=== pomodoro_countdown_ctrl ===
===== src/rtl/pomodoro_pkg.sv =====
// pomodoro_pkg: state encoding, display constants and BCD helpers shared by the Pomodoro timer
package pomodoro_pkg;
  typedef enum logic [1:0] {IDLE = 2'd0, RUN = 2'd1, PAUSE = 2'd2, DONE = 2'd3} state_t;
  localparam logic [63:0] DIG_SEL = {8'h80, 8'h40, 8'h20, 8'h10, 8'h08, 8'h04, 8'h02, 8'h01};
  localparam logic [79:0] SEG_LUT = {8'h90, 8'h80, 8'hF8, 8'h82, 8'h92, 8'h99, 8'hB0, 8'hA4, 8'hF9, 8'hC0};
  function automatic logic [7:0] bcd_to_seg(input logic [3:0] d);
    return d > 4'd9 ? 8'hFF : SEG_LUT[{d, 3'b000} +: 8];
  endfunction
  function automatic logic [15:0] sec_to_bcd(input int s);
    return {4'((s / 60) / 10), 4'((s / 60) % 10), 4'((s % 60) / 10), 4'((s % 60) % 10)};
  endfunction
endpackage


===== src/rtl/pomodoro_countdown_ctrl_disp_scan.sv =====
// pomodoro_disp_scan: streams eight BCD digits (i_nib, digit k at [4k+:4]) as {seg, digit-select} words on o_dat/o_vld/i_rdy
module pomodoro_disp_scan
  import pomodoro_pkg::*;
(
  input  logic        clk,
  input  logic        rst_n,
  input  logic [31:0] i_nib,
  input  logic        i_rdy,
  output logic [15:0] o_dat,
  output logic        o_vld
);
  logic [2:0]  r_idx;
  logic        r_vld;
  logic [15:0] r_dat;
  logic [2:0]  w_idx;
  logic [7:0]  w_seg;
  assign w_idx = r_vld ? r_idx + 3'd1 : r_idx;
  assign w_seg = bcd_to_seg(i_nib[{w_idx, 2'b00} +: 4]) & (w_idx == 3'd5 ? 8'h7F : 8'hFF);
  assign o_dat = r_dat;
  assign o_vld = r_vld;
  always_ff @(posedge clk or negedge rst_n) begin
    if (!rst_n) begin
      r_idx <= '0;
      r_vld <= 1'b0;
      r_dat <= '0;
    end else if (!r_vld || i_rdy) begin
      r_idx <= w_idx;
      r_vld <= 1'b1;
      r_dat <= {w_seg, DIG_SEL[{w_idx, 3'b000} +: 8]};
    end
  end
endmodule


===== src/rtl/pomodoro_countdown_ctrl.sv =====
// pomodoro_countdown_ctrl: BCD mm:ss countdown with IDLE/RUN/PAUSE/DONE control, session counter and 7-seg scan stream (disp_dat/disp_vld/disp_rdy)
module pomodoro_countdown_ctrl
  import pomodoro_pkg::*;
#(
  parameter int                         TICK_DIV    = 125000000,
  parameter int                         NUM_PRESETS = 4,
  parameter logic [NUM_PRESETS*13-1:0]  PRESET_SEC  = {13'd3000, 13'd1500, 13'd600, 13'd300},
  parameter int                         SESS_DIGITS = 4
) (
  input  logic                   clk,
  input  logic                   rst_n,
  input  logic [NUM_PRESETS-1:0] btn_preset,
  input  logic                   btn_pause,
  input  logic                   btn_clr,
  output logic [15:0]            disp_dat,
  output logic                   disp_vld,
  input  logic                   disp_rdy,
  output logic                   alarm,
  output logic                   done_pulse,
  output logic [1:0]             state_o
);
  localparam int PW = $clog2(TICK_DIV);
  if (TICK_DIV < 2 || NUM_PRESETS < 1 || NUM_PRESETS > 8 || SESS_DIGITS < 1 || SESS_DIGITS > 4) begin : g_bad_param
    $error("pomodoro_countdown_ctrl: parameter out of range");
  end
  logic [15:0] w_preset_bcd [NUM_PRESETS];
  for (genvar p = 0; p < NUM_PRESETS; p++) begin : g_pre
    localparam int SEC = int'(PRESET_SEC[p*13 +: 13]);
    if (SEC < 1 || SEC > 5999) begin : g_bad_sec
      $error("pomodoro_countdown_ctrl: preset duration out of range");
    end
    assign w_preset_bcd[p] = sec_to_bcd(SEC);
  end
  state_t                 r_state;
  logic [NUM_PRESETS-1:0] r_btn_q;
  logic                   r_pause_q, r_clr_q, r_alarm, r_done;
  logic [15:0]            r_time, r_sess;
  logic [PW-1:0]          r_pre;
  logic [NUM_PRESETS-1:0] w_pre_edge;
  logic                   w_pause_edge, w_clr_edge, w_tick, w_cy;
  logic                   w_so0, w_st0, w_mo0;
  logic [15:0]            w_pre_bcd, w_dec, w_sess_inc;
  assign w_pre_edge   = btn_preset & ~r_btn_q;
  assign w_pause_edge = btn_pause & ~r_pause_q;
  assign w_clr_edge   = btn_clr & ~r_clr_q;
  assign w_tick       = r_state == RUN && r_pre == PW'(TICK_DIV - 1);
  // walk downward so the lowest-index simultaneous press wins
  always_comb begin
    w_pre_bcd = '0;
    for (int i = NUM_PRESETS - 1; i >= 0; i--) w_pre_bcd = w_pre_edge[i] ? w_preset_bcd[i] : w_pre_bcd;
  end
  assign w_so0 = r_time[3:0] == 4'd0;
  assign w_st0 = r_time[7:4] == 4'd0;
  assign w_mo0 = r_time[11:8] == 4'd0;
  assign w_dec[3:0]   = w_so0 ? 4'd9 : r_time[3:0] - 4'd1;
  assign w_dec[7:4]   = !w_so0 ? r_time[7:4] : w_st0 ? 4'd5 : r_time[7:4] - 4'd1;
  assign w_dec[11:8]  = !(w_so0 && w_st0) ? r_time[11:8] : w_mo0 ? 4'd9 : r_time[11:8] - 4'd1;
  assign w_dec[15:12] = !(w_so0 && w_st0 && w_mo0) ? r_time[15:12] : r_time[15:12] - 4'd1;
  // digits above SESS_DIGITS never increment, so they read as 0
  always_comb begin
    w_sess_inc = r_sess;
    w_cy = 1'b1;
    for (int i = 0; i < SESS_DIGITS; i++) begin
      w_sess_inc[i*4 +: 4] = !w_cy ? r_sess[i*4 +: 4] : r_sess[i*4 +: 4] == 4'd9 ? 4'd0 : r_sess[i*4 +: 4] + 4'd1;
      w_cy = w_cy && r_sess[i*4 +: 4] == 4'd9;
    end
  end
  always_ff @(posedge clk or negedge rst_n) begin
    if (!rst_n) begin
      r_btn_q   <= '0;
      r_pause_q <= 1'b0;
      r_clr_q   <= 1'b0;
      r_state   <= IDLE;
      r_time    <= '0;
      r_sess    <= '0;
      r_pre     <= '0;
      r_alarm   <= 1'b0;
      r_done    <= 1'b0;
    end else begin
      r_btn_q   <= btn_preset;
      r_pause_q <= btn_pause;
      r_clr_q   <= btn_clr;
      r_done    <= 1'b0;
      if (w_clr_edge) begin
        r_state <= IDLE;
        r_time  <= '0;
        r_pre   <= '0;
        r_alarm <= 1'b0;
      end else if (|w_pre_edge) begin
        r_state <= RUN;
        r_time  <= w_pre_bcd;
        r_pre   <= '0;
        r_alarm <= 1'b0;
      end else if (w_pause_edge && (r_state == RUN || r_state == PAUSE)) begin
        r_state <= r_state == RUN ? PAUSE : RUN;
      end else if (r_state == RUN) begin
        r_pre  <= w_tick ? '0 : r_pre + PW'(1);
        r_time <= w_tick ? w_dec : r_time;
        if (w_tick && r_time == 16'h0001) begin
          r_state <= DONE;
          r_sess  <= w_sess_inc;
          r_done  <= 1'b1;
          r_alarm <= 1'b1;
        end
      end
    end
  end
  assign alarm      = r_alarm;
  assign done_pulse = r_done;
  assign state_o    = r_state;
  pomodoro_disp_scan u_scan (
    .clk   (clk),
    .rst_n (rst_n),
    .i_nib ({r_time[3:0], r_time[7:4], r_time[11:8], r_time[15:12],
             r_sess[3:0], r_sess[7:4], r_sess[11:8], r_sess[15:12]}),
    .i_rdy (disp_rdy),
    .o_dat (disp_dat),
    .o_vld (disp_vld)
  );
endmodule


===== config.mk =====
export PLATFORM = sky130hd
export DESIGN_NAME = pomodoro_countdown_ctrl
export DESIGN_NICKNAME = d
export VERILOG_FILES = /design/src/rtl/pomodoro_pkg.sv /design/src/rtl/pomodoro_countdown_ctrl_disp_scan.sv /design/src/rtl/pomodoro_countdown_ctrl.sv
export SDC_FILE = /design/constraint.sdc
export NUM_CORES = 1
export LEC_CHECK = 0
export CAP_MARGIN = 25
export CORE_UTILIZATION = 52
export CTS_CLUSTER_SIZE = 40
export DETAILED_ROUTE_END_ITERATION = 7
export GPL_TIMING_DRIVEN = 0
export PLACE_DENSITY_LB_ADDON = 0.15
export SYNTH_ARGS = -nofsm -noshare
export SYNTH_HDL_FRONTEND = slang
export SYNTH_SLANG_ARGS = --single-unit

===== constraint.sdc =====
create_clock -name clk -period 7.9 [get_ports clk]
set_input_delay 2.37 -clock clk [delete_from_list [all_inputs] [get_ports clk]]
set_output_delay 2.37 -clock clk [all_outputs]
set_load 0.02 [all_outputs]

==> pomodoro_countdown_ctrl/layer_met1.png <==
Bar = 20 microns. Supply wires on this layer in grey.
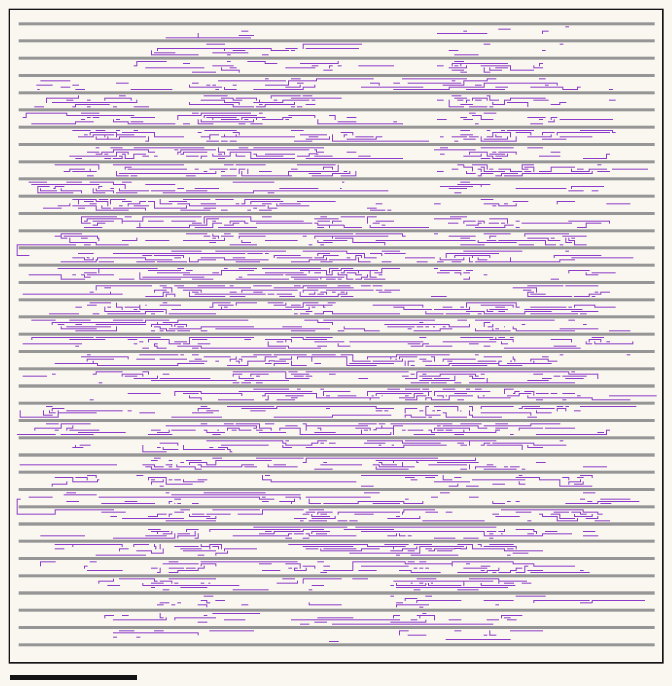
- wire length on this layer: 5730 microns
- main direction: horizontal
- longest straight run: 25.3 microns
GRT met1 Usage: 0.346
routed wire length: 12500 microns
detailed-route via count: 4664

==> run summary <==
clk slew on worst S/H paths - 0.08 ns
worst hold-check path type - flip-flop to flip-flop
Synth area leader - dfrtp_1
n_diodes - 0
core area - 9820 sq um
CP Capture Type - flip-flop
GRT met3 Usage - 0.0319
CP Class - input port to flip-flop
number of synthesized flops with an enable pin - 0
grt total ovfl - 0
most used cell along the critical path - clkbuf_1
Highest Clock Rate - 190 MHz
CP Launch Point - btn_pause
inverters - 26
initial antenna violation count - 0
first-pass iteration count of the detailed router - 5
xor+xnor area frac - 0.0398
Tot GR Track Use - 0.262
Seq cells - 89
Layout area overhead - 13.0%
DP HPWL - 8960 microns
post-synthesis cell type with the largest instance count - dfrtp_1
vias in the first global route - 4443
Flops after synth - 89
first-pass GRT wire length - 21400 microns
Clk pwr share - 0.197
max incr delay on CP - 0.79 ns
switching pwr - 0.661 mW
Top Layout Cells - dfrtp_1 (89), nor2_1 (54), nand2_1 (45), o21ai_0 (40), clkdlybuf4s50_1 (28)
Signal buf overhead - 0.0666
peak supply drop - 0.124 mV
DR iter-0 viols - 315
status - finished clean
Post-CTS Hold Buffers - 0
routed length on met1 - 5730 microns
Arr. time, crit path - 5.55 ns
largest net degree at the start of global routing - 59
Sequential Power Share - 0.327
Biggest consumer - combinational cells
fa+ha+maj area frac - 0.0332
CTS Buffer Depth - 2
critical path cell sequence - clkdlybuf4s50_1 -> nor3b_1 -> nand2b_1 -> clkbuf_1 -> and3_1 -> clkbuf_1 -> a21oi_1 -> clkbuf_1 -> a21oi_1
logic share of the area - 0.482
Hold Path Stages - 1
Top cells by area - dfrtp_1 (42%), nor2_1 (3.8%), o21ai_0 (3.8%)
==> pomodoro_countdown_ctrl/layer_met2.png <==
Cells faint in the background.
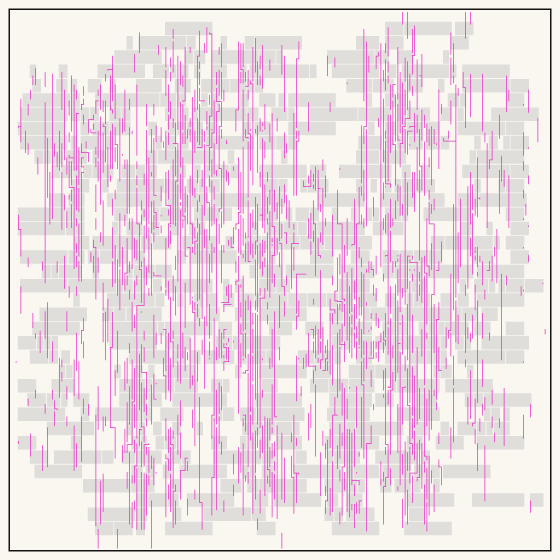
- main direction: vertical
- share of all routed wire: 47%
- longest straight run: 42.5 microns
- wire length on this layer: 5920 microns
- nets with wire on the layer: 548
M2 GR Usage: 0.429

## flip-flops by register name (all words and copies together) (netlist names)
register	flops
state_o	2
r_clr_q	1
u_scan.o_vld	1
r_pause_q	1
r_pre	27
done_pulse	1
alarm	1
r_time	16
r_btn_q	4
r_sess	16
u_scan.o_dat	16
u_scan.r_idx	3
## cell families (layout without fill, tap and decap cells)
group	Yosys count	after routing
XOR/XNOR	24	24
AND-OR/OR-AND	135	135
other	1	1
multiplexers	23	23
AND/OR/NAND/NOR	241	241
buffers and inverters	48	94
adder cells (fa/ha/maj)	14	14
flip-flops	89	89

=== i2c_slave_responder ===
==> i2c_slave_responder/layer_met1.png <==
Bar = 20 microns. Supply wires on this layer in grey.
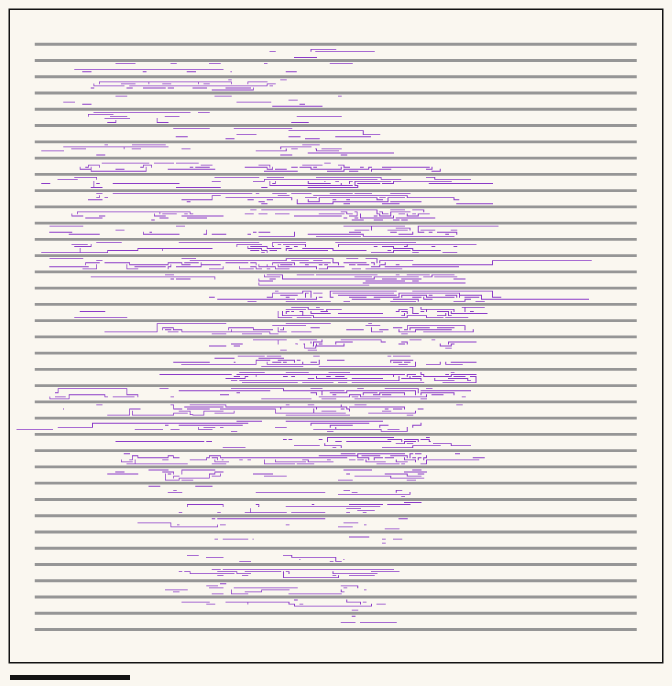
==> i2c_slave_responder/layer_met2.png <==
Cells faint in the background.
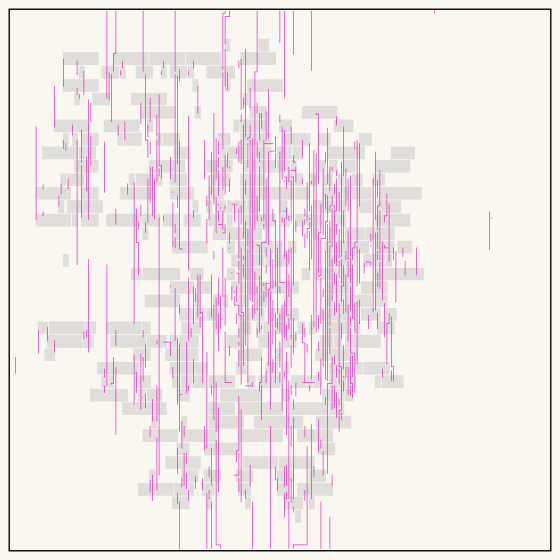
--- src/rtl/i2c_slave_responder.sv ---
// rtl/i2c_slave_responder.sv - I2C target: address match, write pulses, stretched reads
module i2c_slave_responder #(
  parameter logic [6:0] SLAVE_ADDR  = 7'h22,
  parameter int         SYNC_STAGES = 2
) (
  input  logic       clk_i,
  input  logic       rst_i,
  input  logic       scl_i,
  input  logic       sda_i,
  output logic       scl_o,
  output logic       sda_o,
  output logic [7:0] rx_data_o,
  output logic       rx_valid_o,
  input  logic [7:0] tx_data_i,
  input  logic       tx_valid_i,
  output logic       tx_ready_o,
  output logic       start_o,
  output logic       stop_o,
  output logic       rw_o,
  output logic       busy_o
);

  typedef enum logic [3:0] {
    IDLE, ADDR, ADDR_ACK, WR_DATA, WR_ACK, RD_LOAD, RD_DATA, RD_ACK, IGNORE
  } state_t;

  // Events stay masked until the presets have been flushed out of the
  // synchronizer and edge registers, so a reset taken mid-transfer cannot
  // fabricate a START from stale preset values.
  localparam logic [3:0] SETTLE = 4'(SYNC_STAGES + 1);

  state_t                 state_q, state_d;
  logic [SYNC_STAGES-1:0] scl_sync_q, scl_sync_d;
  logic [SYNC_STAGES-1:0] sda_sync_q, sda_sync_d;
  logic                   scl_prev_q, scl_prev_d;
  logic                   sda_prev_q, sda_prev_d;
  logic [3:0]             settle_q, settle_d;
  logic [3:0]             bit_cnt_q, bit_cnt_d;
  logic [7:0]             shift_q, shift_d;
  logic [6:0]             tx_shift_q, tx_shift_d;
  logic                   scl_o_q, scl_o_d;
  logic                   sda_o_q, sda_o_d;
  logic [7:0]             rx_data_q, rx_data_d;
  logic                   rx_valid_q, rx_valid_d;
  logic                   tx_ready_q, tx_ready_d;
  logic                   start_q, start_d;
  logic                   stop_q, stop_d;
  logic                   rw_q, rw_d;
  logic                   busy_q, busy_d;

  logic scl_s, sda_s, armed;
  logic start_ev, stop_ev, scl_rise, scl_fall;
  logic do_load;

  assign scl_s    = scl_sync_q[SYNC_STAGES-1];
  assign sda_s    = sda_sync_q[SYNC_STAGES-1];
  assign armed    = (settle_q == SETTLE);
  assign start_ev = armed & scl_prev_q & scl_s & sda_prev_q & ~sda_s;
  assign stop_ev  = armed & scl_prev_q & scl_s & ~sda_prev_q & sda_s;
  assign scl_rise = armed & ~scl_prev_q & scl_s;
  assign scl_fall = armed & scl_prev_q & ~scl_s;

  assign scl_o      = scl_o_q;
  assign sda_o      = sda_o_q;
  assign rx_data_o  = rx_data_q;
  assign rx_valid_o = rx_valid_q;
  assign tx_ready_o = tx_ready_q;
  assign start_o    = start_q;
  assign stop_o     = stop_q;
  assign rw_o       = rw_q;
  assign busy_o     = busy_q;

  // Next-state logic: bus-event decode, protocol FSM and read-byte loading
  always_comb begin
    scl_sync_d = {scl_sync_q[SYNC_STAGES-2:0], scl_i};
    sda_sync_d = {sda_sync_q[SYNC_STAGES-2:0], sda_i};
    scl_prev_d = scl_s;
    sda_prev_d = sda_s;
    settle_d   = armed ? settle_q : settle_q + 4'd1;
    state_d    = state_q;
    bit_cnt_d  = bit_cnt_q;
    shift_d    = shift_q;
    tx_shift_d = tx_shift_q;
    scl_o_d    = scl_o_q;
    sda_o_d    = sda_o_q;
    rx_data_d  = rx_data_q;
    rx_valid_d = 1'b0;
    tx_ready_d = 1'b0;
    start_d    = 1'b0;
    stop_d     = 1'b0;
    rw_d       = rw_q;
    busy_d     = busy_q;
    do_load    = 1'b0;

    if (start_ev) begin
      state_d   = ADDR;
      bit_cnt_d = 4'd0;
      start_d   = 1'b1;
      sda_o_d   = 1'b1;
      scl_o_d   = 1'b1;
      busy_d    = 1'b0;
    end else if (stop_ev) begin
      state_d = IDLE;
      stop_d  = 1'b1;
      sda_o_d = 1'b1;
      scl_o_d = 1'b1;
      busy_d  = 1'b0;
    end else begin
      case (state_q)
        IDLE: ;
        ADDR: begin
          if (scl_rise) begin
            shift_d   = {shift_q[6:0], sda_s};
            bit_cnt_d = bit_cnt_q + 4'd1;
          end else if (scl_fall && bit_cnt_q == 4'd8) begin
            if (shift_q[7:1] == SLAVE_ADDR) begin
              rw_d    = shift_q[0];
              busy_d  = 1'b1;
              sda_o_d = 1'b0;
              state_d = ADDR_ACK;
            end else begin
              sda_o_d = 1'b1;
              state_d = IGNORE;
            end
          end
        end
        ADDR_ACK: begin
          if (scl_fall) begin
            sda_o_d   = 1'b1;
            bit_cnt_d = 4'd0;
            if (rw_q) do_load = 1'b1;
            else      state_d = WR_DATA;
          end
        end
        WR_DATA: begin
          if (scl_rise) begin
            shift_d   = {shift_q[6:0], sda_s};
            bit_cnt_d = bit_cnt_q + 4'd1;
          end else if (scl_fall && bit_cnt_q == 4'd8) begin
            rx_data_d  = shift_q;
            rx_valid_d = 1'b1;
            sda_o_d    = 1'b0;
            state_d    = WR_ACK;
          end
        end
        WR_ACK: begin
          if (scl_fall) begin
            sda_o_d   = 1'b1;
            bit_cnt_d = 4'd0;
            state_d   = WR_DATA;
          end
        end
        RD_LOAD: do_load = 1'b1;
        RD_DATA: begin
          if (scl_fall) begin
            if (bit_cnt_q == 4'd8) begin
              sda_o_d   = 1'b1;
              bit_cnt_d = 4'd0;
              state_d   = RD_ACK;
            end else begin
              sda_o_d    = tx_shift_q[6];
              tx_shift_d = {tx_shift_q[5:0], 1'b0};
              bit_cnt_d  = bit_cnt_q + 4'd1;
            end
          end
        end
        RD_ACK: begin
          // bit_cnt 9 marks "master acknowledged, fetch next byte on the fall"
          if (scl_rise) begin
            if (sda_s) begin
              busy_d  = 1'b0;
              state_d = IGNORE;
            end else begin
              bit_cnt_d = 4'd9;
            end
          end else if (scl_fall && bit_cnt_q == 4'd9) begin
            do_load = 1'b1;
          end
        end
        IGNORE: begin
          sda_o_d = 1'b1;
          scl_o_d = 1'b1;
        end
        default: state_d = IDLE;
      endcase
    end

    // SCL is low here; either put bit 7 out now or stretch until data arrives
    if (do_load) begin
      if (tx_valid_i) begin
        tx_shift_d = tx_data_i[6:0];
        tx_ready_d = 1'b1;
        sda_o_d    = tx_data_i[7];
        scl_o_d    = 1'b1;
        bit_cnt_d  = 4'd1;
        state_d    = RD_DATA;
      end else begin
        sda_o_d = 1'b1;
        scl_o_d = 1'b0;
        state_d = RD_LOAD;
      end
    end
  end

  // State and registered outputs, synchronous active-high reset
  always_ff @(posedge clk_i) begin
    if (rst_i) begin
      state_q    <= IDLE;
      scl_sync_q <= '1;
      sda_sync_q <= '1;
      scl_prev_q <= 1'b1;
      sda_prev_q <= 1'b1;
      settle_q   <= 4'd0;
      bit_cnt_q  <= 4'd0;
      shift_q    <= 8'd0;
      tx_shift_q <= 7'd0;
      scl_o_q    <= 1'b1;
      sda_o_q    <= 1'b1;
      rx_data_q  <= 8'd0;
      rx_valid_q <= 1'b0;
      tx_ready_q <= 1'b0;
      start_q    <= 1'b0;
      stop_q     <= 1'b0;
      rw_q       <= 1'b0;
      busy_q     <= 1'b0;
    end else begin
      state_q    <= state_d;
      scl_sync_q <= scl_sync_d;
      sda_sync_q <= sda_sync_d;
      scl_prev_q <= scl_prev_d;
      sda_prev_q <= sda_prev_d;
      settle_q   <= settle_d;
      bit_cnt_q  <= bit_cnt_d;
      shift_q    <= shift_d;
      tx_shift_q <= tx_shift_d;
      scl_o_q    <= scl_o_d;
      sda_o_q    <= sda_o_d;
      rx_data_q  <= rx_data_d;
      rx_valid_q <= rx_valid_d;
      tx_ready_q <= tx_ready_d;
      start_q    <= start_d;
      stop_q     <= stop_d;
      rw_q       <= rw_d;
      busy_q     <= busy_d;
    end
  end

endmodule
--- config.mk ---
export PLATFORM = sky130hd
export DESIGN_NAME = i2c_slave_responder
export DESIGN_NICKNAME = d
export VERILOG_FILES = /design/src/rtl/i2c_slave_responder.sv
export SDC_FILE = /design/constraint.sdc
export NUM_CORES = 1
export LEC_CHECK = 0
export CAP_MARGIN = 20
export CORE_MARGIN = 4
export CORE_UTILIZATION = 25
export DETAILED_ROUTE_END_ITERATION = 12
export DONT_BUFFER_PORTS = 1
export GPL_TIMING_DRIVEN = 0
export PLACE_DENSITY = 0.48
export SETUP_SLACK_MARGIN = 0.15
export SYNTH_ARGS = -nofsm -noshare
export SYNTH_HDL_FRONTEND = slang
export SYNTH_SLANG_ARGS = --single-unit
--- constraint.sdc ---
create_clock -name clk_i -period 2.1 [get_ports clk_i]
set_input_delay 0.42 -clock clk_i [delete_from_list [all_inputs] [get_ports clk_i]]
set_output_delay 0.42 -clock clk_i [all_outputs]
set_load 0.01 [all_outputs]
==> run summary <==
Avg WL per Cell - 15.9 microns
Multi-In Gates - 213
Post-CTS Hold Buffers - 0
xor+xnor area frac - 0.0171
internal power - 1.41 mW
clock root buffer - clkbuf_8
# port buffers - 0
cell family with most CP delay - simple AND/OR/NAND/NOR gates
setup tns final - 0 ns
GP Congestion - 0.888
die height - 109 microns
CTS H-tree depth - 2
most numerous logic cell after layout - dfxtp_1
Mux area share - 0.106
CP Class - flip-flop to flip-flop
CTS Buf Count - 5
power share of the combinational group - 0.062
area occupied by multi-input gates - 1600 sq um
Sequential Power - 0.958 mW
Logic family by area - simple AND/OR/NAND/NOR gates
reg2reg end - state_q[1]$_SDFFE_PP0P_
share of cells above drive strength 1 - 0.257
Reg2Reg Setup Slack - 0.1 ns
final worst setup slack - 0.0970 ns
WP buf/inv - 2
Seq cells - 49
fillers - 1031
worst hold-check path type - input port to flip-flop
async set-reset flop share out of synthesis - 0
Layout area overhead - 24.8%
grt total ovfl - 0
Slew Limit Headroom - 0.626
Clk pwr share - 0.413
cell leakage power - 1.09 nW
Cell Area, Synth - 2550 sq um
Period Utilization, post-route - 0.954
NumNets Final - 327
Critical Path Stages - 8
Log Warnings - 31
max incr delay on CP - 0.41 ns
largest net degree at the start of global routing - 16
first-pass iteration count of the detailed router - 4
Tot GR Track Use - 0.125
peak supply drop - 0.406 mV
Flops after synth - 49
logic share of the area - 0.502
initial antenna violation count - 0
slowest cell on the critical path - or4_1
Setup Fix Bufs, Post-CTS - 10
most used cell along the critical path - and4b_2
status - finished clean
## Picture notes: i2c_slave_responder/layer_met1.png
- share of all routed wire: 46%
- main direction: horizontal
- nets with wire on the layer: 307
- wire length on this layer: 3220 microns
- longest straight run: 28.5 microns
detailed-route via count: 2233
routed wire length: 7050 microns
GRT met1 Usage: 0.164

## Picture notes: i2c_slave_responder/layer_met2.png
- nets with wire on the layer: 287
- longest straight run: 52.0 microns
- main direction: vertical
- wire length on this layer: 3310 microns
- share of all routed wire: 47%
M2 GR Usage: 0.204

synth_stat cells, drive strengths merged (3+ instances only):
library cell	count
a211oi	9
a21boi	3
a21oi	13
a221oi	3
a31oi	3
buf	9
clkbuf	10
dfxtp	49
ha	4
inv	10
mux2i	27
nand2	11
nand2b	3
nand3	7
nand3b	3
nand4bb	4
nor2	43
nor3	14
o211ai	3
o21ai	12
o31ai	3
or2	7
xor2	4
layer usage:
layer  vias up  share of wire  global-route usage
li1       1101              -                   -
met2        53           0.47               0.204
met3        16          0.044              0.0249
met1      1063           0.46               0.164
met4         0          0.028              0.0433
met5         -              0                   0

=== mips_id_ex_stage_flat ===
==> mips_id_ex_stage_flat/layer_met1.png <==
Bar = 50 microns. Supply wires on this layer in grey.
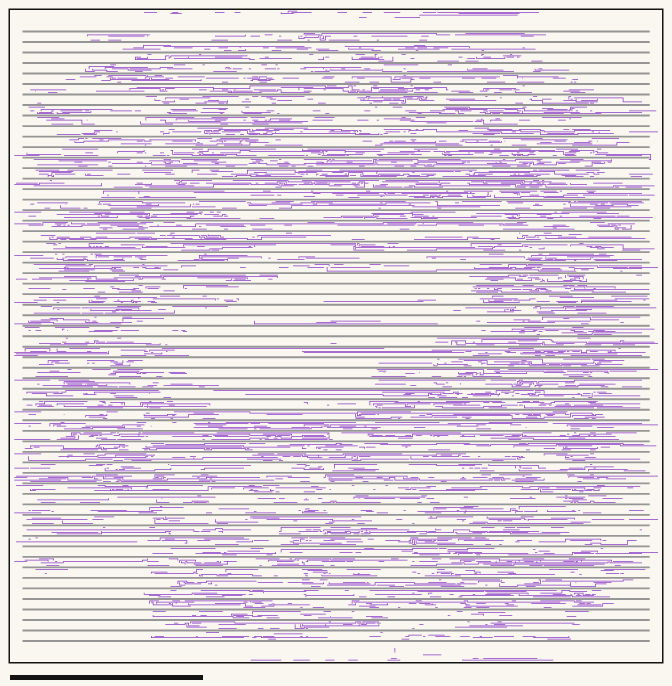
==> mips_id_ex_stage_flat/layer_met2.png <==
Cells faint in the background.
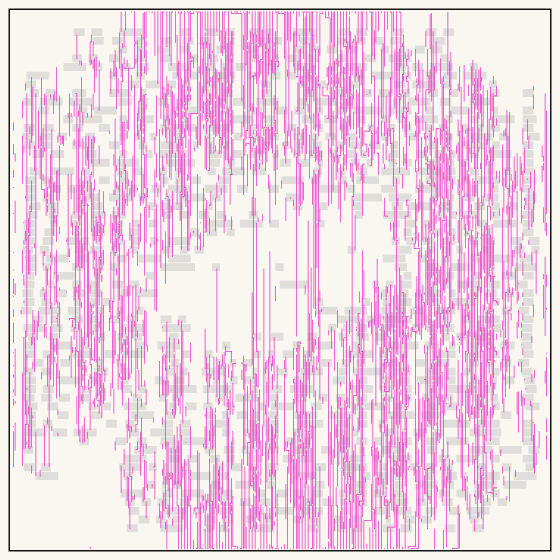
## src/rtl/mips_id_ex_stage_pkg.sv

```systemverilog
// Shared widths, ALUctr codes, B-source selects and the ID/EX bundle layout.
package mips_id_ex_stage_pkg;

    localparam int DW  = 32;  // datapath width
    localparam int RW  = 5;   // register-address width
    localparam int OPW = 5;   // ALUctr width
    localparam int SHW = 5;   // shift-amount width

    // ALUctr codes; 0 is the bubble/no-op encoding
    localparam logic [OPW-1:0] ALU_NOP  = 5'd0;
    localparam logic [OPW-1:0] ALU_ADD  = 5'd1;
    localparam logic [OPW-1:0] ALU_ADDU = 5'd2;
    localparam logic [OPW-1:0] ALU_SUB  = 5'd3;
    localparam logic [OPW-1:0] ALU_SUBU = 5'd4;
    localparam logic [OPW-1:0] ALU_AND  = 5'd5;
    localparam logic [OPW-1:0] ALU_OR   = 5'd6;
    localparam logic [OPW-1:0] ALU_XOR  = 5'd7;
    localparam logic [OPW-1:0] ALU_NOR  = 5'd8;
    localparam logic [OPW-1:0] ALU_SLT  = 5'd9;
    localparam logic [OPW-1:0] ALU_SLTU = 5'd10;
    localparam logic [OPW-1:0] ALU_SLL  = 5'd11;
    localparam logic [OPW-1:0] ALU_SRL  = 5'd12;
    localparam logic [OPW-1:0] ALU_SRA  = 5'd13;
    localparam logic [OPW-1:0] ALU_SLLV = 5'd14;
    localparam logic [OPW-1:0] ALU_SRLV = 5'd15;
    localparam logic [OPW-1:0] ALU_SRAV = 5'd16;
    localparam logic [OPW-1:0] ALU_EQ   = 5'd17;
    localparam logic [OPW-1:0] ALU_LUI  = 5'd18;

    // B operand source
    localparam logic [1:0] BSEL_RT    = 2'd0;
    localparam logic [1:0] BSEL_IMM   = 2'd1;
    localparam logic [1:0] BSEL_SHAMT = 2'd2;

    // Contents of the ID/EX stage register; all-zero is a bubble
    typedef struct packed {
        logic           valid;
        logic [RW-1:0]  rs;
        logic [RW-1:0]  rt;
        logic [RW-1:0]  rd;
        logic [DW-1:0]  rs_data;
        logic [DW-1:0]  rt_data;
        logic [DW-1:0]  imm;
        logic [SHW-1:0] shamt;
        logic [OPW-1:0] opr;
        logic [1:0]     bsel;
        logic           regwrite;
        logic           memread;
        logic           memwrite;
    } idex_t;

endpackage

```

## src/rtl/mips_id_ex_stage_if.sv

```systemverilog
// Decoded-instruction bus from ID into the ID/EX stage.
// Handshake: id_valid qualifies every id_* field in the same cycle; id_stall is
// the inverse of ready -- while it is high the stage does not consume the
// instruction and ID must present the same instruction again next cycle.
interface mips_id_ex_stage_if;
    import mips_id_ex_stage_pkg::*;

    logic           id_valid;
    logic [RW-1:0]  id_rs;
    logic [RW-1:0]  id_rt;
    logic [RW-1:0]  id_rd;
    logic [DW-1:0]  id_rs_data;
    logic [DW-1:0]  id_rt_data;
    logic [DW-1:0]  id_imm;
    logic [SHW-1:0] id_shamt;
    logic [OPW-1:0] id_opr;
    logic [1:0]     id_bsel;
    logic           id_regwrite;
    logic           id_memread;
    logic           id_memwrite;
    logic           id_stall;

    modport master (
        output id_valid, id_rs, id_rt, id_rd, id_rs_data, id_rt_data, id_imm,
               id_shamt, id_opr, id_bsel, id_regwrite, id_memread, id_memwrite,
        input  id_stall
    );

    modport slave (
        input  id_valid, id_rs, id_rt, id_rd, id_rs_data, id_rt_data, id_imm,
               id_shamt, id_opr, id_bsel, id_regwrite, id_memread, id_memwrite,
        output id_stall
    );

endinterface

```

## src/rtl/mips_id_ex_stage_fwd_unit.sv

```systemverilog
// One operand's forwarding select: EX/MEM result, MEM/WB data or the latched
// register-file value. $0 is never forwarded.
module mips_id_ex_stage_fwd_unit
    import mips_id_ex_stage_pkg::*;
(
    input  logic [RW-1:0] src,
    input  logic [DW-1:0] rf_data,
    input  logic          exmem_regwrite,
    input  logic [RW-1:0] exmem_rd,
    input  logic [DW-1:0] exmem_res,
    input  logic          memwb_regwrite,
    input  logic [RW-1:0] memwb_rd,
    input  logic [DW-1:0] memwb_data,
    output logic [DW-1:0] data
);

    // Youngest producer wins: EX/MEM before MEM/WB before the register file
    always_comb begin
        data = rf_data;
        if (exmem_regwrite && (exmem_rd != '0) && (exmem_rd == src)) begin
            data = exmem_res;
        end else if (memwb_regwrite && (memwb_rd != '0) && (memwb_rd == src)) begin
            data = memwb_data;
        end
    end

endmodule

```

## src/rtl/mips_id_ex_stage.sv

```systemverilog
// ID/EX pipeline register with load-use stall, branch squash and operand
// forwarding into the ALU.
module mips_id_ex_stage
    import mips_id_ex_stage_pkg::*;
(
    input  logic                clk,
    input  logic                rst_n,
    mips_id_ex_stage_if.slave   id,
    input  logic                exmem_regwrite,
    input  logic [RW-1:0]       exmem_rd,
    input  logic [DW-1:0]       exmem_res,
    input  logic                memwb_regwrite,
    input  logic [RW-1:0]       memwb_rd,
    input  logic [DW-1:0]       memwb_data,
    input  logic                ex_hold,
    input  logic                ex_flush,
    output logic [DW-1:0]       alu_a,
    output logic [DW-1:0]       alu_b,
    output logic [OPW-1:0]      alu_opr,
    output logic                alu_cin,
    output logic                ex_valid,
    output logic [RW-1:0]       ex_rd,
    output logic                ex_regwrite,
    output logic                ex_memread,
    output logic                ex_memwrite,
    output logic [DW-1:0]       ex_store_data
);

    idex_t       q;
    idex_t       id_word;
    logic        load_use;
    logic        rt_needed;
    logic [DW-1:0] fwd_rs;
    logic [DW-1:0] fwd_rt;

    // Pack the incoming ID fields into the stage-register layout
    always_comb begin
        id_word          = '0;
        id_word.valid    = 1'b1;
        id_word.rs       = id.id_rs;
        id_word.rt       = id.id_rt;
        id_word.rd       = id.id_rd;
        id_word.rs_data  = id.id_rs_data;
        id_word.rt_data  = id.id_rt_data;
        id_word.imm      = id.id_imm;
        id_word.shamt    = id.id_shamt;
        id_word.opr      = id.id_opr;
        id_word.bsel     = id.id_bsel;
        id_word.regwrite = id.id_regwrite;
        id_word.memread  = id.id_memread;
        id_word.memwrite = id.id_memwrite;
    end

    // A load in EX cannot forward in time to a dependent op in ID; rt only
    // counts when it is the B operand or store data
    always_comb begin
        rt_needed = (id.id_bsel == BSEL_RT) || id.id_memwrite;
        load_use  = q.valid && q.memread && (q.rd != '0) &&
                    ((q.rd == id.id_rs) || ((q.rd == id.id_rt) && rt_needed));
        id.id_stall = ex_hold || (load_use && !ex_flush);
    end

    // Stage register: reset > hold > flush > load-use bubble > load
    always_ff @(posedge clk) begin
        if (!rst_n) begin
            q <= '0;
        end else if (ex_hold) begin
            q <= q;
        end else if (ex_flush || load_use || !id.id_valid) begin
            q <= '0;
        end else begin
            q <= id_word;
        end
    end

    mips_id_ex_stage_fwd_unit u_fwd_rs (
        .src            (q.rs),
        .rf_data        (q.rs_data),
        .exmem_regwrite (exmem_regwrite),
        .exmem_rd       (exmem_rd),
        .exmem_res      (exmem_res),
        .memwb_regwrite (memwb_regwrite),
        .memwb_rd       (memwb_rd),
        .memwb_data     (memwb_data),
        .data           (fwd_rs)
    );

    mips_id_ex_stage_fwd_unit u_fwd_rt (
        .src            (q.rt),
        .rf_data        (q.rt_data),
        .exmem_regwrite (exmem_regwrite),
        .exmem_rd       (exmem_rd),
        .exmem_res      (exmem_res),
        .memwb_regwrite (memwb_regwrite),
        .memwb_rd       (memwb_rd),
        .memwb_data     (memwb_data),
        .data           (fwd_rt)
    );

    // ALU operand steering; shifts take their value from rt on the A side
    always_comb begin
        alu_a = (q.bsel == BSEL_SHAMT) ? fwd_rt : fwd_rs;
        case (q.bsel)
            BSEL_IMM:   alu_b = q.imm;
            BSEL_SHAMT: alu_b = {{(DW-SHW){1'b0}}, q.shamt};
            default:    alu_b = fwd_rt;
        endcase
    end

    assign alu_opr       = q.opr;
    assign alu_cin       = 1'b0;
    assign ex_valid      = q.valid;
    assign ex_rd         = q.rd;
    assign ex_regwrite   = q.regwrite;
    assign ex_memread    = q.memread;
    assign ex_memwrite   = q.memwrite;
    assign ex_store_data = fwd_rt;

endmodule

```

## src/flat_wrapper.sv

```systemverilog
// flat-port wrapper written by rule: the top's interface ports become plain ports
module mips_id_ex_stage_flat import mips_id_ex_stage_pkg::*;
  (clk, rst_n, exmem_regwrite, exmem_rd, exmem_res, memwb_regwrite, memwb_rd, memwb_data, ex_hold, ex_flush, alu_a, alu_b, alu_opr, alu_cin, ex_valid, ex_rd, ex_regwrite, ex_memread, ex_memwrite, ex_store_data, id_id_valid, id_id_rs, id_id_rt, id_id_rd, id_id_rs_data, id_id_rt_data, id_id_imm, id_id_shamt, id_id_opr, id_id_bsel, id_id_regwrite, id_id_memread, id_id_memwrite, id_id_stall);
  mips_id_ex_stage_if id_i ();
  input  logic clk;
  input  logic rst_n;
  input  logic exmem_regwrite;
  input  logic [RW-1:0] exmem_rd;
  input  logic [DW-1:0] exmem_res;
  input  logic memwb_regwrite;
  input  logic [RW-1:0] memwb_rd;
  input  logic [DW-1:0] memwb_data;
  input  logic ex_hold;
  input  logic ex_flush;
  output logic [DW-1:0] alu_a;
  output logic [DW-1:0] alu_b;
  output logic [OPW-1:0] alu_opr;
  output logic alu_cin;
  output logic ex_valid;
  output logic [RW-1:0] ex_rd;
  output logic ex_regwrite;
  output logic ex_memread;
  output logic ex_memwrite;
  output logic [DW-1:0] ex_store_data;
  input wire logic [$bits(id_i.id_valid)-1:0] id_id_valid;
  input wire logic [$bits(id_i.id_rs)-1:0] id_id_rs;
  input wire logic [$bits(id_i.id_rt)-1:0] id_id_rt;
  input wire logic [$bits(id_i.id_rd)-1:0] id_id_rd;
  input wire logic [$bits(id_i.id_rs_data)-1:0] id_id_rs_data;
  input wire logic [$bits(id_i.id_rt_data)-1:0] id_id_rt_data;
  input wire logic [$bits(id_i.id_imm)-1:0] id_id_imm;
  input wire logic [$bits(id_i.id_shamt)-1:0] id_id_shamt;
  input wire logic [$bits(id_i.id_opr)-1:0] id_id_opr;
  input wire logic [$bits(id_i.id_bsel)-1:0] id_id_bsel;
  input wire logic [$bits(id_i.id_regwrite)-1:0] id_id_regwrite;
  input wire logic [$bits(id_i.id_memread)-1:0] id_id_memread;
  input wire logic [$bits(id_i.id_memwrite)-1:0] id_id_memwrite;
  output wire logic [$bits(id_i.id_stall)-1:0] id_id_stall;
  assign id_i.id_valid = id_id_valid;
  assign id_i.id_rs = id_id_rs;
  assign id_i.id_rt = id_id_rt;
  assign id_i.id_rd = id_id_rd;
  assign id_i.id_rs_data = id_id_rs_data;
  assign id_i.id_rt_data = id_id_rt_data;
  assign id_i.id_imm = id_id_imm;
  assign id_i.id_shamt = id_id_shamt;
  assign id_i.id_opr = id_id_opr;
  assign id_i.id_bsel = id_id_bsel;
  assign id_i.id_regwrite = id_id_regwrite;
  assign id_i.id_memread = id_id_memread;
  assign id_i.id_memwrite = id_id_memwrite;
  assign id_id_stall = id_i.id_stall;
  mips_id_ex_stage u_core (.clk(clk), .rst_n(rst_n), .id(id_i), .exmem_regwrite(exmem_regwrite), .exmem_rd(exmem_rd), .exmem_res(exmem_res), .memwb_regwrite(memwb_regwrite), .memwb_rd(memwb_rd), .memwb_data(memwb_data), .ex_hold(ex_hold), .ex_flush(ex_flush), .alu_a(alu_a), .alu_b(alu_b), .alu_opr(alu_opr), .alu_cin(alu_cin), .ex_valid(ex_valid), .ex_rd(ex_rd), .ex_regwrite(ex_regwrite), .ex_memread(ex_memread), .ex_memwrite(ex_memwrite), .ex_store_data(ex_store_data));
endmodule
```

## config.mk

```make
export PLATFORM = sky130hd
export DESIGN_NAME = mips_id_ex_stage_flat
export DESIGN_NICKNAME = d
export VERILOG_FILES = /design/src/rtl/mips_id_ex_stage_pkg.sv /design/src/rtl/mips_id_ex_stage_if.sv /design/src/rtl/mips_id_ex_stage_fwd_unit.sv /design/src/rtl/mips_id_ex_stage.sv /design/src/flat_wrapper.sv
export SDC_FILE = /design/constraint.sdc
export NUM_CORES = 1
export LEC_CHECK = 0
export CAP_MARGIN = 10
export CELL_PAD_IN_SITES_DETAIL_PLACEMENT = 2
export CELL_PAD_IN_SITES_GLOBAL_PLACEMENT = 2
export CORE_MARGIN = 3
export CORE_UTILIZATION = 26
export CTS_CLUSTER_SIZE = 30
export DETAILED_ROUTE_END_ITERATION = 7
export HOLD_SLACK_MARGIN = 0.02
export PLACE_DENSITY = 0.88
export SETUP_SLACK_MARGIN = 0.4
export SKIP_CTS_REPAIR_TIMING = 1
export SYNTH_ARGS = -nofsm -noshare
export SYNTH_HDL_FRONTEND = slang
export SYNTH_SLANG_ARGS = --single-unit
```

## constraint.sdc

```tcl
create_clock -name clk -period 5.6 [get_ports clk]
set_input_delay 1.12 -clock clk [delete_from_list [all_inputs] [get_ports clk]]
set_output_delay 1.12 -clock clk [all_outputs]
set_load 0.02 [all_outputs]
```

==> run summary <==
Biggest register - u_core.q
critical path capture point - alu_b[3]
Clock buf/inv share - 0.0533
synth warn - 0
Slew Limit Headroom - 0.324
Flops after synth - 127
NumNets Final - 1210
xor+xnor area frac - 0.0381
r2r startpoint - u_core.ex_rd[0]$_SDFFE_PN0N_
Layout area overhead - 63.9%
n_diodes - 3
num ports - 319
Seq/Total Area, Yosys - 0.369
fa+ha+maj area frac - 0.00363
ao+oa area frac - 0.433
switching pwr - 0.768 mW
power share of the combinational group - 0.203
CTS Buffer Depth - 2
Highest Clock Rate - 193 MHz
bufs w/o clock - 358
internal power - 1.91 mW
Signal buf overhead - 0.319
die height - 169 microns
status - finished clean
DP HPWL - 27100 microns
Hold EP - u_core.alu_opr[1]$_SDFFE_PN0N_
CP Class - input port to output pin
met3 routed WL - 2250 microns
area occupied by multi-input gates - 4110 sq um
CTS Buf Count - 17
post-synthesis cell type with the largest instance count - a22o_1
first-pass GRT wire length - 56500 microns
FP Rows - 58
dominant kind of cell by area - combinational gates
About mips_id_ex_stage_flat/layer_met1.png:
- share of all routed wire: 41%
- longest straight run: 70.8 microns
- main direction: horizontal
- nets with wire on the layer: 1100
- wire length on this layer: 16300 microns
routed wire length: 39700 microns
GRT met1 Usage: 0.322

About mips_id_ex_stage_flat/layer_met2.png:
- longest straight run: 76.2 microns
- nets with wire on the layer: 1160
- main direction: vertical
- share of all routed wire: 50%
- wire length on this layer: 19700 microns
M2 GR Usage: 0.448
detailed-route via count: 8018

## power by group through the flow
stage | Clock (mW) | Sequential [mW] | Combinational [mW]
2_1_floorplan | 0 | 0.957 | 0.206
3_3_place_gp | 0 | 0.961 | 0.503
3_5_place_dp | 0 | 0.962 | 0.517
4_1_cts | 1.20 | 0.943 | 0.525
5_1_grt | 1.25 | 0.946 | 0.571
6_report | 1.19 | 0.945 | 0.544
## critical path, stage by stage
cell	delay [ns]
clkdlybuf4s50_1	0.58
or4_4	0.61
o21ai_4	0.18
buf_12	0.22
o31ai_1	0.12
a31oi_2	0.42
a21o_1	0.19
clkdlybuf4s50_1	0.60

=== serial_byte_collector_flat ===
==> serial_byte_collector_flat/layer_met2.png <==
Cells faint in the background.
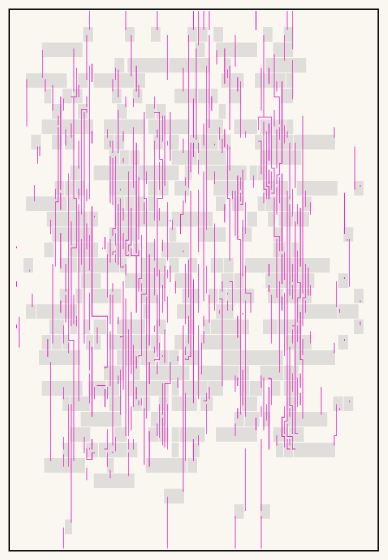
==> config.mk <==
export PLATFORM = sky130hd
export DESIGN_NAME = serial_byte_collector_flat
export DESIGN_NICKNAME = d
export VERILOG_FILES = /design/src/rtl/serial_byte_collector_if.sv /design/src/rtl/serial_byte_collector.sv /design/src/flat_wrapper.sv
export SDC_FILE = /design/constraint.sdc
export NUM_CORES = 1
export LEC_CHECK = 0
export CORE_ASPECT_RATIO = 1.5
export CORE_MARGIN = 2
export CORE_UTILIZATION = 35
export CTS_CLUSTER_DIAMETER = 60
export DETAILED_ROUTE_END_ITERATION = 10
export GPL_TIMING_DRIVEN = 0
export HOLD_SLACK_MARGIN = 0.02
export SKIP_LAST_GASP = 1
export SLEW_MARGIN = 40
export SYNTH_ARGS = -nofsm -noshare
export SYNTH_HDL_FRONTEND = slang
export SYNTH_SLANG_ARGS = --single-unit
==> constraint.sdc <==
create_clock -name clk -period 3.1 [get_ports clk]
set_clock_uncertainty 0.2 [all_clocks]
set_input_delay 0.775 -clock clk [delete_from_list [all_inputs] [get_ports clk]]
set_output_delay 0.775 -clock clk [all_outputs]
set_load 0.1 [all_outputs]
==> src/rtl/serial_byte_collector_if.sv <==
// Bit-side and word-side handshake bundle for serial_byte_collector.
// slave is the collector; master is the upstream/downstream side that drives it.
interface serial_byte_collector_if #(
  parameter int WIDTH = 8,
  parameter int CNT_W = 16
);
  localparam int BW = $clog2(WIDTH + 1);

  logic             bit_in;
  logic             bit_valid;
  logic             bit_ready;
  logic             flush;
  logic [WIDTH-1:0] word_out;
  logic [BW-1:0]    word_bits;
  logic             word_valid;
  logic             word_ready;
  logic [CNT_W-1:0] word_count;

  modport master (
    output bit_in, bit_valid, flush, word_ready,
    input  bit_ready, word_out, word_bits, word_valid, word_count
  );

  modport slave (
    input  bit_in, bit_valid, flush, word_ready,
    output bit_ready, word_out, word_bits, word_valid, word_count
  );
endinterface

==> src/rtl/serial_byte_collector.sv <==
// Serial-to-parallel collector: LSB-first bit assembly into a WIDTH-bit word,
// single held output slot with backpressure, flush of zero-padded partial words.
module serial_byte_collector #(
  parameter int WIDTH = 8,
  parameter int CNT_W = 16
) (
  input logic                  clk,
  input logic                  reset,
  serial_byte_collector_if.slave bus
);
  localparam int CW = $clog2(WIDTH);
  localparam int BW = $clog2(WIDTH + 1);
  localparam logic [CW-1:0] LAST = CW'(WIDTH - 1);

  logic [WIDTH-1:0] asm_q, asm_nxt;
  logic [CW-1:0]    cnt_q, cnt_nxt;
  logic             flush_pend_q, flush_pend_nxt;
  logic [WIDTH-1:0] word_out_q;
  logic [BW-1:0]    word_bits_q;
  logic             word_valid_q;
  logic [CNT_W-1:0] word_count_q;

  logic slot_free;
  logic at_last;
  logic bit_ready;
  logic accept;
  logic full_load;
  logic flush_exec;
  logic load;

  always_comb begin
    slot_free  = !word_valid_q || bus.word_ready;
    at_last    = (cnt_q == LAST);
    bit_ready  = !(at_last && !slot_free);
    accept     = bus.bit_valid && bit_ready;
    full_load  = accept && at_last;
    // a full-word load always wins; the pending flush then has nothing left to emit
    flush_exec = flush_pend_q && slot_free && (cnt_q != '0) && !full_load;
    load       = full_load || flush_exec;
  end

  always_comb begin
    asm_nxt = asm_q;
    cnt_nxt = cnt_q;
    if (full_load) begin
      asm_nxt = '0;
      cnt_nxt = '0;
    end else if (flush_exec) begin
      // a bit arriving on the flush cycle starts the next word
      asm_nxt = '0;
      cnt_nxt = '0;
      if (accept) begin
        asm_nxt[0] = bus.bit_in;
        cnt_nxt    = CW'(1);
      end
    end else if (accept) begin
      asm_nxt[cnt_q] = bus.bit_in;
      cnt_nxt        = cnt_q + CW'(1);
    end
  end

  always_comb begin
    flush_pend_nxt = flush_pend_q || bus.flush;
    if (flush_pend_q && (cnt_q == '0) && !bus.flush)
      flush_pend_nxt = 1'b0;
    if (flush_exec)
      flush_pend_nxt = bus.flush;
    if (full_load)
      flush_pend_nxt = 1'b0;
  end

  always_ff @(posedge clk) begin
    if (reset) begin
      asm_q        <= '0;
      cnt_q        <= '0;
      flush_pend_q <= 1'b0;
      word_out_q   <= '0;
      word_bits_q  <= '0;
      word_valid_q <= 1'b0;
      word_count_q <= '0;
    end else begin
      asm_q        <= asm_nxt;
      cnt_q        <= cnt_nxt;
      flush_pend_q <= flush_pend_nxt;
      if (full_load) begin
        word_out_q  <= {bus.bit_in, asm_q[WIDTH-2:0]};
        word_bits_q <= BW'(WIDTH);
      end else if (flush_exec) begin
        word_out_q  <= asm_q;
        word_bits_q <= BW'(cnt_q);
      end
      if (load)
        word_valid_q <= 1'b1;
      else if (bus.word_ready)
        word_valid_q <= 1'b0;
      if (load)
        word_count_q <= word_count_q + CNT_W'(1);
    end
  end

  assign bus.bit_ready  = bit_ready;
  assign bus.word_out   = word_out_q;
  assign bus.word_bits  = word_bits_q;
  assign bus.word_valid = word_valid_q;
  assign bus.word_count = word_count_q;
endmodule

==> src/flat_wrapper.sv <==
// flat-port wrapper written by rule: the top's interface ports become plain ports
module serial_byte_collector_flat 
#(
  parameter int WIDTH = 8,
  parameter int CNT_W = 16
)
  (clk, reset, bus_bit_in, bus_bit_valid, bus_flush, bus_word_ready, bus_bit_ready, bus_word_out, bus_word_bits, bus_word_valid, bus_word_count);
  serial_byte_collector_if #(.WIDTH(WIDTH), .CNT_W(CNT_W)) bus_i ();
  input logic clk;
  input logic reset;
  input wire logic [$bits(bus_i.bit_in)-1:0] bus_bit_in;
  input wire logic [$bits(bus_i.bit_valid)-1:0] bus_bit_valid;
  input wire logic [$bits(bus_i.flush)-1:0] bus_flush;
  input wire logic [$bits(bus_i.word_ready)-1:0] bus_word_ready;
  output wire logic [$bits(bus_i.bit_ready)-1:0] bus_bit_ready;
  output wire logic [$bits(bus_i.word_out)-1:0] bus_word_out;
  output wire logic [$bits(bus_i.word_bits)-1:0] bus_word_bits;
  output wire logic [$bits(bus_i.word_valid)-1:0] bus_word_valid;
  output wire logic [$bits(bus_i.word_count)-1:0] bus_word_count;
  assign bus_i.bit_in = bus_bit_in;
  assign bus_i.bit_valid = bus_bit_valid;
  assign bus_i.flush = bus_flush;
  assign bus_i.word_ready = bus_word_ready;
  assign bus_bit_ready = bus_i.bit_ready;
  assign bus_word_out = bus_i.word_out;
  assign bus_word_bits = bus_i.word_bits;
  assign bus_word_valid = bus_i.word_valid;
  assign bus_word_count = bus_i.word_count;
  serial_byte_collector #(.WIDTH(WIDTH), .CNT_W(CNT_W)) u_core (.clk(clk), .reset(reset), .bus(bus_i));
endmodule
==> run summary <==
status - finished clean
Clock Sinks - 41
YS chip area - 1950 sq um
fa+ha+maj area frac - 0.0257
worst hold slack - 0.258 ns
Crit Path Max Fanout - 10
initial antenna violation count - 0
GRT met1 Usage - 0.201
die height - 95.4 microns
unrepaired setup endpoints after global routing - no
Cell Area, Synth - 1950 sq um
Slew Viols, Final - 0
synth warn - 0
Hold EP - u_core.bus.word_bits[0]$_SDFFE_PP0P_
clock buf count - 7
critical path capture point - bus_bit_ready
Initial Utilization - 0.361
core area - 5410 sq um
number of cells in Yosys stat - 228
simple share - 0.262
Clk pwr share - 0.416
Multi-In Gates - 164
top_reg_cell synth - dfxtp_1
logic share of the area - 0.438
Mux area share - 0.0712
dpl ws - -0.187 ns
Period Utilization, post-route - 0.966
first-pass GRT wire length - 8140 microns
bufs w/o clock - 51
Post-synth top cells - dfxtp_1 (41), a21oi_1 (24), nand3_1 (20), nand2_1 (18), nor2_1 (17)
Slew Limit Headroom - 0.646
length of routed met2 wiring - 2510 microns
sw frac - 0.235
switching pwr - 0.252 mW
NumNets Final - 279
post-synthesis cell type with the largest instance count - dfxtp_1
CTS tree - yes
xor+xnor area frac - 0
Pwr Total - 1.07 mW
Critical Path Stages - 4
ao+oa area frac - 0.169
cell leakage power - 0.977 nW
Die Area - 6200 sq um
DR iter-0 viols - 114
peak supply drop - 0.252 mV
CTS H-tree depth - 2
first-pass iteration count of the detailed router - 4
clock root buffer - clkbuf_8
grt total ovfl - 0
Startpoint Class - input port
n_diodes - 0
Chip Width - 65.0 microns
synth unique cells - 38
worst hold-check path type - flip-flop to flip-flop
routed length on met1 - 2080 microns
Highest Signal Layer - met4
Signal buf overhead - 0.116
Avg Inst Size Synth - 8.56 sq um
design area - 2350 sq um
Notes on serial_byte_collector_flat/layer_met2.png above:
- main direction: vertical
- longest straight run: 40.8 microns
M2 GR Usage: 0.298
detailed-route via count: 1816
routed wire length: 4890 microns

-- registers in the layout (all words and copies together), names as in the netlist --
name and cells:
u_core.asm_q 8, u_core.flush_pend_q 1, u_core.bus.word_valid 1, u_core.bus.word_bits 4, u_core.bus.word_out 8, u_core.bus.word_count 16
u_core.cnt_q 3
-- stage by stage --
stage	TNS (ns)	util
floorplan	0	-
global placement	-0.924	0.440
detailed placement	-0.187	0.412
CTS	0	0.434
global route	0	0.434
finish	0	0.434
-- timing repair --
| action | 4_1_cts | 5_1_grt |
|---|---|---|
| setup endpoints to repair | 1 | 0 |
| setup buffers | 0 | 0 |
| resized | 2 | 0 |

=== mem_stack_ctrl ===
==> mem_stack_ctrl/congestion.png <==
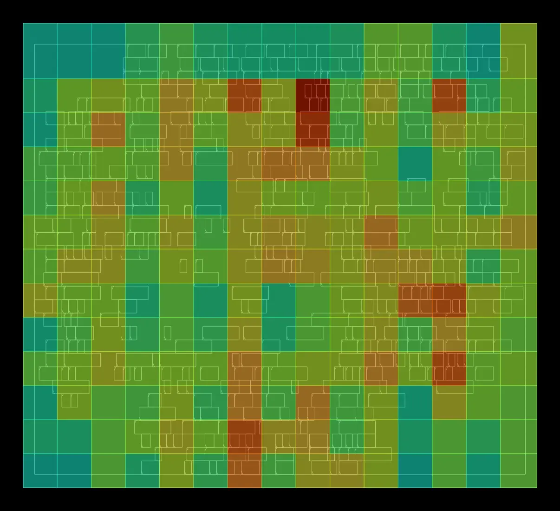
**config.mk**
```make
export PLATFORM = sky130hd
export DESIGN_NAME = mem_stack_ctrl
export DESIGN_NICKNAME = d
export VERILOG_FILES = /design/src/rtl/mem_pkg.sv /design/src/rtl/stack_depth_tracker.sv /design/src/rtl/mem_stack_ctrl.sv
export SDC_FILE = /design/constraint.sdc
export NUM_CORES = 1
export LEC_CHECK = 0
export ABC_AREA = 0
export CELL_PAD_IN_SITES_DETAIL_PLACEMENT = 0
export CELL_PAD_IN_SITES_GLOBAL_PLACEMENT = 1
export CORE_ASPECT_RATIO = 0.9
export CORE_MARGIN = 2
export CORE_UTILIZATION = 29
export DETAILED_ROUTE_END_ITERATION = 12
export GPL_TIMING_DRIVEN = 0
export PLACE_DENSITY = 0.95
export SYNTH_ARGS = -nofsm -noshare
export SYNTH_HDL_FRONTEND = slang
export SYNTH_SLANG_ARGS = --single-unit
export TNS_END_PERCENT = 20
```
**constraint.sdc**
```tcl
create_clock -name clk -period 5.7 [get_ports clk]
set_input_delay 1.14 -clock clk [delete_from_list [all_inputs] [get_ports clk]]
set_output_delay 1.14 -clock clk [all_outputs]
set_load 0.005 [all_outputs]
```
**src/rtl/mem_pkg.sv**
```systemverilog
// Shared types and defaults for the data-memory stack controller.
// The optional stack guard is enabled with the STACK_GUARD_EN macro.
package mem_pkg;

  localparam int DEF_ADDR_W      = 16;
  localparam int DEF_DATA_W      = 16;
  localparam int DEF_FLAG_W      = 3;
  localparam int DEF_DEPTH_W     = 11;
  localparam int DEF_STACK_DEPTH = 2047;

  typedef enum logic [2:0] {
    IDLE,
    PUSH_PC,
    PUSH_FLAGS,
    POP_FLAGS,
    POP_PC
  } state_t;

  // Flags occupy the low bits of a stack word; the upper bits are pushed as zero.
  function automatic logic [DEF_DATA_W-1:0] zext_flags(input logic [DEF_FLAG_W-1:0] flags);
    return {{(DEF_DATA_W-DEF_FLAG_W){1'b0}}, flags};
  endfunction

endpackage

```
**src/rtl/stack_depth_tracker.sv**
```systemverilog
// Stack occupancy counter. With STACK_GUARD_EN it also suppresses overflow and
// underflow accesses and raises a sticky fault.
module stack_depth_tracker
  import mem_pkg::*;
#(
  parameter int DEPTH_W     = DEF_DEPTH_W,
  parameter int STACK_DEPTH = DEF_STACK_DEPTH
) (
  input  logic               clk,
  input  logic               rst,
  input  logic               push_req,
  input  logic               pop_req,
  output logic               push_ok,
  output logic               pop_ok,
  output logic [DEPTH_W-1:0] depth
`ifdef STACK_GUARD_EN
  ,
  output logic               fault
`endif
);

  logic [DEPTH_W-1:0] depth_q;

`ifdef STACK_GUARD_EN
  localparam logic [DEPTH_W-1:0] FULL = DEPTH_W'(STACK_DEPTH);

  logic fault_q;

  assign push_ok = push_req && (depth_q != FULL);
  assign pop_ok  = pop_req && (depth_q != '0);
  assign fault   = fault_q;

  always_ff @(posedge clk) begin
    if (rst)
      fault_q <= 1'b0;
    else if ((push_req && !push_ok) || (pop_req && !pop_ok))
      fault_q <= 1'b1;
  end
`else
  assign push_ok = push_req;
  assign pop_ok  = pop_req;
`endif

  // Push and pop are mutually exclusive upstream; counter wraps modulo 2^DEPTH_W.
  always_ff @(posedge clk) begin
    if (rst)
      depth_q <= '0;
    else if (push_ok)
      depth_q <= depth_q + DEPTH_W'(1);
    else if (pop_ok)
      depth_q <= depth_q - DEPTH_W'(1);
  end

  assign depth = depth_q;

endmodule

```
**src/rtl/mem_stack_ctrl.sv**
```systemverilog
// Memory-port arbiter: pipeline requests vs. interrupt context save / RTI restore.
// Optional STACK_GUARD_EN adds overflow/underflow suppression and stack_fault.
module mem_stack_ctrl
  import mem_pkg::*;
#(
  parameter int ADDR_W      = DEF_ADDR_W,
  parameter int DATA_W      = DEF_DATA_W,
  parameter int FLAG_W      = DEF_FLAG_W,
  parameter int STACK_DEPTH = DEF_STACK_DEPTH,
  parameter int DEPTH_W     = DEF_DEPTH_W
) (
  input  logic               clk,
  input  logic               rst,
  input  logic               ex_mem_read,
  input  logic               ex_mem_write,
  input  logic               ex_mem_push,
  input  logic               ex_mem_pop,
  input  logic [ADDR_W-1:0]  ex_address,
  input  logic [DATA_W-1:0]  ex_write_data,
  input  logic               int_req,
  input  logic [ADDR_W-1:0]  int_pc,
  input  logic [FLAG_W-1:0]  int_flags,
  input  logic               rti_req,
  input  logic [DATA_W-1:0]  rd_data,
  output logic               memory_read,
  output logic               memory_write,
  output logic               memory_push,
  output logic               memory_pop,
  output logic [ADDR_W-1:0]  address,
  output logic [DATA_W-1:0]  write_data,
  output logic               stall,
  output logic               int_ack,
  output logic               rti_ack,
  output logic               restore_valid,
  output logic [ADDR_W-1:0]  restore_pc,
  output logic [FLAG_W-1:0]  restore_flags,
  output logic [DEPTH_W-1:0] stack_depth
`ifdef STACK_GUARD_EN
  ,
  output logic               stack_fault
`endif
);

  state_t            state, next_state;
  logic [ADDR_W-1:0] pc_q;
  logic [FLAG_W-1:0] flags_q;
  logic              latch_int;
  logic              push_req, pop_req;

  stack_depth_tracker #(
    .DEPTH_W    (DEPTH_W),
    .STACK_DEPTH(STACK_DEPTH)
  ) u_tracker (
    .clk     (clk),
    .rst     (rst),
    .push_req(push_req),
    .pop_req (pop_req),
    .push_ok (memory_push),
    .pop_ok  (memory_pop),
    .depth   (stack_depth)
`ifdef STACK_GUARD_EN
    ,
    .fault   (stack_fault)
`endif
  );

  assign stall = (state != IDLE);

  always_comb begin
    // NOTE: every output gets a default first so no path through the case leaves
    // a signal unassigned, which would otherwise infer a latch.
    next_state   = state;
    memory_read  = 1'b0;
    memory_write = 1'b0;
    push_req     = 1'b0;
    pop_req      = 1'b0;
    address      = '0;
    write_data   = '0;
    int_ack      = 1'b0;
    rti_ack      = 1'b0;
    latch_int    = 1'b0;

    unique case (state)
      IDLE: begin
        // An accepted RTI owns this cycle's memory port; an interrupt does not.
        if (int_req || !rti_req) begin
          memory_read  = ex_mem_read;
          memory_write = ex_mem_write;
          push_req     = ex_mem_push;
          pop_req      = ex_mem_pop && !ex_mem_push;
          address      = ex_address;
          write_data   = ex_write_data;
        end
        if (int_req) begin
          latch_int  = 1'b1;
          next_state = PUSH_PC;
        end else if (rti_req) begin
          next_state = POP_FLAGS;
        end
      end
      PUSH_PC: begin
        push_req   = 1'b1;
        write_data = DATA_W'(pc_q);
        next_state = PUSH_FLAGS;
      end
      PUSH_FLAGS: begin
        push_req   = 1'b1;
        write_data = zext_flags(flags_q);
        int_ack    = 1'b1;
        next_state = IDLE;
      end
      POP_FLAGS: begin
        pop_req    = 1'b1;
        next_state = POP_PC;
      end
      POP_PC: begin
        pop_req    = 1'b1;
        rti_ack    = 1'b1;
        next_state = IDLE;
      end
      default: next_state = IDLE;
    endcase
  end

  // NOTE: state is updated with non-blocking assignments so every register
  // samples the pre-edge values, independent of statement order.
  always_ff @(posedge clk) begin
    if (rst) begin
      state         <= IDLE;
      pc_q          <= '0;
      flags_q       <= '0;
      restore_pc    <= '0;
      restore_flags <= '0;
      restore_valid <= 1'b0;
    end else begin
      state         <= next_state;
      restore_valid <= (state == POP_PC);
      if (latch_int) begin
        pc_q    <= int_pc;
        flags_q <= int_flags;
      end
      if (state == POP_FLAGS)
        restore_flags <= rd_data[FLAG_W-1:0];
      if (state == POP_PC)
        restore_pc <= rd_data[ADDR_W-1:0];
    end
  end

endmodule

```
==> run summary <==
status - finished clean
final worst setup slack - 1.08 ns
die height - 94 microns
Period Utilization, post-route - 0.811
r2r startpoint - state[0]$_SDFFE_PP0P_
Via density - 4.68
Worst Clk Skew - 0.00552 ns
Clock buf/inv share - 0.0249
initial antenna violation count - 0
Inst Count DP - 589
Hold Path Stages - 2
post-route ant nets - 0
Slew Viols, Final - 0
Layout area overhead - 65.2%
length of routed met2 wiring - 4080 microns
vias in the first global route - 2769
Top cell area share - 0.407
WP buf/inv - 3
Chip Width - 104 microns
share of cells above drive strength 1 - 0.0461
logic share of the area - 0.336
Post-CTS Hold Buffers - 0
YS chip area - 2610 sq um
max incr delay on CP - 0.85 ns
largest net degree at the start of global routing - 17
Final Hold Viols - 0
worst hold-check path type - flip-flop to flip-flop
DP HPWL - 6400 microns
Die Area - 9780 sq um
fin cells - 596
Notes on mem_stack_ctrl/congestion.png above:
M2 GR Usage: 0.286
Tot GR Track Use: 0.164
GRT met1 Usage: 0.205

-- cells by family after synthesis --
family | after synthesis
flip-flops | 53
adder cells (fa/ha/maj) | 10
AND/OR/NAND/NOR | 144
AND-OR/OR-AND | 83
multiplexers | 5
XOR/XNOR | 5
buffers and inverters | 26
-- registers in the layout (all words and copies together) (netlist names) --
signal	cells
restore_pc	16
u_tracker.depth	11
pc_q	16
state	3
restore_valid	1
flags_q	3
restore_flags	3
-- where the power goes --
group	total (mW)	switching (mW)	internal, mW
combinational	0.598	0.265	0.333
clock	0.263	0.132	0.130
sequential	0.455	0.0381	0.417
total	1.32	0.435	0.880

=== heating_sched ===
<file path="config.mk">
export PLATFORM = sky130hd
export DESIGN_NAME = heating_sched
export DESIGN_NICKNAME = d
export VERILOG_FILES = /design/src/rtl/heating_sched.sv
export SDC_FILE = /design/constraint.sdc
export NUM_CORES = 1
export LEC_CHECK = 0
export CORE_MARGIN = 2
export CORE_UTILIZATION = 57
export CTS_CLUSTER_DIAMETER = 40
export CTS_CLUSTER_SIZE = 8
export DETAILED_ROUTE_END_ITERATION = 8
export PLACE_DENSITY_LB_ADDON = 0.2
export SLEW_MARGIN = 25
export SYNTH_ARGS = -nofsm -noshare
export SYNTH_HDL_FRONTEND = slang
export SYNTH_SLANG_ARGS = --single-unit
</file>
<file path="constraint.sdc">
create_clock -name clock -period 3 [get_ports clock]
set_input_delay 0.45 -clock clock [delete_from_list [all_inputs] [get_ports clock]]
set_output_delay 0.45 -clock clock [all_outputs]
set_load 0.005 [all_outputs]
</file>
<file path="src/rtl/heating_sched.sv">
// Thermostat scheduler: hysteresis compare against a setpoint, heat/cool run sequencing with
// minimum run time, dead-time lockout between runs and a maximum-run fault.
module heating_sched #(
    parameter int unsigned TEMP_W   = 8,
    parameter int unsigned HYST     = 2,
    parameter int unsigned MIN_ON   = 16,
    parameter int unsigned DEAD_CYC = 8,
    parameter int unsigned MAX_RUN  = 1024,
    parameter int unsigned CNT_W    = 12
) (
    input  logic              clock,
    input  logic              rst,
    input  logic              enable,
    input  logic              temp_valid,
    input  logic [TEMP_W-1:0] temp,
    input  logic [TEMP_W-1:0] setpoint,
    input  logic              clear_fault,
    output logic              heat_req,
    output logic              cool_req,
    output logic              fault,
    output logic [2:0]        state_o
);

    typedef enum logic [2:0] {
        StIdle  = 3'd0,
        StHeat  = 3'd1,
        StCool  = 3'd2,
        StDead  = 3'd3,
        StFault = 3'd4
    } state_e;

    localparam int unsigned CW = TEMP_W + 1;
    localparam logic [CNT_W-1:0] DeadLast = CNT_W'(DEAD_CYC - 1);
    localparam logic [CNT_W-1:0] RunLast  = CNT_W'(MAX_RUN - 1);
    localparam logic [CNT_W-1:0] MinOn    = CNT_W'(MIN_ON);

    state_e           state_q, state_d;
    logic [CNT_W-1:0] cnt_q, cnt_d;
    logic [CNT_W-1:0] run_cnt_q, run_cnt_d;
    logic             sat_q, sat_d;

    // One extra bit so temp+HYST and setpoint+HYST cannot wrap.
    logic [TEMP_W:0] temp_x, sp_x, hyst_x;
    logic            heat_cond, cool_cond, heat_sat, cool_sat;

    assign temp_x    = {1'b0, temp};
    assign sp_x      = {1'b0, setpoint};
    assign hyst_x    = CW'(HYST);
    assign heat_cond = (temp_x + hyst_x) < sp_x;
    assign cool_cond = temp_x > (sp_x + hyst_x);
    assign heat_sat  = temp >= setpoint;
    assign cool_sat  = temp <= setpoint;

    always_comb begin
        state_d   = state_q;
        cnt_d     = cnt_q;
        run_cnt_d = run_cnt_q;
        sat_d     = sat_q;
        unique case (state_q)
            StDead: begin
                if (cnt_q == DeadLast) begin
                    state_d = StIdle;
                    cnt_d   = '0;
                end else begin
                    cnt_d = cnt_q + CNT_W'(1);
                end
            end
            StIdle: begin
                if (temp_valid && enable) begin
                    if (heat_cond) begin
                        state_d   = StHeat;
                        run_cnt_d = '0;
                        sat_d     = 1'b0;
                    end else if (cool_cond) begin
                        state_d   = StCool;
                        run_cnt_d = '0;
                        sat_d     = 1'b0;
                    end
                end
            end
            StHeat, StCool: begin
                run_cnt_d = run_cnt_q + CNT_W'(1);
                if (temp_valid) begin
                    sat_d = (state_q == StHeat) ? heat_sat : cool_sat;
                end
                // Disable beats the fault limit, which beats a satisfied exit.
                if (!enable) begin
                    state_d = StDead;
                    cnt_d   = '0;
                end else if (run_cnt_q == RunLast) begin
                    state_d = StFault;
                end else if (sat_q && (run_cnt_q >= MinOn)) begin
                    state_d = StDead;
                    cnt_d   = '0;
                end
            end
            StFault: begin
                if (clear_fault) begin
                    state_d = StDead;
                    cnt_d   = '0;
                end
            end
            default: begin
                state_d = StDead;
                cnt_d   = '0;
            end
        endcase
    end

    always_ff @(posedge clock) begin
        if (!rst) begin
            state_q   <= StDead;
            cnt_q     <= '0;
            run_cnt_q <= '0;
            sat_q     <= 1'b0;
            heat_req  <= 1'b0;
            cool_req  <= 1'b0;
            fault     <= 1'b0;
        end else begin
            state_q   <= state_d;
            cnt_q     <= cnt_d;
            run_cnt_q <= run_cnt_d;
            sat_q     <= sat_d;
            heat_req  <= (state_d == StHeat);
            cool_req  <= (state_d == StCool);
            fault     <= (state_d == StFault);
        end
    end

    assign state_o = state_q;

endmodule

</file>
==> heating_sched/layer_met1.png <==
Bar = 20 microns. Supply wires on this layer in grey.
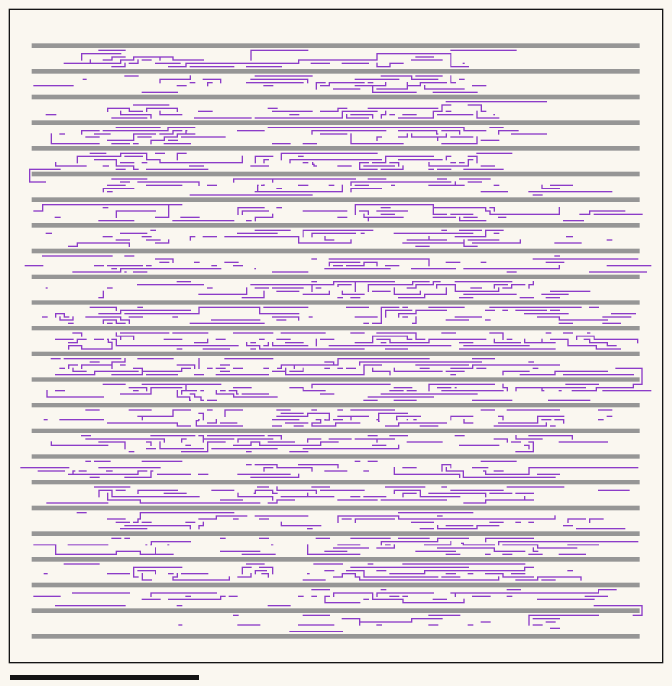
- share of all routed wire: 41%
- longest straight run: 20.7 microns
- nets with wire on the layer: 369
routed wire length: 6620 microns
detailed-route via count: 2477

==> heating_sched/layer_met2.png <==
Cells faint in the background.
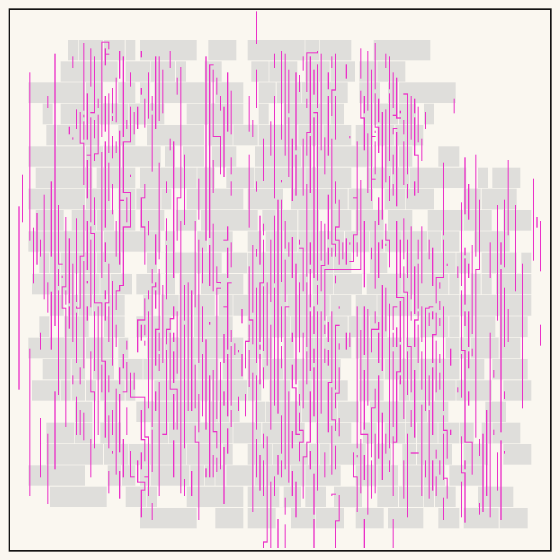
- main direction: vertical
- nets with wire on the layer: 342
- share of all routed wire: 51%
- wire length on this layer: 3400 microns
- longest straight run: 34.7 microns
M2 GR Usage: 0.502

==> state kept, by name, indices dropped and copies added (netlist names) <==
signal / cells
cnt_q: 12
run_cnt_q: 12
state_o: 3
cool_req: 1
fault: 1
heat_req: 1
sat_q: 1
==> layout make-up <==
type | count | share of cell area
Inverter | 19 | 0.0226
Timing Repair Buffer | 57 | 0.158
Sequential cell | 31 | 0.196
Clock buffer | 7 | 0.0305
Clock inverter | 1 | 0.00238
Multi-Input combinational cell | 236 | 0.570
Tap cell | 50 | 0.0198
==> run summary <==
# port buffers - 26
n_diodes - 0
Inst Count DP - 393
synth unique cells - 49
Slew Limit Headroom - 0.462
top_reg_cell synth - dfxtp_1
P_clk - 0.367 mW
internal power - 0.916 mW
FF+latch area - 621 sq um
post-route ant nets - 0
Post-CTS Hold Buffers - 0
Critical Path Stages - 13
Top cell area share - 0.257
CTS tree - yes
Sequential Power - 0.508 mW
async set-reset flop share out of synthesis - 0
reg2reg end - cnt_q[8]$_SDFFE_PN0P_
initial antenna violation count - 0
Seq/Total Area, Yosys - 0.257
placed cell areas - 2930 sq um
DRC - 0
CP Capture Type - flip-flop
share of cells above drive strength 1 - 0.185
slowest cell on the critical path - clkdlybuf4s50_1
Startpoint Class - input port
num ports - 27
Setup Fix Bufs, Post-CTS - 0
fa+ha+maj area frac - 0.140
Final Hold Viols - 0
final worst setup slack - 0.107 ns
Layout area overhead - 31.0%
Log Warnings - 30
Mux area share - 0.0415
Tot GR Track Use - 0.278
Hold Startpoint - run_cnt_q[11]$_SDFFE_PN0P_
GP Congestion - 0.878
Initial Utilization - 0.599
Avg WL per Cell - 16.5 microns
Via density - 6.18
Chip Width - 69.1 microns
status - finished clean

=== hv_abist_seq ===
==> hv_abist_seq/congestion.png <==
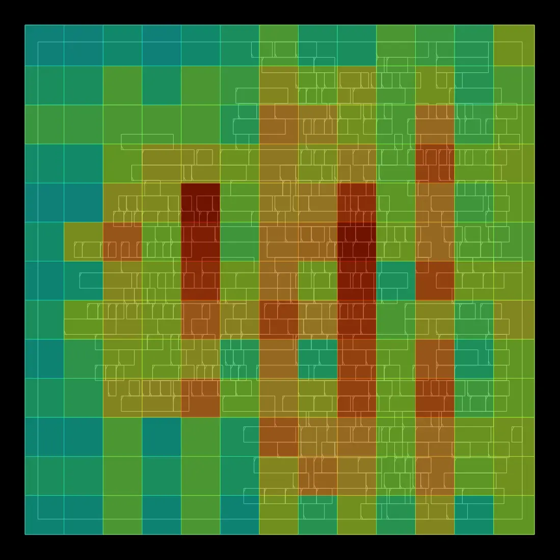
==> hv_abist_seq/layer_met4.png <==
Bar = 20 microns. Supply wires on this layer in grey.
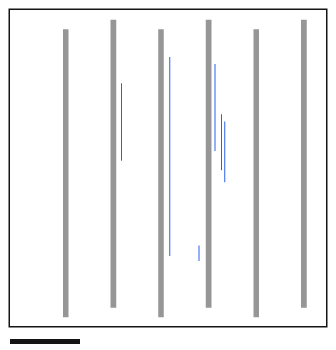
==> hv_abist_seq/layer_met2.png <==
Cells faint in the background.
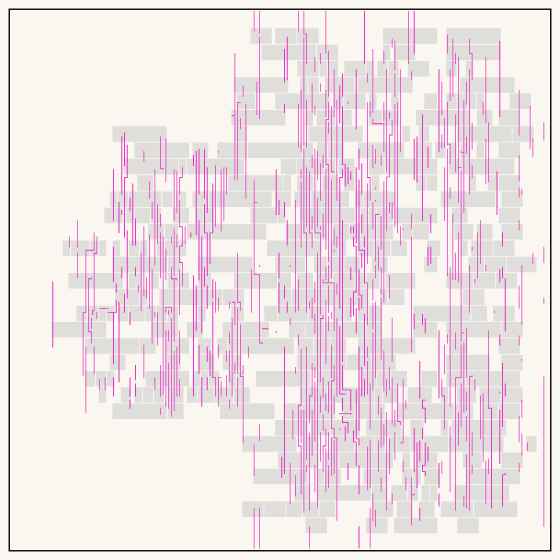
$ cat src/rtl/hv_abist_pkg.sv
// Shared types and helpers for the HV analog BIST sequencer.
// Timeout constants assume a 20 MHz control clock (CLK_M cycles per microsecond).
package hv_abist_pkg;

    typedef enum logic [1:0] {
        S_IDLE,
        S_WAIT,
        S_SETTLE,
        S_DONE
    } state_t;

    localparam int unsigned CLK_M     = 20;
    localparam int unsigned TMO_1US   = 1 * CLK_M;
    localparam int unsigned TMO_4US   = 4 * CLK_M;
    localparam int unsigned TMO_70US  = 70 * CLK_M;
    localparam int unsigned TMO_VEC_W = 512;

    // Extracts field idx of width w (w <= 32) from a packed per-channel vector.
    function automatic logic [31:0] tmo_slice(input logic [TMO_VEC_W-1:0] vec,
                                              input int unsigned idx,
                                              input int unsigned w);
        logic [TMO_VEC_W-1:0] shifted;
        logic [31:0]          r;
        shifted = vec >> (idx * w);
        r       = shifted[31:0];
        if (w < 32)
            r = r & ((32'd1 << w) - 32'd1);
        return r;
    endfunction

endpackage

$ cat src/rtl/hv_abist_pick.sv
// Priority encoder: lowest set mask bit strictly above idx, or the lowest set
// bit overall when from_zero is high.
module hv_abist_pick #(
    parameter int N  = 6,
    parameter int IW = 3
) (
    input  logic [N-1:0]  mask,
    input  logic [IW-1:0] idx,
    input  logic          from_zero,
    output logic          found,
    output logic [IW-1:0] sel
);

    always_comb begin
        found = 1'b0;
        sel   = '0;
        for (int unsigned i = 0; i < N; i++) begin
            if (!found && mask[i] && (from_zero || (i > 32'(idx)))) begin
                found = 1'b1;
                sel   = IW'(i);
            end
        end
    end

endmodule

$ cat src/rtl/hv_abist_seq.sv
// Self-sequencing analog BIST engine: runs enabled channels in ascending order.
// Optional ADC window detect on channel ADC_CH is enabled by HV_ABIST_ADC_WIN_EN.
module hv_abist_seq
    import hv_abist_pkg::*;
#(
    parameter int                       CH_NUM     = 6,
    parameter int                       CNT_W      = 12,
    parameter logic [CH_NUM*CNT_W-1:0]  CH_TMO     = {CH_NUM{CNT_W'(TMO_4US)}},
    parameter int                       SETTLE_CYC = 16,
    parameter int                       ADC_DW     = 10,
    parameter int                       ADC_CH     = CH_NUM - 1,
    parameter logic [ADC_DW-1:0]        ADC_DN_TH  = ADC_DW'('h1F8),
    parameter logic [ADC_DW-1:0]        ADC_UP_TH  = ADC_DW'('h207)
) (
    input  logic              i_clk,
    input  logic              i_rst_n,
    input  logic              i_start,
    input  logic              i_abort,
    input  logic [CH_NUM-1:0] i_ch_en,
    input  logic [CH_NUM-1:0] i_detect,
    input  logic [ADC_DW-1:0] i_adc_data1,
    input  logic [ADC_DW-1:0] i_adc_data2,
    output logic [CH_NUM-1:0] o_bist_req,
    output logic              o_busy,
    output logic              o_done,
    output logic [CH_NUM-1:0] o_pass,
    output logic [CH_NUM-1:0] o_fail,
    output logic              o_fail_any
);

    localparam int IDX_W = (CH_NUM > 1) ? $clog2(CH_NUM) : 1;

    state_t            state_q, state_n;
    logic [CNT_W-1:0]  cnt_q, cnt_n;
    logic [IDX_W-1:0]  cur_q, cur_n;
    logic [CH_NUM-1:0] en_q, en_n;
    logic [CH_NUM-1:0] req_q, req_n;
    logic [CH_NUM-1:0] pass_q, pass_n;
    logic [CH_NUM-1:0] fail_q, fail_n;
    logic              done_q, done_n;
    logic              busy_q, busy_n;
    logic              fail_any_q;

    logic [CH_NUM-1:0] det;
    logic [CH_NUM-1:0] cur_oh;
    logic [CH_NUM-1:0] sel_oh;
    logic [CNT_W-1:0]  tmo_cur;
    logic              det_cur;
    logic              tmo_hit;
    logic              pick_found;
    logic [IDX_W-1:0]  pick_sel;

`ifdef HV_ABIST_ADC_WIN_EN
    logic adc_ok;
    logic det_unused;

    always_comb begin
        adc_ok = (i_adc_data1 >= ADC_DN_TH) && (i_adc_data1 <= ADC_UP_TH) &&
                 (i_adc_data2 >= ADC_DN_TH) && (i_adc_data2 <= ADC_UP_TH);
        det         = i_detect;
        det[ADC_CH] = adc_ok;
    end
    assign det_unused = i_detect[ADC_CH];
`else
    logic adc_unused;

    assign det        = i_detect;
    assign adc_unused = ^{i_adc_data1, i_adc_data2};
`endif

    // One encoder serves both first pick (from raw i_ch_en in IDLE) and next pick.
    hv_abist_pick #(
        .N  (CH_NUM),
        .IW (IDX_W)
    ) u_pick (
        .mask      ((state_q == S_IDLE) ? i_ch_en : en_q),
        .idx       (cur_q),
        .from_zero (state_q == S_IDLE),
        .found     (pick_found),
        .sel       (pick_sel)
    );

    assign cur_oh  = CH_NUM'(1) << cur_q;
    assign sel_oh  = CH_NUM'(1) << pick_sel;
    assign tmo_cur = CNT_W'(tmo_slice(TMO_VEC_W'(CH_TMO), 32'(cur_q), CNT_W));
    assign det_cur = |(det & cur_oh);
    assign tmo_hit = (tmo_cur == '0) || (cnt_q == tmo_cur - CNT_W'(1));

    always_comb begin
        state_n = state_q;
        cnt_n   = cnt_q;
        cur_n   = cur_q;
        en_n    = en_q;
        req_n   = req_q;
        pass_n  = pass_q;
        fail_n  = fail_q;

        unique case (state_q)
            S_IDLE: begin
                if (i_start && !i_abort) begin
                    en_n   = i_ch_en;
                    pass_n = '0;
                    fail_n = '0;
                    cnt_n  = '0;
                    if (pick_found) begin
                        cur_n   = pick_sel;
                        req_n   = sel_oh;
                        state_n = S_WAIT;
                    end else begin
                        state_n = S_DONE;
                    end
                end
            end
            S_WAIT: begin
                if (det_cur) begin
                    pass_n  = pass_q | cur_oh;
                    req_n   = '0;
                    cnt_n   = '0;
                    state_n = S_SETTLE;
                end else if (tmo_hit) begin
                    fail_n  = fail_q | cur_oh;
                    req_n   = '0;
                    cnt_n   = '0;
                    state_n = S_SETTLE;
                end else begin
                    cnt_n = cnt_q + CNT_W'(1);
                end
            end
            S_SETTLE: begin
                if (cnt_q == CNT_W'(SETTLE_CYC - 1)) begin
                    cnt_n = '0;
                    if (pick_found) begin
                        cur_n   = pick_sel;
                        req_n   = sel_oh;
                        state_n = S_WAIT;
                    end else begin
                        state_n = S_DONE;
                    end
                end else begin
                    cnt_n = cnt_q + CNT_W'(1);
                end
            end
            S_DONE: begin
                state_n = S_IDLE;
            end
            default: state_n = S_IDLE;
        endcase

        // Abort overrides any same-cycle detect/timeout result.
        if (i_abort && (state_q != S_IDLE)) begin
            state_n = S_IDLE;
            req_n   = '0;
            cnt_n   = '0;
            pass_n  = pass_q;
            fail_n  = fail_q;
        end

        busy_n = (state_n != S_IDLE);
        done_n = (state_n == S_DONE);
    end

    always_ff @(posedge i_clk or negedge i_rst_n) begin
        if (!i_rst_n) begin
            state_q    <= S_IDLE;
            cnt_q      <= '0;
            cur_q      <= '0;
            en_q       <= '0;
            req_q      <= '0;
            pass_q     <= '0;
            fail_q     <= '0;
            done_q     <= 1'b0;
            busy_q     <= 1'b0;
            fail_any_q <= 1'b0;
        end else begin
            state_q    <= state_n;
            cnt_q      <= cnt_n;
            cur_q      <= cur_n;
            en_q       <= en_n;
            req_q      <= req_n;
            pass_q     <= pass_n;
            fail_q     <= fail_n;
            done_q     <= done_n;
            busy_q     <= busy_n;
            fail_any_q <= |fail_n;
        end
    end

    assign o_bist_req = req_q;
    assign o_busy     = busy_q;
    assign o_done     = done_q;
    assign o_pass     = pass_q;
    assign o_fail     = fail_q;
    assign o_fail_any = fail_any_q;

endmodule

$ cat config.mk
export PLATFORM = sky130hd
export DESIGN_NAME = hv_abist_seq
export DESIGN_NICKNAME = d
export VERILOG_FILES = /design/src/rtl/hv_abist_pkg.sv /design/src/rtl/hv_abist_pick.sv /design/src/rtl/hv_abist_seq.sv
export SDC_FILE = /design/constraint.sdc
export NUM_CORES = 1
export LEC_CHECK = 0
export CORE_MARGIN = 2
export CORE_UTILIZATION = 33
export CTS_BUF_LIST = sky130_fd_sc_hd__clkbuf_2 sky130_fd_sc_hd__clkbuf_4 sky130_fd_sc_hd__clkbuf_8
export CTS_CLUSTER_SIZE = 16
export DETAILED_ROUTE_END_ITERATION = 6
export SETUP_SLACK_MARGIN = 0.02
export SLEW_MARGIN = 20
export SYNTH_ARGS = -nofsm -noshare
export SYNTH_HDL_FRONTEND = slang
export SYNTH_SLANG_ARGS = --single-unit
$ cat constraint.sdc
create_clock -name i_clk -period 2 [get_ports i_clk]
set_input_delay 0.4 -clock i_clk [delete_from_list [all_inputs] [get_ports i_clk]]
set_output_delay 0.4 -clock i_clk [all_outputs]
set_load 0.005 [all_outputs]
==> run summary <==
status - finished clean
clock root buffer - clkbuf_8
final worst setup slack - 0.0285 ns
reg2reg end - o_busy$_DFF_PN0_
Final Hold Viols - 0
Signal buf overhead - 0.253
placed cell areas - 3320 sq um
cell count after synthesis - 266
Pwr Total - 4.94 mW
Flops after synth - 43
Log Warnings - 50
Largest register FFs - 12
Die Area - 8110 sq um
Crit Path Max Fanout - 6
post-route ant nets - 0
GP Congestion - 0.855
Highest Clock Rate - 507 MHz
Biggest register - cnt_q
Top Layout Cells - buf_4 (59), dfrtp_1 (40), clkdlybuf4s50_1 (35), nand2_1 (34), nand3_1 (23)
Multi-In Gates - 204
dpl ws - -0.340 ns
FP Rows - 31
Worst Clk Skew - 0.00797 ns
reg2reg path depth - 10
Initial Utilization - 0.339
number of cells in Yosys stat - 266
Tot GR Track Use - 0.162
vias in the first global route - 2334
top_reg_cell synth - dfrtp_1
Synth area leader - dfrtp_1
Clock buf/inv share - 0.0240
Slew Limit Headroom - 0.629
num ports - 57
num tapcells - 99
core area - 7210 sq um
length of routed met2 wiring - 3180 microns
first-pass iteration count of the detailed router - 5
CP Capture Type - flip-flop
Period Utilization, post-route - 0.986
CTS Buffer Depth - 2
final core occ - 0.514
Max-cap violations - 0
Setup Fix Bufs, Post-CTS - 5
unrepaired setup endpoints after global routing - yes
Seq cells - 43
dominant kind of cell by area - combinational gates
Floorplan Nets - 306
fin cells - 468
Via density - 4.98
routed length on met1 - 2850 microns
clk slew on worst S/H paths - 0.08 ns
logic share of the area - 0.387
Inst Count DP - 447
number of synthesized flops with an enable pin - 0
Final Setup Violations - 0
DR iter-0 viols - 66
inverters - 11
crit path DRT - 2.19 ns
design area - 3700 sq um
CP Launch Point - state_q[0]$_DFF_PN0_
async set-reset flop share out of synthesis - 1.00
met3 routed WL - 237 microns
initial antenna violation count - 0
DRC - 0
FF+latch area - 1080 sq um
## Picture notes: hv_abist_seq/congestion.png
GRT met3 Usage: 0.0335
M2 GR Usage: 0.279
Avg WL per Cell: 13.7 microns

## Picture notes: hv_abist_seq/layer_met4.png
- share of all routed wire: 2.2%
- wire length on this layer: 139 microns
detailed-route via count: 2331
routed wire length: 6400 microns

## Picture notes: hv_abist_seq/layer_met2.png
- wire length on this layer: 3180 microns
- longest straight run: 42.5 microns

[where the power goes]
part / internal [mW] / switching [mW]
sequential: 1.12 / 0.167
clock: 0.272 / 0.289
combinational: 1.70 / 1.39
[critical path: stages (launching register included)]
cell      delay (ns)
dfrtp_1         0.36
inv_2           0.06
ha_4            0.18
buf_6           0.13
a211oi_2        0.21
a22oi_2         0.10
nand4_1         0.13
buf_4           0.15
nand3_2         0.08
a31o_4          0.24
or2_4           0.21

=== if_id_fetch_stage ===
==> if_id_fetch_stage/layer_met1.png <==
Bar = 20 microns. Supply wires on this layer in grey.
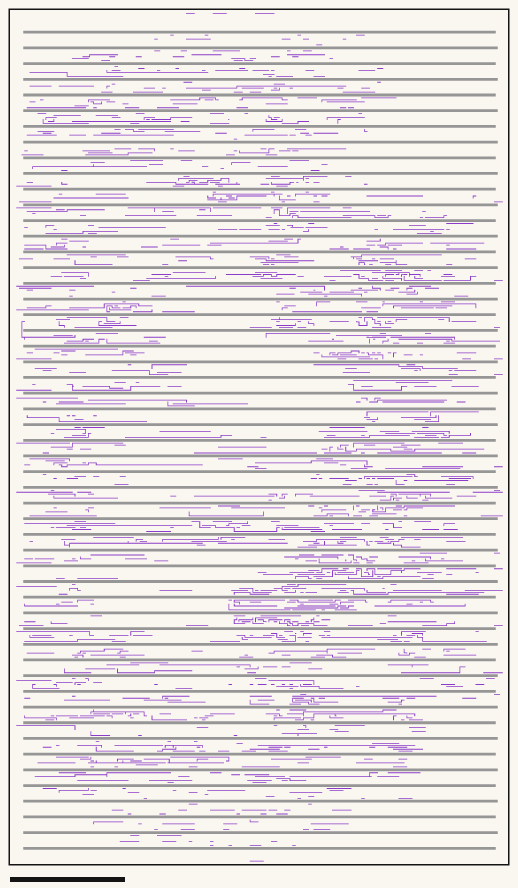
==> if_id_fetch_stage/layer_met2.png <==
Cells faint in the background.
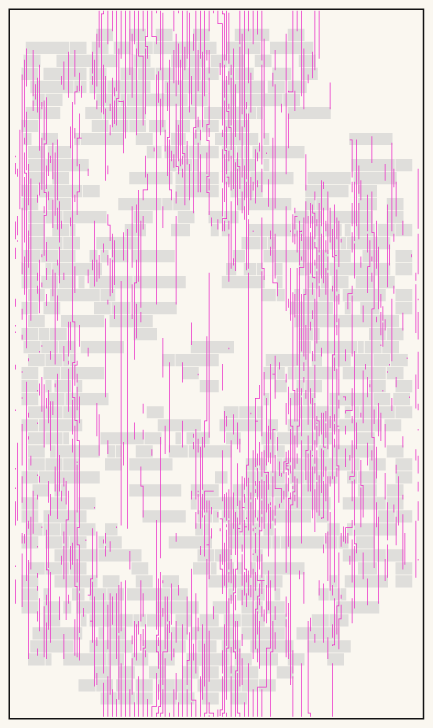
==> if_id_fetch_stage/layer_met3.png <==
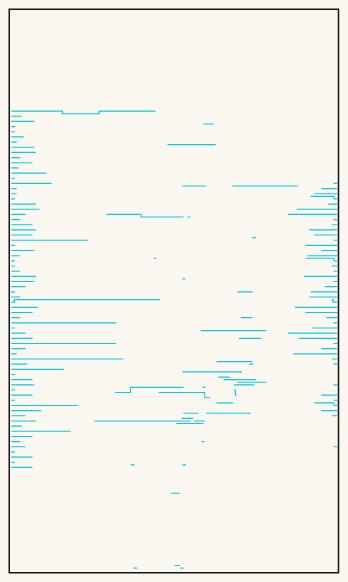
## src/rtl/if_id_fetch_stage.sv

```systemverilog
// Instruction fetch stage with IF/ID pipeline register: PC, stall/redirect handling, decode field split.
// Optional performance counters are enabled with `define IF_ID_PERF_EN.
module if_id_fetch_stage #(
    parameter logic [31:0] RESET_PC  = 32'h0000_0000,
    parameter logic [31:0] PC_STEP   = 32'h0000_0001,
    parameter logic [31:0] NOP_INSTR = 32'h0000_0000
) (
    input  logic        clk,
    input  logic        reset,
    input  logic        stall,
    input  logic        redirect,
    input  logic [31:0] redirect_pc,
    output logic [31:0] imem_addr,
    input  logic [31:0] imem_rdata,
    output logic        id_valid,
    output logic [31:0] id_instr,
    output logic [31:0] id_pc,
    output logic [3:0]  id_opcode,
    output logic [5:0]  id_rd,
    output logic [5:0]  id_rs,
    output logic [5:0]  id_rt,
    output logic [5:0]  id_imm6
`ifdef IF_ID_PERF_EN
    ,
    output logic [31:0] perf_fetch_cnt,
    output logic [31:0] perf_bubble_cnt
`endif
);

    localparam int unsigned XLEN = 32;

    logic [XLEN-1:0] pc_q,    pc_d;
    logic [XLEN-1:0] instr_q, instr_d;
    logic [XLEN-1:0] idpc_q,  idpc_d;
    logic            valid_q, valid_d;
    logic            load_c;

    // Next-state selection: redirect beats stall beats normal fetch.
    always_comb begin
        pc_d    = pc_q;
        instr_d = instr_q;
        idpc_d  = idpc_q;
        valid_d = valid_q;
        load_c  = 1'b0;
        if (redirect) begin
            pc_d    = redirect_pc;
            instr_d = NOP_INSTR;
            idpc_d  = pc_q;
            valid_d = 1'b0;
        end else if (!stall) begin
            pc_d    = XLEN'(pc_q + PC_STEP);
            instr_d = imem_rdata;
            idpc_d  = pc_q;
            valid_d = 1'b1;
            load_c  = 1'b1;
        end
    end

    always_ff @(posedge clk or posedge reset) begin
        if (reset) begin
            pc_q    <= RESET_PC;
            instr_q <= NOP_INSTR;
            idpc_q  <= '0;
            valid_q <= 1'b0;
        end else begin
            pc_q    <= pc_d;
            instr_q <= instr_d;
            idpc_q  <= idpc_d;
            valid_q <= valid_d;
        end
    end

    assign imem_addr = pc_q;
    assign id_valid  = valid_q;
    assign id_instr  = instr_q;
    assign id_pc     = idpc_q;

    // Decode fields; immediate forms reuse the rt bits.
    assign id_opcode = instr_q[31:28];
    assign id_rd     = instr_q[27:22];
    assign id_rs     = instr_q[21:16];
    assign id_rt     = instr_q[15:10];
    assign id_imm6   = instr_q[15:10];

`ifdef IF_ID_PERF_EN
    logic [XLEN-1:0] fetch_cnt_q,  fetch_cnt_d;
    logic [XLEN-1:0] bubble_cnt_q, bubble_cnt_d;

    always_comb begin
        fetch_cnt_d  = fetch_cnt_q;
        bubble_cnt_d = bubble_cnt_q;
        if (load_c) begin
            fetch_cnt_d = XLEN'(fetch_cnt_q + XLEN'(1));
        end else begin
            bubble_cnt_d = XLEN'(bubble_cnt_q + XLEN'(1));
        end
    end

    always_ff @(posedge clk or posedge reset) begin
        if (reset) begin
            fetch_cnt_q  <= '0;
            bubble_cnt_q <= '0;
        end else begin
            fetch_cnt_q  <= fetch_cnt_d;
            bubble_cnt_q <= bubble_cnt_d;
        end
    end

    assign perf_fetch_cnt  = fetch_cnt_q;
    assign perf_bubble_cnt = bubble_cnt_q;
`else
    logic unused_load;
    assign unused_load = load_c;
`endif

endmodule

```

## config.mk

```make
export PLATFORM = sky130hd
export DESIGN_NAME = if_id_fetch_stage
export DESIGN_NICKNAME = d
export VERILOG_FILES = /design/src/rtl/if_id_fetch_stage.sv
export SDC_FILE = /design/constraint.sdc
export NUM_CORES = 1
export LEC_CHECK = 0
export CORE_ASPECT_RATIO = 1.75
export CORE_MARGIN = 2
export CORE_UTILIZATION = 39
export DETAILED_ROUTE_END_ITERATION = 8
export PLACE_DENSITY = 0.8
export REMOVE_ABC_BUFFERS = 1
export SYNTH_ARGS = -nofsm -noshare
export SYNTH_HDL_FRONTEND = slang
export SYNTH_SLANG_ARGS = --single-unit
```

## constraint.sdc

```tcl
create_clock -name clk -period 6.5 [get_ports clk]
set_clock_uncertainty 0.15 [all_clocks]
set_input_delay 1.95 -clock clk [delete_from_list [all_inputs] [get_ports clk]]
set_output_delay 1.95 -clock clk [all_outputs]
set_load 0.03 [all_outputs]
```

==> run summary <==
status - finished clean
Layout area overhead - 44.8%
Slew Viols, Final - 0
Post-CTS Hold Buffers - 0
WP buf/inv - 2
Startpoint Class - input port
fillers - 979
Hold Path Stages - 2
power share of the combinational group - 0.255
Top Layout Cells - clkdlybuf4s50_1 (190), dfrtp_1 (97), nor2_1 (52), mux2i_1 (33), nand2_1 (30)
post-route ant nets - 0
CTS H-tree depth - 3
met3 routed WL - 883 microns
cell count after synthesis - 427
Inst Count DP - 704
Top cells by area - dfrtp_1 (53%), mux2i_1 (7.1%), mux2_2 (6.8%)
Die Area - 12800 sq um
DP HPWL - 9160 microns
Tot GR Track Use - 0.200
Final Setup Violations - 0
P_clk - 0.551 mW
area occupied by multi-input gates - 1830 sq um
Top Usage Layer GRT - met2
YS chip area - 4620 sq um
Crit Path Max Fanout - 38
Initial Utilization - 0.399
critical path capture point - imem_addr[18]$_DFFE_PP0P_
top_reg_cell synth - dfrtp_1
dpl ws - 2.09 ns
FP Rows - 52
first-pass GRT wire length - 20200 microns
clock root buffer - clkbuf_16
DR iter-0 viols - 210
Biggest consumer - sequential cells
Setup Fix Bufs, Post-CTS - 0
reg2reg path depth - 4
crit path DRT - 6.61 ns
Clk pwr share - 0.324
Synth area leader - dfrtp_1
Log Warnings - 25
Cell Area, Synth - 4620 sq um
core area - 11600 sq um
grt total ovfl - 0
Period Utilization, post-route - 0.623
r2r startpoint - imem_addr[0]$_DFFE_PP0P_
CP Capture Type - flip-flop
CTS Buf Count - 9
internal power - 1.19 mW
reg2reg end - imem_addr[31]$_DFFE_PP0P_
Seq/Total Area, Yosys - 0.525
CP Class - input port to flip-flop
setup tns final - 0 ns
slew at the pin closest to its max-slew limit - 1.00 ns
final worst setup slack - 2.45 ns
critical path cell sequence - buf_2 -> buf_4 -> or2b_4 -> or4_1 -> or4_1 -> a31oi_1
largest net degree at the start of global routing - 59
fin crit period - 4.05 ns
worst hold slack - 0.329 ns
Hold EP - id_pc[5]$_DFFE_PP0P_
clk slew on worst S/H paths - 0.07 ns
synth unique cells - 42
Notes on if_id_fetch_stage/layer_met1.png above:
- share of all routed wire: 35%
- main direction: horizontal
routed wire length: 12400 microns
GRT met1 Usage: 0.219
detailed-route via count: 3871

Notes on if_id_fetch_stage/layer_met2.png above:
- nets with wire on the layer: 586
- wire length on this layer: 6840 microns
- longest straight run: 62.6 microns
- main direction: vertical
M2 GR Usage: 0.368

Notes on if_id_fetch_stage/layer_met3.png above:
- share of all routed wire: 7.1%
- wire length on this layer: 883 microns
GRT met3 Usage: 0.0441

## cell families after synthesis
family,count (synthesis),share of synthesized area
flip-flops,97,0.525
adder cells (fa/ha/maj),1,0.00271
buffers and inverters,62,0.0815
XOR/XNOR,11,0.0208
AND/OR/NAND/NOR,143,0.158
multiplexers,61,0.140
AND-OR/OR-AND,52,0.0717
## final cells by class
cell class	count	area share
clock buffer	10	0.0342
tap	135	0.0252
inverter	9	0.00542
multi-input combinational	268	0.273
sequential	97	0.363
timing repair buffer	195	0.289
clock inverter	4	0.0105

=== regfile_write_arbiter_flat ===
[src/rtl/regfile_write_arbiter_if.sv]
// Bundle of the two writeback request channels, the register-file write port
// and the status outputs of regfile_write_arbiter.
//   a_valid/a_addr/a_data -> a_ready : requester A (ALU result)
//   b_valid/b_addr/b_data -> b_ready : requester B (memory load)
//   we3/wa3/wd3                      : registered register-file write port
//   pending                          : per-register "write still in flight"
//   busy                             : any queued entry or write on the port
// master = requester/controller side, slave = arbiter side.
interface regfile_write_arbiter_if #(
    parameter int AW = 3,
    parameter int DW = 8
);
    logic                  a_valid;
    logic [AW-1:0]         a_addr;
    logic [DW-1:0]         a_data;
    logic                  a_ready;
    logic                  b_valid;
    logic [AW-1:0]         b_addr;
    logic [DW-1:0]         b_data;
    logic                  b_ready;
    logic                  we3;
    logic [AW-1:0]         wa3;
    logic [DW-1:0]         wd3;
    logic [(1<<AW)-1:0]    pending;
    logic                  busy;

    modport master (
        output a_valid, a_addr, a_data,
        input  a_ready,
        output b_valid, b_addr, b_data,
        input  b_ready,
        input  we3, wa3, wd3, pending, busy
    );

    modport slave (
        input  a_valid, a_addr, a_data,
        output a_ready,
        input  b_valid, b_addr, b_data,
        output b_ready,
        output we3, wa3, wd3, pending, busy
    );
endinterface

[src/rtl/regfile_write_arbiter.sv]
// Shares the register file's single write port between requester A (ALU) and
// requester B (load). Each requester has a DEPTH-entry FIFO; a round-robin
// arbiter drains the heads onto a registered write port (we3/wa3/wd3).
// Ports:
//   clk   : clock, all state on posedge
//   reset : asynchronous, active-low
//   bus   : slave side of regfile_write_arbiter_if (requests, write port,
//           pending scoreboard, busy)
//
// Arbiter state (last_grant):
//   state   | meaning
//   GRANT_A | A was granted last; B wins the next tie
//   GRANT_B | B was granted last (reset value); A wins the next tie
module regfile_write_arbiter #(
    parameter int DEPTH = 2,
    parameter int AW    = 3,
    parameter int DW    = 8
) (
    input  logic                    clk,
    input  logic                    reset,
    regfile_write_arbiter_if.slave  bus
);
    localparam int          PW   = $clog2(DEPTH);
    localparam int          NREG = 1 << AW;
    localparam logic [PW:0] FULL = (PW+1)'(DEPTH);

    typedef enum logic {GRANT_A = 1'b0, GRANT_B = 1'b1} grant_t;

    grant_t            last_grant, last_grant_nxt;

    logic [AW-1:0]     addr_a [DEPTH];
    logic [DW-1:0]     data_a [DEPTH];
    logic [DEPTH-1:0]  vld_a;
    logic [PW-1:0]     wr_ptr_a, rd_ptr_a;
    logic [PW:0]       count_a;

    logic [AW-1:0]     addr_b [DEPTH];
    logic [DW-1:0]     data_b [DEPTH];
    logic [DEPTH-1:0]  vld_b;
    logic [PW-1:0]     wr_ptr_b, rd_ptr_b;
    logic [PW:0]       count_b;

    logic              push_a, push_b, pop_a, pop_b;
    logic              nonempty_a, nonempty_b;
    logic [AW-1:0]     head_addr;
    logic [DW-1:0]     head_data;

    logic              we3_q;
    logic [AW-1:0]     wa3_q;
    logic [DW-1:0]     wd3_q;
    logic [NREG-1:0]   pend;

    // Ready depends only on the registered count: a same-cycle pop never
    // frees room for a push.
    assign bus.a_ready = reset && (count_a != FULL);
    assign bus.b_ready = reset && (count_b != FULL);
    assign push_a      = bus.a_valid && bus.a_ready;
    assign push_b      = bus.b_valid && bus.b_ready;
    assign nonempty_a  = (count_a != '0);
    assign nonempty_b  = (count_b != '0);

    always_ff @(posedge clk or negedge reset) begin
        if (!reset) begin
            last_grant <= GRANT_B;
        end else begin
            last_grant <= last_grant_nxt;
        end
    end

    always_comb begin
        last_grant_nxt = last_grant;
        pop_a          = 1'b0;
        pop_b          = 1'b0;
        if (nonempty_a && (!nonempty_b || last_grant == GRANT_B)) begin
            pop_a          = 1'b1;
            last_grant_nxt = GRANT_A;
        end else if (nonempty_b) begin
            pop_b          = 1'b1;
            last_grant_nxt = GRANT_B;
        end
    end

    assign head_addr = pop_a ? addr_a[rd_ptr_a] : addr_b[rd_ptr_b];
    assign head_data = pop_a ? data_a[rd_ptr_a] : data_b[rd_ptr_b];

    // FIFO A control; per-entry valid bits feed the pending scoreboard.
    always_ff @(posedge clk or negedge reset) begin
        if (!reset) begin
            wr_ptr_a <= '0;
            rd_ptr_a <= '0;
            count_a  <= '0;
            vld_a    <= '0;
        end else begin
            if (pop_a) begin
                rd_ptr_a        <= rd_ptr_a + 1'b1;
                vld_a[rd_ptr_a] <= 1'b0;
            end
            if (push_a) begin
                wr_ptr_a        <= wr_ptr_a + 1'b1;
                vld_a[wr_ptr_a] <= 1'b1;
            end
            case ({push_a, pop_a})
                2'b10:   count_a <= count_a + 1'b1;
                2'b01:   count_a <= count_a - 1'b1;
                default: count_a <= count_a;
            endcase
        end
    end

    always_ff @(posedge clk) begin
        if (push_a) begin
            addr_a[wr_ptr_a] <= bus.a_addr;
            data_a[wr_ptr_a] <= bus.a_data;
        end
    end

    // FIFO B control.
    always_ff @(posedge clk or negedge reset) begin
        if (!reset) begin
            wr_ptr_b <= '0;
            rd_ptr_b <= '0;
            count_b  <= '0;
            vld_b    <= '0;
        end else begin
            if (pop_b) begin
                rd_ptr_b        <= rd_ptr_b + 1'b1;
                vld_b[rd_ptr_b] <= 1'b0;
            end
            if (push_b) begin
                wr_ptr_b        <= wr_ptr_b + 1'b1;
                vld_b[wr_ptr_b] <= 1'b1;
            end
            case ({push_b, pop_b})
                2'b10:   count_b <= count_b + 1'b1;
                2'b01:   count_b <= count_b - 1'b1;
                default: count_b <= count_b;
            endcase
        end
    end

    always_ff @(posedge clk) begin
        if (push_b) begin
            addr_b[wr_ptr_b] <= bus.b_addr;
            data_b[wr_ptr_b] <= bus.b_data;
        end
    end

    // Write port. An r0 head is consumed without a write since r0 is hardwired
    // zero; wa3/wd3 keep their last values whenever no write issues.
    always_ff @(posedge clk or negedge reset) begin
        if (!reset) begin
            we3_q <= 1'b0;
            wa3_q <= '0;
            wd3_q <= '0;
        end else if ((pop_a || pop_b) && (head_addr != '0)) begin
            we3_q <= 1'b1;
            wa3_q <= head_addr;
            wd3_q <= head_data;
        end else begin
            we3_q <= 1'b0;
        end
    end

    always_comb begin
        pend = '0;
        for (int j = 0; j < DEPTH; j++) begin
            if (vld_a[j]) pend[addr_a[j]] = 1'b1;
            if (vld_b[j]) pend[addr_b[j]] = 1'b1;
        end
        if (we3_q) pend[wa3_q] = 1'b1;
        pend[0] = 1'b0;
    end

    assign bus.we3     = we3_q;
    assign bus.wa3     = wa3_q;
    assign bus.wd3     = wd3_q;
    assign bus.pending = reset ? pend : '0;
    assign bus.busy    = reset && (nonempty_a || nonempty_b || we3_q);
endmodule

[src/flat_wrapper.sv]
// flat-port wrapper written by rule: the top's interface ports become plain ports
module regfile_write_arbiter_flat 
#(
    parameter int DEPTH = 2,
    parameter int AW    = 3,
    parameter int DW    = 8
)
  (clk, reset, bus_a_valid, bus_a_addr, bus_a_data, bus_a_ready, bus_b_valid, bus_b_addr, bus_b_data, bus_b_ready, bus_we3, bus_wa3, bus_wd3, bus_pending, bus_busy);
  regfile_write_arbiter_if #(.AW(AW), .DW(DW)) bus_i ();
  input  logic clk;
  input  logic reset;
  input wire logic [$bits(bus_i.a_valid)-1:0] bus_a_valid;
  input wire logic [$bits(bus_i.a_addr)-1:0] bus_a_addr;
  input wire logic [$bits(bus_i.a_data)-1:0] bus_a_data;
  output wire logic [$bits(bus_i.a_ready)-1:0] bus_a_ready;
  input wire logic [$bits(bus_i.b_valid)-1:0] bus_b_valid;
  input wire logic [$bits(bus_i.b_addr)-1:0] bus_b_addr;
  input wire logic [$bits(bus_i.b_data)-1:0] bus_b_data;
  output wire logic [$bits(bus_i.b_ready)-1:0] bus_b_ready;
  output wire logic [$bits(bus_i.we3)-1:0] bus_we3;
  output wire logic [$bits(bus_i.wa3)-1:0] bus_wa3;
  output wire logic [$bits(bus_i.wd3)-1:0] bus_wd3;
  output wire logic [$bits(bus_i.pending)-1:0] bus_pending;
  output wire logic [$bits(bus_i.busy)-1:0] bus_busy;
  assign bus_i.a_valid = bus_a_valid;
  assign bus_i.a_addr = bus_a_addr;
  assign bus_i.a_data = bus_a_data;
  assign bus_a_ready = bus_i.a_ready;
  assign bus_i.b_valid = bus_b_valid;
  assign bus_i.b_addr = bus_b_addr;
  assign bus_i.b_data = bus_b_data;
  assign bus_b_ready = bus_i.b_ready;
  assign bus_we3 = bus_i.we3;
  assign bus_wa3 = bus_i.wa3;
  assign bus_wd3 = bus_i.wd3;
  assign bus_pending = bus_i.pending;
  assign bus_busy = bus_i.busy;
  regfile_write_arbiter #(.DEPTH(DEPTH), .AW(AW), .DW(DW)) u_core (.clk(clk), .reset(reset), .bus(bus_i));
endmodule
[config.mk]
export PLATFORM = sky130hd
export DESIGN_NAME = regfile_write_arbiter_flat
export DESIGN_NICKNAME = d
export VERILOG_FILES = /design/src/rtl/regfile_write_arbiter_if.sv /design/src/rtl/regfile_write_arbiter.sv /design/src/flat_wrapper.sv
export SDC_FILE = /design/constraint.sdc
export NUM_CORES = 1
export LEC_CHECK = 0
export CAP_MARGIN = 20
export CORE_ASPECT_RATIO = 1.5
export CORE_MARGIN = 1
export CORE_UTILIZATION = 40
export CTS_CLUSTER_DIAMETER = 150
export DETAILED_ROUTE_END_ITERATION = 10
export GPL_TIMING_DRIVEN = 0
export PLACE_DENSITY = 0.61
export SYNTH_ARGS = -nofsm -noshare
export SYNTH_HDL_FRONTEND = slang
export SYNTH_SLANG_ARGS = --single-unit
[constraint.sdc]
create_clock -name clk -period 5.4 [get_ports clk]
set_input_delay 0.81 -clock clk [delete_from_list [all_inputs] [get_ports clk]]
set_output_delay 0.81 -clock clk [all_outputs]
set_load 0.02 [all_outputs]
==> regfile_write_arbiter_flat/layer_met1.png <==
Bar = 20 microns. Supply wires on this layer in grey.
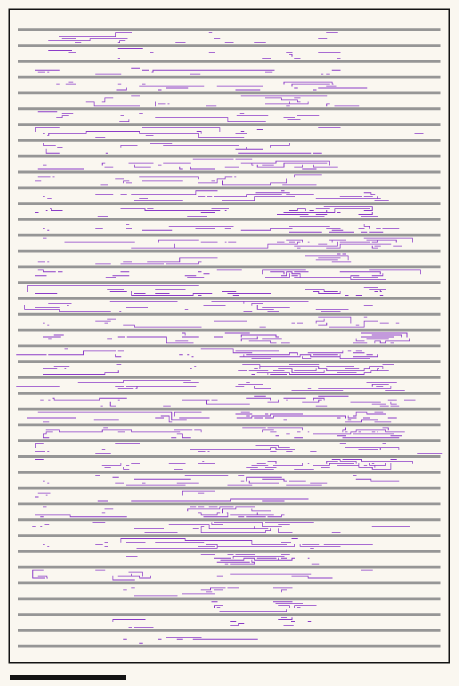
- longest straight run: 29.4 microns
- nets with wire on the layer: 276
- wire length on this layer: 2560 microns
detailed-route via count: 2061
routed wire length: 6610 microns
GRT met1 Usage: 0.216

==> run summary <==
status - finished clean
Biggest consumer - combinational cells
number of synthesized flops with an enable pin - 44
worst hold slack - 0.499 ns
Final Hold Viols - 0
fin cells - 402
met3 routed WL - 226 microns
cell count after synthesis - 236
synth warn - 0
vias in the first global route - 2175
Worst Clk Skew - 0.00553 ns
slew at the pin closest to its max-slew limit - 0.968 ns
setup tns final - 0 ns
first-pass iteration count of the detailed router - 4
post-cts resize count - 0
Hold Path Stages - 1
Arr. time, crit path - 3.01 ns
async set-reset flop share out of synthesis - 0.362
length of routed met2 wiring - 3630 microns
power share of the combinational group - 0.441
Sequential Power - 0.832 mW
NumNets Final - 323
dpl ws - 1.53 ns
P_clk - 0.524 mW
Logic family by area - multiplexers
CP Launch Point - reset
Inst Count DP - 386
Top cell area share - 0.408
DRC - 0
first-pass GRT wire length - 11100 microns
Log Warnings - 26
Top Layout Cells - clkdlybuf4s50_1 (47), edfxtp_1 (44), mux2i_1 (28), dfrtp_1 (24), nand2_1 (18)
final worst setup slack - 1.58 ns
Top Usage Layer GRT - met2
Flops after synth - 69
num ports - 49
clk slew on worst S/H paths - 0.05 ns
Layout area overhead - 27.7%
final core occ - 0.537
largest net degree at the start of global routing - 19
CTS tree - yes
max incr delay on CP - 0.79 ns
Pwr Total - 2.43 mW
sw frac - 0.340
Critical Path Stages - 4
Post-CTS Hold Buffers - 0
n_diodes - 0
-- final cells by class --
| cell class | instances | area (sq um) |
|---|---|---|
| Fill cell | 706 | 3570 |
| Sequential cell | 69 | 1950 |
| Multi-Input combinational cell | 150 | 1180 |
| Timing Repair Buffer | 48 | 498 |
| Clock buffer | 14 | 264 |
| Tap cell | 102 | 128 |
| Buffer | 10 | 83.8 |
| Inverter | 7 | 26.3 |
| Clock inverter | 2 | 8.76 |

=== incdec_pipe_flat ===
## src/rtl/incdec_pipe_if.sv

```systemverilog
`default_nettype none
// ============================================================================
// Module   : incdec_pipe_if
// Purpose  : Request and result handshake bundle for incdec_pipe.
//            master = requester / result consumer, slave = incdec_pipe.
// Signals  : in_valid/in_ready, op[1:0], sel, A, B, step   (request side)
//            out_valid/out_ready, S, N, Z, Co, V           (result side)
// Revision : 1.0 - initial release
// ============================================================================
interface incdec_pipe_if #(
  parameter int BITS = 4
);
  logic            in_valid;
  logic            in_ready;
  logic [1:0]      op;
  logic            sel;
  logic [BITS-1:0] A;
  logic [BITS-1:0] B;
  logic [BITS-1:0] step;
  logic            out_valid;
  logic            out_ready;
  logic [BITS-1:0] S;
  logic            N;
  logic            Z;
  logic            Co;
  logic            V;

  modport master (
    output in_valid, op, sel, A, B, step, out_ready,
    input  in_ready, out_valid, S, N, Z, Co, V
  );

  modport slave (
    input  in_valid, op, sel, A, B, step, out_ready,
    output in_ready, out_valid, S, N, Z, Co, V
  );
endinterface
`default_nettype wire

```

## src/rtl/incdec_pipe.sv

```systemverilog
`default_nettype none
// ============================================================================
// Module   : incdec_pipe
// Purpose  : Registered increment / decrement / accumulate unit with an
//            internal accumulator and a DEPTH-entry result FIFO. Results and
//            their flags are computed in the accept cycle and written into the
//            FIFO on the accept edge.
// Ports    : clk      rising-edge clock
//            rst_n    asynchronous active-low reset
//            bus      incdec_pipe_if.slave (request + result handshakes)
// Params   : BITS  datapath width (>= 2), DEPTH FIFO entries (power of 2, >= 1)
// Options  : INCDEC_SAT_EN - when defined, overflowing results clamp to the
//            signed max (INC/ACC) or min (DEC) instead of wrapping.
// Revision : 1.0 - initial release
// ============================================================================
module incdec_pipe #(
  parameter int BITS  = 4,
  parameter int DEPTH = 2
) (
  input  wire logic    clk,
  input  wire logic    rst_n,
  incdec_pipe_if.slave bus
);

  localparam int c_PW = (DEPTH > 1) ? $clog2(DEPTH) : 1;
  localparam int c_CW = $clog2(DEPTH + 1);
  localparam int c_EW = BITS + 4;   // entry = {S, N, Z, Co, V}

  localparam logic [c_PW-1:0] c_LAST  = c_PW'(DEPTH - 1);
  localparam logic [c_CW-1:0] c_DEPTH = c_CW'(DEPTH);

  localparam logic [1:0] c_OP_INC = 2'b00;
  localparam logic [1:0] c_OP_DEC = 2'b01;
  localparam logic [1:0] c_OP_ACC = 2'b10;

  logic [BITS-1:0] r_acc;
  logic [c_EW-1:0] r_mem [DEPTH];
  logic [c_EW-1:0] r_last;          // last popped entry, shown while empty
  logic [c_PW-1:0] r_wptr;
  logic [c_PW-1:0] r_rptr;
  logic [c_CW-1:0] r_count;

  logic [BITS-1:0] w_src;
  logic [BITS:0]   w_sum;
  logic [BITS:0]   w_dif;
  logic [BITS-1:0] w_r;
  logic [BITS-1:0] w_res;
  logic            w_co;
  logic            w_v;
  logic [c_EW-1:0] w_entry;
  logic [c_EW-1:0] w_head;
  logic            w_push;
  logic            w_pop;
  logic [c_PW-1:0] w_wptr_nxt;
  logic [c_PW-1:0] w_rptr_nxt;

  // ---------------------------------------------------------------- datapath
  assign w_src = (bus.op == c_OP_ACC) ? r_acc : (bus.sel ? bus.B : bus.A);
  assign w_sum = {1'b0, w_src} + {1'b0, bus.step};
  assign w_dif = {1'b0, w_src} - {1'b0, bus.step};

  always_comb begin
    w_r  = '0;
    w_co = 1'b0;
    w_v  = 1'b0;
    case (bus.op)
      c_OP_INC, c_OP_ACC: begin
        w_r  = w_sum[BITS-1:0];
        w_co = w_sum[BITS];
        // unsigned step: only a positive operand can overflow upward
        w_v  = ~w_src[BITS-1] & w_sum[BITS-1];
      end
      c_OP_DEC: begin
        w_r  = w_dif[BITS-1:0];
        w_co = w_dif[BITS];     // top bit of the extended difference is the borrow
        w_v  = w_src[BITS-1] & ~w_dif[BITS-1];
      end
      default: begin
        w_r  = '0;
        w_co = 1'b0;
        w_v  = 1'b0;
      end
    endcase
  end

`ifdef INCDEC_SAT_EN
  always_comb begin
    w_res = w_r;
    if (w_v) begin
      w_res = (bus.op == c_OP_DEC) ? {1'b1, {(BITS-1){1'b0}}}
                                   : {1'b0, {(BITS-1){1'b1}}};
    end
  end
`else
  assign w_res = w_r;
`endif

  assign w_entry = {w_res, w_res[BITS-1], (w_res == '0), w_co, w_v};

  // ---------------------------------------------------------------- FIFO
  assign bus.out_valid = (r_count != '0);
  assign w_pop         = bus.out_valid & bus.out_ready;
  // a simultaneous pop frees a slot, so a full FIFO may still accept
  assign bus.in_ready  = (r_count < c_DEPTH) | w_pop;
  assign w_push        = bus.in_valid & bus.in_ready;

  assign w_wptr_nxt = (r_wptr == c_LAST) ? '0 : r_wptr + 1'b1;
  assign w_rptr_nxt = (r_rptr == c_LAST) ? '0 : r_rptr + 1'b1;

  always_ff @(posedge clk or negedge rst_n) begin
    if (!rst_n) begin
      r_acc   <= '0;
      r_last  <= '0;
      r_wptr  <= '0;
      r_rptr  <= '0;
      r_count <= '0;
      for (int i = 0; i < DEPTH; i++) begin
        r_mem[i] <= '0;
      end
    end else begin
      if (w_push) begin
        r_mem[r_wptr] <= w_entry;
        r_wptr        <= w_wptr_nxt;
        r_acc         <= w_res;
      end
      if (w_pop) begin
        r_last <= r_mem[r_rptr];
        r_rptr <= w_rptr_nxt;
      end
      case ({w_push, w_pop})
        2'b10:   r_count <= r_count + 1'b1;
        2'b01:   r_count <= r_count - 1'b1;
        default: r_count <= r_count;
      endcase
    end
  end

  assign w_head = bus.out_valid ? r_mem[r_rptr] : r_last;
  assign bus.S  = w_head[c_EW-1:4];
  assign bus.N  = w_head[3];
  assign bus.Z  = w_head[2];
  assign bus.Co = w_head[1];
  assign bus.V  = w_head[0];

endmodule
`default_nettype wire

```

## src/flat_wrapper.sv

```systemverilog
// flat-port wrapper written by rule: the top's interface ports become plain ports
module incdec_pipe_flat 
#(
  parameter int BITS  = 4,
  parameter int DEPTH = 2
)
  (clk, rst_n, bus_in_valid, bus_op, bus_sel, bus_A, bus_B, bus_step, bus_out_ready, bus_in_ready, bus_out_valid, bus_S, bus_N, bus_Z, bus_Co, bus_V);
  incdec_pipe_if #(.BITS(BITS)) bus_i ();
  input  wire logic clk;
  input  wire logic rst_n;
  input wire logic [$bits(bus_i.in_valid)-1:0] bus_in_valid;
  input wire logic [$bits(bus_i.op)-1:0] bus_op;
  input wire logic [$bits(bus_i.sel)-1:0] bus_sel;
  input wire logic [$bits(bus_i.A)-1:0] bus_A;
  input wire logic [$bits(bus_i.B)-1:0] bus_B;
  input wire logic [$bits(bus_i.step)-1:0] bus_step;
  input wire logic [$bits(bus_i.out_ready)-1:0] bus_out_ready;
  output wire logic [$bits(bus_i.in_ready)-1:0] bus_in_ready;
  output wire logic [$bits(bus_i.out_valid)-1:0] bus_out_valid;
  output wire logic [$bits(bus_i.S)-1:0] bus_S;
  output wire logic [$bits(bus_i.N)-1:0] bus_N;
  output wire logic [$bits(bus_i.Z)-1:0] bus_Z;
  output wire logic [$bits(bus_i.Co)-1:0] bus_Co;
  output wire logic [$bits(bus_i.V)-1:0] bus_V;
  assign bus_i.in_valid = bus_in_valid;
  assign bus_i.op = bus_op;
  assign bus_i.sel = bus_sel;
  assign bus_i.A = bus_A;
  assign bus_i.B = bus_B;
  assign bus_i.step = bus_step;
  assign bus_i.out_ready = bus_out_ready;
  assign bus_in_ready = bus_i.in_ready;
  assign bus_out_valid = bus_i.out_valid;
  assign bus_S = bus_i.S;
  assign bus_N = bus_i.N;
  assign bus_Z = bus_i.Z;
  assign bus_Co = bus_i.Co;
  assign bus_V = bus_i.V;
  incdec_pipe #(.BITS(BITS), .DEPTH(DEPTH)) u_core (.clk(clk), .rst_n(rst_n), .bus(bus_i));
endmodule
```

## config.mk

```make
export PLATFORM = sky130hd
export DESIGN_NAME = incdec_pipe_flat
export DESIGN_NICKNAME = d
export VERILOG_FILES = /design/src/rtl/incdec_pipe_if.sv /design/src/rtl/incdec_pipe.sv /design/src/flat_wrapper.sv
export SDC_FILE = /design/constraint.sdc
export NUM_CORES = 1
export LEC_CHECK = 0
export CAP_MARGIN = 25
export CORE_MARGIN = 10
export CORE_UTILIZATION = 40
export DETAILED_ROUTE_END_ITERATION = 12
export HOLD_SLACK_MARGIN = 0.06
export PLACE_DENSITY = 0.69
export SYNTH_ARGS = -nofsm -noshare
export SYNTH_HDL_FRONTEND = slang
export SYNTH_SLANG_ARGS = --single-unit
```

## constraint.sdc

```tcl
create_clock -name clk -period 2 [get_ports clk]
set_clock_uncertainty 0.2 [all_clocks]
set_input_delay 0.2 -clock clk [delete_from_list [all_inputs] [get_ports clk]]
set_output_delay 0.2 -clock clk [all_outputs]
set_load 0.02 [all_outputs]
```

==> incdec_pipe_flat/layer_met1.png <==
Bar = 20 microns. Supply wires on this layer in grey.
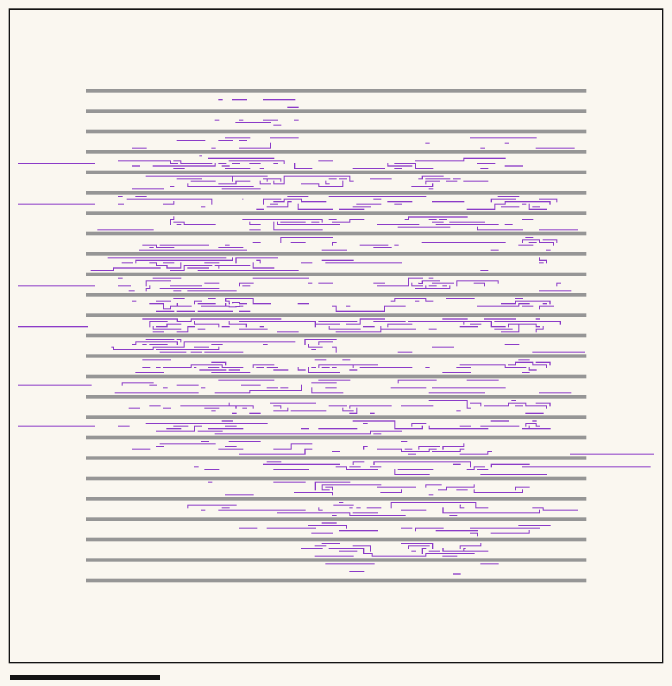
- nets with wire on the layer: 248
- longest straight run: 20.7 microns
- share of all routed wire: 43%
GRT met1 Usage: 0.147
detailed-route via count: 1553
routed wire length: 4370 microns

==> incdec_pipe_flat/layer_met2.png <==
Cells faint in the background.
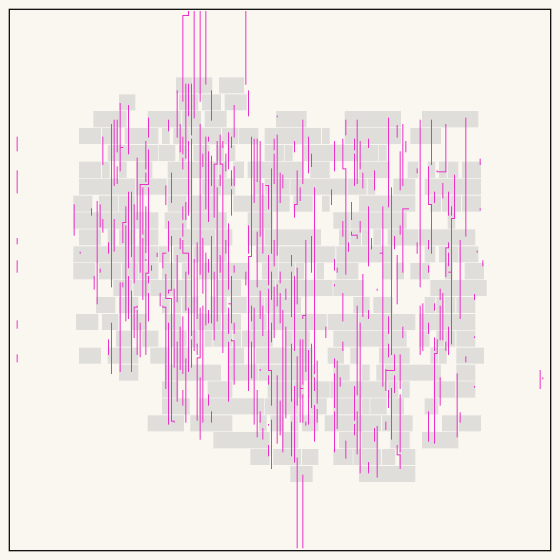
- share of all routed wire: 49%
- main direction: vertical
M2 GR Usage: 0.195

==> run summary <==
final worst setup slack - -0.251 ns
status - finished with violations
failing checks - negative setup slack
post-synthesis cell type with the largest instance count - dfrtp_1
Final Setup Violations - 13
setup tns final - -1.89 ns
Logic family by area - simple AND/OR/NAND/NOR gates
xor+xnor area frac - 0.0244
Startpoint Class - flip-flop
Arr. time, crit path - 2.26 ns
first-pass GRT wire length - 7600 microns
Flops after synth - 29
YS chip area - 1790 sq um
Sequential Power - 0.981 mW
max incr delay on CP - 0.36 ns
reg2reg end - u_core.r_mem[14]$_DFFE_PN0P_
dpl ws - -0.793 ns
Clock Sinks - 29
ao+oa area frac - 0.175
CP Capture Type - flip-flop
fillers - 374
Slew Viols, Final - 0
initial antenna violation count - 0
number of cells in Yosys stat - 191
Via density - 5.11
core area - 4350 sq um
GP Congestion - 0.960
met3 routed WL - 277 microns
GRT met3 Usage - 0.0431
unrepaired setup endpoints after global routing - yes
Initial Utilization - 0.411
[cell type report]
cell class | instances | area share
clock buffers | 7 | 0.0324
well taps | 52 | 0.0244
inverters | 8 | 0.0113
repair buffers | 65 | 0.211
multi-input cells | 143 | 0.449
flip-flops and latches | 29 | 0.273
[sequential cells by signal (all words and copies together) (netlist names)]
| register | count |
|---|---|
| u_core.r_count | 2 |
| u_core.r_rptr | 1 |
| u_core.r_last | 7 |
| u_core.r_mem | 14 |
| u_core.r_acc | 4 |
| u_core.r_wptr | 1 |

=== seg_scan_ctrl ===
==> seg_scan_ctrl/layer_met1.png <==
Bar = 10 microns. Supply wires on this layer in grey.
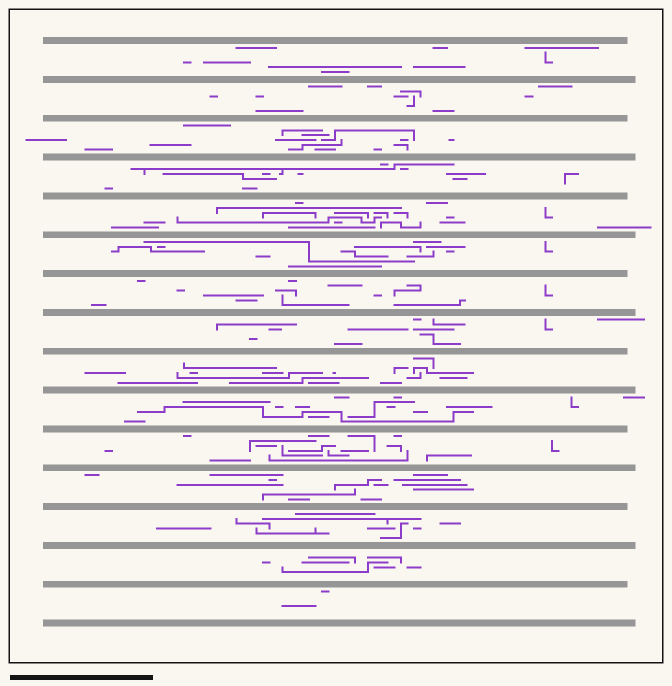
==> seg_scan_ctrl/layer_met2.png <==
Cells faint in the background.
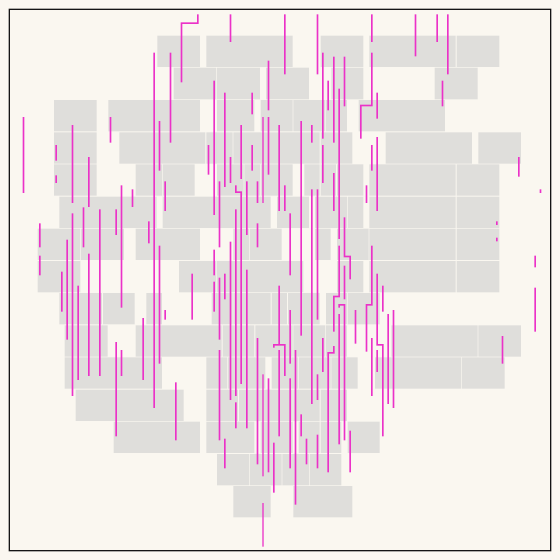
==> seg_scan_ctrl/layer_met3.png <==
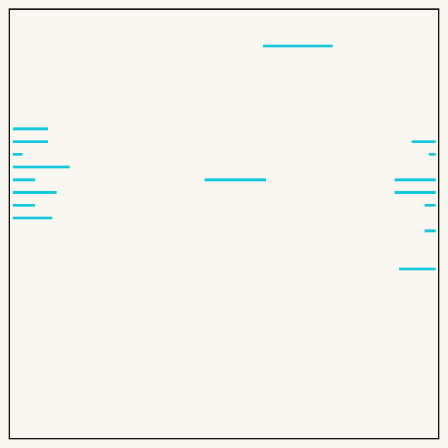
[src/rtl/seg_scan_ctrl.sv]
// seg_scan_ctrl: 8-digit seven-segment scan controller with per-slot dead time and per-digit blanking
module seg_scan_ctrl #(
  parameter int CLK_DIV          = 4,
  parameter int BLANK_CYCLES     = 1,
  parameter bit DIGIT_ACTIVE_LOW = 1'b1
) (
  input  logic       clk,
  input  logic       rst,
  input  logic       en_i,
  input  logic [7:0] blank_mask_i,
  output logic [2:0] Sel,
  output logic [7:0] Digit_en_o,
  output logic       Blank_o,
  output logic       Frame_done_o
);
  localparam int DW = $clog2(CLK_DIV);
  localparam logic [DW-1:0] LAST = DW'(CLK_DIV - 1);
  localparam logic [DW-1:0] BL = DW'(BLANK_CYCLES);
  localparam logic [7:0] OFF = {8{DIGIT_ACTIVE_LOW}};
  logic [DW-1:0] div_cnt, div_nxt;
  logic [2:0] sel_nxt;
  logic mask_q, mask_nxt, wrap, drive;
  // outputs are derived from next-state values so the enables always match the registered Sel
  always_comb begin
    wrap     = en_i && div_cnt == LAST;
    div_nxt  = wrap ? '0 : div_cnt + DW'(en_i);
    sel_nxt  = Sel + 3'(wrap);
    mask_nxt = div_nxt == '0 ? blank_mask_i[sel_nxt] : mask_q;
    drive    = en_i && div_nxt >= BL && !mask_nxt;
  end
  always_ff @(posedge clk) begin
    if (rst) begin
      div_cnt      <= '0;
      Sel          <= '0;
      mask_q       <= blank_mask_i[0];
      Digit_en_o   <= OFF;
      Blank_o      <= 1'b1;
      Frame_done_o <= 1'b0;
    end else begin
      div_cnt      <= div_nxt;
      Sel          <= sel_nxt;
      mask_q       <= mask_nxt;
      Digit_en_o   <= drive ? (8'b1 << sel_nxt) ^ OFF : OFF;
      Blank_o      <= !drive;
      Frame_done_o <= wrap && sel_nxt == 3'd0;
    end
  end
endmodule

[config.mk]
export PLATFORM = sky130hd
export DESIGN_NAME = seg_scan_ctrl
export DESIGN_NICKNAME = d
export VERILOG_FILES = /design/src/rtl/seg_scan_ctrl.sv
export SDC_FILE = /design/constraint.sdc
export NUM_CORES = 1
export LEC_CHECK = 0
export CAP_MARGIN = 25
export CORE_MARGIN = 2
export CORE_UTILIZATION = 38
export DETAILED_ROUTE_END_ITERATION = 12
export GPL_TIMING_DRIVEN = 1
export PLACE_DENSITY = 0.82
export SYNTH_ARGS = -nofsm -noshare
export SYNTH_HDL_FRONTEND = slang
export SYNTH_SLANG_ARGS = --single-unit
export TNS_END_PERCENT = 100
[constraint.sdc]
create_clock -name clk -period 2 [get_ports clk]
set_input_delay 0.4 -clock clk [delete_from_list [all_inputs] [get_ports clk]]
set_output_delay 0.4 -clock clk [all_outputs]
set_load 0.05 [all_outputs]
==> run summary <==
Top cell area share - 0.486
CTS Buffer Depth - 2
first-pass GRT wire length - 2040 microns
Flops after synth - 16
routed length on met1 - 533 microns
Chip Width - 45.7 microns
Worst Clk Skew - 0.00502 ns
Crit Path Max Fanout - 2
Period Utilization, post-route - 0.941
Die Area - 2080 sq um
most numerous logic cell after layout - clkdlybuf4s50_1
status - finished clean
top_reg_cell synth - dfxtp_1
met3 routed WL - 55 microns
FP Rows - 15
# port buffers - 23
Avg WL per Cell - 11.0 microns
Logic power comb - 0.120 mW
DR iter-0 viols - 6
Tot GR Track Use - 0.140
Mux area share - 0.0968
cell family with most CP delay - buffers and inverters
placed cell areas - 1010 sq um
post-route ant nets - 0
## Picture notes: seg_scan_ctrl/layer_met1.png
- longest straight run: 18.4 microns
- wire length on this layer: 533 microns
- main direction: horizontal
- share of all routed wire: 42%
- nets with wire on the layer: 99
GRT met1 Usage: 0.163
detailed-route via count: 566
routed wire length: 1280 microns

## Picture notes: seg_scan_ctrl/layer_met2.png
- share of all routed wire: 53%
- nets with wire on the layer: 94
- main direction: vertical
M2 GR Usage: 0.242

## Picture notes: seg_scan_ctrl/layer_met3.png
- nets with wire on the layer: 16
- longest straight run: 7.10 microns
- share of all routed wire: 4.3%
- main direction: horizontal
GRT met3 Usage: 0.0119

layout make-up:
type / count / share of cell area
Inverter: 1 / 0.00355
Clock buffer: 4 / 0.0344
Tap cell: 17 / 0.0201
Sequential cell: 16 / 0.305
Multi-Input combinational cell: 42 / 0.328
Timing Repair Buffer: 36 / 0.309
sequential cells by signal, summed over array words and instances (netlist names):
register,count
Digit_en_o,8
Sel,3
div_cnt,2
Blank_o,1
Frame_done_o,1
mask_q,1

=== pool_window_sched ===
==> pool_window_sched/layer_met2.png <==
Cells faint in the background.
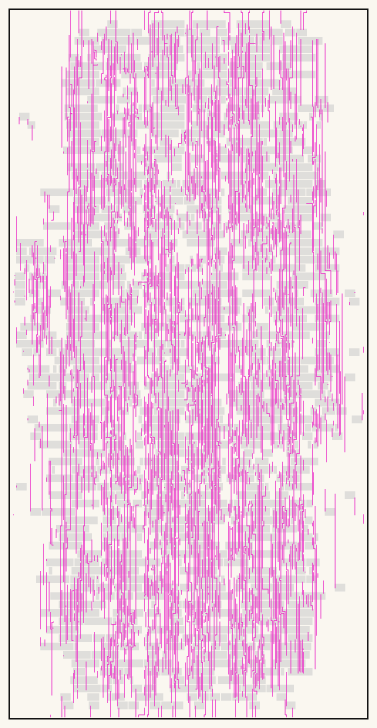
==> pool_window_sched/congestion.png <==
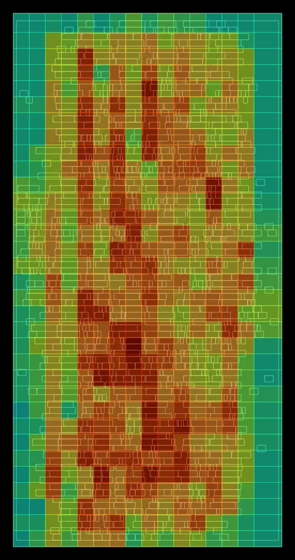
--- config.mk ---
export PLATFORM = sky130hd
export DESIGN_NAME = pool_window_sched
export DESIGN_NICKNAME = d
export VERILOG_FILES = /design/src/rtl/pool_window_sched.sv
export SDC_FILE = /design/constraint.sdc
export NUM_CORES = 1
export LEC_CHECK = 0
export ABC_CLOCK_PERIOD_IN_PS = 8000
export CAP_MARGIN = 20
export CELL_PAD_IN_SITES_DETAIL_PLACEMENT = 0
export CELL_PAD_IN_SITES_GLOBAL_PLACEMENT = 1
export CORE_ASPECT_RATIO = 2
export CORE_UTILIZATION = 50
export CTS_CLUSTER_DIAMETER = 150
export CTS_CLUSTER_SIZE = 8
export DETAILED_ROUTE_END_ITERATION = 12
export PLACE_DENSITY = 0.88
export REMOVE_ABC_BUFFERS = 1
export SLEW_MARGIN = 0
export SYNTH_ARGS = -nofsm -noshare
export SYNTH_HDL_FRONTEND = slang
export SYNTH_SLANG_ARGS = --single-unit
export TNS_END_PERCENT = 1
--- constraint.sdc ---
create_clock -name clk -period 8 [get_ports clk]
set_clock_uncertainty 0.1 [all_clocks]
set_input_delay 0.8 -clock clk [delete_from_list [all_inputs] [get_ports clk]]
set_output_delay 0.8 -clock clk [all_outputs]
set_load 0.005 [all_outputs]
--- src/rtl/pool_window_sched.sv ---
// pool_window_sched: turns a raster-order stream of convolution results into a
// stream of 2x2 stride-2 max-pooled values. One even row is buffered; the odd
// row completes each window, which is reduced by a max_pooling instance.

module max_pooling #(
    parameter int unsigned DW = 36
) (
    input  logic [DW-1:0] conv_val0,
    input  logic [DW-1:0] conv_val1,
    input  logic [DW-1:0] conv_val2,
    input  logic [DW-1:0] conv_val3,
    output logic [DW-1:0] max_val
);

    logic [DW-1:0] max_top;
    logic [DW-1:0] max_bot;

    // Unsigned tree reduction of the four window values
    always_comb begin
        max_top = (conv_val0 > conv_val1) ? conv_val0 : conv_val1;
        max_bot = (conv_val2 > conv_val3) ? conv_val2 : conv_val3;
        max_val = (max_top > max_bot) ? max_top : max_bot;
    end

endmodule

module pool_window_sched #(
    parameter int unsigned MAP_W = 4,
    parameter int unsigned MAP_H = 4,
    parameter int unsigned DW    = 36
) (
    input  logic          clk,
    input  logic          rst_n,
    input  logic          clear,
    input  logic          in_valid,
    input  logic [DW-1:0] in_data,
    output logic          out_valid,
    output logic [DW-1:0] out_data,
    output logic          out_last,
    output logic          busy
);

    localparam int unsigned CW = (MAP_W > 1) ? $clog2(MAP_W) : 1;
    localparam int unsigned RW = (MAP_H > 1) ? $clog2(MAP_H) : 1;

    // Windows are non-overlapping 2x2, so odd dimensions have no valid tiling
    if ((MAP_W % 2) != 0 || MAP_W < 2) begin : g_bad_map_w
        $error("pool_window_sched: MAP_W must be even and >= 2");
    end
    if ((MAP_H % 2) != 0 || MAP_H < 2) begin : g_bad_map_h
        $error("pool_window_sched: MAP_H must be even and >= 2");
    end

    // Phase within the 2x2 tiling, fully encoded by row[0]/col[0]
    typedef enum logic [1:0] {
        StFillTop = 2'd0,
        StHoldBl  = 2'd1,
        StEmit    = 2'd2
    } phase_e;

    logic [CW-1:0] col_q;
    logic [RW-1:0] row_q;
    logic [DW-1:0] hold_q;
    logic          busy_q;
    logic [DW-1:0] linebuf [MAP_W];

    phase_e        phase;
    logic          accept;
    logic          emit;
    logic          col_wrap;
    logic          row_wrap;
    logic          frame_end;
    logic [CW-1:0] col_left;
    logic [DW-1:0] max_val;

    // Decode phase and the per-sample control strobes
    always_comb begin
        if (!row_q[0]) begin
            phase = StFillTop;
        end else if (!col_q[0]) begin
            phase = StHoldBl;
        end else begin
            phase = StEmit;
        end
        accept    = in_valid && !clear;
        emit      = accept && (phase == StEmit);
        col_wrap  = (col_q == CW'(MAP_W - 1));
        row_wrap  = (row_q == RW'(MAP_H - 1));
        frame_end = emit && col_wrap && row_wrap;
        col_left  = col_q - CW'(1);
    end

    max_pooling #(
        .DW (DW)
    ) u_max_pooling (
        .conv_val0 (linebuf[col_left]),
        .conv_val1 (linebuf[col_q]),
        .conv_val2 (hold_q),
        .conv_val3 (in_data),
        .max_val   (max_val)
    );

    // Top row of each window; no reset since every entry is written before it is read
    always_ff @(posedge clk) begin
        if (accept && (phase == StFillTop)) begin
            linebuf[col_q] <= in_data;
        end
    end

    // Counters, bottom-left hold, registered pooled output and frame-busy flag
    always_ff @(posedge clk or negedge rst_n) begin
        if (!rst_n) begin
            col_q     <= '0;
            row_q     <= '0;
            hold_q    <= '0;
            busy_q    <= 1'b0;
            out_valid <= 1'b0;
            out_last  <= 1'b0;
            out_data  <= '0;
        end else if (clear) begin
            // Abort the frame; an output completing on this edge is dropped
            col_q     <= '0;
            row_q     <= '0;
            busy_q    <= 1'b0;
            out_valid <= 1'b0;
            out_last  <= 1'b0;
        end else begin
            out_valid <= emit;
            out_last  <= frame_end;
            if (accept) begin
                busy_q <= !frame_end;
                if (phase == StHoldBl) begin
                    hold_q <= in_data;
                end
                if (emit) begin
                    out_data <= max_val;
                end
                if (col_wrap) begin
                    col_q <= '0;
                    row_q <= row_wrap ? '0 : row_q + RW'(1);
                end else begin
                    col_q <= col_q + CW'(1);
                end
            end
        end
    end

    // The next frame's first sample arriving alongside out_last keeps busy high
    always_comb begin
        busy = busy_q || (out_last && in_valid && !clear);
    end

endmodule

==> run summary <==
worst hold-check path type - flip-flop to flip-flop
Clock buf/inv share - 0.0587
internal power - 2.35 mW
synth unique cells - 49
Arr. time, crit path - 7.39 ns
num tapcells - 336
status - finished clean
first-pass GRT wire length - 48600 microns
number of cells in Yosys stat - 939
post-synthesis cell type with the largest instance count - edfxtp_1
inverters - 114
Clock Sinks - 223
critical path cell sequence - buf_4 -> buf_4 -> mux4_2 -> ha_1 -> nand4_1 -> or2_2 -> a21oi_1 -> o41ai_1 -> nand3_1 -> o211ai_1 -> buf_4 -> mux2i_1 -> inv_1 -> ha_1 -> nand4_1 -> nor3_1 -> o21ai_1 -> a41oi_1 -> nand2b_2 -> buf_4 -> o221ai_1
CTS H-tree depth - 1
CTS Buffer Depth - 3
Log Warnings - 28
slowest cell on the critical path - buf_4
Pwr Total - 3.28 mW
About pool_window_sched/layer_met2.png:
- wire length on this layer: 17700 microns
- main direction: vertical
- share of all routed wire: 57%
- longest straight run: 87.4 microns
routed wire length: 31300 microns
M2 GR Usage: 0.465
detailed-route via count: 8298

About pool_window_sched/congestion.png:
final core occ: 0.591
Tot GR Track Use: 0.248

[cells by family (layout without fill, tap and decap cells)]
family | Yosys count | in the layout | share of synthesized area
buf+inv | 153 | 269 | 0.0584
compound gates | 126 | 126 | 0.0692
fa+ha+maj | 113 | 113 | 0.110
flops | 223 | 223 | 0.489
simple gates | 143 | 143 | 0.0549
mux | 181 | 181 | 0.218

=== instr_fetch ===
===== src/rtl/instr_fetch_pkg.sv =====
// instr_fetch_pkg
//   Constants and types shared by the instruction fetch unit and its users:
//   instruction/address widths, the default halt word (program-memory fill
//   value) and the fetch FSM state encoding.
package instr_fetch_pkg;

    localparam int INSTR_W = 18;
    localparam int ADDR_W  = 8;

    // Unprogrammed memory reads back this word, so fetching stops on it.
    localparam logic [INSTR_W-1:0] HALT_WORD_DEFAULT = 18'h001FF;

    typedef logic [1:0] fetch_state_t;

    localparam fetch_state_t ST_IDLE   = 2'd0;
    localparam fetch_state_t ST_FETCH  = 2'd1;
    localparam fetch_state_t ST_HALTED = 2'd2;

endpackage


===== src/rtl/instr_fetch.sv =====
// instr_fetch
//   Sequential instruction fetch unit. Holds the PC, drives it straight out
//   as the program-memory address, captures the returned word into an
//   output register and hands it to the consumer with a valid/ready
//   handshake. Fetching stops on HALT_WORD and restarts on a branch.
//
// Ports
//   clk           in   rising-edge clock
//   reset         in   synchronous active-high reset
//   start         in   leave IDLE and begin fetching (ignored elsewhere)
//   address       out  program-memory address (== PC, registered)
//   mem_out       in   program-memory word for `address`, same cycle
//   instr         out  captured instruction
//   instr_pc      out  address `instr` was fetched from
//   instr_valid   out  instr/instr_pc hold an unconsumed instruction
//   instr_ready   in   consumer accepts instr this cycle
//   branch_en     in   redirect fetch to branch_target (FETCH/HALTED only)
//   branch_target in   redirect address
//   halted        out  FSM is in HALTED
//   dbg_state     out  raw FSM state for observation
//
// Handshake: a word transfers on every rising edge where instr_valid=1 and
// instr_ready=1. While instr_valid=1 and instr_ready=0 the producer holds
// instr/instr_pc stable. instr_ready may be high with instr_valid low; that
// cycle transfers nothing.
module instr_fetch
    import instr_fetch_pkg::*;
#(
    parameter logic [ADDR_W-1:0]  RESET_PC  = 8'd0,
    parameter logic [INSTR_W-1:0] HALT_WORD = HALT_WORD_DEFAULT
) (
    input  logic               clk,
    input  logic               reset,
    input  logic               start,
    output logic [ADDR_W-1:0]  address,
    input  logic [INSTR_W-1:0] mem_out,
    output logic [INSTR_W-1:0] instr,
    output logic [ADDR_W-1:0]  instr_pc,
    output logic               instr_valid,
    input  logic               instr_ready,
    input  logic               branch_en,
    input  logic [ADDR_W-1:0]  branch_target,
    output logic               halted,
    output fetch_state_t       dbg_state
);

    fetch_state_t       state_q, state_d;
    logic [ADDR_W-1:0]  pc_q, pc_d;
    logic [INSTR_W-1:0] instr_q, instr_d;
    logic [ADDR_W-1:0]  instr_pc_q, instr_pc_d;
    logic               valid_q, valid_d;

    logic accept;
    assign accept = valid_q & instr_ready;

    always_comb begin
        state_d    = state_q;
        pc_d       = pc_q;
        instr_d    = instr_q;
        instr_pc_d = instr_pc_q;
        // A consumed word leaves the register empty unless refilled below.
        valid_d    = valid_q & ~accept;

        if (branch_en && state_q != ST_IDLE) begin
            // Branch wins over everything: flush, redirect, no capture.
            pc_d    = branch_target;
            valid_d = 1'b0;
            state_d = ST_FETCH;
        end else begin
            case (state_q)
                ST_IDLE: begin
                    if (start) begin
                        state_d = ST_FETCH;
                    end
                end
                ST_FETCH: begin
                    if (!valid_q || instr_ready) begin
                        instr_d    = mem_out;
                        instr_pc_d = pc_q;
                        valid_d    = 1'b1;
                        if (mem_out == HALT_WORD) begin
                            // PC parks on the halt word's address.
                            state_d = ST_HALTED;
                        end else begin
                            pc_d = pc_q + 8'd1;
                        end
                    end
                end
                ST_HALTED: begin
                    // No captures; the pending halt word drains normally.
                end
                default: begin
                    state_d = ST_IDLE;
                end
            endcase
        end
    end

    always_ff @(posedge clk) begin
        if (reset) begin
            state_q    <= ST_IDLE;
            pc_q       <= RESET_PC;
            instr_q    <= '0;
            instr_pc_q <= '0;
            valid_q    <= 1'b0;
        end else begin
            state_q    <= state_d;
            pc_q       <= pc_d;
            instr_q    <= instr_d;
            instr_pc_q <= instr_pc_d;
            valid_q    <= valid_d;
        end
    end

    assign address     = pc_q;
    assign instr       = instr_q;
    assign instr_pc    = instr_pc_q;
    assign instr_valid = valid_q;
    assign halted      = (state_q == ST_HALTED);
    assign dbg_state   = state_q;

endmodule


===== config.mk =====
export PLATFORM = sky130hd
export DESIGN_NAME = instr_fetch
export DESIGN_NICKNAME = d
export VERILOG_FILES = /design/src/rtl/instr_fetch_pkg.sv /design/src/rtl/instr_fetch.sv
export SDC_FILE = /design/constraint.sdc
export NUM_CORES = 1
export LEC_CHECK = 0
export CAP_MARGIN = 30
export CORE_UTILIZATION = 36
export DETAILED_ROUTE_END_ITERATION = 10
export GPL_TIMING_DRIVEN = 0
export PLACE_DENSITY = 0.73
export SETUP_SLACK_MARGIN = 0.3
export SYNTH_ARGS = -nofsm -noshare
export SYNTH_HDL_FRONTEND = slang
export SYNTH_SLANG_ARGS = --single-unit

===== constraint.sdc =====
create_clock -name clk -period 2.14 [get_ports clk]
set_input_delay 0.321 -clock clk [delete_from_list [all_inputs] [get_ports clk]]
set_output_delay 0.321 -clock clk [all_outputs]
set_load 0.02 [all_outputs]

==> instr_fetch/layer_met1.png <==
Bar = 20 microns. Supply wires on this layer in grey.
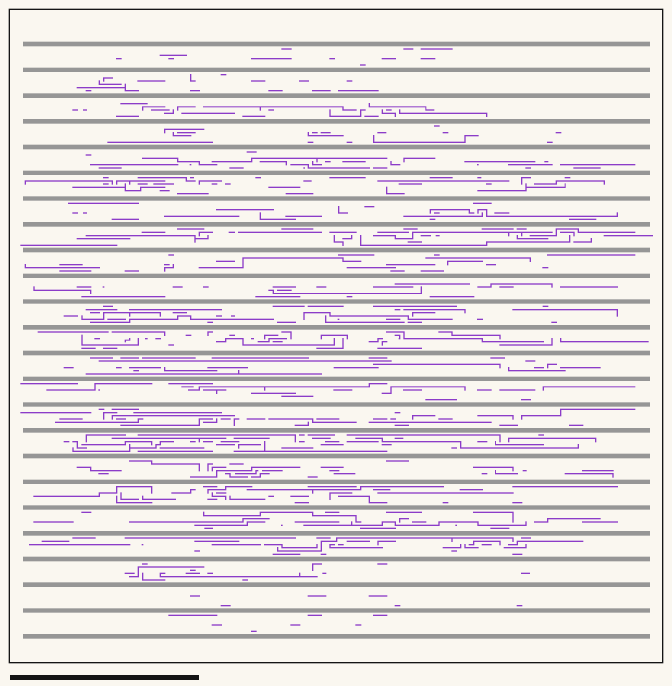
- wire length on this layer: 1880 microns
- main direction: horizontal
- nets with wire on the layer: 249
- longest straight run: 30.8 microns
GRT met1 Usage: 0.237
routed wire length: 4080 microns
detailed-route via count: 1574

==> run summary <==
P_clk - 0.489 mW
Clk pwr share - 0.324
Biggest consumer - sequential cells
first-pass GRT wire length - 6350 microns
Top cell area share - 0.460
clock root buffer - clkbuf_8
Hold EP - instr[10]$_SDFFE_PP0P_
largest net degree at the start of global routing - 11
bufs w/o clock - 81
dominant kind of cell by area - combinational gates
status - finished clean
GP Congestion - 0.718
cell leakage power - 0.918 nW
power share of the combinational group - 0.182
NumNets Final - 300
grt total ovfl - 0
Seq area share - 0.296
internal power - 1.12 mW
==> instr_fetch/layer_met2.png <==
Cells faint in the background.
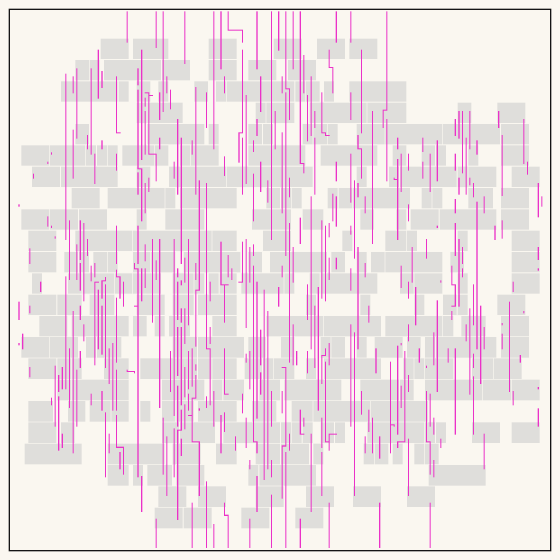
- main direction: vertical
- share of all routed wire: 46%
- nets with wire on the layer: 242
M2 GR Usage: 0.290

## per-stage QoR
step,setup slack [ns],instances,setup TNS (ns),util
finish,0.371,318,0,0.604
detailed placement,-0.268,308,-5.06,0.566
CTS,0.311,318,0,0.596
floorplan,0.456,191,0,-
global route,0.299,318,0,0.604
global placement,-0.224,308,-4.28,0.566
## timing repair
| action | 4_1_cts | 5_1_grt |
|---|---|---|
| pin swaps | 2 | 5 |
| hold endpoints to repair | 0 | 0 |
| gates resized | 10 | 10 |
| setup buffers | 3 | 0 |
| endpoints found under the setup margin | 27 | 26 |

=== fetch_unit ===
==> fetch_unit/layer_met2.png <==
Cells faint in the background.
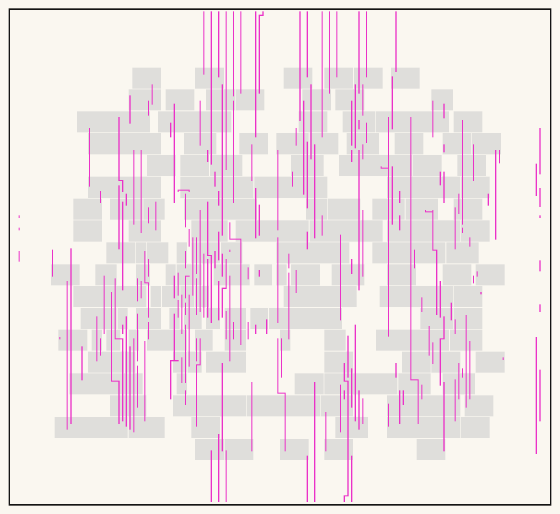
==> fetch_unit/layer_met3.png <==
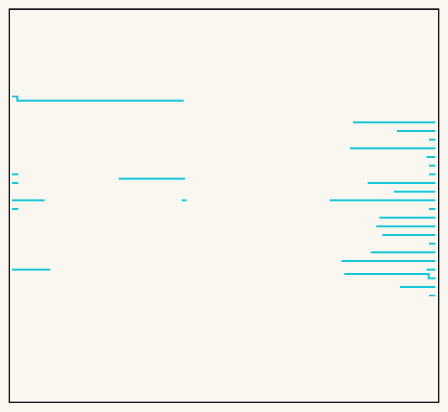
==> fetch_unit/layer_met1.png <==
Bar = 20 microns. Supply wires on this layer in grey.
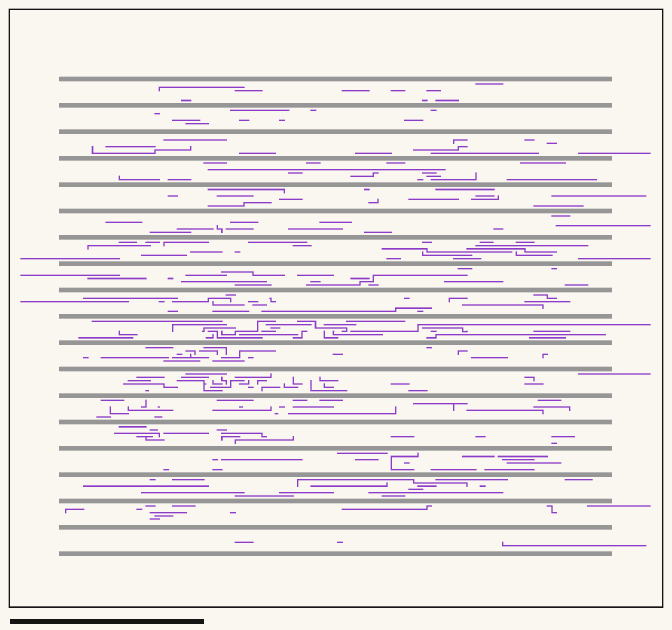
## config.mk

```make
export PLATFORM = sky130hd
export DESIGN_NAME = fetch_unit
export DESIGN_NICKNAME = d
export VERILOG_FILES = /design/src/rtl/proc_pkg.sv /design/src/rtl/fetch_predecode.sv /design/src/rtl/fetch_unit.sv
export SDC_FILE = /design/constraint.sdc
export NUM_CORES = 1
export LEC_CHECK = 0
export ABC_CLOCK_PERIOD_IN_PS = 4100
export CAP_MARGIN = 20
export CORE_ASPECT_RATIO = 0.9
export CORE_MARGIN = 5
export CORE_UTILIZATION = 40
export DETAILED_ROUTE_END_ITERATION = 10
export PLACE_DENSITY = 0.76
export SYNTH_ARGS = -nofsm -noshare
export SYNTH_HDL_FRONTEND = slang
export SYNTH_SLANG_ARGS = --single-unit
```

## constraint.sdc

```tcl
create_clock -name clk -period 4.1 [get_ports clk]
set_input_delay 0.82 -clock clk [delete_from_list [all_inputs] [get_ports clk]]
set_output_delay 0.82 -clock clk [all_outputs]
set_load 0.02 [all_outputs]
```

## src/rtl/proc_pkg.sv

```systemverilog
// Shared processor definitions: widths, instruction field positions, opcodes, fetch FSM states.
// Used by fetch_unit and fetch_predecode.
package proc_pkg;
  localparam int ADDR_W = 4;
  localparam int INST_W = 16;
  localparam int OPC_HI = 15;
  localparam int OPC_LO = 12;
  localparam int TGT_HI = 11;
  localparam int TGT_LO = 8;

  localparam logic [3:0] OP_JMP = 4'b1000;
  localparam logic [3:0] OP_BR  = 4'b1100;
  localparam logic [3:0] OP_OUT = 4'b1111;

  typedef enum logic [1:0] {
    ST_BOOT   = 2'd0,
    ST_RUN    = 2'd1,
    ST_HALTED = 2'd2
  } fetch_state_e;

  function automatic logic [3:0] get_opcode(input logic [INST_W-1:0] inst);
    return inst[OPC_HI:OPC_LO];
  endfunction
endpackage

```

## src/rtl/fetch_predecode.sv

```systemverilog
// Combinational jump predecode: flags a jmp opcode and extracts its absolute target.
// Only instantiated when FETCH_JMP_PREDECODE_EN is defined.
module fetch_predecode
  import proc_pkg::*;
#(
  parameter int ADDR_W = proc_pkg::ADDR_W
) (
  input  logic [3:0]        opcode,
  input  logic [3:0]        target,
  output logic              is_jmp,
  output logic [ADDR_W-1:0] jmp_target
);
  assign is_jmp     = (opcode == OP_JMP);
  assign jmp_target = ADDR_W'(target);
endmodule

```

## src/rtl/fetch_unit.sv

```systemverilog
// Instruction fetch stage: pc, one-entry registered issue slot, redirect/halt/stall handling.
// Optional jump predecode enabled by defining FETCH_JMP_PREDECODE_EN.
module fetch_unit
  import proc_pkg::*;
#(
  parameter int ADDR_W = proc_pkg::ADDR_W,
  parameter int INST_W = proc_pkg::INST_W
) (
  input  logic              clk,
  input  logic              rst_n,
  output logic [ADDR_W-1:0] rom_addr,
  input  logic [INST_W-1:0] rom_data,
  input  logic              redirect_valid,
  input  logic [ADDR_W-1:0] redirect_addr,
  input  logic              halt,
  output logic              if_valid,
  input  logic              if_ready,
  output logic [INST_W-1:0] if_inst,
  output logic [ADDR_W-1:0] if_pc
);
  fetch_state_e      state_r, state_nxt_s;
  logic [ADDR_W-1:0] pc_r, pc_nxt_s, seq_pc_s;
  logic [INST_W-1:0] if_inst_r, if_inst_nxt_s;
  logic [ADDR_W-1:0] if_pc_r, if_pc_nxt_s;
  logic              if_valid_r, if_valid_nxt_s;
  logic              load_s, drain_s;

`ifdef FETCH_JMP_PREDECODE_EN
  logic              is_jmp_s;
  logic [ADDR_W-1:0] jmp_target_s;

  fetch_predecode #(.ADDR_W(ADDR_W)) u_predecode (
    .opcode     (get_opcode(rom_data)),
    .target     (rom_data[TGT_HI:TGT_LO]),
    .is_jmp     (is_jmp_s),
    .jmp_target (jmp_target_s)
  );

  assign seq_pc_s = is_jmp_s ? jmp_target_s : pc_r + ADDR_W'(1);
`else
  assign seq_pc_s = pc_r + ADDR_W'(1);
`endif

  // A held instruction may still be accepted while halting; the slot then empties.
  assign load_s  = (state_r == ST_RUN) && !halt && (!if_valid_r || if_ready);
  assign drain_s = (((state_r == ST_RUN) && halt) || (state_r == ST_HALTED))
                   && if_valid_r && if_ready;

  // Next-state and next-datapath selection; redirect outranks every other action.
  always_comb begin
    state_nxt_s    = state_r;
    pc_nxt_s       = pc_r;
    if_inst_nxt_s  = if_inst_r;
    if_pc_nxt_s    = if_pc_r;
    if_valid_nxt_s = if_valid_r;

    case (state_r)
      ST_BOOT:   state_nxt_s = ST_RUN;
      ST_RUN:    if (halt) state_nxt_s = ST_HALTED; else state_nxt_s = ST_RUN;
      ST_HALTED: if (!halt) state_nxt_s = ST_RUN; else state_nxt_s = ST_HALTED;
      default:   state_nxt_s = ST_BOOT;
    endcase

    if (redirect_valid) begin
      pc_nxt_s       = redirect_addr;
      if_valid_nxt_s = 1'b0;
    end else if (load_s) begin
      if_inst_nxt_s  = rom_data;
      if_pc_nxt_s    = pc_r;
      if_valid_nxt_s = 1'b1;
      pc_nxt_s       = seq_pc_s;
    end else if (drain_s) begin
      if_valid_nxt_s = 1'b0;
    end else begin
      if_valid_nxt_s = if_valid_r;
    end
  end

  // State and datapath registers.
  always_ff @(posedge clk or negedge rst_n) begin
    if (!rst_n) begin
      state_r    <= ST_BOOT;
      pc_r       <= '0;
      if_inst_r  <= '0;
      if_pc_r    <= '0;
      if_valid_r <= 1'b0;
    end else begin
      state_r    <= state_nxt_s;
      pc_r       <= pc_nxt_s;
      if_inst_r  <= if_inst_nxt_s;
      if_pc_r    <= if_pc_nxt_s;
      if_valid_r <= if_valid_nxt_s;
    end
  end

  assign rom_addr = pc_r;
  assign if_inst  = if_inst_r;
  assign if_pc    = if_pc_r;
  assign if_valid = if_valid_r;
endmodule

```

==> run summary <==
crit path DRT - 4.33 ns
Hold Startpoint - if_inst[8]$_DFFE_PN0P_
Inst Count DP - 177
Top Layout Cells - clkdlybuf4s50_1 (49), dfrtp_1 (27), mux2_2 (11), mux2_1 (9), nor2_1 (6)
number of synthesized flops with an enable pin - 0
Floorplan Nets - 118
Clock buf/inv share - 0.0172
fillers - 256
area occupied by multi-input gates - 470 sq um
vias in the first global route - 859
slowest cell on the critical path - nor3_2
Crit Path Max Fanout - 11
FP Rows - 18
Pwr Total - 1.18 mW
pwr dens - 671 nW/um^2
CP Capture Type - flip-flop
share of cells above drive strength 1 - 0.163
Die Area - 4140 sq um
Seq/Total Area, Yosys - 0.573
die height - 61.5 microns
Worst Clk Skew - 0.00734 ns
cell family with most CP delay - simple AND/OR/NAND/NOR gates
worst hold-check path type - flip-flop to flip-flop
Startpoint Class - input port
# port buffers - 49
Final Setup Violations - 0
Avg WL per Cell - 13.8 microns
Post-CTS Hold Buffers - 0
Synth area leader - dfrtp_1
dominant kind of cell by area - flip-flops and latches
n_diodes - 0
slew at the pin closest to its max-slew limit - 0.723 ns
Final Hold Viols - 0
Period Utilization, post-route - 0.608
reg2reg path depth - 6
critical path cell sequence - clkdlybuf4s50_1 -> nand2b_4 -> nor3_2 -> buf_4 -> mux2_2
num ports - 50
YS chip area - 1180 sq um
Flops after synth - 27
clk slew on worst S/H paths - 0.14 ns
core area - 2790 sq um
unrepaired setup endpoints after global routing - no
worst hold slack - 0.500 ns
Seq area share - 0.386
fa+ha+maj area frac - 0.0530
Top cell area share - 0.573
post-cts resize count - 0
logic share of the area - 0.269
Arr. time, crit path - 2.73 ns
NumNets Final - 172
Highest Clock Rate - 401 MHz
Slew Limit Headroom - 0.515
setup tns final - 0 ns
DR iter-0 viols - 23
fin crit period - 2.49 ns
Initial Utilization - 0.422
max incr delay on CP - 0.60 ns
CTS Buffer Depth - 2
Logic family by area - multiplexers
Chip Width - 67.3 microns
placed cell areas - 1720 sq um
initial antenna violation count - 0
final core occ - 0.627
cell leakage power - 0.733 nW
Clock Sinks - 27
GP Congestion - 0.674
status - finished clean
reg2reg end - if_inst[4]$_DFFE_PN0P_
cell count after synthesis - 88
Insertion Delay late pin - 0.33 ns
About fetch_unit/layer_met2.png:
- share of all routed wire: 49%
- nets with wire on the layer: 151
- main direction: vertical
- longest straight run: 32.6 microns
- wire length on this layer: 1240 microns
detailed-route via count: 858
M2 GR Usage: 0.227
routed wire length: 2510 microns

About fetch_unit/layer_met3.png:
- share of all routed wire: 7.6%
- main direction: horizontal
- longest straight run: 26.0 microns
- wire length on this layer: 191 microns
GRT met3 Usage: 0.0420

About fetch_unit/layer_met1.png:
- nets with wire on the layer: 143
- longest straight run: 24.4 microns
- main direction: horizontal
- wire length on this layer: 1060 microns
GRT met1 Usage: 0.149

==> where the power goes <==
part / total, mW / internal [mW] / switching, mW
combinational: 0.609 / 0.323 / 0.286
clock: 0.115 / 0.0373 / 0.0779
sequential: 0.451 / 0.385 / 0.0666
total: 1.18 / 0.745 / 0.430
==> per-layer routing <==
layer	GRT usage	share of wire	vias to the layer above
met3	0.0420	0.076	2
met5	0	0	-
met4	0.0434	0.0060	0
met1	0.149	0.42	413
li1	-	-	414
met2	0.227	0.49	29

=== sipo_deserializer ===
==> sipo_deserializer/layer_met1.png <==
Bar = 10 microns. Supply wires on this layer in grey.
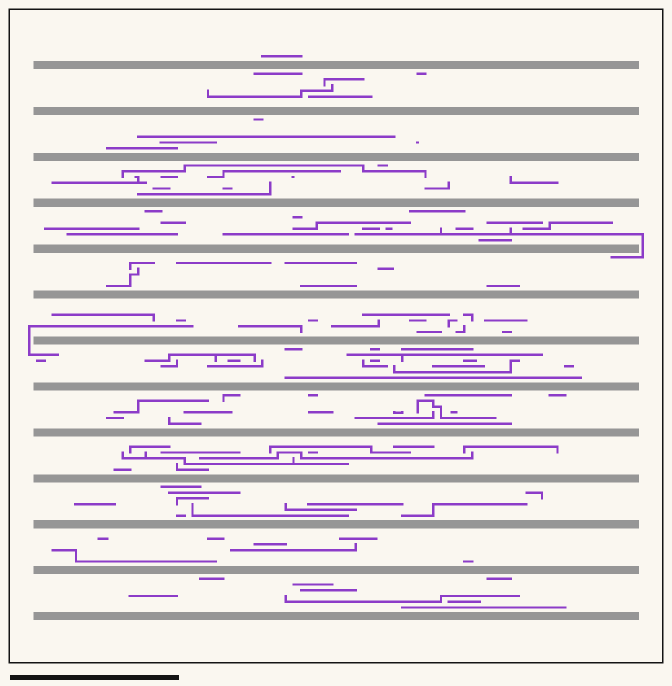
## config.mk

```make
export PLATFORM = sky130hd
export DESIGN_NAME = sipo_deserializer
export DESIGN_NICKNAME = d
export VERILOG_FILES = /design/src/rtl/sipo_deserializer.sv
export SDC_FILE = /design/constraint.sdc
export NUM_CORES = 1
export LEC_CHECK = 0
export ABC_CLOCK_PERIOD_IN_PS = 1300
export CORE_MARGIN = 1
export CORE_UTILIZATION = 39
export CTS_BUF_LIST = sky130_fd_sc_hd__clkbuf_4 sky130_fd_sc_hd__clkbuf_8 sky130_fd_sc_hd__clkbuf_16
export CTS_CLUSTER_SIZE = 14
export DETAILED_ROUTE_END_ITERATION = 16
export GPL_ROUTABILITY_DRIVEN = 0
export PLACE_DENSITY = 0.7
export SLEW_MARGIN = 5
export SYNTH_ARGS = -nofsm -noshare
export SYNTH_HDL_FRONTEND = slang
export SYNTH_SLANG_ARGS = --single-unit
```

## constraint.sdc

```tcl
create_clock -name clk -period 1.3 [get_ports clk]
set_input_delay 0.26 -clock clk [delete_from_list [all_inputs] [get_ports clk]]
set_output_delay 0.26 -clock clk [all_outputs]
set_load 0.005 [all_outputs]
```

## src/rtl/sipo_deserializer.sv

```systemverilog
// Serial-in parallel-out receiver: assembles WIDTH strobed bits into a word and
// hands it off through a one-deep valid/ready output register with sticky overrun.
module sipo_deserializer #(
  parameter int unsigned WIDTH     = 4,
  parameter bit          MSB_FIRST = 1'b1
) (
  input  logic                       clk,
  input  logic                       reset,
  input  logic                       serial_in,
  input  logic                       serial_en,
  input  logic                       clear,
  output logic [WIDTH-1:0]           parallel_out,
  output logic                       out_valid,
  input  logic                       out_ready,
  output logic                       overrun,
  output logic [$clog2(WIDTH+1)-1:0] bit_count
);

  localparam int unsigned CW = $clog2(WIDTH + 1);

  typedef enum logic {
    RX_IDLE,
    RX_SHIFTING
  } rx_state_t;

  typedef enum logic {
    OUT_EMPTY,
    OUT_FULL
  } out_state_t;

  rx_state_t          rx_state;
  out_state_t         out_state;
  logic [WIDTH-1:0]   shreg;
  logic [WIDTH-1:0]   shreg_next;
  logic [CW-1:0]      cnt;
  logic               completing;

  always_comb begin
    shreg_next = shreg;
    if (MSB_FIRST) begin
      shreg_next = {shreg[WIDTH-2:0], serial_in};
    end else begin
      shreg_next = {serial_in, shreg[WIDTH-1:1]};
    end
    completing = serial_en && (cnt == CW'(WIDTH - 1));
  end

  always_ff @(posedge clk) begin
    if (reset) begin
      rx_state     <= RX_IDLE;
      out_state    <= OUT_EMPTY;
      shreg        <= '0;
      cnt          <= '0;
      parallel_out <= '0;
      overrun      <= 1'b0;
    end else if (clear) begin
      // Pending output word survives an abort; only the receive side is flushed.
      rx_state <= RX_IDLE;
      shreg    <= '0;
      cnt      <= '0;
      overrun  <= 1'b0;
    end else begin
      if (serial_en) begin
        shreg <= shreg_next;
        if (completing) begin
          cnt      <= '0;
          rx_state <= RX_IDLE;
        end else begin
          cnt      <= cnt + CW'(1);
          rx_state <= RX_SHIFTING;
        end
      end

      if (completing) begin
        if (out_state == OUT_EMPTY || out_ready) begin
          parallel_out <= shreg_next;
          out_state    <= OUT_FULL;
        end else begin
          overrun <= 1'b1;
        end
      end else if (out_state == OUT_FULL && out_ready) begin
        out_state <= OUT_EMPTY;
      end
    end
  end

  assign out_valid = (out_state == OUT_FULL);
  assign bit_count = cnt;

endmodule

```

==> run summary <==
status - finished clean
Biggest register - parallel_out
Post-synth top cells - dfxtp_1 (12), nand2b_1 (10), mux2i_1 (8), nor2_1 (6)
Insertion Delay late pin - 0.27 ns
top_reg_cell synth - dfxtp_1
Period Utilization, post-route - 0.951
bufs w/o clock - 24
first-pass iteration count of the detailed router - 4
FF+latch area - 248 sq um
simple share - 0.270
fa+ha+maj area frac - 0.0239
YS chip area - 523 sq um
r2r startpoint - bit_count[0]$_SDFFE_PP0P_
Avg WL per Cell - 10.8 microns
slowest cell on the critical path - dfxtp_2
Top Layout Cells - nand2b_1 (10), dlygate4sd2_1 (9), buf_4 (9), mux2i_1 (8)
synth warn - 0
Reg2Reg Setup Slack - 0.07 ns
post-synthesis cell type with the largest instance count - dfxtp_1
Pwr Total - 0.735 mW
Flops after synth - 12
dominant kind of cell by area - combinational gates
max incr delay on CP - 0.33 ns
CP Class - flip-flop to output pin
core area - 1170 sq um
final core occ - 0.674
xor+xnor area frac - 0
Highest Clock Rate - 809 MHz
Slew Viols, Final - 0
post-route ant nets - 0
Setup Fix Bufs, Post-CTS - 2
design area - 790 sq um
grt total ovfl - 0
Multi-In Gates - 34
number of cells in Yosys stat - 49
slew at the pin closest to its max-slew limit - 0.292 ns
async set-reset flop share out of synthesis - 0
Die Area - 1490 sq um
Initial Utilization - 0.447
unrepaired setup endpoints after global routing - yes
post-cts resize count - 17
Avg Inst Size Synth - 10.7 sq um
worst hold slack - 0.475 ns
critical path capture point - bit_count[0]
initial antenna violation count - 0
Log Warnings - 27
Floorplan Nets - 56
Synth area leader - dfxtp_1
DRC - 0
internal power - 0.581 mW
area occupied by multi-input gates - 277 sq um
Slew Limit Headroom - 0.805
Chip Width - 38.6 microns
Seq area share - 0.314
About sipo_deserializer/layer_met1.png:
- wire length on this layer: 484 microns
- main direction: horizontal
- nets with wire on the layer: 70
- longest straight run: 17.5 microns
- share of all routed wire: 50%
routed wire length: 963 microns
detailed-route via count: 423

-- per-layer routing --
layer | share of wire | vias to the layer above | track usage | wire, microns
li1 | - | 216 | - | -
met1 | 0.50 | 190 | 0.195 | 484
met2 | 0.41 | 13 | 0.233 | 398
met3 | 0.055 | 4 | 0.0347 | 53
met4 | 0.028 | 0 | 0.129 | 27
met5 | 0 | - | 0 | 0
-- critical path, delay by kind of cell, from the launching register on --
family,cells,cell delay (ns)
buf+inv,2,0.38
flops,1,0.33

=== div_seq ===
--- src/rtl/div_seq.sv ---
// Sequential restoring divider (one quotient bit per clock) with its own sequencer
// and pipeline stall request. Optional early-out path enabled by DIV_EARLY_OUT_EN.
module div_seq #(
  parameter int unsigned WIDTH = 32
) (
  input  logic               clk,
  input  logic               rst,
  input  logic               start_i,
  input  logic               annul_i,
  input  logic               signed_i,
  input  logic [WIDTH-1:0]   opdata1_i,
  input  logic [WIDTH-1:0]   opdata2_i,
  output logic [2*WIDTH-1:0] result_o,
  output logic               ready_o,
  output logic               stallreq_o
);

  localparam int unsigned CW = $clog2(WIDTH) + 1;

  typedef enum logic [1:0] {S_IDLE, S_ON, S_BYZERO, S_END} state_t;

  state_t           state, state_next;
  logic [CW-1:0]    cnt;
  logic [WIDTH-1:0] rem, dvd, dvs;
  logic             neg_q, neg_r;
  logic [WIDTH-1:0] abs1, abs2;
  logic [WIDTH:0]   shifted, trial;
  logic [WIDTH-1:0] rem_nx, dvd_nx, q_fix, r_fix;
  logic             last, early, go, zero_dvs;

  always_comb begin
    abs1     = (signed_i && opdata1_i[WIDTH-1]) ? -opdata1_i : opdata1_i;
    abs2     = (signed_i && opdata2_i[WIDTH-1]) ? -opdata2_i : opdata2_i;
    go       = start_i && !annul_i;
    zero_dvs = (opdata2_i == '0);
    // trial is WIDTH+1 bits; its top bit is the sign because rem < dvs always holds
    shifted  = {rem, dvd[WIDTH-1]};
    trial    = shifted - {1'b0, dvs};
    rem_nx   = trial[WIDTH] ? shifted[WIDTH-1:0] : trial[WIDTH-1:0];
    dvd_nx   = {dvd[WIDTH-2:0], ~trial[WIDTH]};
    q_fix    = neg_q ? -dvd_nx : dvd_nx;
    r_fix    = neg_r ? -rem_nx : rem_nx;
    last     = (cnt == CW'(WIDTH - 1));
  end

`ifdef DIV_EARLY_OUT_EN
  assign early = (abs1 < abs2);
`else
  assign early = 1'b0;
`endif

  assign stallreq_o = start_i && !annul_i && !ready_o;

  always_ff @(posedge clk or negedge rst) begin
    if (!rst) state <= S_IDLE;
    else      state <= state_next;
  end

  always_comb begin
    state_next = state;
    case (state)
      S_IDLE: if (go) begin
        if (zero_dvs)   state_next = S_BYZERO;
        else if (early) state_next = S_END;
        else            state_next = S_ON;
      end
      S_ON:     if (annul_i) state_next = S_IDLE;
                else if (last) state_next = S_END;
      S_BYZERO: state_next = annul_i ? S_IDLE : S_END;
      S_END:    if (annul_i || !start_i) state_next = S_IDLE;
      default:  state_next = S_IDLE;
    endcase
  end

  always_ff @(posedge clk or negedge rst) begin
    if (!rst) begin
      cnt      <= '0;
      rem      <= '0;
      dvd      <= '0;
      dvs      <= '0;
      neg_q    <= 1'b0;
      neg_r    <= 1'b0;
      result_o <= '0;
      ready_o  <= 1'b0;
    end else begin
      ready_o <= (state_next == S_END);
      case (state)
        S_IDLE: if (go) begin
          cnt   <= '0;
          rem   <= '0;
          dvd   <= zero_dvs ? opdata1_i : abs1;
          dvs   <= abs2;
          neg_q <= signed_i && (opdata1_i[WIDTH-1] ^ opdata2_i[WIDTH-1]);
          neg_r <= signed_i && opdata1_i[WIDTH-1];
          if (!zero_dvs && early) result_o <= {opdata1_i, {WIDTH{1'b0}}};
        end
        S_ON: if (!annul_i) begin
          cnt <= cnt + CW'(1);
          rem <= rem_nx;
          dvd <= dvd_nx;
          // final iteration and sign fix share the edge into END
          if (last) result_o <= {r_fix, q_fix};
        end
        S_BYZERO: if (!annul_i) result_o <= {dvd, {WIDTH{1'b1}}};
        default: ;
      endcase
    end
  end

endmodule

--- config.mk ---
export PLATFORM = sky130hd
export DESIGN_NAME = div_seq
export DESIGN_NICKNAME = d
export VERILOG_FILES = /design/src/rtl/div_seq.sv
export SDC_FILE = /design/constraint.sdc
export NUM_CORES = 1
export LEC_CHECK = 0
export ABC_CLOCK_PERIOD_IN_PS = 5900
export CAP_MARGIN = 20
export CORE_ASPECT_RATIO = 1.4
export CORE_MARGIN = 2
export CORE_UTILIZATION = 52
export CTS_CLUSTER_DIAMETER = 150
export DETAILED_ROUTE_END_ITERATION = 6
export GPL_TIMING_DRIVEN = 0
export PLACE_DENSITY = 0.75
export SLEW_MARGIN = 0
export SYNTH_ARGS = -nofsm -noshare
export SYNTH_HDL_FRONTEND = slang
export SYNTH_SLANG_ARGS = --single-unit
--- constraint.sdc ---
create_clock -name clk -period 5.9 [get_ports clk]
set_clock_uncertainty 0.15 [all_clocks]
set_input_delay 1.18 -clock clk [delete_from_list [all_inputs] [get_ports clk]]
set_output_delay 1.18 -clock clk [all_outputs]
set_load 0.03 [all_outputs]
==> run summary <==
status - finished clean
bufs w/o clock - 225
Flops after synth - 171
inverters - 55
Top cell area share - 0.345
grt total ovfl - 0
async set-reset flop share out of synthesis - 1.00
logic share of the area - 0.512
Log Warnings - 28
Startpoint Class - flip-flop
CP Class - flip-flop to flip-flop
clk slew on worst S/H paths - 0.08 ns
GRT met1 Usage - 0.358
Hold Startpoint - dvs[6]$_DFFE_PN0P_
Signal buf overhead - 0.118
Largest register FFs - 64
Avg WL per Cell - 19.4 microns
Seq cells - 171
post-cts resize count - 8
Seq/Total Area, Yosys - 0.345
Synth area leader - dfrtp_1
peak supply drop - 0.256 mV
vias in the first global route - 11900
Initial Utilization - 0.531
setup tns final - 0 ns
met3 routed WL - 2130 microns
DP HPWL - 30900 microns
top_reg_cell synth - dfrtp_1
Max-cap violations - 0
synth warn - 0
Slew Viols, Final - 0
[critical path: cells and delay by family, from the launching register on]
kind / cells / cell delay, ns
simple gates: 6 / 0.95
flops: 1 / 0.47
fa+ha+maj: 3 / 0.78
buf+inv: 6 / 0.76
xor+xnor: 1 / 0.20
compound gates: 10 / 2.12
[where the power goes]
group          total (mW)  switching (mW)  internal (mW)
Clock                1.16           0.517          0.645
Sequential           1.70           0.314           1.39
Combinational        4.08            2.52           1.55
Total                6.94            3.35           3.58
==> div_seq/layer_met1.png <==
Bar = 50 microns. Supply wires on this layer in grey.
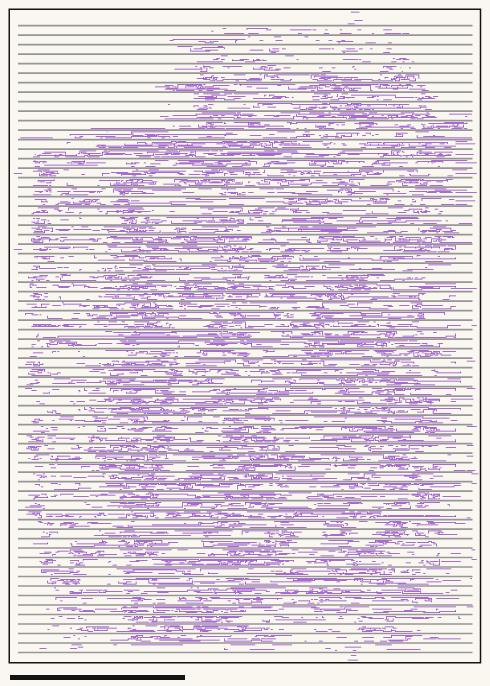
- wire length on this layer: 15000 microns
- nets with wire on the layer: 1664
- main direction: horizontal
- longest straight run: 34.7 microns
detailed-route via count: 12200
routed wire length: 39200 microns

==> div_seq/layer_met2.png <==
Cells faint in the background.
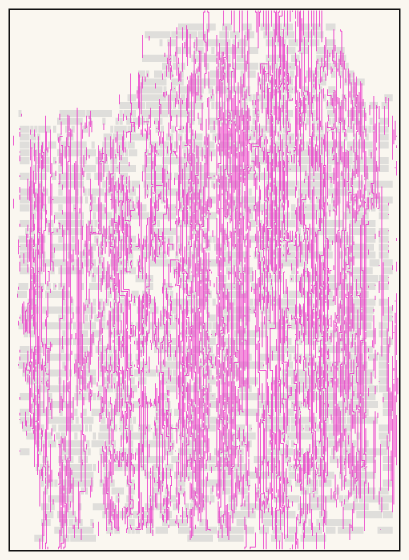
- share of all routed wire: 51%
- wire length on this layer: 19800 microns
- nets with wire on the layer: 1465
- longest straight run: 115 microns
- main direction: vertical
M2 GR Usage: 0.553

==> div_seq/layer_met3.png <==
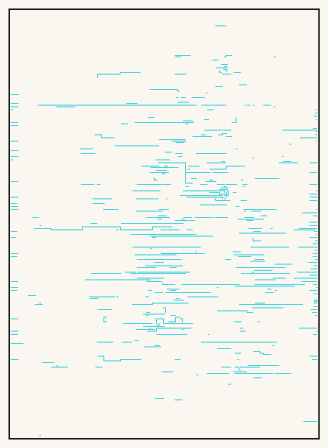
- share of all routed wire: 5.4%
- nets with wire on the layer: 242
GRT met3 Usage: 0.0446


=== fetch_queue ===
===== src/rtl/fetch_queue.sv =====
// Instruction fetch front end: one outstanding memory read at a time, with the
// fetched words and their PCs buffered in a DEPTH-entry FIFO; redirect flushes.
module fetch_queue #(
  parameter int DEPTH = 4
) (
  input  logic        clk,
  input  logic        rst,
  input  logic [31:0] inicioPC,
  output logic        im_req,
  output logic [31:0] im_addr,
  input  logic        im_ack,
  input  logic [31:0] im_data,
  output logic        instr_valid,
  output logic [31:0] instr,
  output logic [31:0] instr_pc,
  input  logic        instr_ready,
  input  logic        redirect,
  input  logic [31:0] redirect_pc
);
  localparam int AW = $clog2(DEPTH);
  localparam logic [AW:0] CNT_FULL = (AW+1)'(DEPTH);

  typedef enum logic [1:0] {BOOT, IDLE, WAIT, DROP} state_t;

  state_t                 r_state;
  logic [31:0]            r_fetch_pc;
  logic [31:0]            r_req_addr;
  logic [AW:0]            r_count;
  logic [AW-1:0]          r_wptr;
  logic [AW-1:0]          r_rptr;
  logic [DEPTH-1:0][31:0] r_fifo_instr;
  logic [DEPTH-1:0][31:0] r_fifo_pc;

  logic        w_flush;
  logic        w_issue;
  logic        w_push;
  logic        w_pop;
  logic        w_busy;
  logic [31:0] w_redirect_pc;

  assign w_redirect_pc = {redirect_pc[31:2], 2'b00};
  assign w_busy        = (r_state == WAIT) || (r_state == DROP);
  assign w_flush       = redirect && (r_state != BOOT);
  // Issue only with a free slot: nothing else can push while the read is out.
  assign w_issue       = (r_state == IDLE) && !redirect && (r_count < CNT_FULL);
  assign w_push        = (r_state == WAIT) && im_ack && !redirect;
  assign w_pop         = instr_valid && instr_ready && !w_flush;

  assign im_req      = w_issue || w_busy;
  assign im_addr     = (r_state == IDLE) ? r_fetch_pc : (w_busy ? r_req_addr : 32'h0);
  assign instr_valid = (r_count != '0);
  assign instr       = r_fifo_instr[r_rptr];
  assign instr_pc    = r_fifo_pc[r_rptr];

  always_ff @(posedge clk or posedge rst) begin
    if (rst) begin
      r_state      <= BOOT;
      r_fetch_pc   <= '0;
      r_req_addr   <= '0;
      r_count      <= '0;
      r_wptr       <= '0;
      r_rptr       <= '0;
      r_fifo_instr <= '0;
      r_fifo_pc    <= '0;
    end else begin
      case (r_state)
        BOOT: begin
          r_fetch_pc <= {inicioPC[31:2], 2'b00};
          r_state    <= IDLE;
        end
        IDLE: if (w_issue) begin
          r_req_addr <= r_fetch_pc;
          r_state    <= WAIT;
        end
        WAIT: begin
          if (redirect)
            r_state <= im_ack ? IDLE : DROP;
          else if (im_ack) begin
            r_fetch_pc <= r_fetch_pc + 32'd4;
            r_state    <= IDLE;
          end
        end
        DROP: if (im_ack) r_state <= IDLE;
        default: r_state <= BOOT;
      endcase

      // Flush overrides the fetch_pc update above and any same-cycle pop.
      if (w_flush) begin
        r_fetch_pc <= w_redirect_pc;
        r_count    <= '0;
        r_wptr     <= '0;
        r_rptr     <= '0;
      end else begin
        if (w_push) begin
          r_fifo_instr[r_wptr] <= im_data;
          r_fifo_pc[r_wptr]    <= r_req_addr;
          r_wptr               <= r_wptr + 1'b1;
        end
        if (w_pop) r_rptr <= r_rptr + 1'b1;
        if (w_push && !w_pop)
          r_count <= r_count + 1'b1;
        else if (!w_push && w_pop)
          r_count <= r_count - 1'b1;
      end
    end
  end
endmodule


===== config.mk =====
export PLATFORM = sky130hd
export DESIGN_NAME = fetch_queue
export DESIGN_NICKNAME = d
export VERILOG_FILES = /design/src/rtl/fetch_queue.sv
export SDC_FILE = /design/constraint.sdc
export NUM_CORES = 1
export LEC_CHECK = 0
export CORE_MARGIN = 4
export CORE_UTILIZATION = 43
export DETAILED_ROUTE_END_ITERATION = 10
export PLACE_DENSITY = 0.63
export SYNTH_ARGS = -nofsm -noshare
export SYNTH_HDL_FRONTEND = slang
export SYNTH_SLANG_ARGS = --single-unit

===== constraint.sdc =====
create_clock -name clk -period 12.71 [get_ports clk]
set_input_delay 1.9065 -clock clk [delete_from_list [all_inputs] [get_ports clk]]
set_output_delay 1.9065 -clock clk [all_outputs]
set_load 0.02 [all_outputs]

==> fetch_queue/layer_met1.png <==
Bar = 50 microns. Supply wires on this layer in grey.
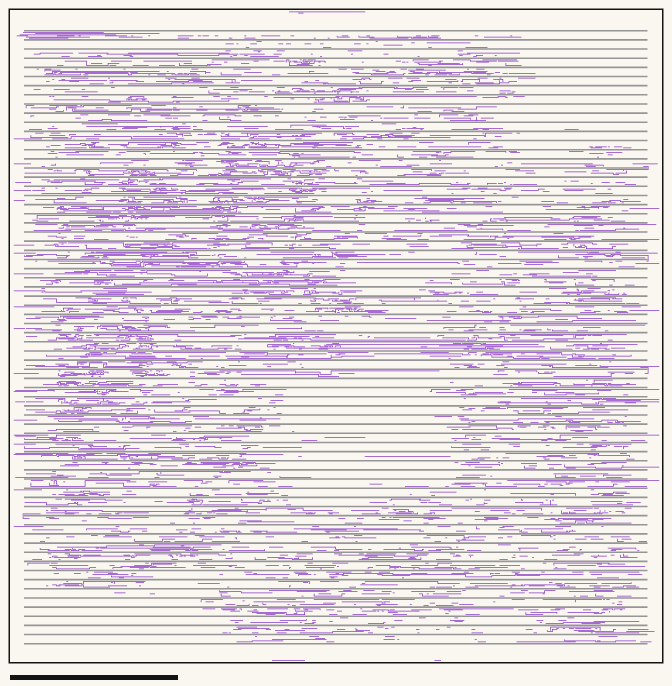
- wire length on this layer: 16300 microns
- share of all routed wire: 45%
- nets with wire on the layer: 1198
- longest straight run: 59.3 microns
- main direction: horizontal
detailed-route via count: 9539
GRT met1 Usage: 0.269
routed wire length: 36100 microns

==> fetch_queue/layer_met2.png <==
Cells faint in the background.
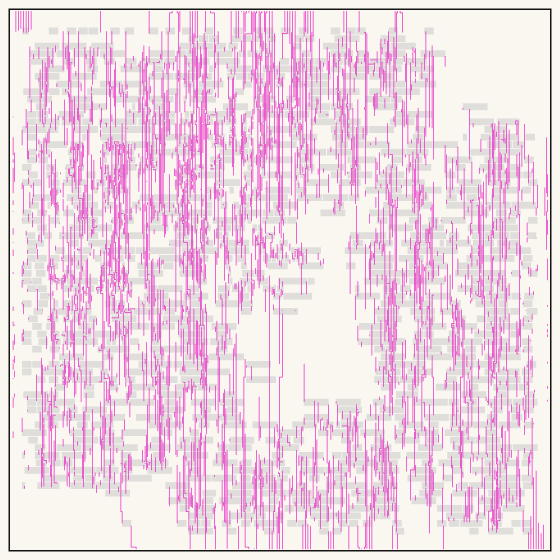
- share of all routed wire: 48%
- main direction: vertical
- longest straight run: 98.1 microns
- nets with wire on the layer: 1199
- wire length on this layer: 17200 microns
M2 GR Usage: 0.306

==> run summary <==
dpl ws - 7.13 ns
Hold Path Stages - 1
Logic family by area - multiplexers
core area - 33800 sq um
critical path cell sequence - clkdlybuf4s50_1 -> buf_4 -> nor4_4 -> or2_2 -> clkdlybuf4s50_1
CTS Buf Count - 36
final core occ - 0.539
reg2reg path depth - 6
met3 routed WL - 2070 microns
Avg WL per Cell - 21.3 microns
routed length on met1 - 16300 microns
Final Hold Viols - 0
status - finished clean
top_reg_cell synth - dfrtp_1
Top cell area share - 0.534
Final Setup Violations - 0
simple share - 0.0486
WP buf/inv - 3
Worst Clk Skew - 0.0147 ns
crit path DRT - 10.80 ns
Top cells by area - dfrtp_1 (53%), mux2_2 (12%), mux4_2 (9.4%)
DRC - 0
peak supply drop - 0.158 mV
YS chip area - 14900 sq um
clock root buffer - clkbuf_16
clk slew on worst S/H paths - 0.06 ns
Post-CTS Hold Buffers - 0
slew at the pin closest to its max-slew limit - 1.21 ns
==> fetch_queue/layer_met3.png <==
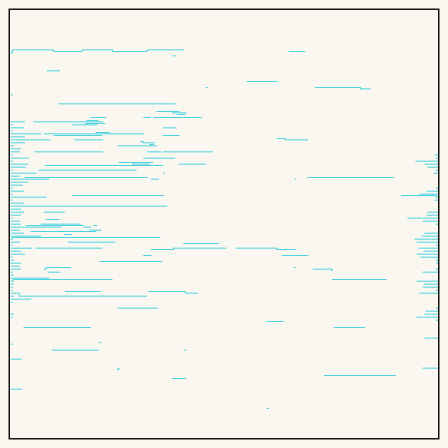
- longest straight run: 70.6 microns
- main direction: horizontal
- share of all routed wire: 5.7%
- wire length on this layer: 2070 microns
- nets with wire on the layer: 150
GRT met3 Usage: 0.0384

-- final cells by class --
cell class | count | area (sq um)
Clock inverter | 9 | 95.1
Timing Repair Buffer | 204 | 2020
Multi-Input combinational cell | 653 | 6490
Clock buffer | 54 | 1080
Sequential cell | 317 | 7940
Inverter | 7 | 33.8
Tap cell | 448 | 561
Antenna cell | 1 | 2.50
Fill cell | 2845 | 15600
-- power breakdown --
part	switching, mW	internal [mW]	leakage (nW)	total (mW)
clock network	0.402	0.626	0.586	1.03
registers	0.271	1.23	4.22	1.50
logic	0.688	0.761	3.53	1.45
total	1.36	2.61	8.34	3.98

=== cluster_frame_packer_flat ===
==> cluster_frame_packer_flat/layer_met1.png <==
Bar = 50 microns. Supply wires on this layer in grey.
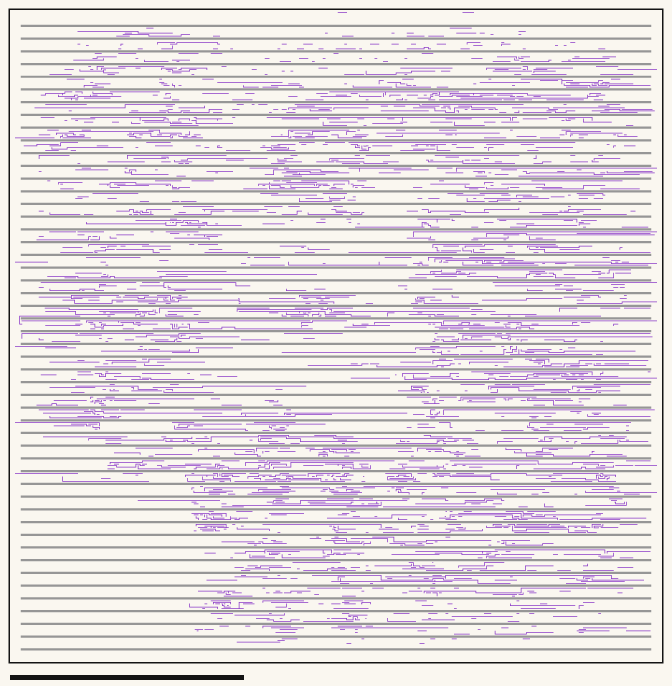
<file path="src/rtl/cluster_frame_packer_if.sv">
// Bus between the cluster finder, the frame packer and the trigger-link side.
// Master drives the captured cluster set (latch_in/adr_in/cnt_in/vpf_in);
// slave (the packer) drives the serialised frame and its status outputs.
interface cluster_frame_packer_if #(
  parameter int MXCLUSTERS = 8,
  parameter int MXADRBITS  = 11,
  parameter int MXCNTBITS  = 3
);
  localparam int WW  = MXCNTBITS + MXADRBITS;
  localparam int NCW = $clog2(MXCLUSTERS + 1);

  logic                            latch_in;
  logic [MXCLUSTERS*MXADRBITS-1:0] adr_in;
  logic [MXCLUSTERS*MXCNTBITS-1:0] cnt_in;
  logic [MXCLUSTERS-1:0]           vpf_in;
  logic [2*WW-1:0]                 frame_data;
  logic                            frame_valid;
  logic                            frame_start;
  logic                            frame_overflow;
  logic [NCW-1:0]                  nclusters;
  logic [15:0]                     drop_cnt;

  modport master (
    output latch_in, adr_in, cnt_in, vpf_in,
    input  frame_data, frame_valid, frame_start, frame_overflow, nclusters, drop_cnt
  );

  modport slave (
    input  latch_in, adr_in, cnt_in, vpf_in,
    output frame_data, frame_valid, frame_start, frame_overflow, nclusters, drop_cnt
  );
endinterface

</file>
<file path="src/rtl/cluster_frame_packer.sv">
// Captures an 8-cluster set on latch_in, formats 14-bit words, sends a 4-beat frame (2 words/beat).
// Latency: latch_in at cycle N -> beat 0 at N+1, beat 3 at N+4 (all outputs registered).
// No backpressure: a set latched while beats 0..2 are in flight is dropped and counted.
// Ports: clock/reset (async, active-high); bus (slave): latch_in, adr_in, cnt_in, vpf_in in;
//        frame_data, frame_valid, frame_start, frame_overflow, nclusters, drop_cnt out.
module cluster_frame_packer #(
  parameter int                   MXCLUSTERS  = 8,
  parameter int                   MXADRBITS   = 11,
  parameter int                   MXCNTBITS   = 3,
  parameter int                   NBEATS      = 4,
  parameter logic [MXADRBITS-1:0] INVALID_ADR = 11'h7FE
) (
  input logic clock,
  input logic reset,
  cluster_frame_packer_if.slave bus
);
  localparam int WW  = MXCNTBITS + MXADRBITS;
  localparam int BW  = $clog2(NBEATS);
  localparam int NCW = $clog2(MXCLUSTERS + 1);
  localparam logic [MXADRBITS-1:0] MAX_ADR   = MXADRBITS'(1535);
  localparam logic [BW-1:0]        LAST_BEAT = BW'(NBEATS - 1);

  typedef enum logic {IDLE, SEND} state_t;

  state_t          state_q, state_d;
  logic [BW-1:0]   beat_q, beat_d;
  logic            capture, drop;

  logic [WW-1:0]   fmt_word [MXCLUSTERS];
  logic [NCW-1:0]  fmt_ncl;
  logic [WW-1:0]   words_q  [MXCLUSTERS];
  logic [WW-1:0]   words_d  [MXCLUSTERS];

  logic            pending_ovf_q, pending_ovf_d;
  logic [15:0]     drop_cnt_q, drop_cnt_d;
  logic [2*WW-1:0] frame_data_q, frame_data_d;
  logic            frame_valid_q, frame_valid_d;
  logic            frame_start_q, frame_start_d;
  logic            frame_overflow_q, frame_overflow_d;
  logic [NCW-1:0]  nclusters_q, nclusters_d;

  // Word formatting and legal-cluster popcount straight off the inputs, so the
  // capture cycle can register beat 0 directly.
  always_comb begin
    fmt_ncl = '0;
    for (int i = 0; i < MXCLUSTERS; i++) begin
      fmt_word[i] = {{MXCNTBITS{1'b0}}, INVALID_ADR};
      if (bus.vpf_in[i] && (bus.adr_in[i*MXADRBITS +: MXADRBITS] <= MAX_ADR)) begin
        fmt_word[i] = {bus.cnt_in[i*MXCNTBITS +: MXCNTBITS], bus.adr_in[i*MXADRBITS +: MXADRBITS]};
        fmt_ncl     = fmt_ncl + NCW'(1);
      end
    end
  end

  // State register
  always_ff @(posedge clock or posedge reset) begin
    if (reset) begin
      state_q <= IDLE;
      beat_q  <= '0;
    end else begin
      state_q <= state_d;
      beat_q  <= beat_d;
    end
  end

  // Next state: a new set is only accepted when idle or on the last beat.
  always_comb begin
    state_d = state_q;
    beat_d  = beat_q;
    capture = 1'b0;
    drop    = 1'b0;
    case (state_q)
      IDLE: begin
        if (bus.latch_in) begin
          capture = 1'b1;
          state_d = SEND;
          beat_d  = '0;
        end
      end
      SEND: begin
        if (beat_q != LAST_BEAT) begin
          beat_d = beat_q + BW'(1);
          drop   = bus.latch_in;
        end else if (bus.latch_in) begin
          capture = 1'b1;
          beat_d  = '0;
        end else begin
          state_d = IDLE;
          beat_d  = '0;
        end
      end
      default: begin
        state_d = IDLE;
        beat_d  = '0;
      end
    endcase
  end

  // Outputs for the cycle after this edge, computed from the next state.
  always_comb begin
    words_d          = capture ? fmt_word : words_q;
    nclusters_d      = capture ? fmt_ncl : nclusters_q;
    pending_ovf_d    = pending_ovf_q;
    if (capture)   pending_ovf_d = 1'b0;
    else if (drop) pending_ovf_d = 1'b1;
    drop_cnt_d       = drop_cnt_q;
    if (drop && (drop_cnt_q != 16'hFFFF)) drop_cnt_d = drop_cnt_q + 16'd1;
    frame_valid_d    = (state_d == SEND);
    frame_start_d    = capture;
    frame_overflow_d = 1'b0;
    frame_data_d     = '0;
    if (state_d == SEND) begin
      // Overflow flag is latched at capture and then carried across the frame.
      frame_overflow_d = capture ? pending_ovf_q : frame_overflow_q;
      frame_data_d     = {words_d[{beat_d, 1'b1}], words_d[{beat_d, 1'b0}]};
    end
  end

  always_ff @(posedge clock or posedge reset) begin
    if (reset) begin
      words_q          <= '{default: '0};
      nclusters_q      <= '0;
      pending_ovf_q    <= 1'b0;
      drop_cnt_q       <= '0;
      frame_valid_q    <= 1'b0;
      frame_start_q    <= 1'b0;
      frame_overflow_q <= 1'b0;
      frame_data_q     <= '0;
    end else begin
      words_q          <= words_d;
      nclusters_q      <= nclusters_d;
      pending_ovf_q    <= pending_ovf_d;
      drop_cnt_q       <= drop_cnt_d;
      frame_valid_q    <= frame_valid_d;
      frame_start_q    <= frame_start_d;
      frame_overflow_q <= frame_overflow_d;
      frame_data_q     <= frame_data_d;
    end
  end

  assign bus.frame_data     = frame_data_q;
  assign bus.frame_valid    = frame_valid_q;
  assign bus.frame_start    = frame_start_q;
  assign bus.frame_overflow = frame_overflow_q;
  assign bus.nclusters      = nclusters_q;
  assign bus.drop_cnt       = drop_cnt_q;
endmodule

</file>
<file path="src/flat_wrapper.sv">
// flat-port wrapper written by rule: the top's interface ports become plain ports
module cluster_frame_packer_flat 
#(
  parameter int                   MXCLUSTERS  = 8,
  parameter int                   MXADRBITS   = 11,
  parameter int                   MXCNTBITS   = 3,
  parameter int                   NBEATS      = 4,
  parameter logic [MXADRBITS-1:0] INVALID_ADR = 11'h7FE
)
  (clock, reset, bus_latch_in, bus_adr_in, bus_cnt_in, bus_vpf_in, bus_frame_data, bus_frame_valid, bus_frame_start, bus_frame_overflow, bus_nclusters, bus_drop_cnt);
  cluster_frame_packer_if #(.MXCLUSTERS(MXCLUSTERS), .MXADRBITS(MXADRBITS), .MXCNTBITS(MXCNTBITS)) bus_i ();
  input logic clock;
  input logic reset;
  input wire logic [$bits(bus_i.latch_in)-1:0] bus_latch_in;
  input wire logic [$bits(bus_i.adr_in)-1:0] bus_adr_in;
  input wire logic [$bits(bus_i.cnt_in)-1:0] bus_cnt_in;
  input wire logic [$bits(bus_i.vpf_in)-1:0] bus_vpf_in;
  output wire logic [$bits(bus_i.frame_data)-1:0] bus_frame_data;
  output wire logic [$bits(bus_i.frame_valid)-1:0] bus_frame_valid;
  output wire logic [$bits(bus_i.frame_start)-1:0] bus_frame_start;
  output wire logic [$bits(bus_i.frame_overflow)-1:0] bus_frame_overflow;
  output wire logic [$bits(bus_i.nclusters)-1:0] bus_nclusters;
  output wire logic [$bits(bus_i.drop_cnt)-1:0] bus_drop_cnt;
  assign bus_i.latch_in = bus_latch_in;
  assign bus_i.adr_in = bus_adr_in;
  assign bus_i.cnt_in = bus_cnt_in;
  assign bus_i.vpf_in = bus_vpf_in;
  assign bus_frame_data = bus_i.frame_data;
  assign bus_frame_valid = bus_i.frame_valid;
  assign bus_frame_start = bus_i.frame_start;
  assign bus_frame_overflow = bus_i.frame_overflow;
  assign bus_nclusters = bus_i.nclusters;
  assign bus_drop_cnt = bus_i.drop_cnt;
  cluster_frame_packer #(.MXCLUSTERS(MXCLUSTERS), .MXADRBITS(MXADRBITS), .MXCNTBITS(MXCNTBITS), .NBEATS(NBEATS), .INVALID_ADR(INVALID_ADR)) u_core (.clock(clock), .reset(reset), .bus(bus_i));
endmodule
</file>
<file path="config.mk">
export PLATFORM = sky130hd
export DESIGN_NAME = cluster_frame_packer_flat
export DESIGN_NICKNAME = d
export VERILOG_FILES = /design/src/rtl/cluster_frame_packer_if.sv /design/src/rtl/cluster_frame_packer.sv /design/src/flat_wrapper.sv
export SDC_FILE = /design/constraint.sdc
export NUM_CORES = 1
export LEC_CHECK = 0
export ABC_CLOCK_PERIOD_IN_PS = 15900
export CAP_MARGIN = 10
export CORE_MARGIN = 2
export CORE_UTILIZATION = 40
export CTS_CLUSTER_SIZE = 25
export DETAILED_ROUTE_END_ITERATION = 7
export PLACE_DENSITY = 0.66
export REMOVE_ABC_BUFFERS = 1
export SYNTH_ARGS = -nofsm -noshare
export SYNTH_HDL_FRONTEND = slang
export SYNTH_SLANG_ARGS = --single-unit
</file>
<file path="constraint.sdc">
create_clock -name clock -period 15.9 [get_ports clock]
set_input_delay 4.77 -clock clock [delete_from_list [all_inputs] [get_ports clock]]
set_output_delay 4.77 -clock clock [all_outputs]
set_load 0.02 [all_outputs]
</file>
==> run summary <==
status - finished clean
Logic power comb - 0.864 mW
number of synthesized flops with an enable pin - 0
design area - 9810 sq um
ao+oa area frac - 0.213
peak supply drop - 0.105 mV
most used cell along the critical path - ha_1
fin cells - 1024
power share of the combinational group - 0.449
fillers - 1501
Logic family by area - AND-OR/OR-AND gates
fa+ha+maj area frac - 0.0188
CTS Buffer Depth - 2
Initial Utilization - 0.408
worst hold slack - 0.485 ns
slowest cell on the critical path - clkdlybuf4s50_1
Notes on cluster_frame_packer_flat/layer_met1.png above:
- longest straight run: 53.4 microns
- nets with wire on the layer: 799
detailed-route via count: 5693
GRT met1 Usage: 0.287
routed wire length: 20300 microns

[area by class of cell]
cell class / count / share of cell area
multi-input cells: 391 / 0.300
clock inverters: 13 / 0.0101
well taps: 229 / 0.0292
repair buffers: 179 / 0.181
clock buffers: 19 / 0.0452
inverters: 27 / 0.0110
flip-flops and latches: 166 / 0.423

=== fifo_sync_param_flat ===
==> fifo_sync_param_flat/layer_met1.png <==
Bar = 20 microns. Supply wires on this layer in grey.
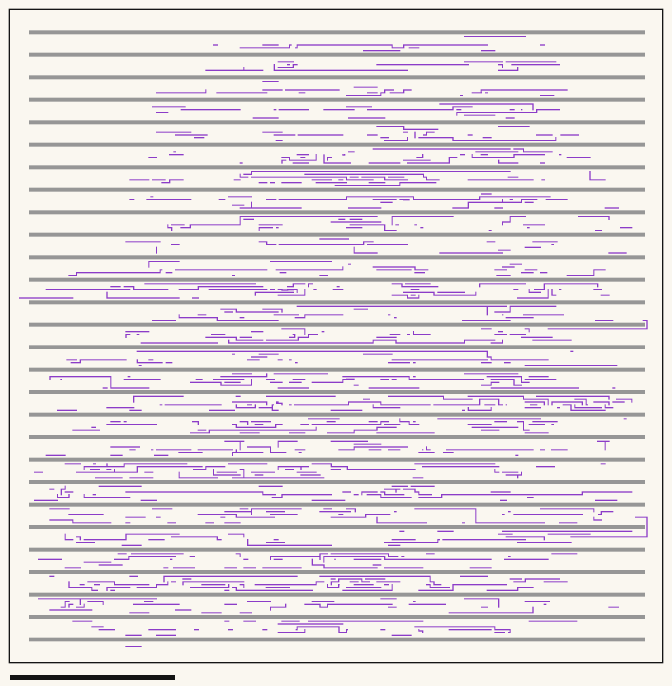
==> fifo_sync_param_flat/layer_met2.png <==
Cells faint in the background.
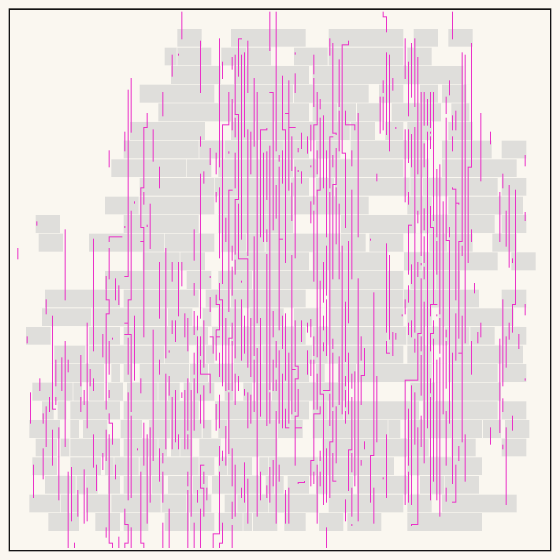
$ cat src/rtl/fifo_sync_param_if.sv
// Handshake/bus bundle for fifo_sync_param.
// master: producer/consumer side; slave: the FIFO itself.
interface fifo_sync_param_if #(
    parameter int DATA_W = 8,
    parameter int DEPTH  = 8
);
    localparam int CNT_W = $clog2(DEPTH) + 1;

    logic [DATA_W-1:0] data_in;
    logic              push;
    logic              full;
    logic              almost_full;
    logic [DATA_W-1:0] data_out;
    logic              pop;
    logic              empty;
    logic              almost_empty;
    logic [CNT_W-1:0]  count;
    logic              clr_err;
    logic              overflow;
    logic              underflow;

    modport master (
        output data_in, push, pop, clr_err,
        input  full, almost_full, data_out, empty, almost_empty, count,
               overflow, underflow
    );

    modport slave (
        input  data_in, push, pop, clr_err,
        output full, almost_full, data_out, empty, almost_empty, count,
               overflow, underflow
    );
endinterface

$ cat src/rtl/fifo_sync_param.sv
// Parametrised single-clock FIFO with fill count, almost-full/almost-empty
// thresholds and sticky overflow/underflow flags.
// Optional macro FIFO_SYNC_FWFT_EN selects first-word-fall-through reads;
// without it data_out is a registered copy of the last popped word.
// All flags are decoded from the registered count, so push/pop never reach a
// flag combinationally.
module fifo_sync_param #(
    parameter int DATA_W    = 8,
    parameter int DEPTH     = 8,
    parameter int AF_THRESH = 6,
    parameter int AE_THRESH = 1
) (
    input  logic               clk_i,
    input  logic               rst_i,
    fifo_sync_param_if.slave   bus
);
    localparam int ADDR_W = $clog2(DEPTH);
    localparam int CNT_W  = ADDR_W + 1;

    logic [DATA_W-1:0] mem_q [DEPTH];
    logic [ADDR_W-1:0] wr_ptr_q, wr_ptr_d;
    logic [ADDR_W-1:0] rd_ptr_q, rd_ptr_d;
    logic [CNT_W-1:0]  count_q, count_d;
    logic              ovf_q, ovf_d;
    logic              unf_q, unf_d;

    logic full_w;
    logic empty_w;
    logic wr_acc;
    logic rd_acc;

    assign full_w  = (count_q == CNT_W'(DEPTH));
    assign empty_w = (count_q == '0);
    assign wr_acc  = bus.push && !full_w;
    assign rd_acc  = bus.pop && !empty_w;

    // Next-state for pointers, occupancy and sticky error flags
    always_comb begin
        wr_ptr_d = wr_ptr_q;
        rd_ptr_d = rd_ptr_q;
        count_d  = count_q;
        if (wr_acc) begin
            wr_ptr_d = wr_ptr_q + ADDR_W'(1);
        end
        if (rd_acc) begin
            rd_ptr_d = rd_ptr_q + ADDR_W'(1);
        end
        count_d = count_q + CNT_W'(wr_acc) - CNT_W'(rd_acc);
        // a rejection in the same cycle as clr_err wins, so no event is lost
        ovf_d = (bus.push && full_w)  || (ovf_q && !bus.clr_err);
        unf_d = (bus.pop  && empty_w) || (unf_q && !bus.clr_err);
    end

    // Control state registers with synchronous reset
    always_ff @(posedge clk_i) begin
        if (rst_i) begin
            wr_ptr_q <= '0;
            rd_ptr_q <= '0;
            count_q  <= '0;
            ovf_q    <= 1'b0;
            unf_q    <= 1'b0;
        end else begin
            wr_ptr_q <= wr_ptr_d;
            rd_ptr_q <= rd_ptr_d;
            count_q  <= count_d;
            ovf_q    <= ovf_d;
            unf_q    <= unf_d;
        end
    end

    // Storage array; deliberately not cleared by reset
    always_ff @(posedge clk_i) begin
        if (!rst_i && wr_acc) begin
            mem_q[wr_ptr_q] <= bus.data_in;
        end
    end

`ifdef FIFO_SYNC_FWFT_EN
    // Head entry is shown directly; forced to zero while empty
    always_comb begin
        bus.data_out = '0;
        if (!empty_w) begin
            bus.data_out = mem_q[rd_ptr_q];
        end
    end
`else
    logic [DATA_W-1:0] data_out_q, data_out_d;

    // Popped word is captured on the accepting edge, held otherwise
    always_comb begin
        data_out_d = data_out_q;
        if (rd_acc) begin
            data_out_d = mem_q[rd_ptr_q];
        end
    end

    // Registered read data
    always_ff @(posedge clk_i) begin
        if (rst_i) begin
            data_out_q <= '0;
        end else begin
            data_out_q <= data_out_d;
        end
    end

    assign bus.data_out = data_out_q;
`endif

    assign bus.full         = full_w;
    assign bus.empty        = empty_w;
    assign bus.almost_full  = (count_q >= CNT_W'(AF_THRESH));
    assign bus.almost_empty = (count_q <= CNT_W'(AE_THRESH));
    assign bus.count        = count_q;
    assign bus.overflow     = ovf_q;
    assign bus.underflow    = unf_q;
endmodule
$ cat src/flat_wrapper.sv
// flat-port wrapper written by rule: the top's interface ports become plain ports
module fifo_sync_param_flat 
#(
    parameter int DATA_W    = 8,
    parameter int DEPTH     = 8,
    parameter int AF_THRESH = 6,
    parameter int AE_THRESH = 1
)
  (clk_i, rst_i, bus_data_in, bus_push, bus_pop, bus_clr_err, bus_full, bus_almost_full, bus_data_out, bus_empty, bus_almost_empty, bus_count, bus_overflow, bus_underflow);
  fifo_sync_param_if #(.DATA_W(DATA_W), .DEPTH(DEPTH)) bus_i ();
  input  logic clk_i;
  input  logic rst_i;
  input wire logic [$bits(bus_i.data_in)-1:0] bus_data_in;
  input wire logic [$bits(bus_i.push)-1:0] bus_push;
  input wire logic [$bits(bus_i.pop)-1:0] bus_pop;
  input wire logic [$bits(bus_i.clr_err)-1:0] bus_clr_err;
  output wire logic [$bits(bus_i.full)-1:0] bus_full;
  output wire logic [$bits(bus_i.almost_full)-1:0] bus_almost_full;
  output wire logic [$bits(bus_i.data_out)-1:0] bus_data_out;
  output wire logic [$bits(bus_i.empty)-1:0] bus_empty;
  output wire logic [$bits(bus_i.almost_empty)-1:0] bus_almost_empty;
  output wire logic [$bits(bus_i.count)-1:0] bus_count;
  output wire logic [$bits(bus_i.overflow)-1:0] bus_overflow;
  output wire logic [$bits(bus_i.underflow)-1:0] bus_underflow;
  assign bus_i.data_in = bus_data_in;
  assign bus_i.push = bus_push;
  assign bus_i.pop = bus_pop;
  assign bus_i.clr_err = bus_clr_err;
  assign bus_full = bus_i.full;
  assign bus_almost_full = bus_i.almost_full;
  assign bus_data_out = bus_i.data_out;
  assign bus_empty = bus_i.empty;
  assign bus_almost_empty = bus_i.almost_empty;
  assign bus_count = bus_i.count;
  assign bus_overflow = bus_i.overflow;
  assign bus_underflow = bus_i.underflow;
  fifo_sync_param #(.DATA_W(DATA_W), .DEPTH(DEPTH), .AF_THRESH(AF_THRESH), .AE_THRESH(AE_THRESH)) u_core (.clk_i(clk_i), .rst_i(rst_i), .bus(bus_i));
endmodule
$ cat config.mk
export PLATFORM = sky130hd
export DESIGN_NAME = fifo_sync_param_flat
export DESIGN_NICKNAME = d
export VERILOG_FILES = /design/src/rtl/fifo_sync_param_if.sv /design/src/rtl/fifo_sync_param.sv /design/src/flat_wrapper.sv
export SDC_FILE = /design/constraint.sdc
export NUM_CORES = 1
export LEC_CHECK = 0
export CAP_MARGIN = 20
export CORE_MARGIN = 2
export CORE_UTILIZATION = 61
export DETAILED_ROUTE_END_ITERATION = 10
export PLACE_DENSITY = 0.92
export SLEW_MARGIN = 20
export SYNTH_ARGS = -nofsm -noshare
export SYNTH_HDL_FRONTEND = slang
export SYNTH_SLANG_ARGS = --single-unit
$ cat constraint.sdc
create_clock -name clk_i -period 6.45 [get_ports clk_i]
set_input_delay 1.29 -clock clk_i [delete_from_list [all_inputs] [get_ports clk_i]]
set_output_delay 1.29 -clock clk_i [all_outputs]
set_load 0.02 [all_outputs]
==> run summary <==
DRC - 0
core area - 5470 sq um
Seq/Total Area, Yosys - 0.679
async set-reset flop share out of synthesis - 0
slowest cell on the critical path - clkdlybuf4s50_1
CTS Buffer Depth - 2
logic share of the area - 0.254
Floorplan Nets - 252
Avg WL per Cell - 19.6 microns
cell family with most CP delay - buffers and inverters
area occupied by multi-input gates - 1020 sq um
Top Layout Cells - edfxtp_1 (64), mux2i_1 (33), clkdlybuf4s50_1 (30), dfxtp_1 (19), a22oi_1 (16)
Flops after synth - 84
Startpoint Class - flip-flop
worst hold slack - 0.471 ns
critical path cell sequence - inv_1 -> ha_1 -> or3b_2 -> inv_1 -> clkdlybuf4s50_1
# port buffers - 30
GRT met3 Usage - 0.0864
FF+latch area - 2320 sq um
number of synthesized flops with an enable pin - 64
num tapcells - 72
crit path DRT - 5.16 ns
Hold Startpoint - u_core.bus.data_out[1]$_SDFFE_PP0P_
Tot GR Track Use - 0.236
Via density - 5.92
inverters - 9
Cell Area, Synth - 3420 sq um
sw frac - 0.301
CP Capture Type - output pin
met3 routed WL - 545 microns
initial antenna violation count - 0
CTS H-tree depth - 3
Synth area leader - edfxtp_1
FP Rows - 27
placed cell areas - 3760 sq um
synth unique cells - 31
Insertion Delay late pin - 0.36 ns
vias in the first global route - 1961
Initial Utilization - 0.625
power share of the combinational group - 0.275
slew at the pin closest to its max-slew limit - 1.08 ns
Layout area overhead - 17.4%
status - finished clean
Final Setup Violations - 0
DP HPWL - 4400 microns
first-pass GRT wire length - 10400 microns
post-route ant nets - 0
fillers - 354
cell count after synthesis - 228
Top cell area share - 0.562
grt total ovfl - 0
Inst Count DP - 320
Reg2Reg Setup Slack - 3.63 ns
largest net degree at the start of global routing - 35
Arr. time, crit path - 2.15 ns
n_diodes - 0
Die Area - 6220 sq um
xor+xnor area frac - 0.0154
## Picture notes: fifo_sync_param_flat/layer_met1.png
- nets with wire on the layer: 261
- wire length on this layer: 2540 microns
- share of all routed wire: 39%
- longest straight run: 42.3 microns
- main direction: horizontal
routed wire length: 6580 microns
detailed-route via count: 1988

## Picture notes: fifo_sync_param_flat/layer_met2.png
- main direction: vertical
- wire length on this layer: 3390 microns
- longest straight run: 43.2 microns
M2 GR Usage: 0.380

==> power groups by stage <==
stage | Sequential (mW) | Combinational (mW) | Clock [mW]
after floorplan | 0.702 | 0.300 | 0
after global placement | 0.717 | 0.418 | 0
after detailed placement | 0.720 | 0.434 | 0
after CTS | 0.707 | 0.437 | 0.450
after global routing | 0.716 | 0.475 | 0.470
final | 0.708 | 0.437 | 0.445
==> state kept, by name, summed over array words and instances (netlist names) <==
register	cells
u_core.mem_q	64
u_core.bus.data_out	8
u_core.bus.count	4
u_core.bus.overflow	1
u_core.bus.underflow	1
u_core.rd_ptr_q	3
u_core.wr_ptr_q	3

=== serial_cmd_master ===
==> serial_cmd_master/layer_met1.png <==
Bar = 20 microns. Supply wires on this layer in grey.
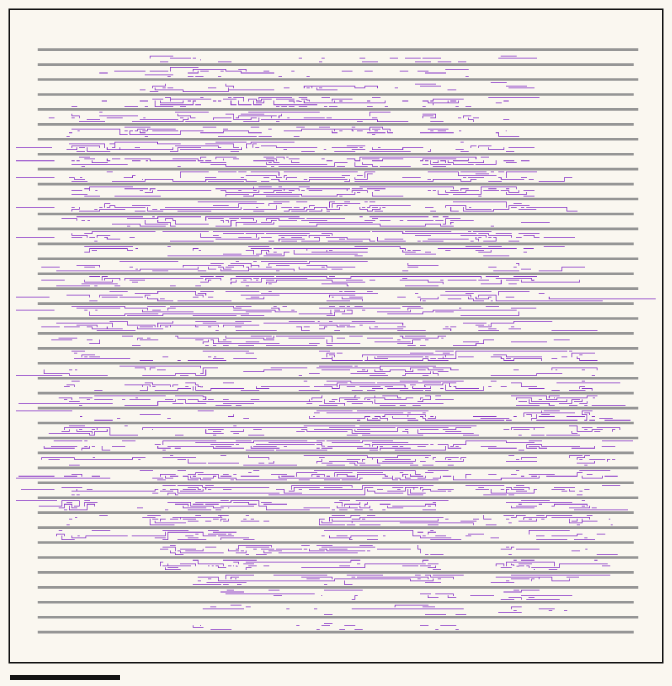
==> src/rtl/serial_cmd_pkg.sv <==
// Shared encodings for the serial command master: op codes, protocol bytes,
// FSM state enum and helpers that build header and expected echo bytes.
package serial_cmd_pkg;

   localparam logic [1:0] OP_R    = 2'd0;
   localparam logic [1:0] OP_W    = 2'd1;
   localparam logic [1:0] OP_V    = 2'd2;
   localparam logic [1:0] OP_RSVD = 2'd3;

   localparam logic [7:0] BYTE_SYNC  = 8'hFF;
   localparam logic [7:0] BYTE_ECHO  = 8'h40;  // "@"
   localparam logic [7:0] BYTE_WACK  = 8'h77;  // "w"
   localparam logic [7:0] BYTE_WDONE = 8'h57;  // "W"
   localparam logic [7:0] BYTE_R     = 8'h52;
   localparam logic [7:0] BYTE_W     = 8'h57;
   localparam logic [7:0] BYTE_V     = 8'h56;
   localparam logic [7:0] BYTE_ZERO  = 8'h30;  // "0"

   typedef enum logic [2:0] {
      IDLE, HDR, WR_DATA, WR_ACK, RD_DATA, FINISH
   } state_t;

   function automatic logic [7:0] op_byte(input logic [1:0] op);
      case (op)
         OP_R:    op_byte = BYTE_R;
         OP_W:    op_byte = BYTE_W;
         OP_V:    op_byte = BYTE_V;
         default: op_byte = 8'h00;
      endcase
   endfunction

   // Header bytes sent: V carries no address.
   function automatic logic [2:0] hdr_count(input logic [1:0] op);
      hdr_count = (op == OP_V) ? 3'd3 : 3'd7;
   endfunction

   // Echo bytes expected back: only W echoes the address digits.
   function automatic logic [2:0] echo_count(input logic [1:0] op);
      echo_count = (op == OP_W) ? 3'd7 : 3'd3;
   endfunction

   function automatic logic [7:0] hdr_byte(input logic [1:0] op, input logic [7:0] len,
                                           input logic [31:0] addr, input logic [2:0] idx);
      case (idx)
         3'd0:    hdr_byte = BYTE_SYNC;
         3'd1:    hdr_byte = len;
         3'd2:    hdr_byte = op_byte(op);
         3'd3:    hdr_byte = addr[31:24];
         3'd4:    hdr_byte = addr[23:16];
         3'd5:    hdr_byte = addr[15:8];
         3'd6:    hdr_byte = addr[7:0];
         default: hdr_byte = 8'h00;
      endcase
   endfunction

   function automatic logic [7:0] echo_byte(input logic [1:0] op, input logic [7:0] len,
                                            input logic [2:0] idx);
      case (idx)
         3'd0:    echo_byte = BYTE_ECHO;
         3'd1:    echo_byte = BYTE_ZERO + len;
         3'd2:    echo_byte = op_byte(op);
         3'd3:    echo_byte = 8'h33;
         3'd4:    echo_byte = 8'h32;
         3'd5:    echo_byte = 8'h31;
         3'd6:    echo_byte = 8'h30;
         default: echo_byte = 8'h00;
      endcase
   endfunction

endpackage

==> src/rtl/serial_cmd_timer.sv <==
// Idle-cycle watchdog: counts enabled cycles since the last clear and flags
// expiry combinationally once LIMIT cycles have accumulated.
module serial_cmd_timer #(
   parameter int LIMIT = 95998
) (
   input  logic clk,
   input  logic reset,
   input  logic clear,
   input  logic enable,
   output logic expired
);

   localparam int CW = (LIMIT < 1) ? 1 : $clog2(LIMIT + 1);

   logic [CW-1:0] cnt;

   always_ff @(posedge clk) begin
      if (reset || clear) begin
         cnt <= '0;
      end else if (enable && (cnt != CW'(LIMIT))) begin
         cnt <= cnt + CW'(1);
      end
   end

   assign expired = enable && !clear && (cnt == CW'(LIMIT));

endmodule

==> src/rtl/serial_cmd_master.sv <==
// Byte-serial command master (R/W/V) over a UART byte interface.
// Define ECHO_CHECK_EN to compare every echo byte and abort on mismatch.
module serial_cmd_master
   import serial_cmd_pkg::*;
#(
   parameter int TIMEOUT_CYCLES = 96000
) (
   input  logic        clk,
   input  logic        reset,
   input  logic        cmd_valid,
   output logic        cmd_ready,
   input  logic [1:0]  cmd_op,
   input  logic [31:0] cmd_addr,
   input  logic [7:0]  cmd_len,
   input  logic [7:0]  wr_data,
   input  logic        wr_valid,
   output logic        wr_ready,
   output logic [7:0]  rd_data,
   output logic        rd_strobe,
   output logic [7:0]  tx_data,
   output logic        tx_strobe,
   input  logic        tx_ready,
   input  logic [7:0]  rx_data,
   input  logic        rx_strobe,
   output logic        busy,
   output logic        done,
   output logic        error,
   output state_t      state
);

   // Valid/ready: a transfer happens on a rising edge where both are high;
   // the master keeps cmd_ready/wr_ready registered and never drops valid data.

   // Decision is taken two cycles ahead so done lands TIMEOUT_CYCLES after the last rx byte.
   localparam int TIMER_LIMIT = (TIMEOUT_CYCLES > 2) ? TIMEOUT_CYCLES - 2 : 0;

   logic [1:0]  op_q;
   logic [31:0] addr_q;
   logic [7:0]  len_q;
   logic [2:0]  tx_idx;
   logic [2:0]  echo_idx;
   logic [7:0]  data_cnt;
   logic        ack_seen;
   logic [7:0]  wr_buf;
   logic        wr_have;

   logic hdr_sent, echo_done, echo_bad;
   logic timer_run, timer_clear, timer_expired;

   assign hdr_sent  = (tx_idx == hdr_count(op_q));
   assign echo_done = (echo_idx == echo_count(op_q));

`ifdef ECHO_CHECK_EN
   logic [7:0] echo_exp;
   always_comb begin
      echo_exp = echo_byte(op_q, len_q, echo_idx);
      if (state == WR_ACK) echo_exp = ack_seen ? BYTE_WDONE : BYTE_WACK;
   end
   assign echo_bad = (rx_data != echo_exp);
`else
   assign echo_bad = 1'b0;
`endif

   assign timer_run   = hdr_sent && ((state == HDR) || (state == WR_ACK) || (state == RD_DATA));
   assign timer_clear = rx_strobe || !timer_run;

   serial_cmd_timer #(.LIMIT(TIMER_LIMIT)) u_timer (
      .clk     (clk),
      .reset   (reset),
      .clear   (timer_clear),
      .enable  (timer_run),
      .expired (timer_expired)
   );

   always_ff @(posedge clk) begin
      if (reset) begin
         state     <= IDLE;
         cmd_ready <= 1'b1;
         busy      <= 1'b0;
         done      <= 1'b0;
         error     <= 1'b0;
         tx_strobe <= 1'b0;
         tx_data   <= 8'h00;
         rd_strobe <= 1'b0;
         rd_data   <= 8'h00;
         wr_ready  <= 1'b0;
         op_q      <= OP_R;
         addr_q    <= '0;
         len_q     <= '0;
         tx_idx    <= '0;
         echo_idx  <= '0;
         data_cnt  <= '0;
         ack_seen  <= 1'b0;
         wr_buf    <= '0;
         wr_have   <= 1'b0;
      end else begin
         tx_strobe <= 1'b0;
         rd_strobe <= 1'b0;
         if (timer_expired) begin
            state    <= FINISH;
            done     <= 1'b1;
            error    <= 1'b1;
            wr_ready <= 1'b0;
         end else begin
            case (state)
               IDLE: begin
                  if (cmd_valid && cmd_ready) begin
                     op_q      <= cmd_op;
                     addr_q    <= cmd_addr;
                     len_q     <= cmd_len;
                     tx_idx    <= '0;
                     echo_idx  <= '0;
                     data_cnt  <= '0;
                     ack_seen  <= 1'b0;
                     wr_have   <= 1'b0;
                     cmd_ready <= 1'b0;
                     busy      <= 1'b1;
                     state     <= HDR;
                  end
               end
               HDR: begin
                  if ((len_q == 8'd0) || (op_q == OP_RSVD)) begin
                     state <= FINISH;
                     done  <= 1'b1;
                     error <= 1'b1;
                  end else if (rx_strobe && !echo_done && echo_bad) begin
                     state <= FINISH;
                     done  <= 1'b1;
                     error <= 1'b1;
                  end else begin
                     // Echoes are consumed even while the transmitter is stalled.
                     if (rx_strobe && !echo_done) echo_idx <= echo_idx + 3'd1;
                     if (!hdr_sent && tx_ready && !tx_strobe) begin
                        tx_data   <= hdr_byte(op_q, len_q, addr_q, tx_idx);
                        tx_strobe <= 1'b1;
                        tx_idx    <= tx_idx + 3'd1;
                     end
                     if (hdr_sent && echo_done) begin
                        if (op_q == OP_W) begin
                           state    <= WR_DATA;
                           wr_ready <= 1'b1;
                        end else begin
                           state <= RD_DATA;
                        end
                     end
                  end
               end
               WR_DATA: begin
                  if (!wr_have) begin
                     if (wr_valid) begin
                        wr_buf   <= wr_data;
                        wr_have  <= 1'b1;
                        wr_ready <= 1'b0;
                     end
                  end else if (tx_ready && !tx_strobe) begin
                     tx_data   <= wr_buf;
                     tx_strobe <= 1'b1;
                     wr_have   <= 1'b0;
                     ack_seen  <= 1'b0;
                     state     <= WR_ACK;
                  end
               end
               WR_ACK: begin
                  if (rx_strobe) begin
                     if (echo_bad) begin
                        state <= FINISH;
                        done  <= 1'b1;
                        error <= 1'b1;
                     end else if (!ack_seen) begin
                        ack_seen <= 1'b1;
                     end else if (data_cnt + 8'd1 == len_q) begin
                        state <= FINISH;
                        done  <= 1'b1;
                        error <= 1'b0;
                     end else begin
                        data_cnt <= data_cnt + 8'd1;
                        ack_seen <= 1'b0;
                        wr_ready <= 1'b1;
                        state    <= WR_DATA;
                     end
                  end
               end
               RD_DATA: begin
                  if (rx_strobe) begin
                     rd_data   <= rx_data;
                     rd_strobe <= 1'b1;
                     data_cnt  <= data_cnt + 8'd1;
                     if (data_cnt + 8'd1 == len_q) begin
                        state <= FINISH;
                        done  <= 1'b1;
                        error <= 1'b0;
                     end
                  end
               end
               FINISH: begin
                  done      <= 1'b0;
                  error     <= 1'b0;
                  busy      <= 1'b0;
                  cmd_ready <= 1'b1;
                  state     <= IDLE;
               end
               default: state <= IDLE;
            endcase
         end
      end
   end

endmodule

==> config.mk <==
export PLATFORM = sky130hd
export DESIGN_NAME = serial_cmd_master
export DESIGN_NICKNAME = d
export VERILOG_FILES = /design/src/rtl/serial_cmd_pkg.sv /design/src/rtl/serial_cmd_timer.sv /design/src/rtl/serial_cmd_master.sv
export SDC_FILE = /design/constraint.sdc
export NUM_CORES = 1
export LEC_CHECK = 0
export CORE_MARGIN = 5
export CORE_UTILIZATION = 45
export CTS_BUF_LIST = sky130_fd_sc_hd__clkbuf_8
export DETAILED_ROUTE_END_ITERATION = 8
export GPL_TIMING_DRIVEN = 0
export PLACE_DENSITY = 0.75
export SLEW_MARGIN = 10
export SYNTH_ARGS = -nofsm -noshare
export SYNTH_HDL_FRONTEND = slang
export SYNTH_SLANG_ARGS = --single-unit
==> constraint.sdc <==
create_clock -name clk -period 2.6 [get_ports clk]
set_input_delay 0.39 -clock clk [delete_from_list [all_inputs] [get_ports clk]]
set_output_delay 0.39 -clock clk [all_outputs]
set_load 0.1 [all_outputs]
==> run summary <==
CTS Buffer Depth - 2
internal power - 2.96 mW
Hold Startpoint - wr_valid
Startpoint Class - flip-flop
Top cell area share - 0.410
power share of the combinational group - 0.435
unrepaired setup endpoints after global routing - yes
num ports - 90
synth unique cells - 65
bufs w/o clock - 132
GP Congestion - 0.940
Period Utilization, post-route - 0.941
status - finished clean
clk slew on worst S/H paths - 0.11 ns
inverters - 13
Floorplan Nets - 755
Seq cells - 109
Highest Clock Rate - 409 MHz
NumNets Final - 856
most numerous logic cell after layout - nand2_1
post-synthesis cell type with the largest instance count - nand2_1
Signal buf overhead - 0.159
Biggest register - addr_q
Top Usage Layer GRT - met2
Clk pwr share - 0.178
switching pwr - 2.38 mW
post-cts resize count - 7
Crit Path Max Fanout - 10
r2r startpoint - state[1]$_SDFFE_PP0P_
Seq/Total Area, Yosys - 0.410
Flops after synth - 109
largest net degree at the start of global routing - 19
most used cell along the critical path - buf_2
CTS Buf Count - 9
FP Rows - 39
placed cell areas - 6390 sq um
worst hold slack - 0.432 ns
Largest register FFs - 32
cell leakage power - 2.22 nW
reg2reg end - tx_data[7]$_SDFFE_PP0P_
Worst Clk Skew - 0.0154 ns
CP Launch Point - state[1]$_SDFFE_PP0P_
Final Setup Violations - 0
Arr. time, crit path - 2.74 ns
Sequential Power - 2.07 mW
ao+oa area frac - 0.212
Setup Fix Bufs, Post-CTS - 1
Post-CTS Hold Buffers - 0
Post-synth top cells - nand2_1 (152), dfxtp_1 (109), a21oi_1 (87), nor2_1 (49), clkbuf_1 (33)
critical path capture point - tx_data[7]$_SDFFE_PP0P_
top_reg_cell synth - dfxtp_1
Chip Width - 119 microns
CP Capture Type - flip-flop
core area - 11500 sq um
Die Area - 14100 sq um
# port buffers - 87
Layout area overhead - 24.9%
design area - 6650 sq um
first-pass GRT wire length - 24600 microns
fillers - 1087
Reg2Reg Setup Slack - 0.15 ns
final worst setup slack - 0.152 ns
CP Class - flip-flop to flip-flop
fin crit period - 2.45 ns
worst hold-check path type - input port to flip-flop
fa+ha+maj area frac - 0.0306
peak supply drop - 0.611 mV
fin cells - 927
Sequential Power Share - 0.387
slew at the pin closest to its max-slew limit - 0.997 ns
Notes on serial_cmd_master/layer_met1.png above:
- longest straight run: 29.9 microns
- main direction: horizontal
routed wire length: 14900 microns
detailed-route via count: 5260
GRT met1 Usage: 0.269

-- metal layers --
| metal | vias up | part of all wire |
|---|---|---|
| met3 | 20 | 0.072 |
| met2 | 178 | 0.47 |
| met4 | 0 | 0.013 |
| li1 | 2591 | - |
| met1 | 2471 | 0.44 |
| met5 | - | 0 |
-- worst max-delay path, delay by kind of cell (launching register included) --
| family | cells | cell delay, ns |
|---|---|---|
| and+or+nand+nor | 3 | 0.68 |
| buffers and inverters | 4 | 0.95 |
| DFF | 1 | 0.34 |
| AOI/OAI and AO/OA | 2 | 0.39 |

=== video_layer_mixer_flat ===
$ cat src/rtl/video_layer_mixer_pkg.sv
// video_pkg: shared types, palette geometry helpers and the layer priority encoder for the video layer mixer.
package video_pkg;
  typedef enum logic {IDLE, PEND} pal_wr_state_t;
  localparam int PAL_AW = 2 + 4 + 2;
  localparam int PAL_DW = 3 + 3 + 2;
  function automatic int pal_aw(input int cref_w, input int col_w, input int vid_w);
    return cref_w + col_w + vid_w;
  endfunction
  function automatic int pal_dw(input int r_w, input int g_w, input int b_w);
    return r_w + g_w + b_w;
  endfunction
  // Lowest set index among the first n bits; n when none is set.
  function automatic int prio_enc(input logic [31:0] opaque, input int n);
    int r;
    r = n;
    for (int i = 31; i >= 0; i--)
      if (i < n && opaque[i]) r = i;
    return r;
  endfunction
endpackage

$ cat src/rtl/video_layer_mixer_if.sv
// video_layer_mixer_if: CPU palette write bus (request/ack handshake plus busy status).
interface video_layer_mixer_if #(
  parameter int AW = 8,
  parameter int DW = 8
);
  logic          pal_wr_req;
  logic [AW-1:0] pal_wr_addr;
  logic [DW-1:0] pal_wr_data;
  logic          pal_wr_ack;
  logic          pal_busy;
  modport master (output pal_wr_req, pal_wr_addr, pal_wr_data, input pal_wr_ack, pal_busy);
  modport slave (input pal_wr_req, pal_wr_addr, pal_wr_data, output pal_wr_ack, pal_busy);
endinterface

$ cat src/rtl/video_layer_mixer_palette_ram.sv
// palette_ram: single-write, single-sync-read palette store; a same-cycle read of the written entry returns old data.
module palette_ram #(
  parameter int AW = 8,
  parameter int DW = 8
) (
  input  logic          clk,
  input  logic          rst,
  input  logic          re,
  input  logic [AW-1:0] ra,
  output logic [DW-1:0] rd,
  input  logic          we,
  input  logic [AW-1:0] wa,
  input  logic [DW-1:0] wd
);
  logic [DW-1:0] mem [2**AW];
  always_ff @(posedge clk)
    if (we) mem[wa] <= wd;
  // Only the read register is reset; the array keeps its contents.
  always_ff @(posedge clk or posedge rst)
    if (rst) rd <= '0;
    else if (re) rd <= mem[ra];
endmodule

$ cat src/rtl/video_layer_mixer.sv
// video_layer_mixer: priority-merges NUM_LAYERS pixel streams through a CPU-writable palette into RGB with 2-tick latency.
// Build option MIXER_COLLISION_EN adds sticky per-pair layer collision flags.
module video_layer_mixer
  import video_pkg::*;
#(
  parameter int NUM_LAYERS = 2,
  parameter int COL_W      = 4,
  parameter int VID_W      = 2,
  parameter int CREF_W     = 2,
  parameter int R_W        = 3,
  parameter int G_W        = 3,
  parameter int B_W        = 2
) (
  input  logic                          clk,
  input  logic                          rst,
  input  logic                          pix_ce,
  input  logic                          blank_in,
  input  logic [NUM_LAYERS-1:0]         layer_ena,
  input  logic [NUM_LAYERS*COL_W-1:0]   layer_col,
  input  logic [NUM_LAYERS*VID_W-1:0]   layer_vid,
  input  logic [CREF_W-1:0]             cref,
  video_layer_mixer_if.slave            pal,
  output logic [R_W-1:0]                r_sig,
  output logic [G_W-1:0]                g_sig,
  output logic [B_W-1:0]                b_sig,
  output logic                          blank_out,
  output logic [$clog2(NUM_LAYERS):0]   win_layer
`ifdef MIXER_COLLISION_EN
  ,
  input  logic                          vsync_pulse,
  input  logic                          coll_clr,
  output logic [NUM_LAYERS*NUM_LAYERS-1:0] coll_flags
`endif
);
  localparam int AW   = pal_aw(CREF_W, COL_W, VID_W);
  localparam int DW   = pal_dw(R_W, G_W, B_W);
  localparam int WL_W = $clog2(NUM_LAYERS) + 1;
  logic [NUM_LAYERS-1:0]  opaque;
  logic [WL_W-1:0]        win_nxt;
  logic [COL_W+VID_W-1:0] pix_nxt;
  logic [AW-1:0]          addr1;
  logic [WL_W-1:0]        win1, win2;
  logic                   blk1, blk2;
  logic [DW-1:0]          pal_q;
  pal_wr_state_t          state, state_nxt;
  logic                   cap, pal_we, ack;
  logic [AW-1:0]          wr_addr;
  logic [DW-1:0]          wr_data;
  always_comb begin
    opaque = '0;
    for (int i = 0; i < NUM_LAYERS; i++)
      opaque[i] = layer_ena[i] && |layer_vid[i*VID_W +: VID_W];
  end
  assign win_nxt = WL_W'(prio_enc(32'(opaque), NUM_LAYERS));
  // Background (no winner) keeps pix_nxt at zero, selecting entry {cref,0,0}.
  always_comb begin
    pix_nxt = '0;
    for (int i = 0; i < NUM_LAYERS; i++)
      if (win_nxt == WL_W'(i)) pix_nxt = {layer_col[i*COL_W +: COL_W], layer_vid[i*VID_W +: VID_W]};
  end
  always_ff @(posedge clk or posedge rst)
    if (rst) begin
      addr1 <= '0;
      win1  <= '0;
      blk1  <= 1'b0;
      win2  <= '0;
      blk2  <= 1'b0;
    end else if (pix_ce) begin
      addr1 <= {cref, pix_nxt};
      win1  <= win_nxt;
      blk1  <= blank_in;
      win2  <= win1;
      blk2  <= blk1;
    end
  palette_ram #(.AW(AW), .DW(DW)) u_ram (
    .clk(clk),
    .rst(rst),
    .re(pix_ce),
    .ra(addr1),
    .rd(pal_q),
    .we(pal_we),
    .wa(wr_addr),
    .wd(wr_data)
  );
  assign {r_sig, g_sig, b_sig} = blk2 ? '0 : pal_q;
  assign blank_out = blk2;
  assign win_layer = win2;
  // A request still high during the ack cycle is the write just committed, not a new one.
  always_comb begin
    cap       = state == IDLE && pal.pal_wr_req && !ack;
    pal_we    = state == PEND && blank_in;
    state_nxt = state == IDLE ? (cap ? PEND : IDLE) : (blank_in ? IDLE : PEND);
  end
  always_ff @(posedge clk or posedge rst)
    if (rst) begin
      state   <= IDLE;
      ack     <= 1'b0;
      wr_addr <= '0;
      wr_data <= '0;
    end else begin
      state <= state_nxt;
      ack   <= pal_we;
      if (cap) begin
        wr_addr <= pal.pal_wr_addr;
        wr_data <= pal.pal_wr_data;
      end
    end
  assign pal.pal_wr_ack = ack;
  assign pal.pal_busy   = state == PEND;
`ifdef MIXER_COLLISION_EN
  logic [NUM_LAYERS*NUM_LAYERS-1:0] coll_set;
  always_comb begin
    coll_set = '0;
    for (int i = 0; i < NUM_LAYERS; i++)
      for (int j = i + 1; j < NUM_LAYERS; j++)
        coll_set[i*NUM_LAYERS+j] = opaque[i] && opaque[j];
  end
  always_ff @(posedge clk or posedge rst)
    if (rst) coll_flags <= '0;
    else if (vsync_pulse || coll_clr) coll_flags <= '0;
    else if (pix_ce && !blank_in) coll_flags <= coll_flags | coll_set;
`endif
endmodule

$ cat src/flat_wrapper.sv
// flat-port wrapper written by rule: the top's interface ports become plain ports
module video_layer_mixer_flat import video_pkg::*;
#(
  parameter int NUM_LAYERS = 2,
  parameter int COL_W      = 4,
  parameter int VID_W      = 2,
  parameter int CREF_W     = 2,
  parameter int R_W        = 3,
  parameter int G_W        = 3,
  parameter int B_W        = 2
)
  (clk, rst, pix_ce, blank_in, layer_ena, layer_col, layer_vid, cref, r_sig, g_sig, b_sig, blank_out, win_layer, pal_pal_wr_req, pal_pal_wr_addr, pal_pal_wr_data, pal_pal_wr_ack, pal_pal_busy);
  video_layer_mixer_if pal_i ();
  input  logic clk;
  input  logic rst;
  input  logic pix_ce;
  input  logic blank_in;
  input  logic [NUM_LAYERS-1:0] layer_ena;
  input  logic [NUM_LAYERS*COL_W-1:0] layer_col;
  input  logic [NUM_LAYERS*VID_W-1:0] layer_vid;
  input  logic [CREF_W-1:0] cref;
  output logic [R_W-1:0] r_sig;
  output logic [G_W-1:0] g_sig;
  output logic [B_W-1:0] b_sig;
  output logic blank_out;
  output logic [$clog2(NUM_LAYERS):0] win_layer;
  input wire logic [$bits(pal_i.pal_wr_req)-1:0] pal_pal_wr_req;
  input wire logic [$bits(pal_i.pal_wr_addr)-1:0] pal_pal_wr_addr;
  input wire logic [$bits(pal_i.pal_wr_data)-1:0] pal_pal_wr_data;
  output wire logic [$bits(pal_i.pal_wr_ack)-1:0] pal_pal_wr_ack;
  output wire logic [$bits(pal_i.pal_busy)-1:0] pal_pal_busy;
  assign pal_i.pal_wr_req = pal_pal_wr_req;
  assign pal_i.pal_wr_addr = pal_pal_wr_addr;
  assign pal_i.pal_wr_data = pal_pal_wr_data;
  assign pal_pal_wr_ack = pal_i.pal_wr_ack;
  assign pal_pal_busy = pal_i.pal_busy;
  video_layer_mixer #(.NUM_LAYERS(NUM_LAYERS), .COL_W(COL_W), .VID_W(VID_W), .CREF_W(CREF_W), .R_W(R_W), .G_W(G_W), .B_W(B_W)) u_core (.clk(clk), .rst(rst), .pix_ce(pix_ce), .blank_in(blank_in), .layer_ena(layer_ena), .layer_col(layer_col), .layer_vid(layer_vid), .cref(cref), .pal(pal_i), .r_sig(r_sig), .g_sig(g_sig), .b_sig(b_sig), .blank_out(blank_out), .win_layer(win_layer));
endmodule
$ cat config.mk
export PLATFORM = sky130hd
export DESIGN_NAME = video_layer_mixer_flat
export DESIGN_NICKNAME = d
export VERILOG_FILES = /design/src/rtl/video_layer_mixer_pkg.sv /design/src/rtl/video_layer_mixer_if.sv /design/src/rtl/video_layer_mixer_palette_ram.sv /design/src/rtl/video_layer_mixer.sv /design/src/flat_wrapper.sv
export SDC_FILE = /design/constraint.sdc
export NUM_CORES = 2
export LEC_CHECK = 0
export CORE_ASPECT_RATIO = 1.2
export CORE_MARGIN = 2
export CORE_UTILIZATION = 52
export CTS_CLUSTER_DIAMETER = 100
export DETAILED_ROUTE_END_ITERATION = 10
export PLACE_DENSITY_LB_ADDON = 0.12
export SYNTH_ARGS = -nofsm -noshare
export SYNTH_HDL_FRONTEND = slang
export SYNTH_HIERARCHICAL = 1
export SYNTH_SLANG_ARGS = --single-unit
$ cat constraint.sdc
create_clock -name clk -period 8.9 [get_ports clk]
set_input_delay 2.225 -clock clk [delete_from_list [all_inputs] [get_ports clk]]
set_output_delay 2.225 -clock clk [all_outputs]
set_load 0.02 [all_outputs]
==> run summary <==
crit path DRT - 9.69 ns
Layout area overhead - 11.0%
Top Layout Cells - edfxtp_1 (2048), mux4_2 (346), mux2i_1 (296), nor2_1 (293), clkbuf_16 (203)
Multi-In Gates - 1692
Highest Clock Rate - 201 MHz
slowest cell on the critical path - buf_4
Sequential Power - 12.2 mW
WP buf/inv - 3
status - finished clean
number of synthesized flops with an enable pin - 2048
Biggest consumer - sequential cells
Crit Path Max Fanout - 45
cell count after synthesis - 4033
final core occ - 0.579
Highest Signal Layer - met5
first-pass GRT wire length - 317000 microns
xor+xnor area frac - 0
initial antenna violation count - 8
Via density - 6.55
FF+latch area - 62500 sq um
Seq cells - 2088
CTS tree - yes
CP Class - flip-flop to flip-flop
Signal buf overhead - 0.0143
design area - 90500 sq um
largest net degree at the start of global routing - 189
num tapcells - 2093
post-synthesis cell type with the largest instance count - edfxtp_1
worst hold slack - 0.503 ns
critical path capture point - u_core/u_ram/rd[4]$_DFFE_PP0P_
Slew Limit Headroom - 0.127
DP HPWL - 139000 microns
Avg Inst Size Synth - 20.2 sq um
Clk pwr share - 0.364
Insertion Delay late pin - 0.85 ns
Reg2Reg Setup Slack - 3.91 ns
CTS Buffer Depth - 3
CP Launch Point - u_core/addr1[2]$_DFFE_PP0P_
Chip Width - 365 microns
n_diodes - 3
grt total ovfl - 0
Tot GR Track Use - 0.286
Flops after synth - 2088
routed length on met1 - 87000 microns
Critical Path Stages - 9
fin cells - 6394
==> state kept, by name (all words and copies together), names as in the netlist, 2 cells and up <==
| signal | count |
|---|---|
| u_core/wr_addr | 8 |
| u_core/u_ram/rd | 8 |
| u_core/addr1 | 8 |
| u_core/u_ram/mem | 2048 |
| u_core/wr_data | 8 |
| u_core/win_layer | 2 |
| u_core/win1 | 2 |
==> video_layer_mixer_flat/layer_met1.png <==
Bar = 100 microns. Supply wires on this layer in grey.
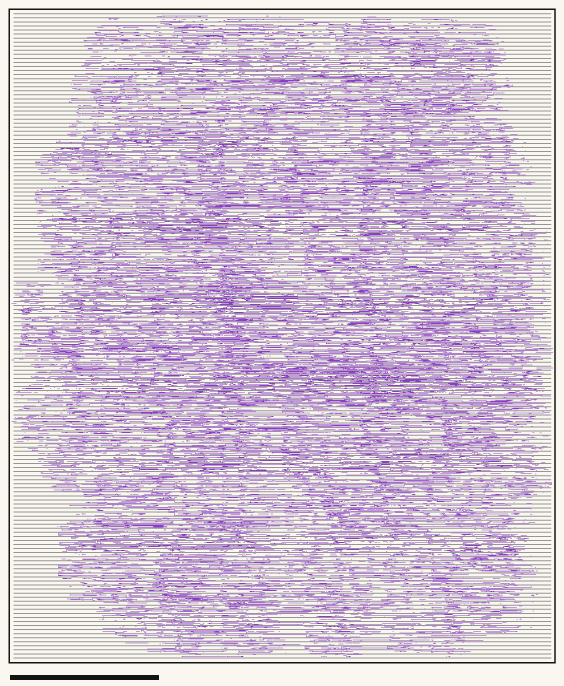
- longest straight run: 138 microns
- nets with wire on the layer: 4042
- main direction: horizontal
routed wire length: 227000 microns
GRT met1 Usage: 0.393
detailed-route via count: 41900


=== state_frame_tx ===
==> state_frame_tx/layer_met1.png <==
Bar = 20 microns. Supply wires on this layer in grey.
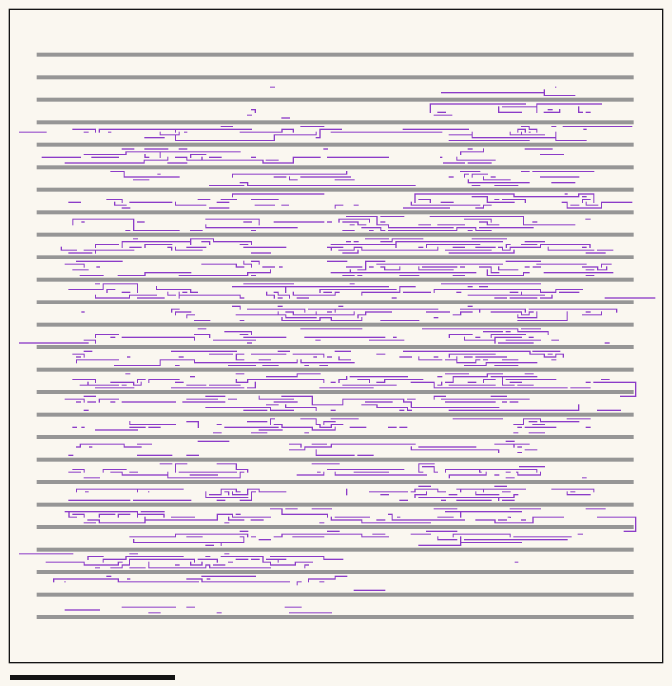
==> state_frame_tx/layer_met2.png <==
Cells faint in the background.
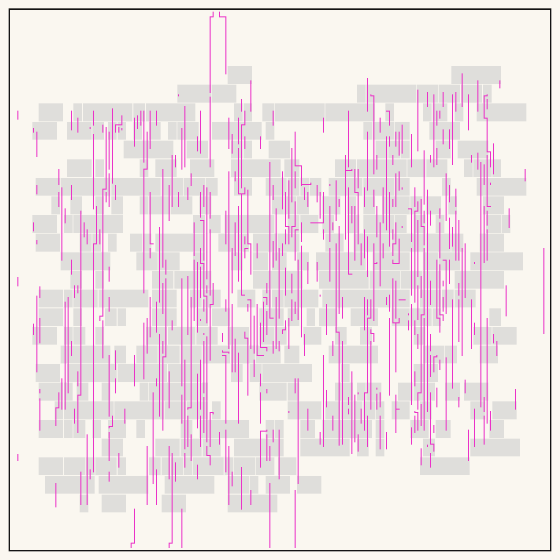
==> state_frame_tx/layer_met3.png <==
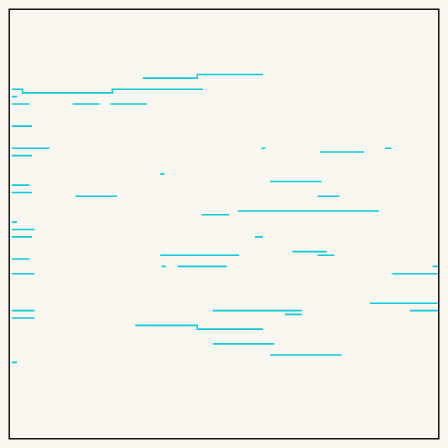
[src/rtl/state_frame_tx.sv]
// state_frame_tx: returns the 16-bit unit state plus a 4-bit sequence number as an async serial frame.
// Define STATE_TX_PARITY_EN to insert an even-parity bit between the data bits and the stop bit.
module state_frame_tx #(
  parameter int CLK_DIV  = 50,
  parameter int GAP_BITS = 2
) (
  input  logic        clk,
  input  logic        rst,
  input  logic        send,
  input  logic        fault,
  input  logic [15:0] state,
  output logic        txd,
  output logic        busy,
  output logic        done,
  output logic [3:0]  seq
);

  localparam int TW = $clog2(CLK_DIV);
  localparam int IW = ($clog2(GAP_BITS + 1) > 5) ? $clog2(GAP_BITS + 1) : 5;

  typedef enum logic [2:0] {
    S_IDLE,
    S_START,
    S_DATA,
    S_PAR,
    S_STOP,
    S_GAP
  } fsm_t;

  fsm_t          fsm_q, fsm_n;
  logic [TW-1:0] timer_q, timer_n;
  logic [IW-1:0] idx_q, idx_n;
  logic [19:0]   shreg_q, shreg_n;
  logic [3:0]    seq_q, seq_n;
  logic          pending_q, pending_n;
  logic          fault_d;
  logic          txd_q, txd_n;
  logic          req;
  logic          bit_end;
  logic          gap_last;
  logic          start_frame;

  assign req      = send | (fault & ~fault_d);
  assign bit_end  = (timer_q == TW'(CLK_DIV - 1));
  assign gap_last = (idx_q == IW'(GAP_BITS - 1));

  always_ff @(posedge clk) begin
    if (rst) begin
      fsm_q     <= S_IDLE;
      timer_q   <= '0;
      idx_q     <= '0;
      shreg_q   <= '0;
      seq_q     <= '0;
      pending_q <= 1'b0;
      fault_d   <= 1'b0;
      txd_q     <= 1'b1;
    end else begin
      fsm_q     <= fsm_n;
      timer_q   <= timer_n;
      idx_q     <= idx_n;
      shreg_q   <= shreg_n;
      seq_q     <= seq_n;
      pending_q <= pending_n;
      fault_d   <= fault;
      txd_q     <= txd_n;
    end
  end

  always_comb begin
    fsm_n       = fsm_q;
    timer_n     = timer_q;
    idx_n       = idx_q;
    shreg_n     = shreg_q;
    seq_n       = seq_q;
    pending_n   = pending_q;
    start_frame = 1'b0;
    txd_n       = 1'b1;

    if (fsm_q != S_IDLE) begin
      timer_n = bit_end ? '0 : timer_q + 1'b1;
      if (req) pending_n = 1'b1;
    end

    // idx counts data bits in DATA and gap bit-times in GAP
    case (fsm_q)
      S_IDLE:  if (req) start_frame = 1'b1;
      S_START: if (bit_end) begin
        fsm_n = S_DATA;
        idx_n = '0;
      end
      S_DATA:  if (bit_end) begin
        if (idx_q == IW'(19)) begin
`ifdef STATE_TX_PARITY_EN
          fsm_n = S_PAR;
`else
          fsm_n = S_STOP;
`endif
        end else begin
          idx_n = idx_q + 1'b1;
        end
      end
      S_PAR:   if (bit_end) fsm_n = S_STOP;
      S_STOP:  if (bit_end) begin
        fsm_n = S_GAP;
        idx_n = '0;
      end
      S_GAP:   if (bit_end) begin
        if (gap_last) begin
          if (pending_q || req) start_frame = 1'b1;
          else                  fsm_n = S_IDLE;
        end else begin
          idx_n = idx_q + 1'b1;
        end
      end
      default: fsm_n = S_IDLE;
    endcase

    // Frame start latches state and the incremented seq together; pending is consumed here
    if (start_frame) begin
      fsm_n     = S_START;
      timer_n   = '0;
      idx_n     = '0;
      seq_n     = seq_q + 4'd1;
      shreg_n   = {seq_q + 4'd1, state};
      pending_n = 1'b0;
    end

    case (fsm_n)
      S_START: txd_n = 1'b0;
      S_DATA:  txd_n = shreg_n[idx_n[4:0]];
      S_PAR:   txd_n = ^shreg_n;
      default: txd_n = 1'b1;
    endcase
  end

  assign txd  = txd_q;
  assign busy = (fsm_q != S_IDLE);
  assign done = (fsm_q == S_GAP) && bit_end && gap_last;
  assign seq  = seq_q;

endmodule

[config.mk]
export PLATFORM = sky130hd
export DESIGN_NAME = state_frame_tx
export DESIGN_NICKNAME = d
export VERILOG_FILES = /design/src/rtl/state_frame_tx.sv
export SDC_FILE = /design/constraint.sdc
export NUM_CORES = 1
export LEC_CHECK = 0
export CAP_MARGIN = 40
export CORE_MARGIN = 3
export CORE_UTILIZATION = 45
export DETAILED_ROUTE_END_ITERATION = 16
export PLACE_DENSITY = 0.7
export SKIP_CTS_REPAIR_TIMING = 1
export SKIP_LAST_GASP = 1
export SLEW_MARGIN = 0
export SYNTH_ARGS = -nofsm -noshare
export SYNTH_HDL_FRONTEND = slang
export SYNTH_SLANG_ARGS = --single-unit
[constraint.sdc]
create_clock -name clk -period 3.4 [get_ports clk]
set_input_delay 0.68 -clock clk [delete_from_list [all_inputs] [get_ports clk]]
set_output_delay 0.68 -clock clk [all_outputs]
set_load 0.005 [all_outputs]
==> run summary <==
Layout area overhead - 16.2%
length of routed met2 wiring - 2290 microns
Seq area share - 0.296
Period Utilization, post-route - 0.885
CTS Buf Count - 5
setup tns final - 0 ns
Biggest consumer - sequential cells
internal power - 0.772 mW
worst hold-check path type - flip-flop to flip-flop
post-route ant nets - 0
FP Rows - 25
DR iter-0 viols - 85
logic share of the area - 0.535
status - finished clean
Cell Area, Synth - 2390 sq um
vias in the first global route - 1831
number of cells in Yosys stat - 290
design area - 2780 sq um
area occupied by multi-input gates - 1480 sq um
slew at the pin closest to its max-slew limit - 0.537 ns
NumNets Final - 338
cell count after synthesis - 290
Floorplan Nets - 315
met3 routed WL - 302 microns
Top Registers - shreg_q (20), timer_q (6), idx_q (5)
Notes on state_frame_tx/layer_met1.png above:
- wire length on this layer: 2510 microns
- share of all routed wire: 48%
detailed-route via count: 2090
routed wire length: 5200 microns
GRT met1 Usage: 0.247

Notes on state_frame_tx/layer_met2.png above:
- nets with wire on the layer: 260
- longest straight run: 35.7 microns
M2 GR Usage: 0.267

Notes on state_frame_tx/layer_met3.png above:
- share of all routed wire: 5.8%
- wire length on this layer: 303 microns
- longest straight run: 25.8 microns
- main direction: horizontal
- nets with wire on the layer: 36
GRT met3 Usage: 0.0431

critical path: stages, from the launching register on:
cell and delay (ns):
dfxtp_1 0.48, ha_1 0.20, nor4b_2 0.47, nand2_1 0.10, nor3_1 0.23, clkdlybuf4s50_1 0.56
kinds of logic after synthesis:
logic type	share of synthesized area
AND-OR/OR-AND	0.215
XOR/XNOR	0.103
adder cells (fa/ha/maj)	0.0262
buffers and inverters	0.0351
flip-flops	0.344
multiplexers	0.0304
AND/OR/NAND/NOR	0.247

=== pipelined_add_sub ===
File: config.mk
export PLATFORM = sky130hd
export DESIGN_NAME = pipelined_add_sub
export DESIGN_NICKNAME = d
export VERILOG_FILES = /design/src/rtl/add_sub_pkg.sv /design/src/rtl/adder_segment.sv /design/src/rtl/full_adder_1bit.sv /design/src/rtl/pipelined_add_sub.sv
export SDC_FILE = /design/constraint.sdc
export NUM_CORES = 1
export LEC_CHECK = 0
export CAP_MARGIN = 15
export CORE_MARGIN = 3
export CORE_UTILIZATION = 50
export CTS_CLUSTER_DIAMETER = 60
export DETAILED_ROUTE_END_ITERATION = 8
export PLACE_DENSITY_LB_ADDON = 0.08
export SLEW_MARGIN = 5
export SYNTH_ARGS = -nofsm -noshare
export SYNTH_HDL_FRONTEND = slang
export SYNTH_SLANG_ARGS = --single-unit
File: constraint.sdc
create_clock -name clk -period 13.15 [get_ports clk]
set_clock_uncertainty 0.1 [all_clocks]
set_input_delay 1.9725 -clock clk [delete_from_list [all_inputs] [get_ports clk]]
set_output_delay 1.9725 -clock clk [all_outputs]
set_load 0.02 [all_outputs]
File: src/rtl/add_sub_pkg.sv
// Shared constants and elaboration-time helpers for the pipelined adder/subtractor.
package add_sub_pkg;

    // Encoding of the op_sub input.
    localparam logic OP_ADD = 1'b0;
    localparam logic OP_SUB = 1'b1;

    // Widest result the saturation helper can describe.
    localparam int SAT_MAX_W = 1024;

    // Width of one carry-chain segment.
    function automatic int seg_width(input int width, input int stages);
        return width / stages;
    endfunction

    // Segments must tile the word exactly and each must hold at least one bit.
    function automatic bit params_legal(input int width, input int stages);
        return (stages >= 1) && (stages <= width) && (width <= SAT_MAX_W) &&
               ((width % stages) == 0);
    endfunction

    // Signed clamp value: sign=0 gives the largest positive, sign=1 the most negative.
    function automatic logic [SAT_MAX_W-1:0] sat_value(input logic sign, input int width);
        logic [SAT_MAX_W-1:0] r;
        for (int i = 0; i < SAT_MAX_W; i++) begin
            if (i < width - 1)
                r[i] = ~sign;
            else if (i == width - 1)
                r[i] = sign;
            else
                r[i] = 1'b0;
        end
        return r;
    endfunction

endpackage

File: src/rtl/adder_segment.sv
// Combinational SEG_W-bit ripple-carry segment. Also exposes the carry into
// its top bit so the stage holding the word MSB can derive signed overflow.
module adder_segment #(
    parameter int SEG_W = 8
) (
    input  logic [SEG_W-1:0] a,
    input  logic [SEG_W-1:0] b,
    input  logic             cin,
    output logic [SEG_W-1:0] sum,
    output logic             cout,
    output logic             msb_carry_in
);

    logic [SEG_W:0] c;

    assign c[0] = cin;

    for (genvar i = 0; i < SEG_W; i++) begin : g_bit
        full_adder_1bit u_fa (
            .a    (a[i]),
            .b    (b[i]),
            .cin  (c[i]),
            .sum  (sum[i]),
            .cout (c[i+1])
        );
    end

    assign cout         = c[SEG_W];
    assign msb_carry_in = c[SEG_W-1];

endmodule

File: src/rtl/full_adder_1bit.sv
// One-bit full adder cell; the building block of each carry-chain segment.
module full_adder_1bit (
    input  logic a,
    input  logic b,
    input  logic cin,
    output logic sum,
    output logic cout
);

    assign sum  = a ^ b ^ cin;
    assign cout = (a & b) | (cin & (a ^ b));

endmodule

File: src/rtl/pipelined_add_sub.sv
// Carry-pipelined WIDTH-bit adder/subtractor with optional signed saturation.
// Segment k of the sum is formed in pipeline stage k; unused high operand
// slices ride forward with the beat and finished low result slices are held
// until the whole word leaves the last stage together.
module pipelined_add_sub
    import add_sub_pkg::*;
#(
    parameter int WIDTH  = 32,
    parameter int STAGES = 4
) (
    input  logic             clk,
    input  logic             rst,
    input  logic             in_valid,
    output logic             in_ready,
    input  logic [WIDTH-1:0] a,
    input  logic [WIDTH-1:0] b,
    input  logic             cin,
    input  logic             op_sub,
    input  logic             sat_en,
    output logic             out_valid,
    input  logic             out_ready,
    output logic [WIDTH-1:0] sum,
    output logic             cout,
    output logic             overflow,
    output logic             zero
);

    localparam int SEG_W = seg_width(WIDTH, STAGES);
    localparam logic [WIDTH-1:0] SAT_POS = WIDTH'(sat_value(1'b0, WIDTH));
    localparam logic [WIDTH-1:0] SAT_NEG = WIDTH'(sat_value(1'b1, WIDTH));

    if (!params_legal(WIDTH, STAGES)) begin : g_bad_params
        $error("pipelined_add_sub: WIDTH must be a multiple of STAGES, 1 <= STAGES <= WIDTH");
    end

    // vld_pipe[0] is the incoming beat, vld_pipe[k+1] the beat leaving stage k.
    logic [STAGES:0] vld_pipe;
    logic [STAGES:1] vld_q;
    logic            adv;

    assign vld_pipe  = {vld_q, in_valid};
    assign out_valid = vld_pipe[STAGES];
    assign adv       = !(out_valid && !out_ready);
    assign in_ready  = adv;

    // Subtract is A + ~B + 1; cin only matters when adding.
    logic [WIDTH-1:0] b_eff;
    logic             c0;

    assign b_eff = (op_sub == OP_SUB) ? ~b : b;
    assign c0    = (op_sub == OP_SUB) ? 1'b1 : cin;

    // Valid chain: the whole pipeline moves together or not at all.
    always_ff @(posedge clk or posedge rst) begin
        if (rst)
            vld_q <= '0;
        else if (adv)
            vld_q <= vld_pipe[STAGES-1:0];
    end

    for (genvar k = 0; k < STAGES; k++) begin : g_stage
        localparam int LO   = k * SEG_W;
        localparam int HI_W = WIDTH - LO;

        // Operand bits still to be added (this segment and everything above).
        logic [HI_W-1:0]       a_in;
        logic [HI_W-1:0]       b_in;
        logic                  c_in;
        logic                  sat_in;
        logic [SEG_W-1:0]      seg_sum;
        logic                  seg_cout;
        logic                  seg_msb_c;
        // Result bits finished so far, including this segment.
        logic [LO+SEG_W-1:0]   s_acc;

        if (k == 0) begin : g_first
            assign a_in   = a;
            assign b_in   = b_eff;
            assign c_in   = c0;
            assign sat_in = sat_en;
            assign s_acc  = seg_sum;
        end else begin : g_next
            assign a_in   = g_stage[k-1].g_reg.a_q;
            assign b_in   = g_stage[k-1].g_reg.b_q;
            assign c_in   = g_stage[k-1].g_reg.c_q;
            assign sat_in = g_stage[k-1].g_reg.sat_q;
            assign s_acc  = {seg_sum, g_stage[k-1].g_reg.s_q};
        end

        adder_segment #(.SEG_W(SEG_W)) u_seg (
            .a            (a_in[SEG_W-1:0]),
            .b            (b_in[SEG_W-1:0]),
            .cin          (c_in),
            .sum          (seg_sum),
            .cout         (seg_cout),
            .msb_carry_in (seg_msb_c)
        );

        if (k < STAGES - 1) begin : g_reg
            logic [HI_W-SEG_W-1:0] a_q;
            logic [HI_W-SEG_W-1:0] b_q;
            logic [LO+SEG_W-1:0]   s_q;
            logic                  c_q;
            logic                  sat_q;
            // Only the top segment's MSB carry feeds the overflow flag.
            logic                  unused_msb_c;

            assign unused_msb_c = seg_msb_c;

            // Carry each beat's own carry and skewed operands; bubbles leave the registers alone.
            always_ff @(posedge clk or posedge rst) begin
                if (rst) begin
                    a_q   <= '0;
                    b_q   <= '0;
                    s_q   <= '0;
                    c_q   <= 1'b0;
                    sat_q <= 1'b0;
                end else if (adv && vld_pipe[k]) begin
                    a_q   <= a_in[HI_W-1:SEG_W];
                    b_q   <= b_in[HI_W-1:SEG_W];
                    s_q   <= s_acc;
                    c_q   <= seg_cout;
                    sat_q <= sat_in;
                end
            end
        end else begin : g_out
            logic             ovf_raw;
            logic [WIDTH-1:0] s_final;

            // Operands share a sign and the result flipped it: carry in/out of the MSB differ.
            assign ovf_raw = seg_cout ^ seg_msb_c;
            assign s_final = (sat_in && ovf_raw) ? (a_in[HI_W-1] ? SAT_NEG : SAT_POS) : s_acc;

            // Output registers only load on a real beat so they hold through bubbles and stalls.
            always_ff @(posedge clk or posedge rst) begin
                if (rst) begin
                    sum      <= '0;
                    cout     <= 1'b0;
                    overflow <= 1'b0;
                    zero     <= 1'b0;
                end else if (adv && vld_pipe[k]) begin
                    sum      <= s_final;
                    cout     <= seg_cout;
                    overflow <= ovf_raw;
                    zero     <= (s_final == '0);
                end
            end
        end
    end

endmodule

==> run summary <==
status - finished clean
CP Capture Type - flip-flop
first-pass iteration count of the detailed router - 4
Via density - 5.40
NumNets Final - 839
synth warn - 0
slowest cell on the critical path - buf_4
Synth area leader - dfrtp_1
met3 routed WL - 757 microns
Clock Sinks - 189
Slew Viols, Final - 0
CTS H-tree depth - 4
async set-reset flop share out of synthesis - 1.00
Logic family by area - multiplexers
critical path capture point - g_stage[0].g_reg.s_q[7]$_DFFE_PP0P_
Tot GR Track Use - 0.195
peak supply drop - 0.160 mV
fa+ha+maj area frac - 0.0756
CTS tree - yes
sw frac - 0.365
Hold Startpoint - g_stage[1].g_reg.b_q[15]$_DFFE_PP0P_
cell family with most CP delay - adder cells
Top Registers - g_stage.g_reg.a_q (48), g_stage.g_reg.b_q (48), g_stage.g_reg.s_q (48)
Logic power comb - 1.13 mW
num ports - 108
die height - 136 microns
max incr delay on CP - 0.46 ns
Insertion Delay late pin - 0.43 ns
grt total ovfl - 0
post-route ant nets - 0
top_reg_cell synth - dfrtp_1
core area - 16200 sq um
reg2reg path depth - 13
Highest Signal Layer - met4
cell count after synthesis - 652
Top Usage Layer GRT - met1
Setup Fix Bufs, Post-CTS - 0
most numerous logic cell after layout - dfrtp_1
GP Congestion - 0.761
Top cell area share - 0.558
Hold Path Stages - 1
number of cells in Yosys stat - 652
==> final cells by class <==
cell class                 instances  area, sq um
timing repair buffer             116         1140
clock buffer                      21          470
inverter                          35          136
clock inverter                    10          113
multi-input combinational        377         3380
tap                              216          270
sequential                       189         4730
fill                            1278         5990
==> through the flow <==
stage               std cells  hold WS, ns  power (mW)
finish                    964        0.400        2.67
global placement          932        0.386        2.12
global route              964        0.423        2.86
CTS                       963        0.406        2.67
detailed placement        932        0.392        2.16
floorplan                 652        0.375        1.80
==> pipelined_add_sub/layer_met1.png <==
Bar = 50 microns. Supply wires on this layer in grey.
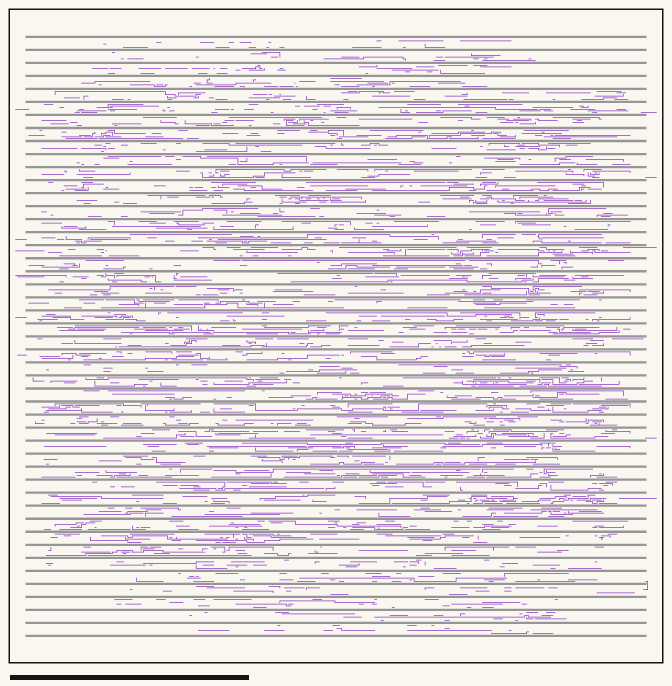
- share of all routed wire: 50%
- longest straight run: 46.5 microns
- main direction: horizontal
- wire length on this layer: 8340 microns
detailed-route via count: 5209
routed wire length: 16800 microns
GRT met1 Usage: 0.289

==> pipelined_add_sub/layer_met2.png <==
Cells faint in the background.
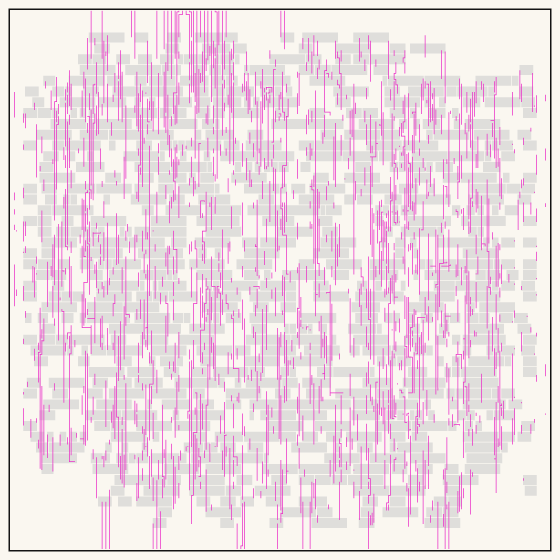
- longest straight run: 56.8 microns
- share of all routed wire: 44%
- main direction: vertical
- nets with wire on the layer: 723
- wire length on this layer: 7380 microns
M2 GR Usage: 0.289

==> pipelined_add_sub/layer_met3.png <==
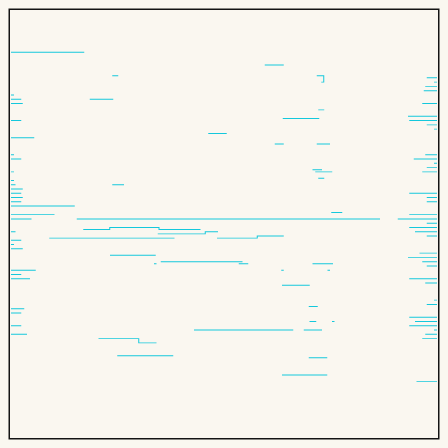
- nets with wire on the layer: 83
- wire length on this layer: 757 microns
- share of all routed wire: 4.5%
- main direction: horizontal
GRT met3 Usage: 0.0381



==> notes/layouts.md <==
Pictures saved along the way, in no particular order.

The metal 4 layer.
Plate I
Bar = 50 microns. Supply wires on this layer in grey.
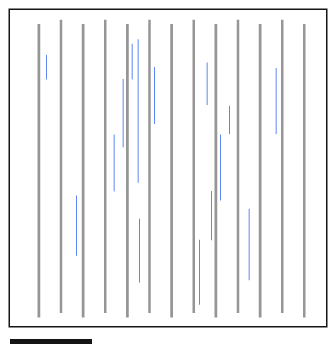
Plate II
Bar = 50 microns. Supply wires on this layer in grey.
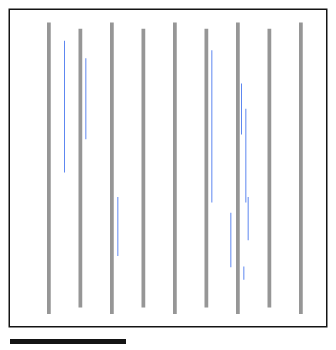
Plate III
Bar = 20 microns. Supply wires on this layer in grey.
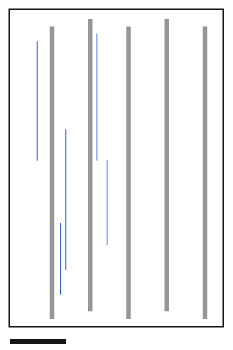
Plate IV
Bar = 50 microns. Supply wires on this layer in grey.
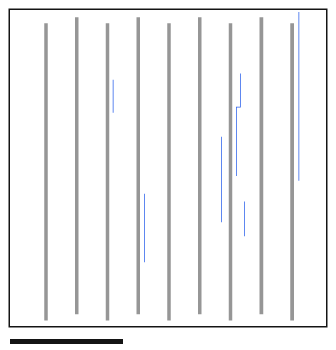
Plate V
Bar = 20 microns. Supply wires on this layer in grey.
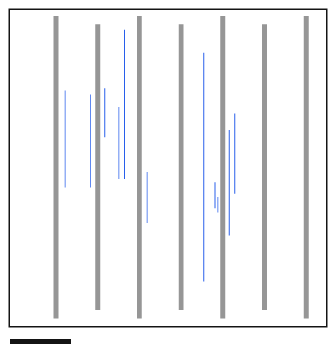
Plate VI
Bar = 20 microns. Supply wires on this layer in grey.
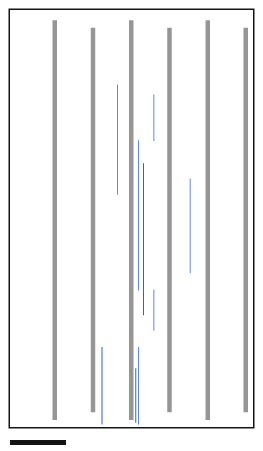
| from | picture |
|---|---|
| regfile_write_arbiter_flat | Plate III |
| pomodoro_countdown_ctrl | Plate V |
| pipelined_add_sub | Plate II |
| cluster_frame_packer_flat | Plate IV |
| fetch_queue | Plate I |
| if_id_fetch_stage | Plate VI |
Of these, largest die: Plate I
Of these, smallest die: Plate III

Key to Plate V:
- nets with wire on the layer: 10
- wire length on this layer: 311 microns


==> gallery <==
Cell classes on the final placement.
panel A
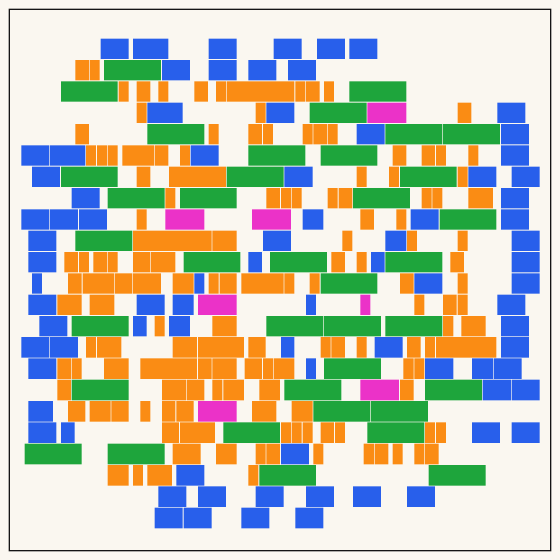
panel B
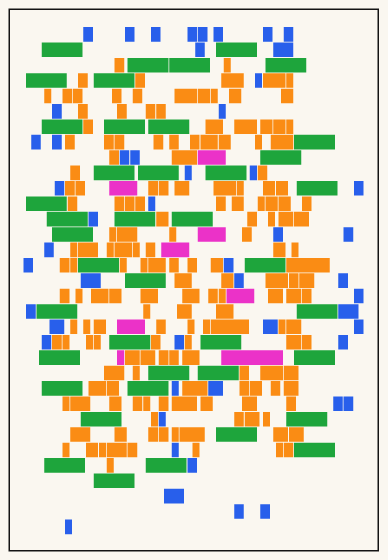
panel C
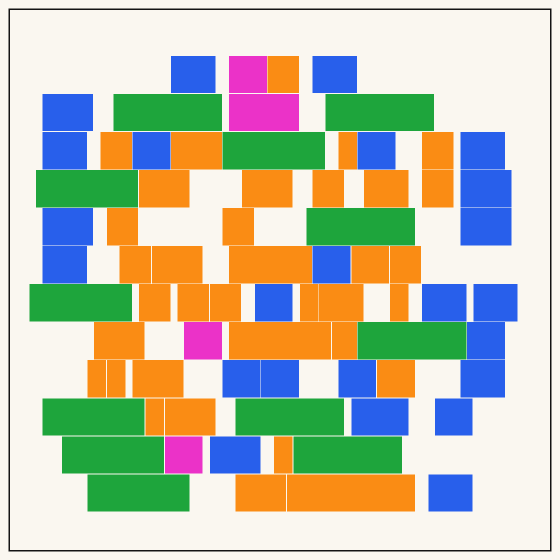
panel D
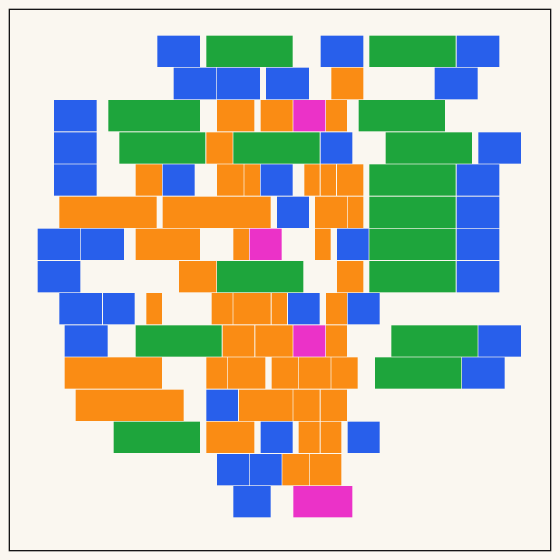
panel E
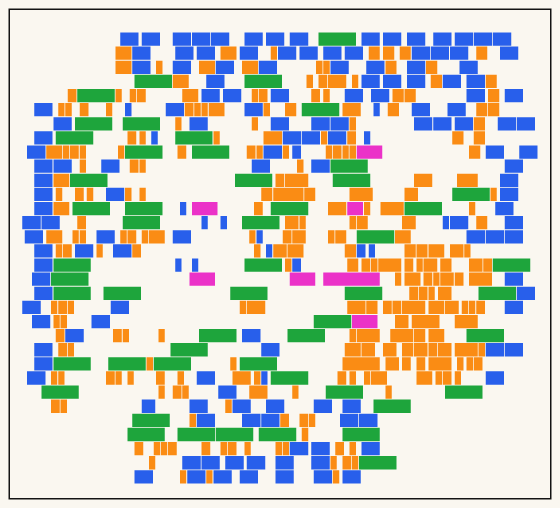
panel F
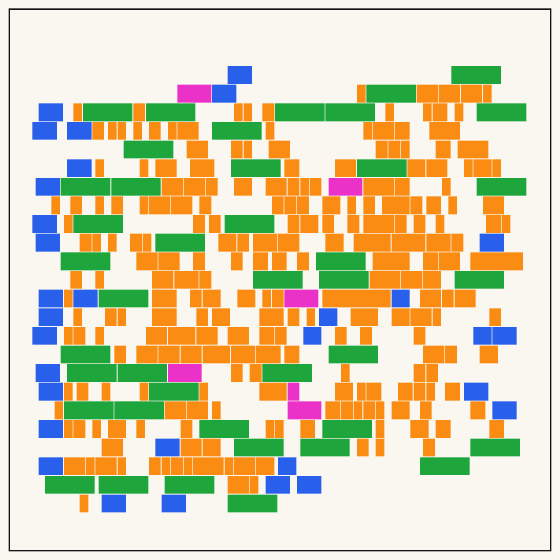
panel E -> mem_stack_ctrl
panel A -> instr_fetch
panel B -> serial_byte_collector_flat
panel C -> sipo_deserializer
panel F -> state_frame_tx
panel D -> seg_scan_ctrl
The one with the fewest cells is panel C.

Key to panel C:
- green: sequential cells (cells 12)
- blue: remaining buffers and delay cells (cells 24)
- orange: combinational and other logic (cells 35)
- magenta: clock drivers and dummy loads (cells 4)

No activity file was given, so power comes from the tool's default toggle rates.
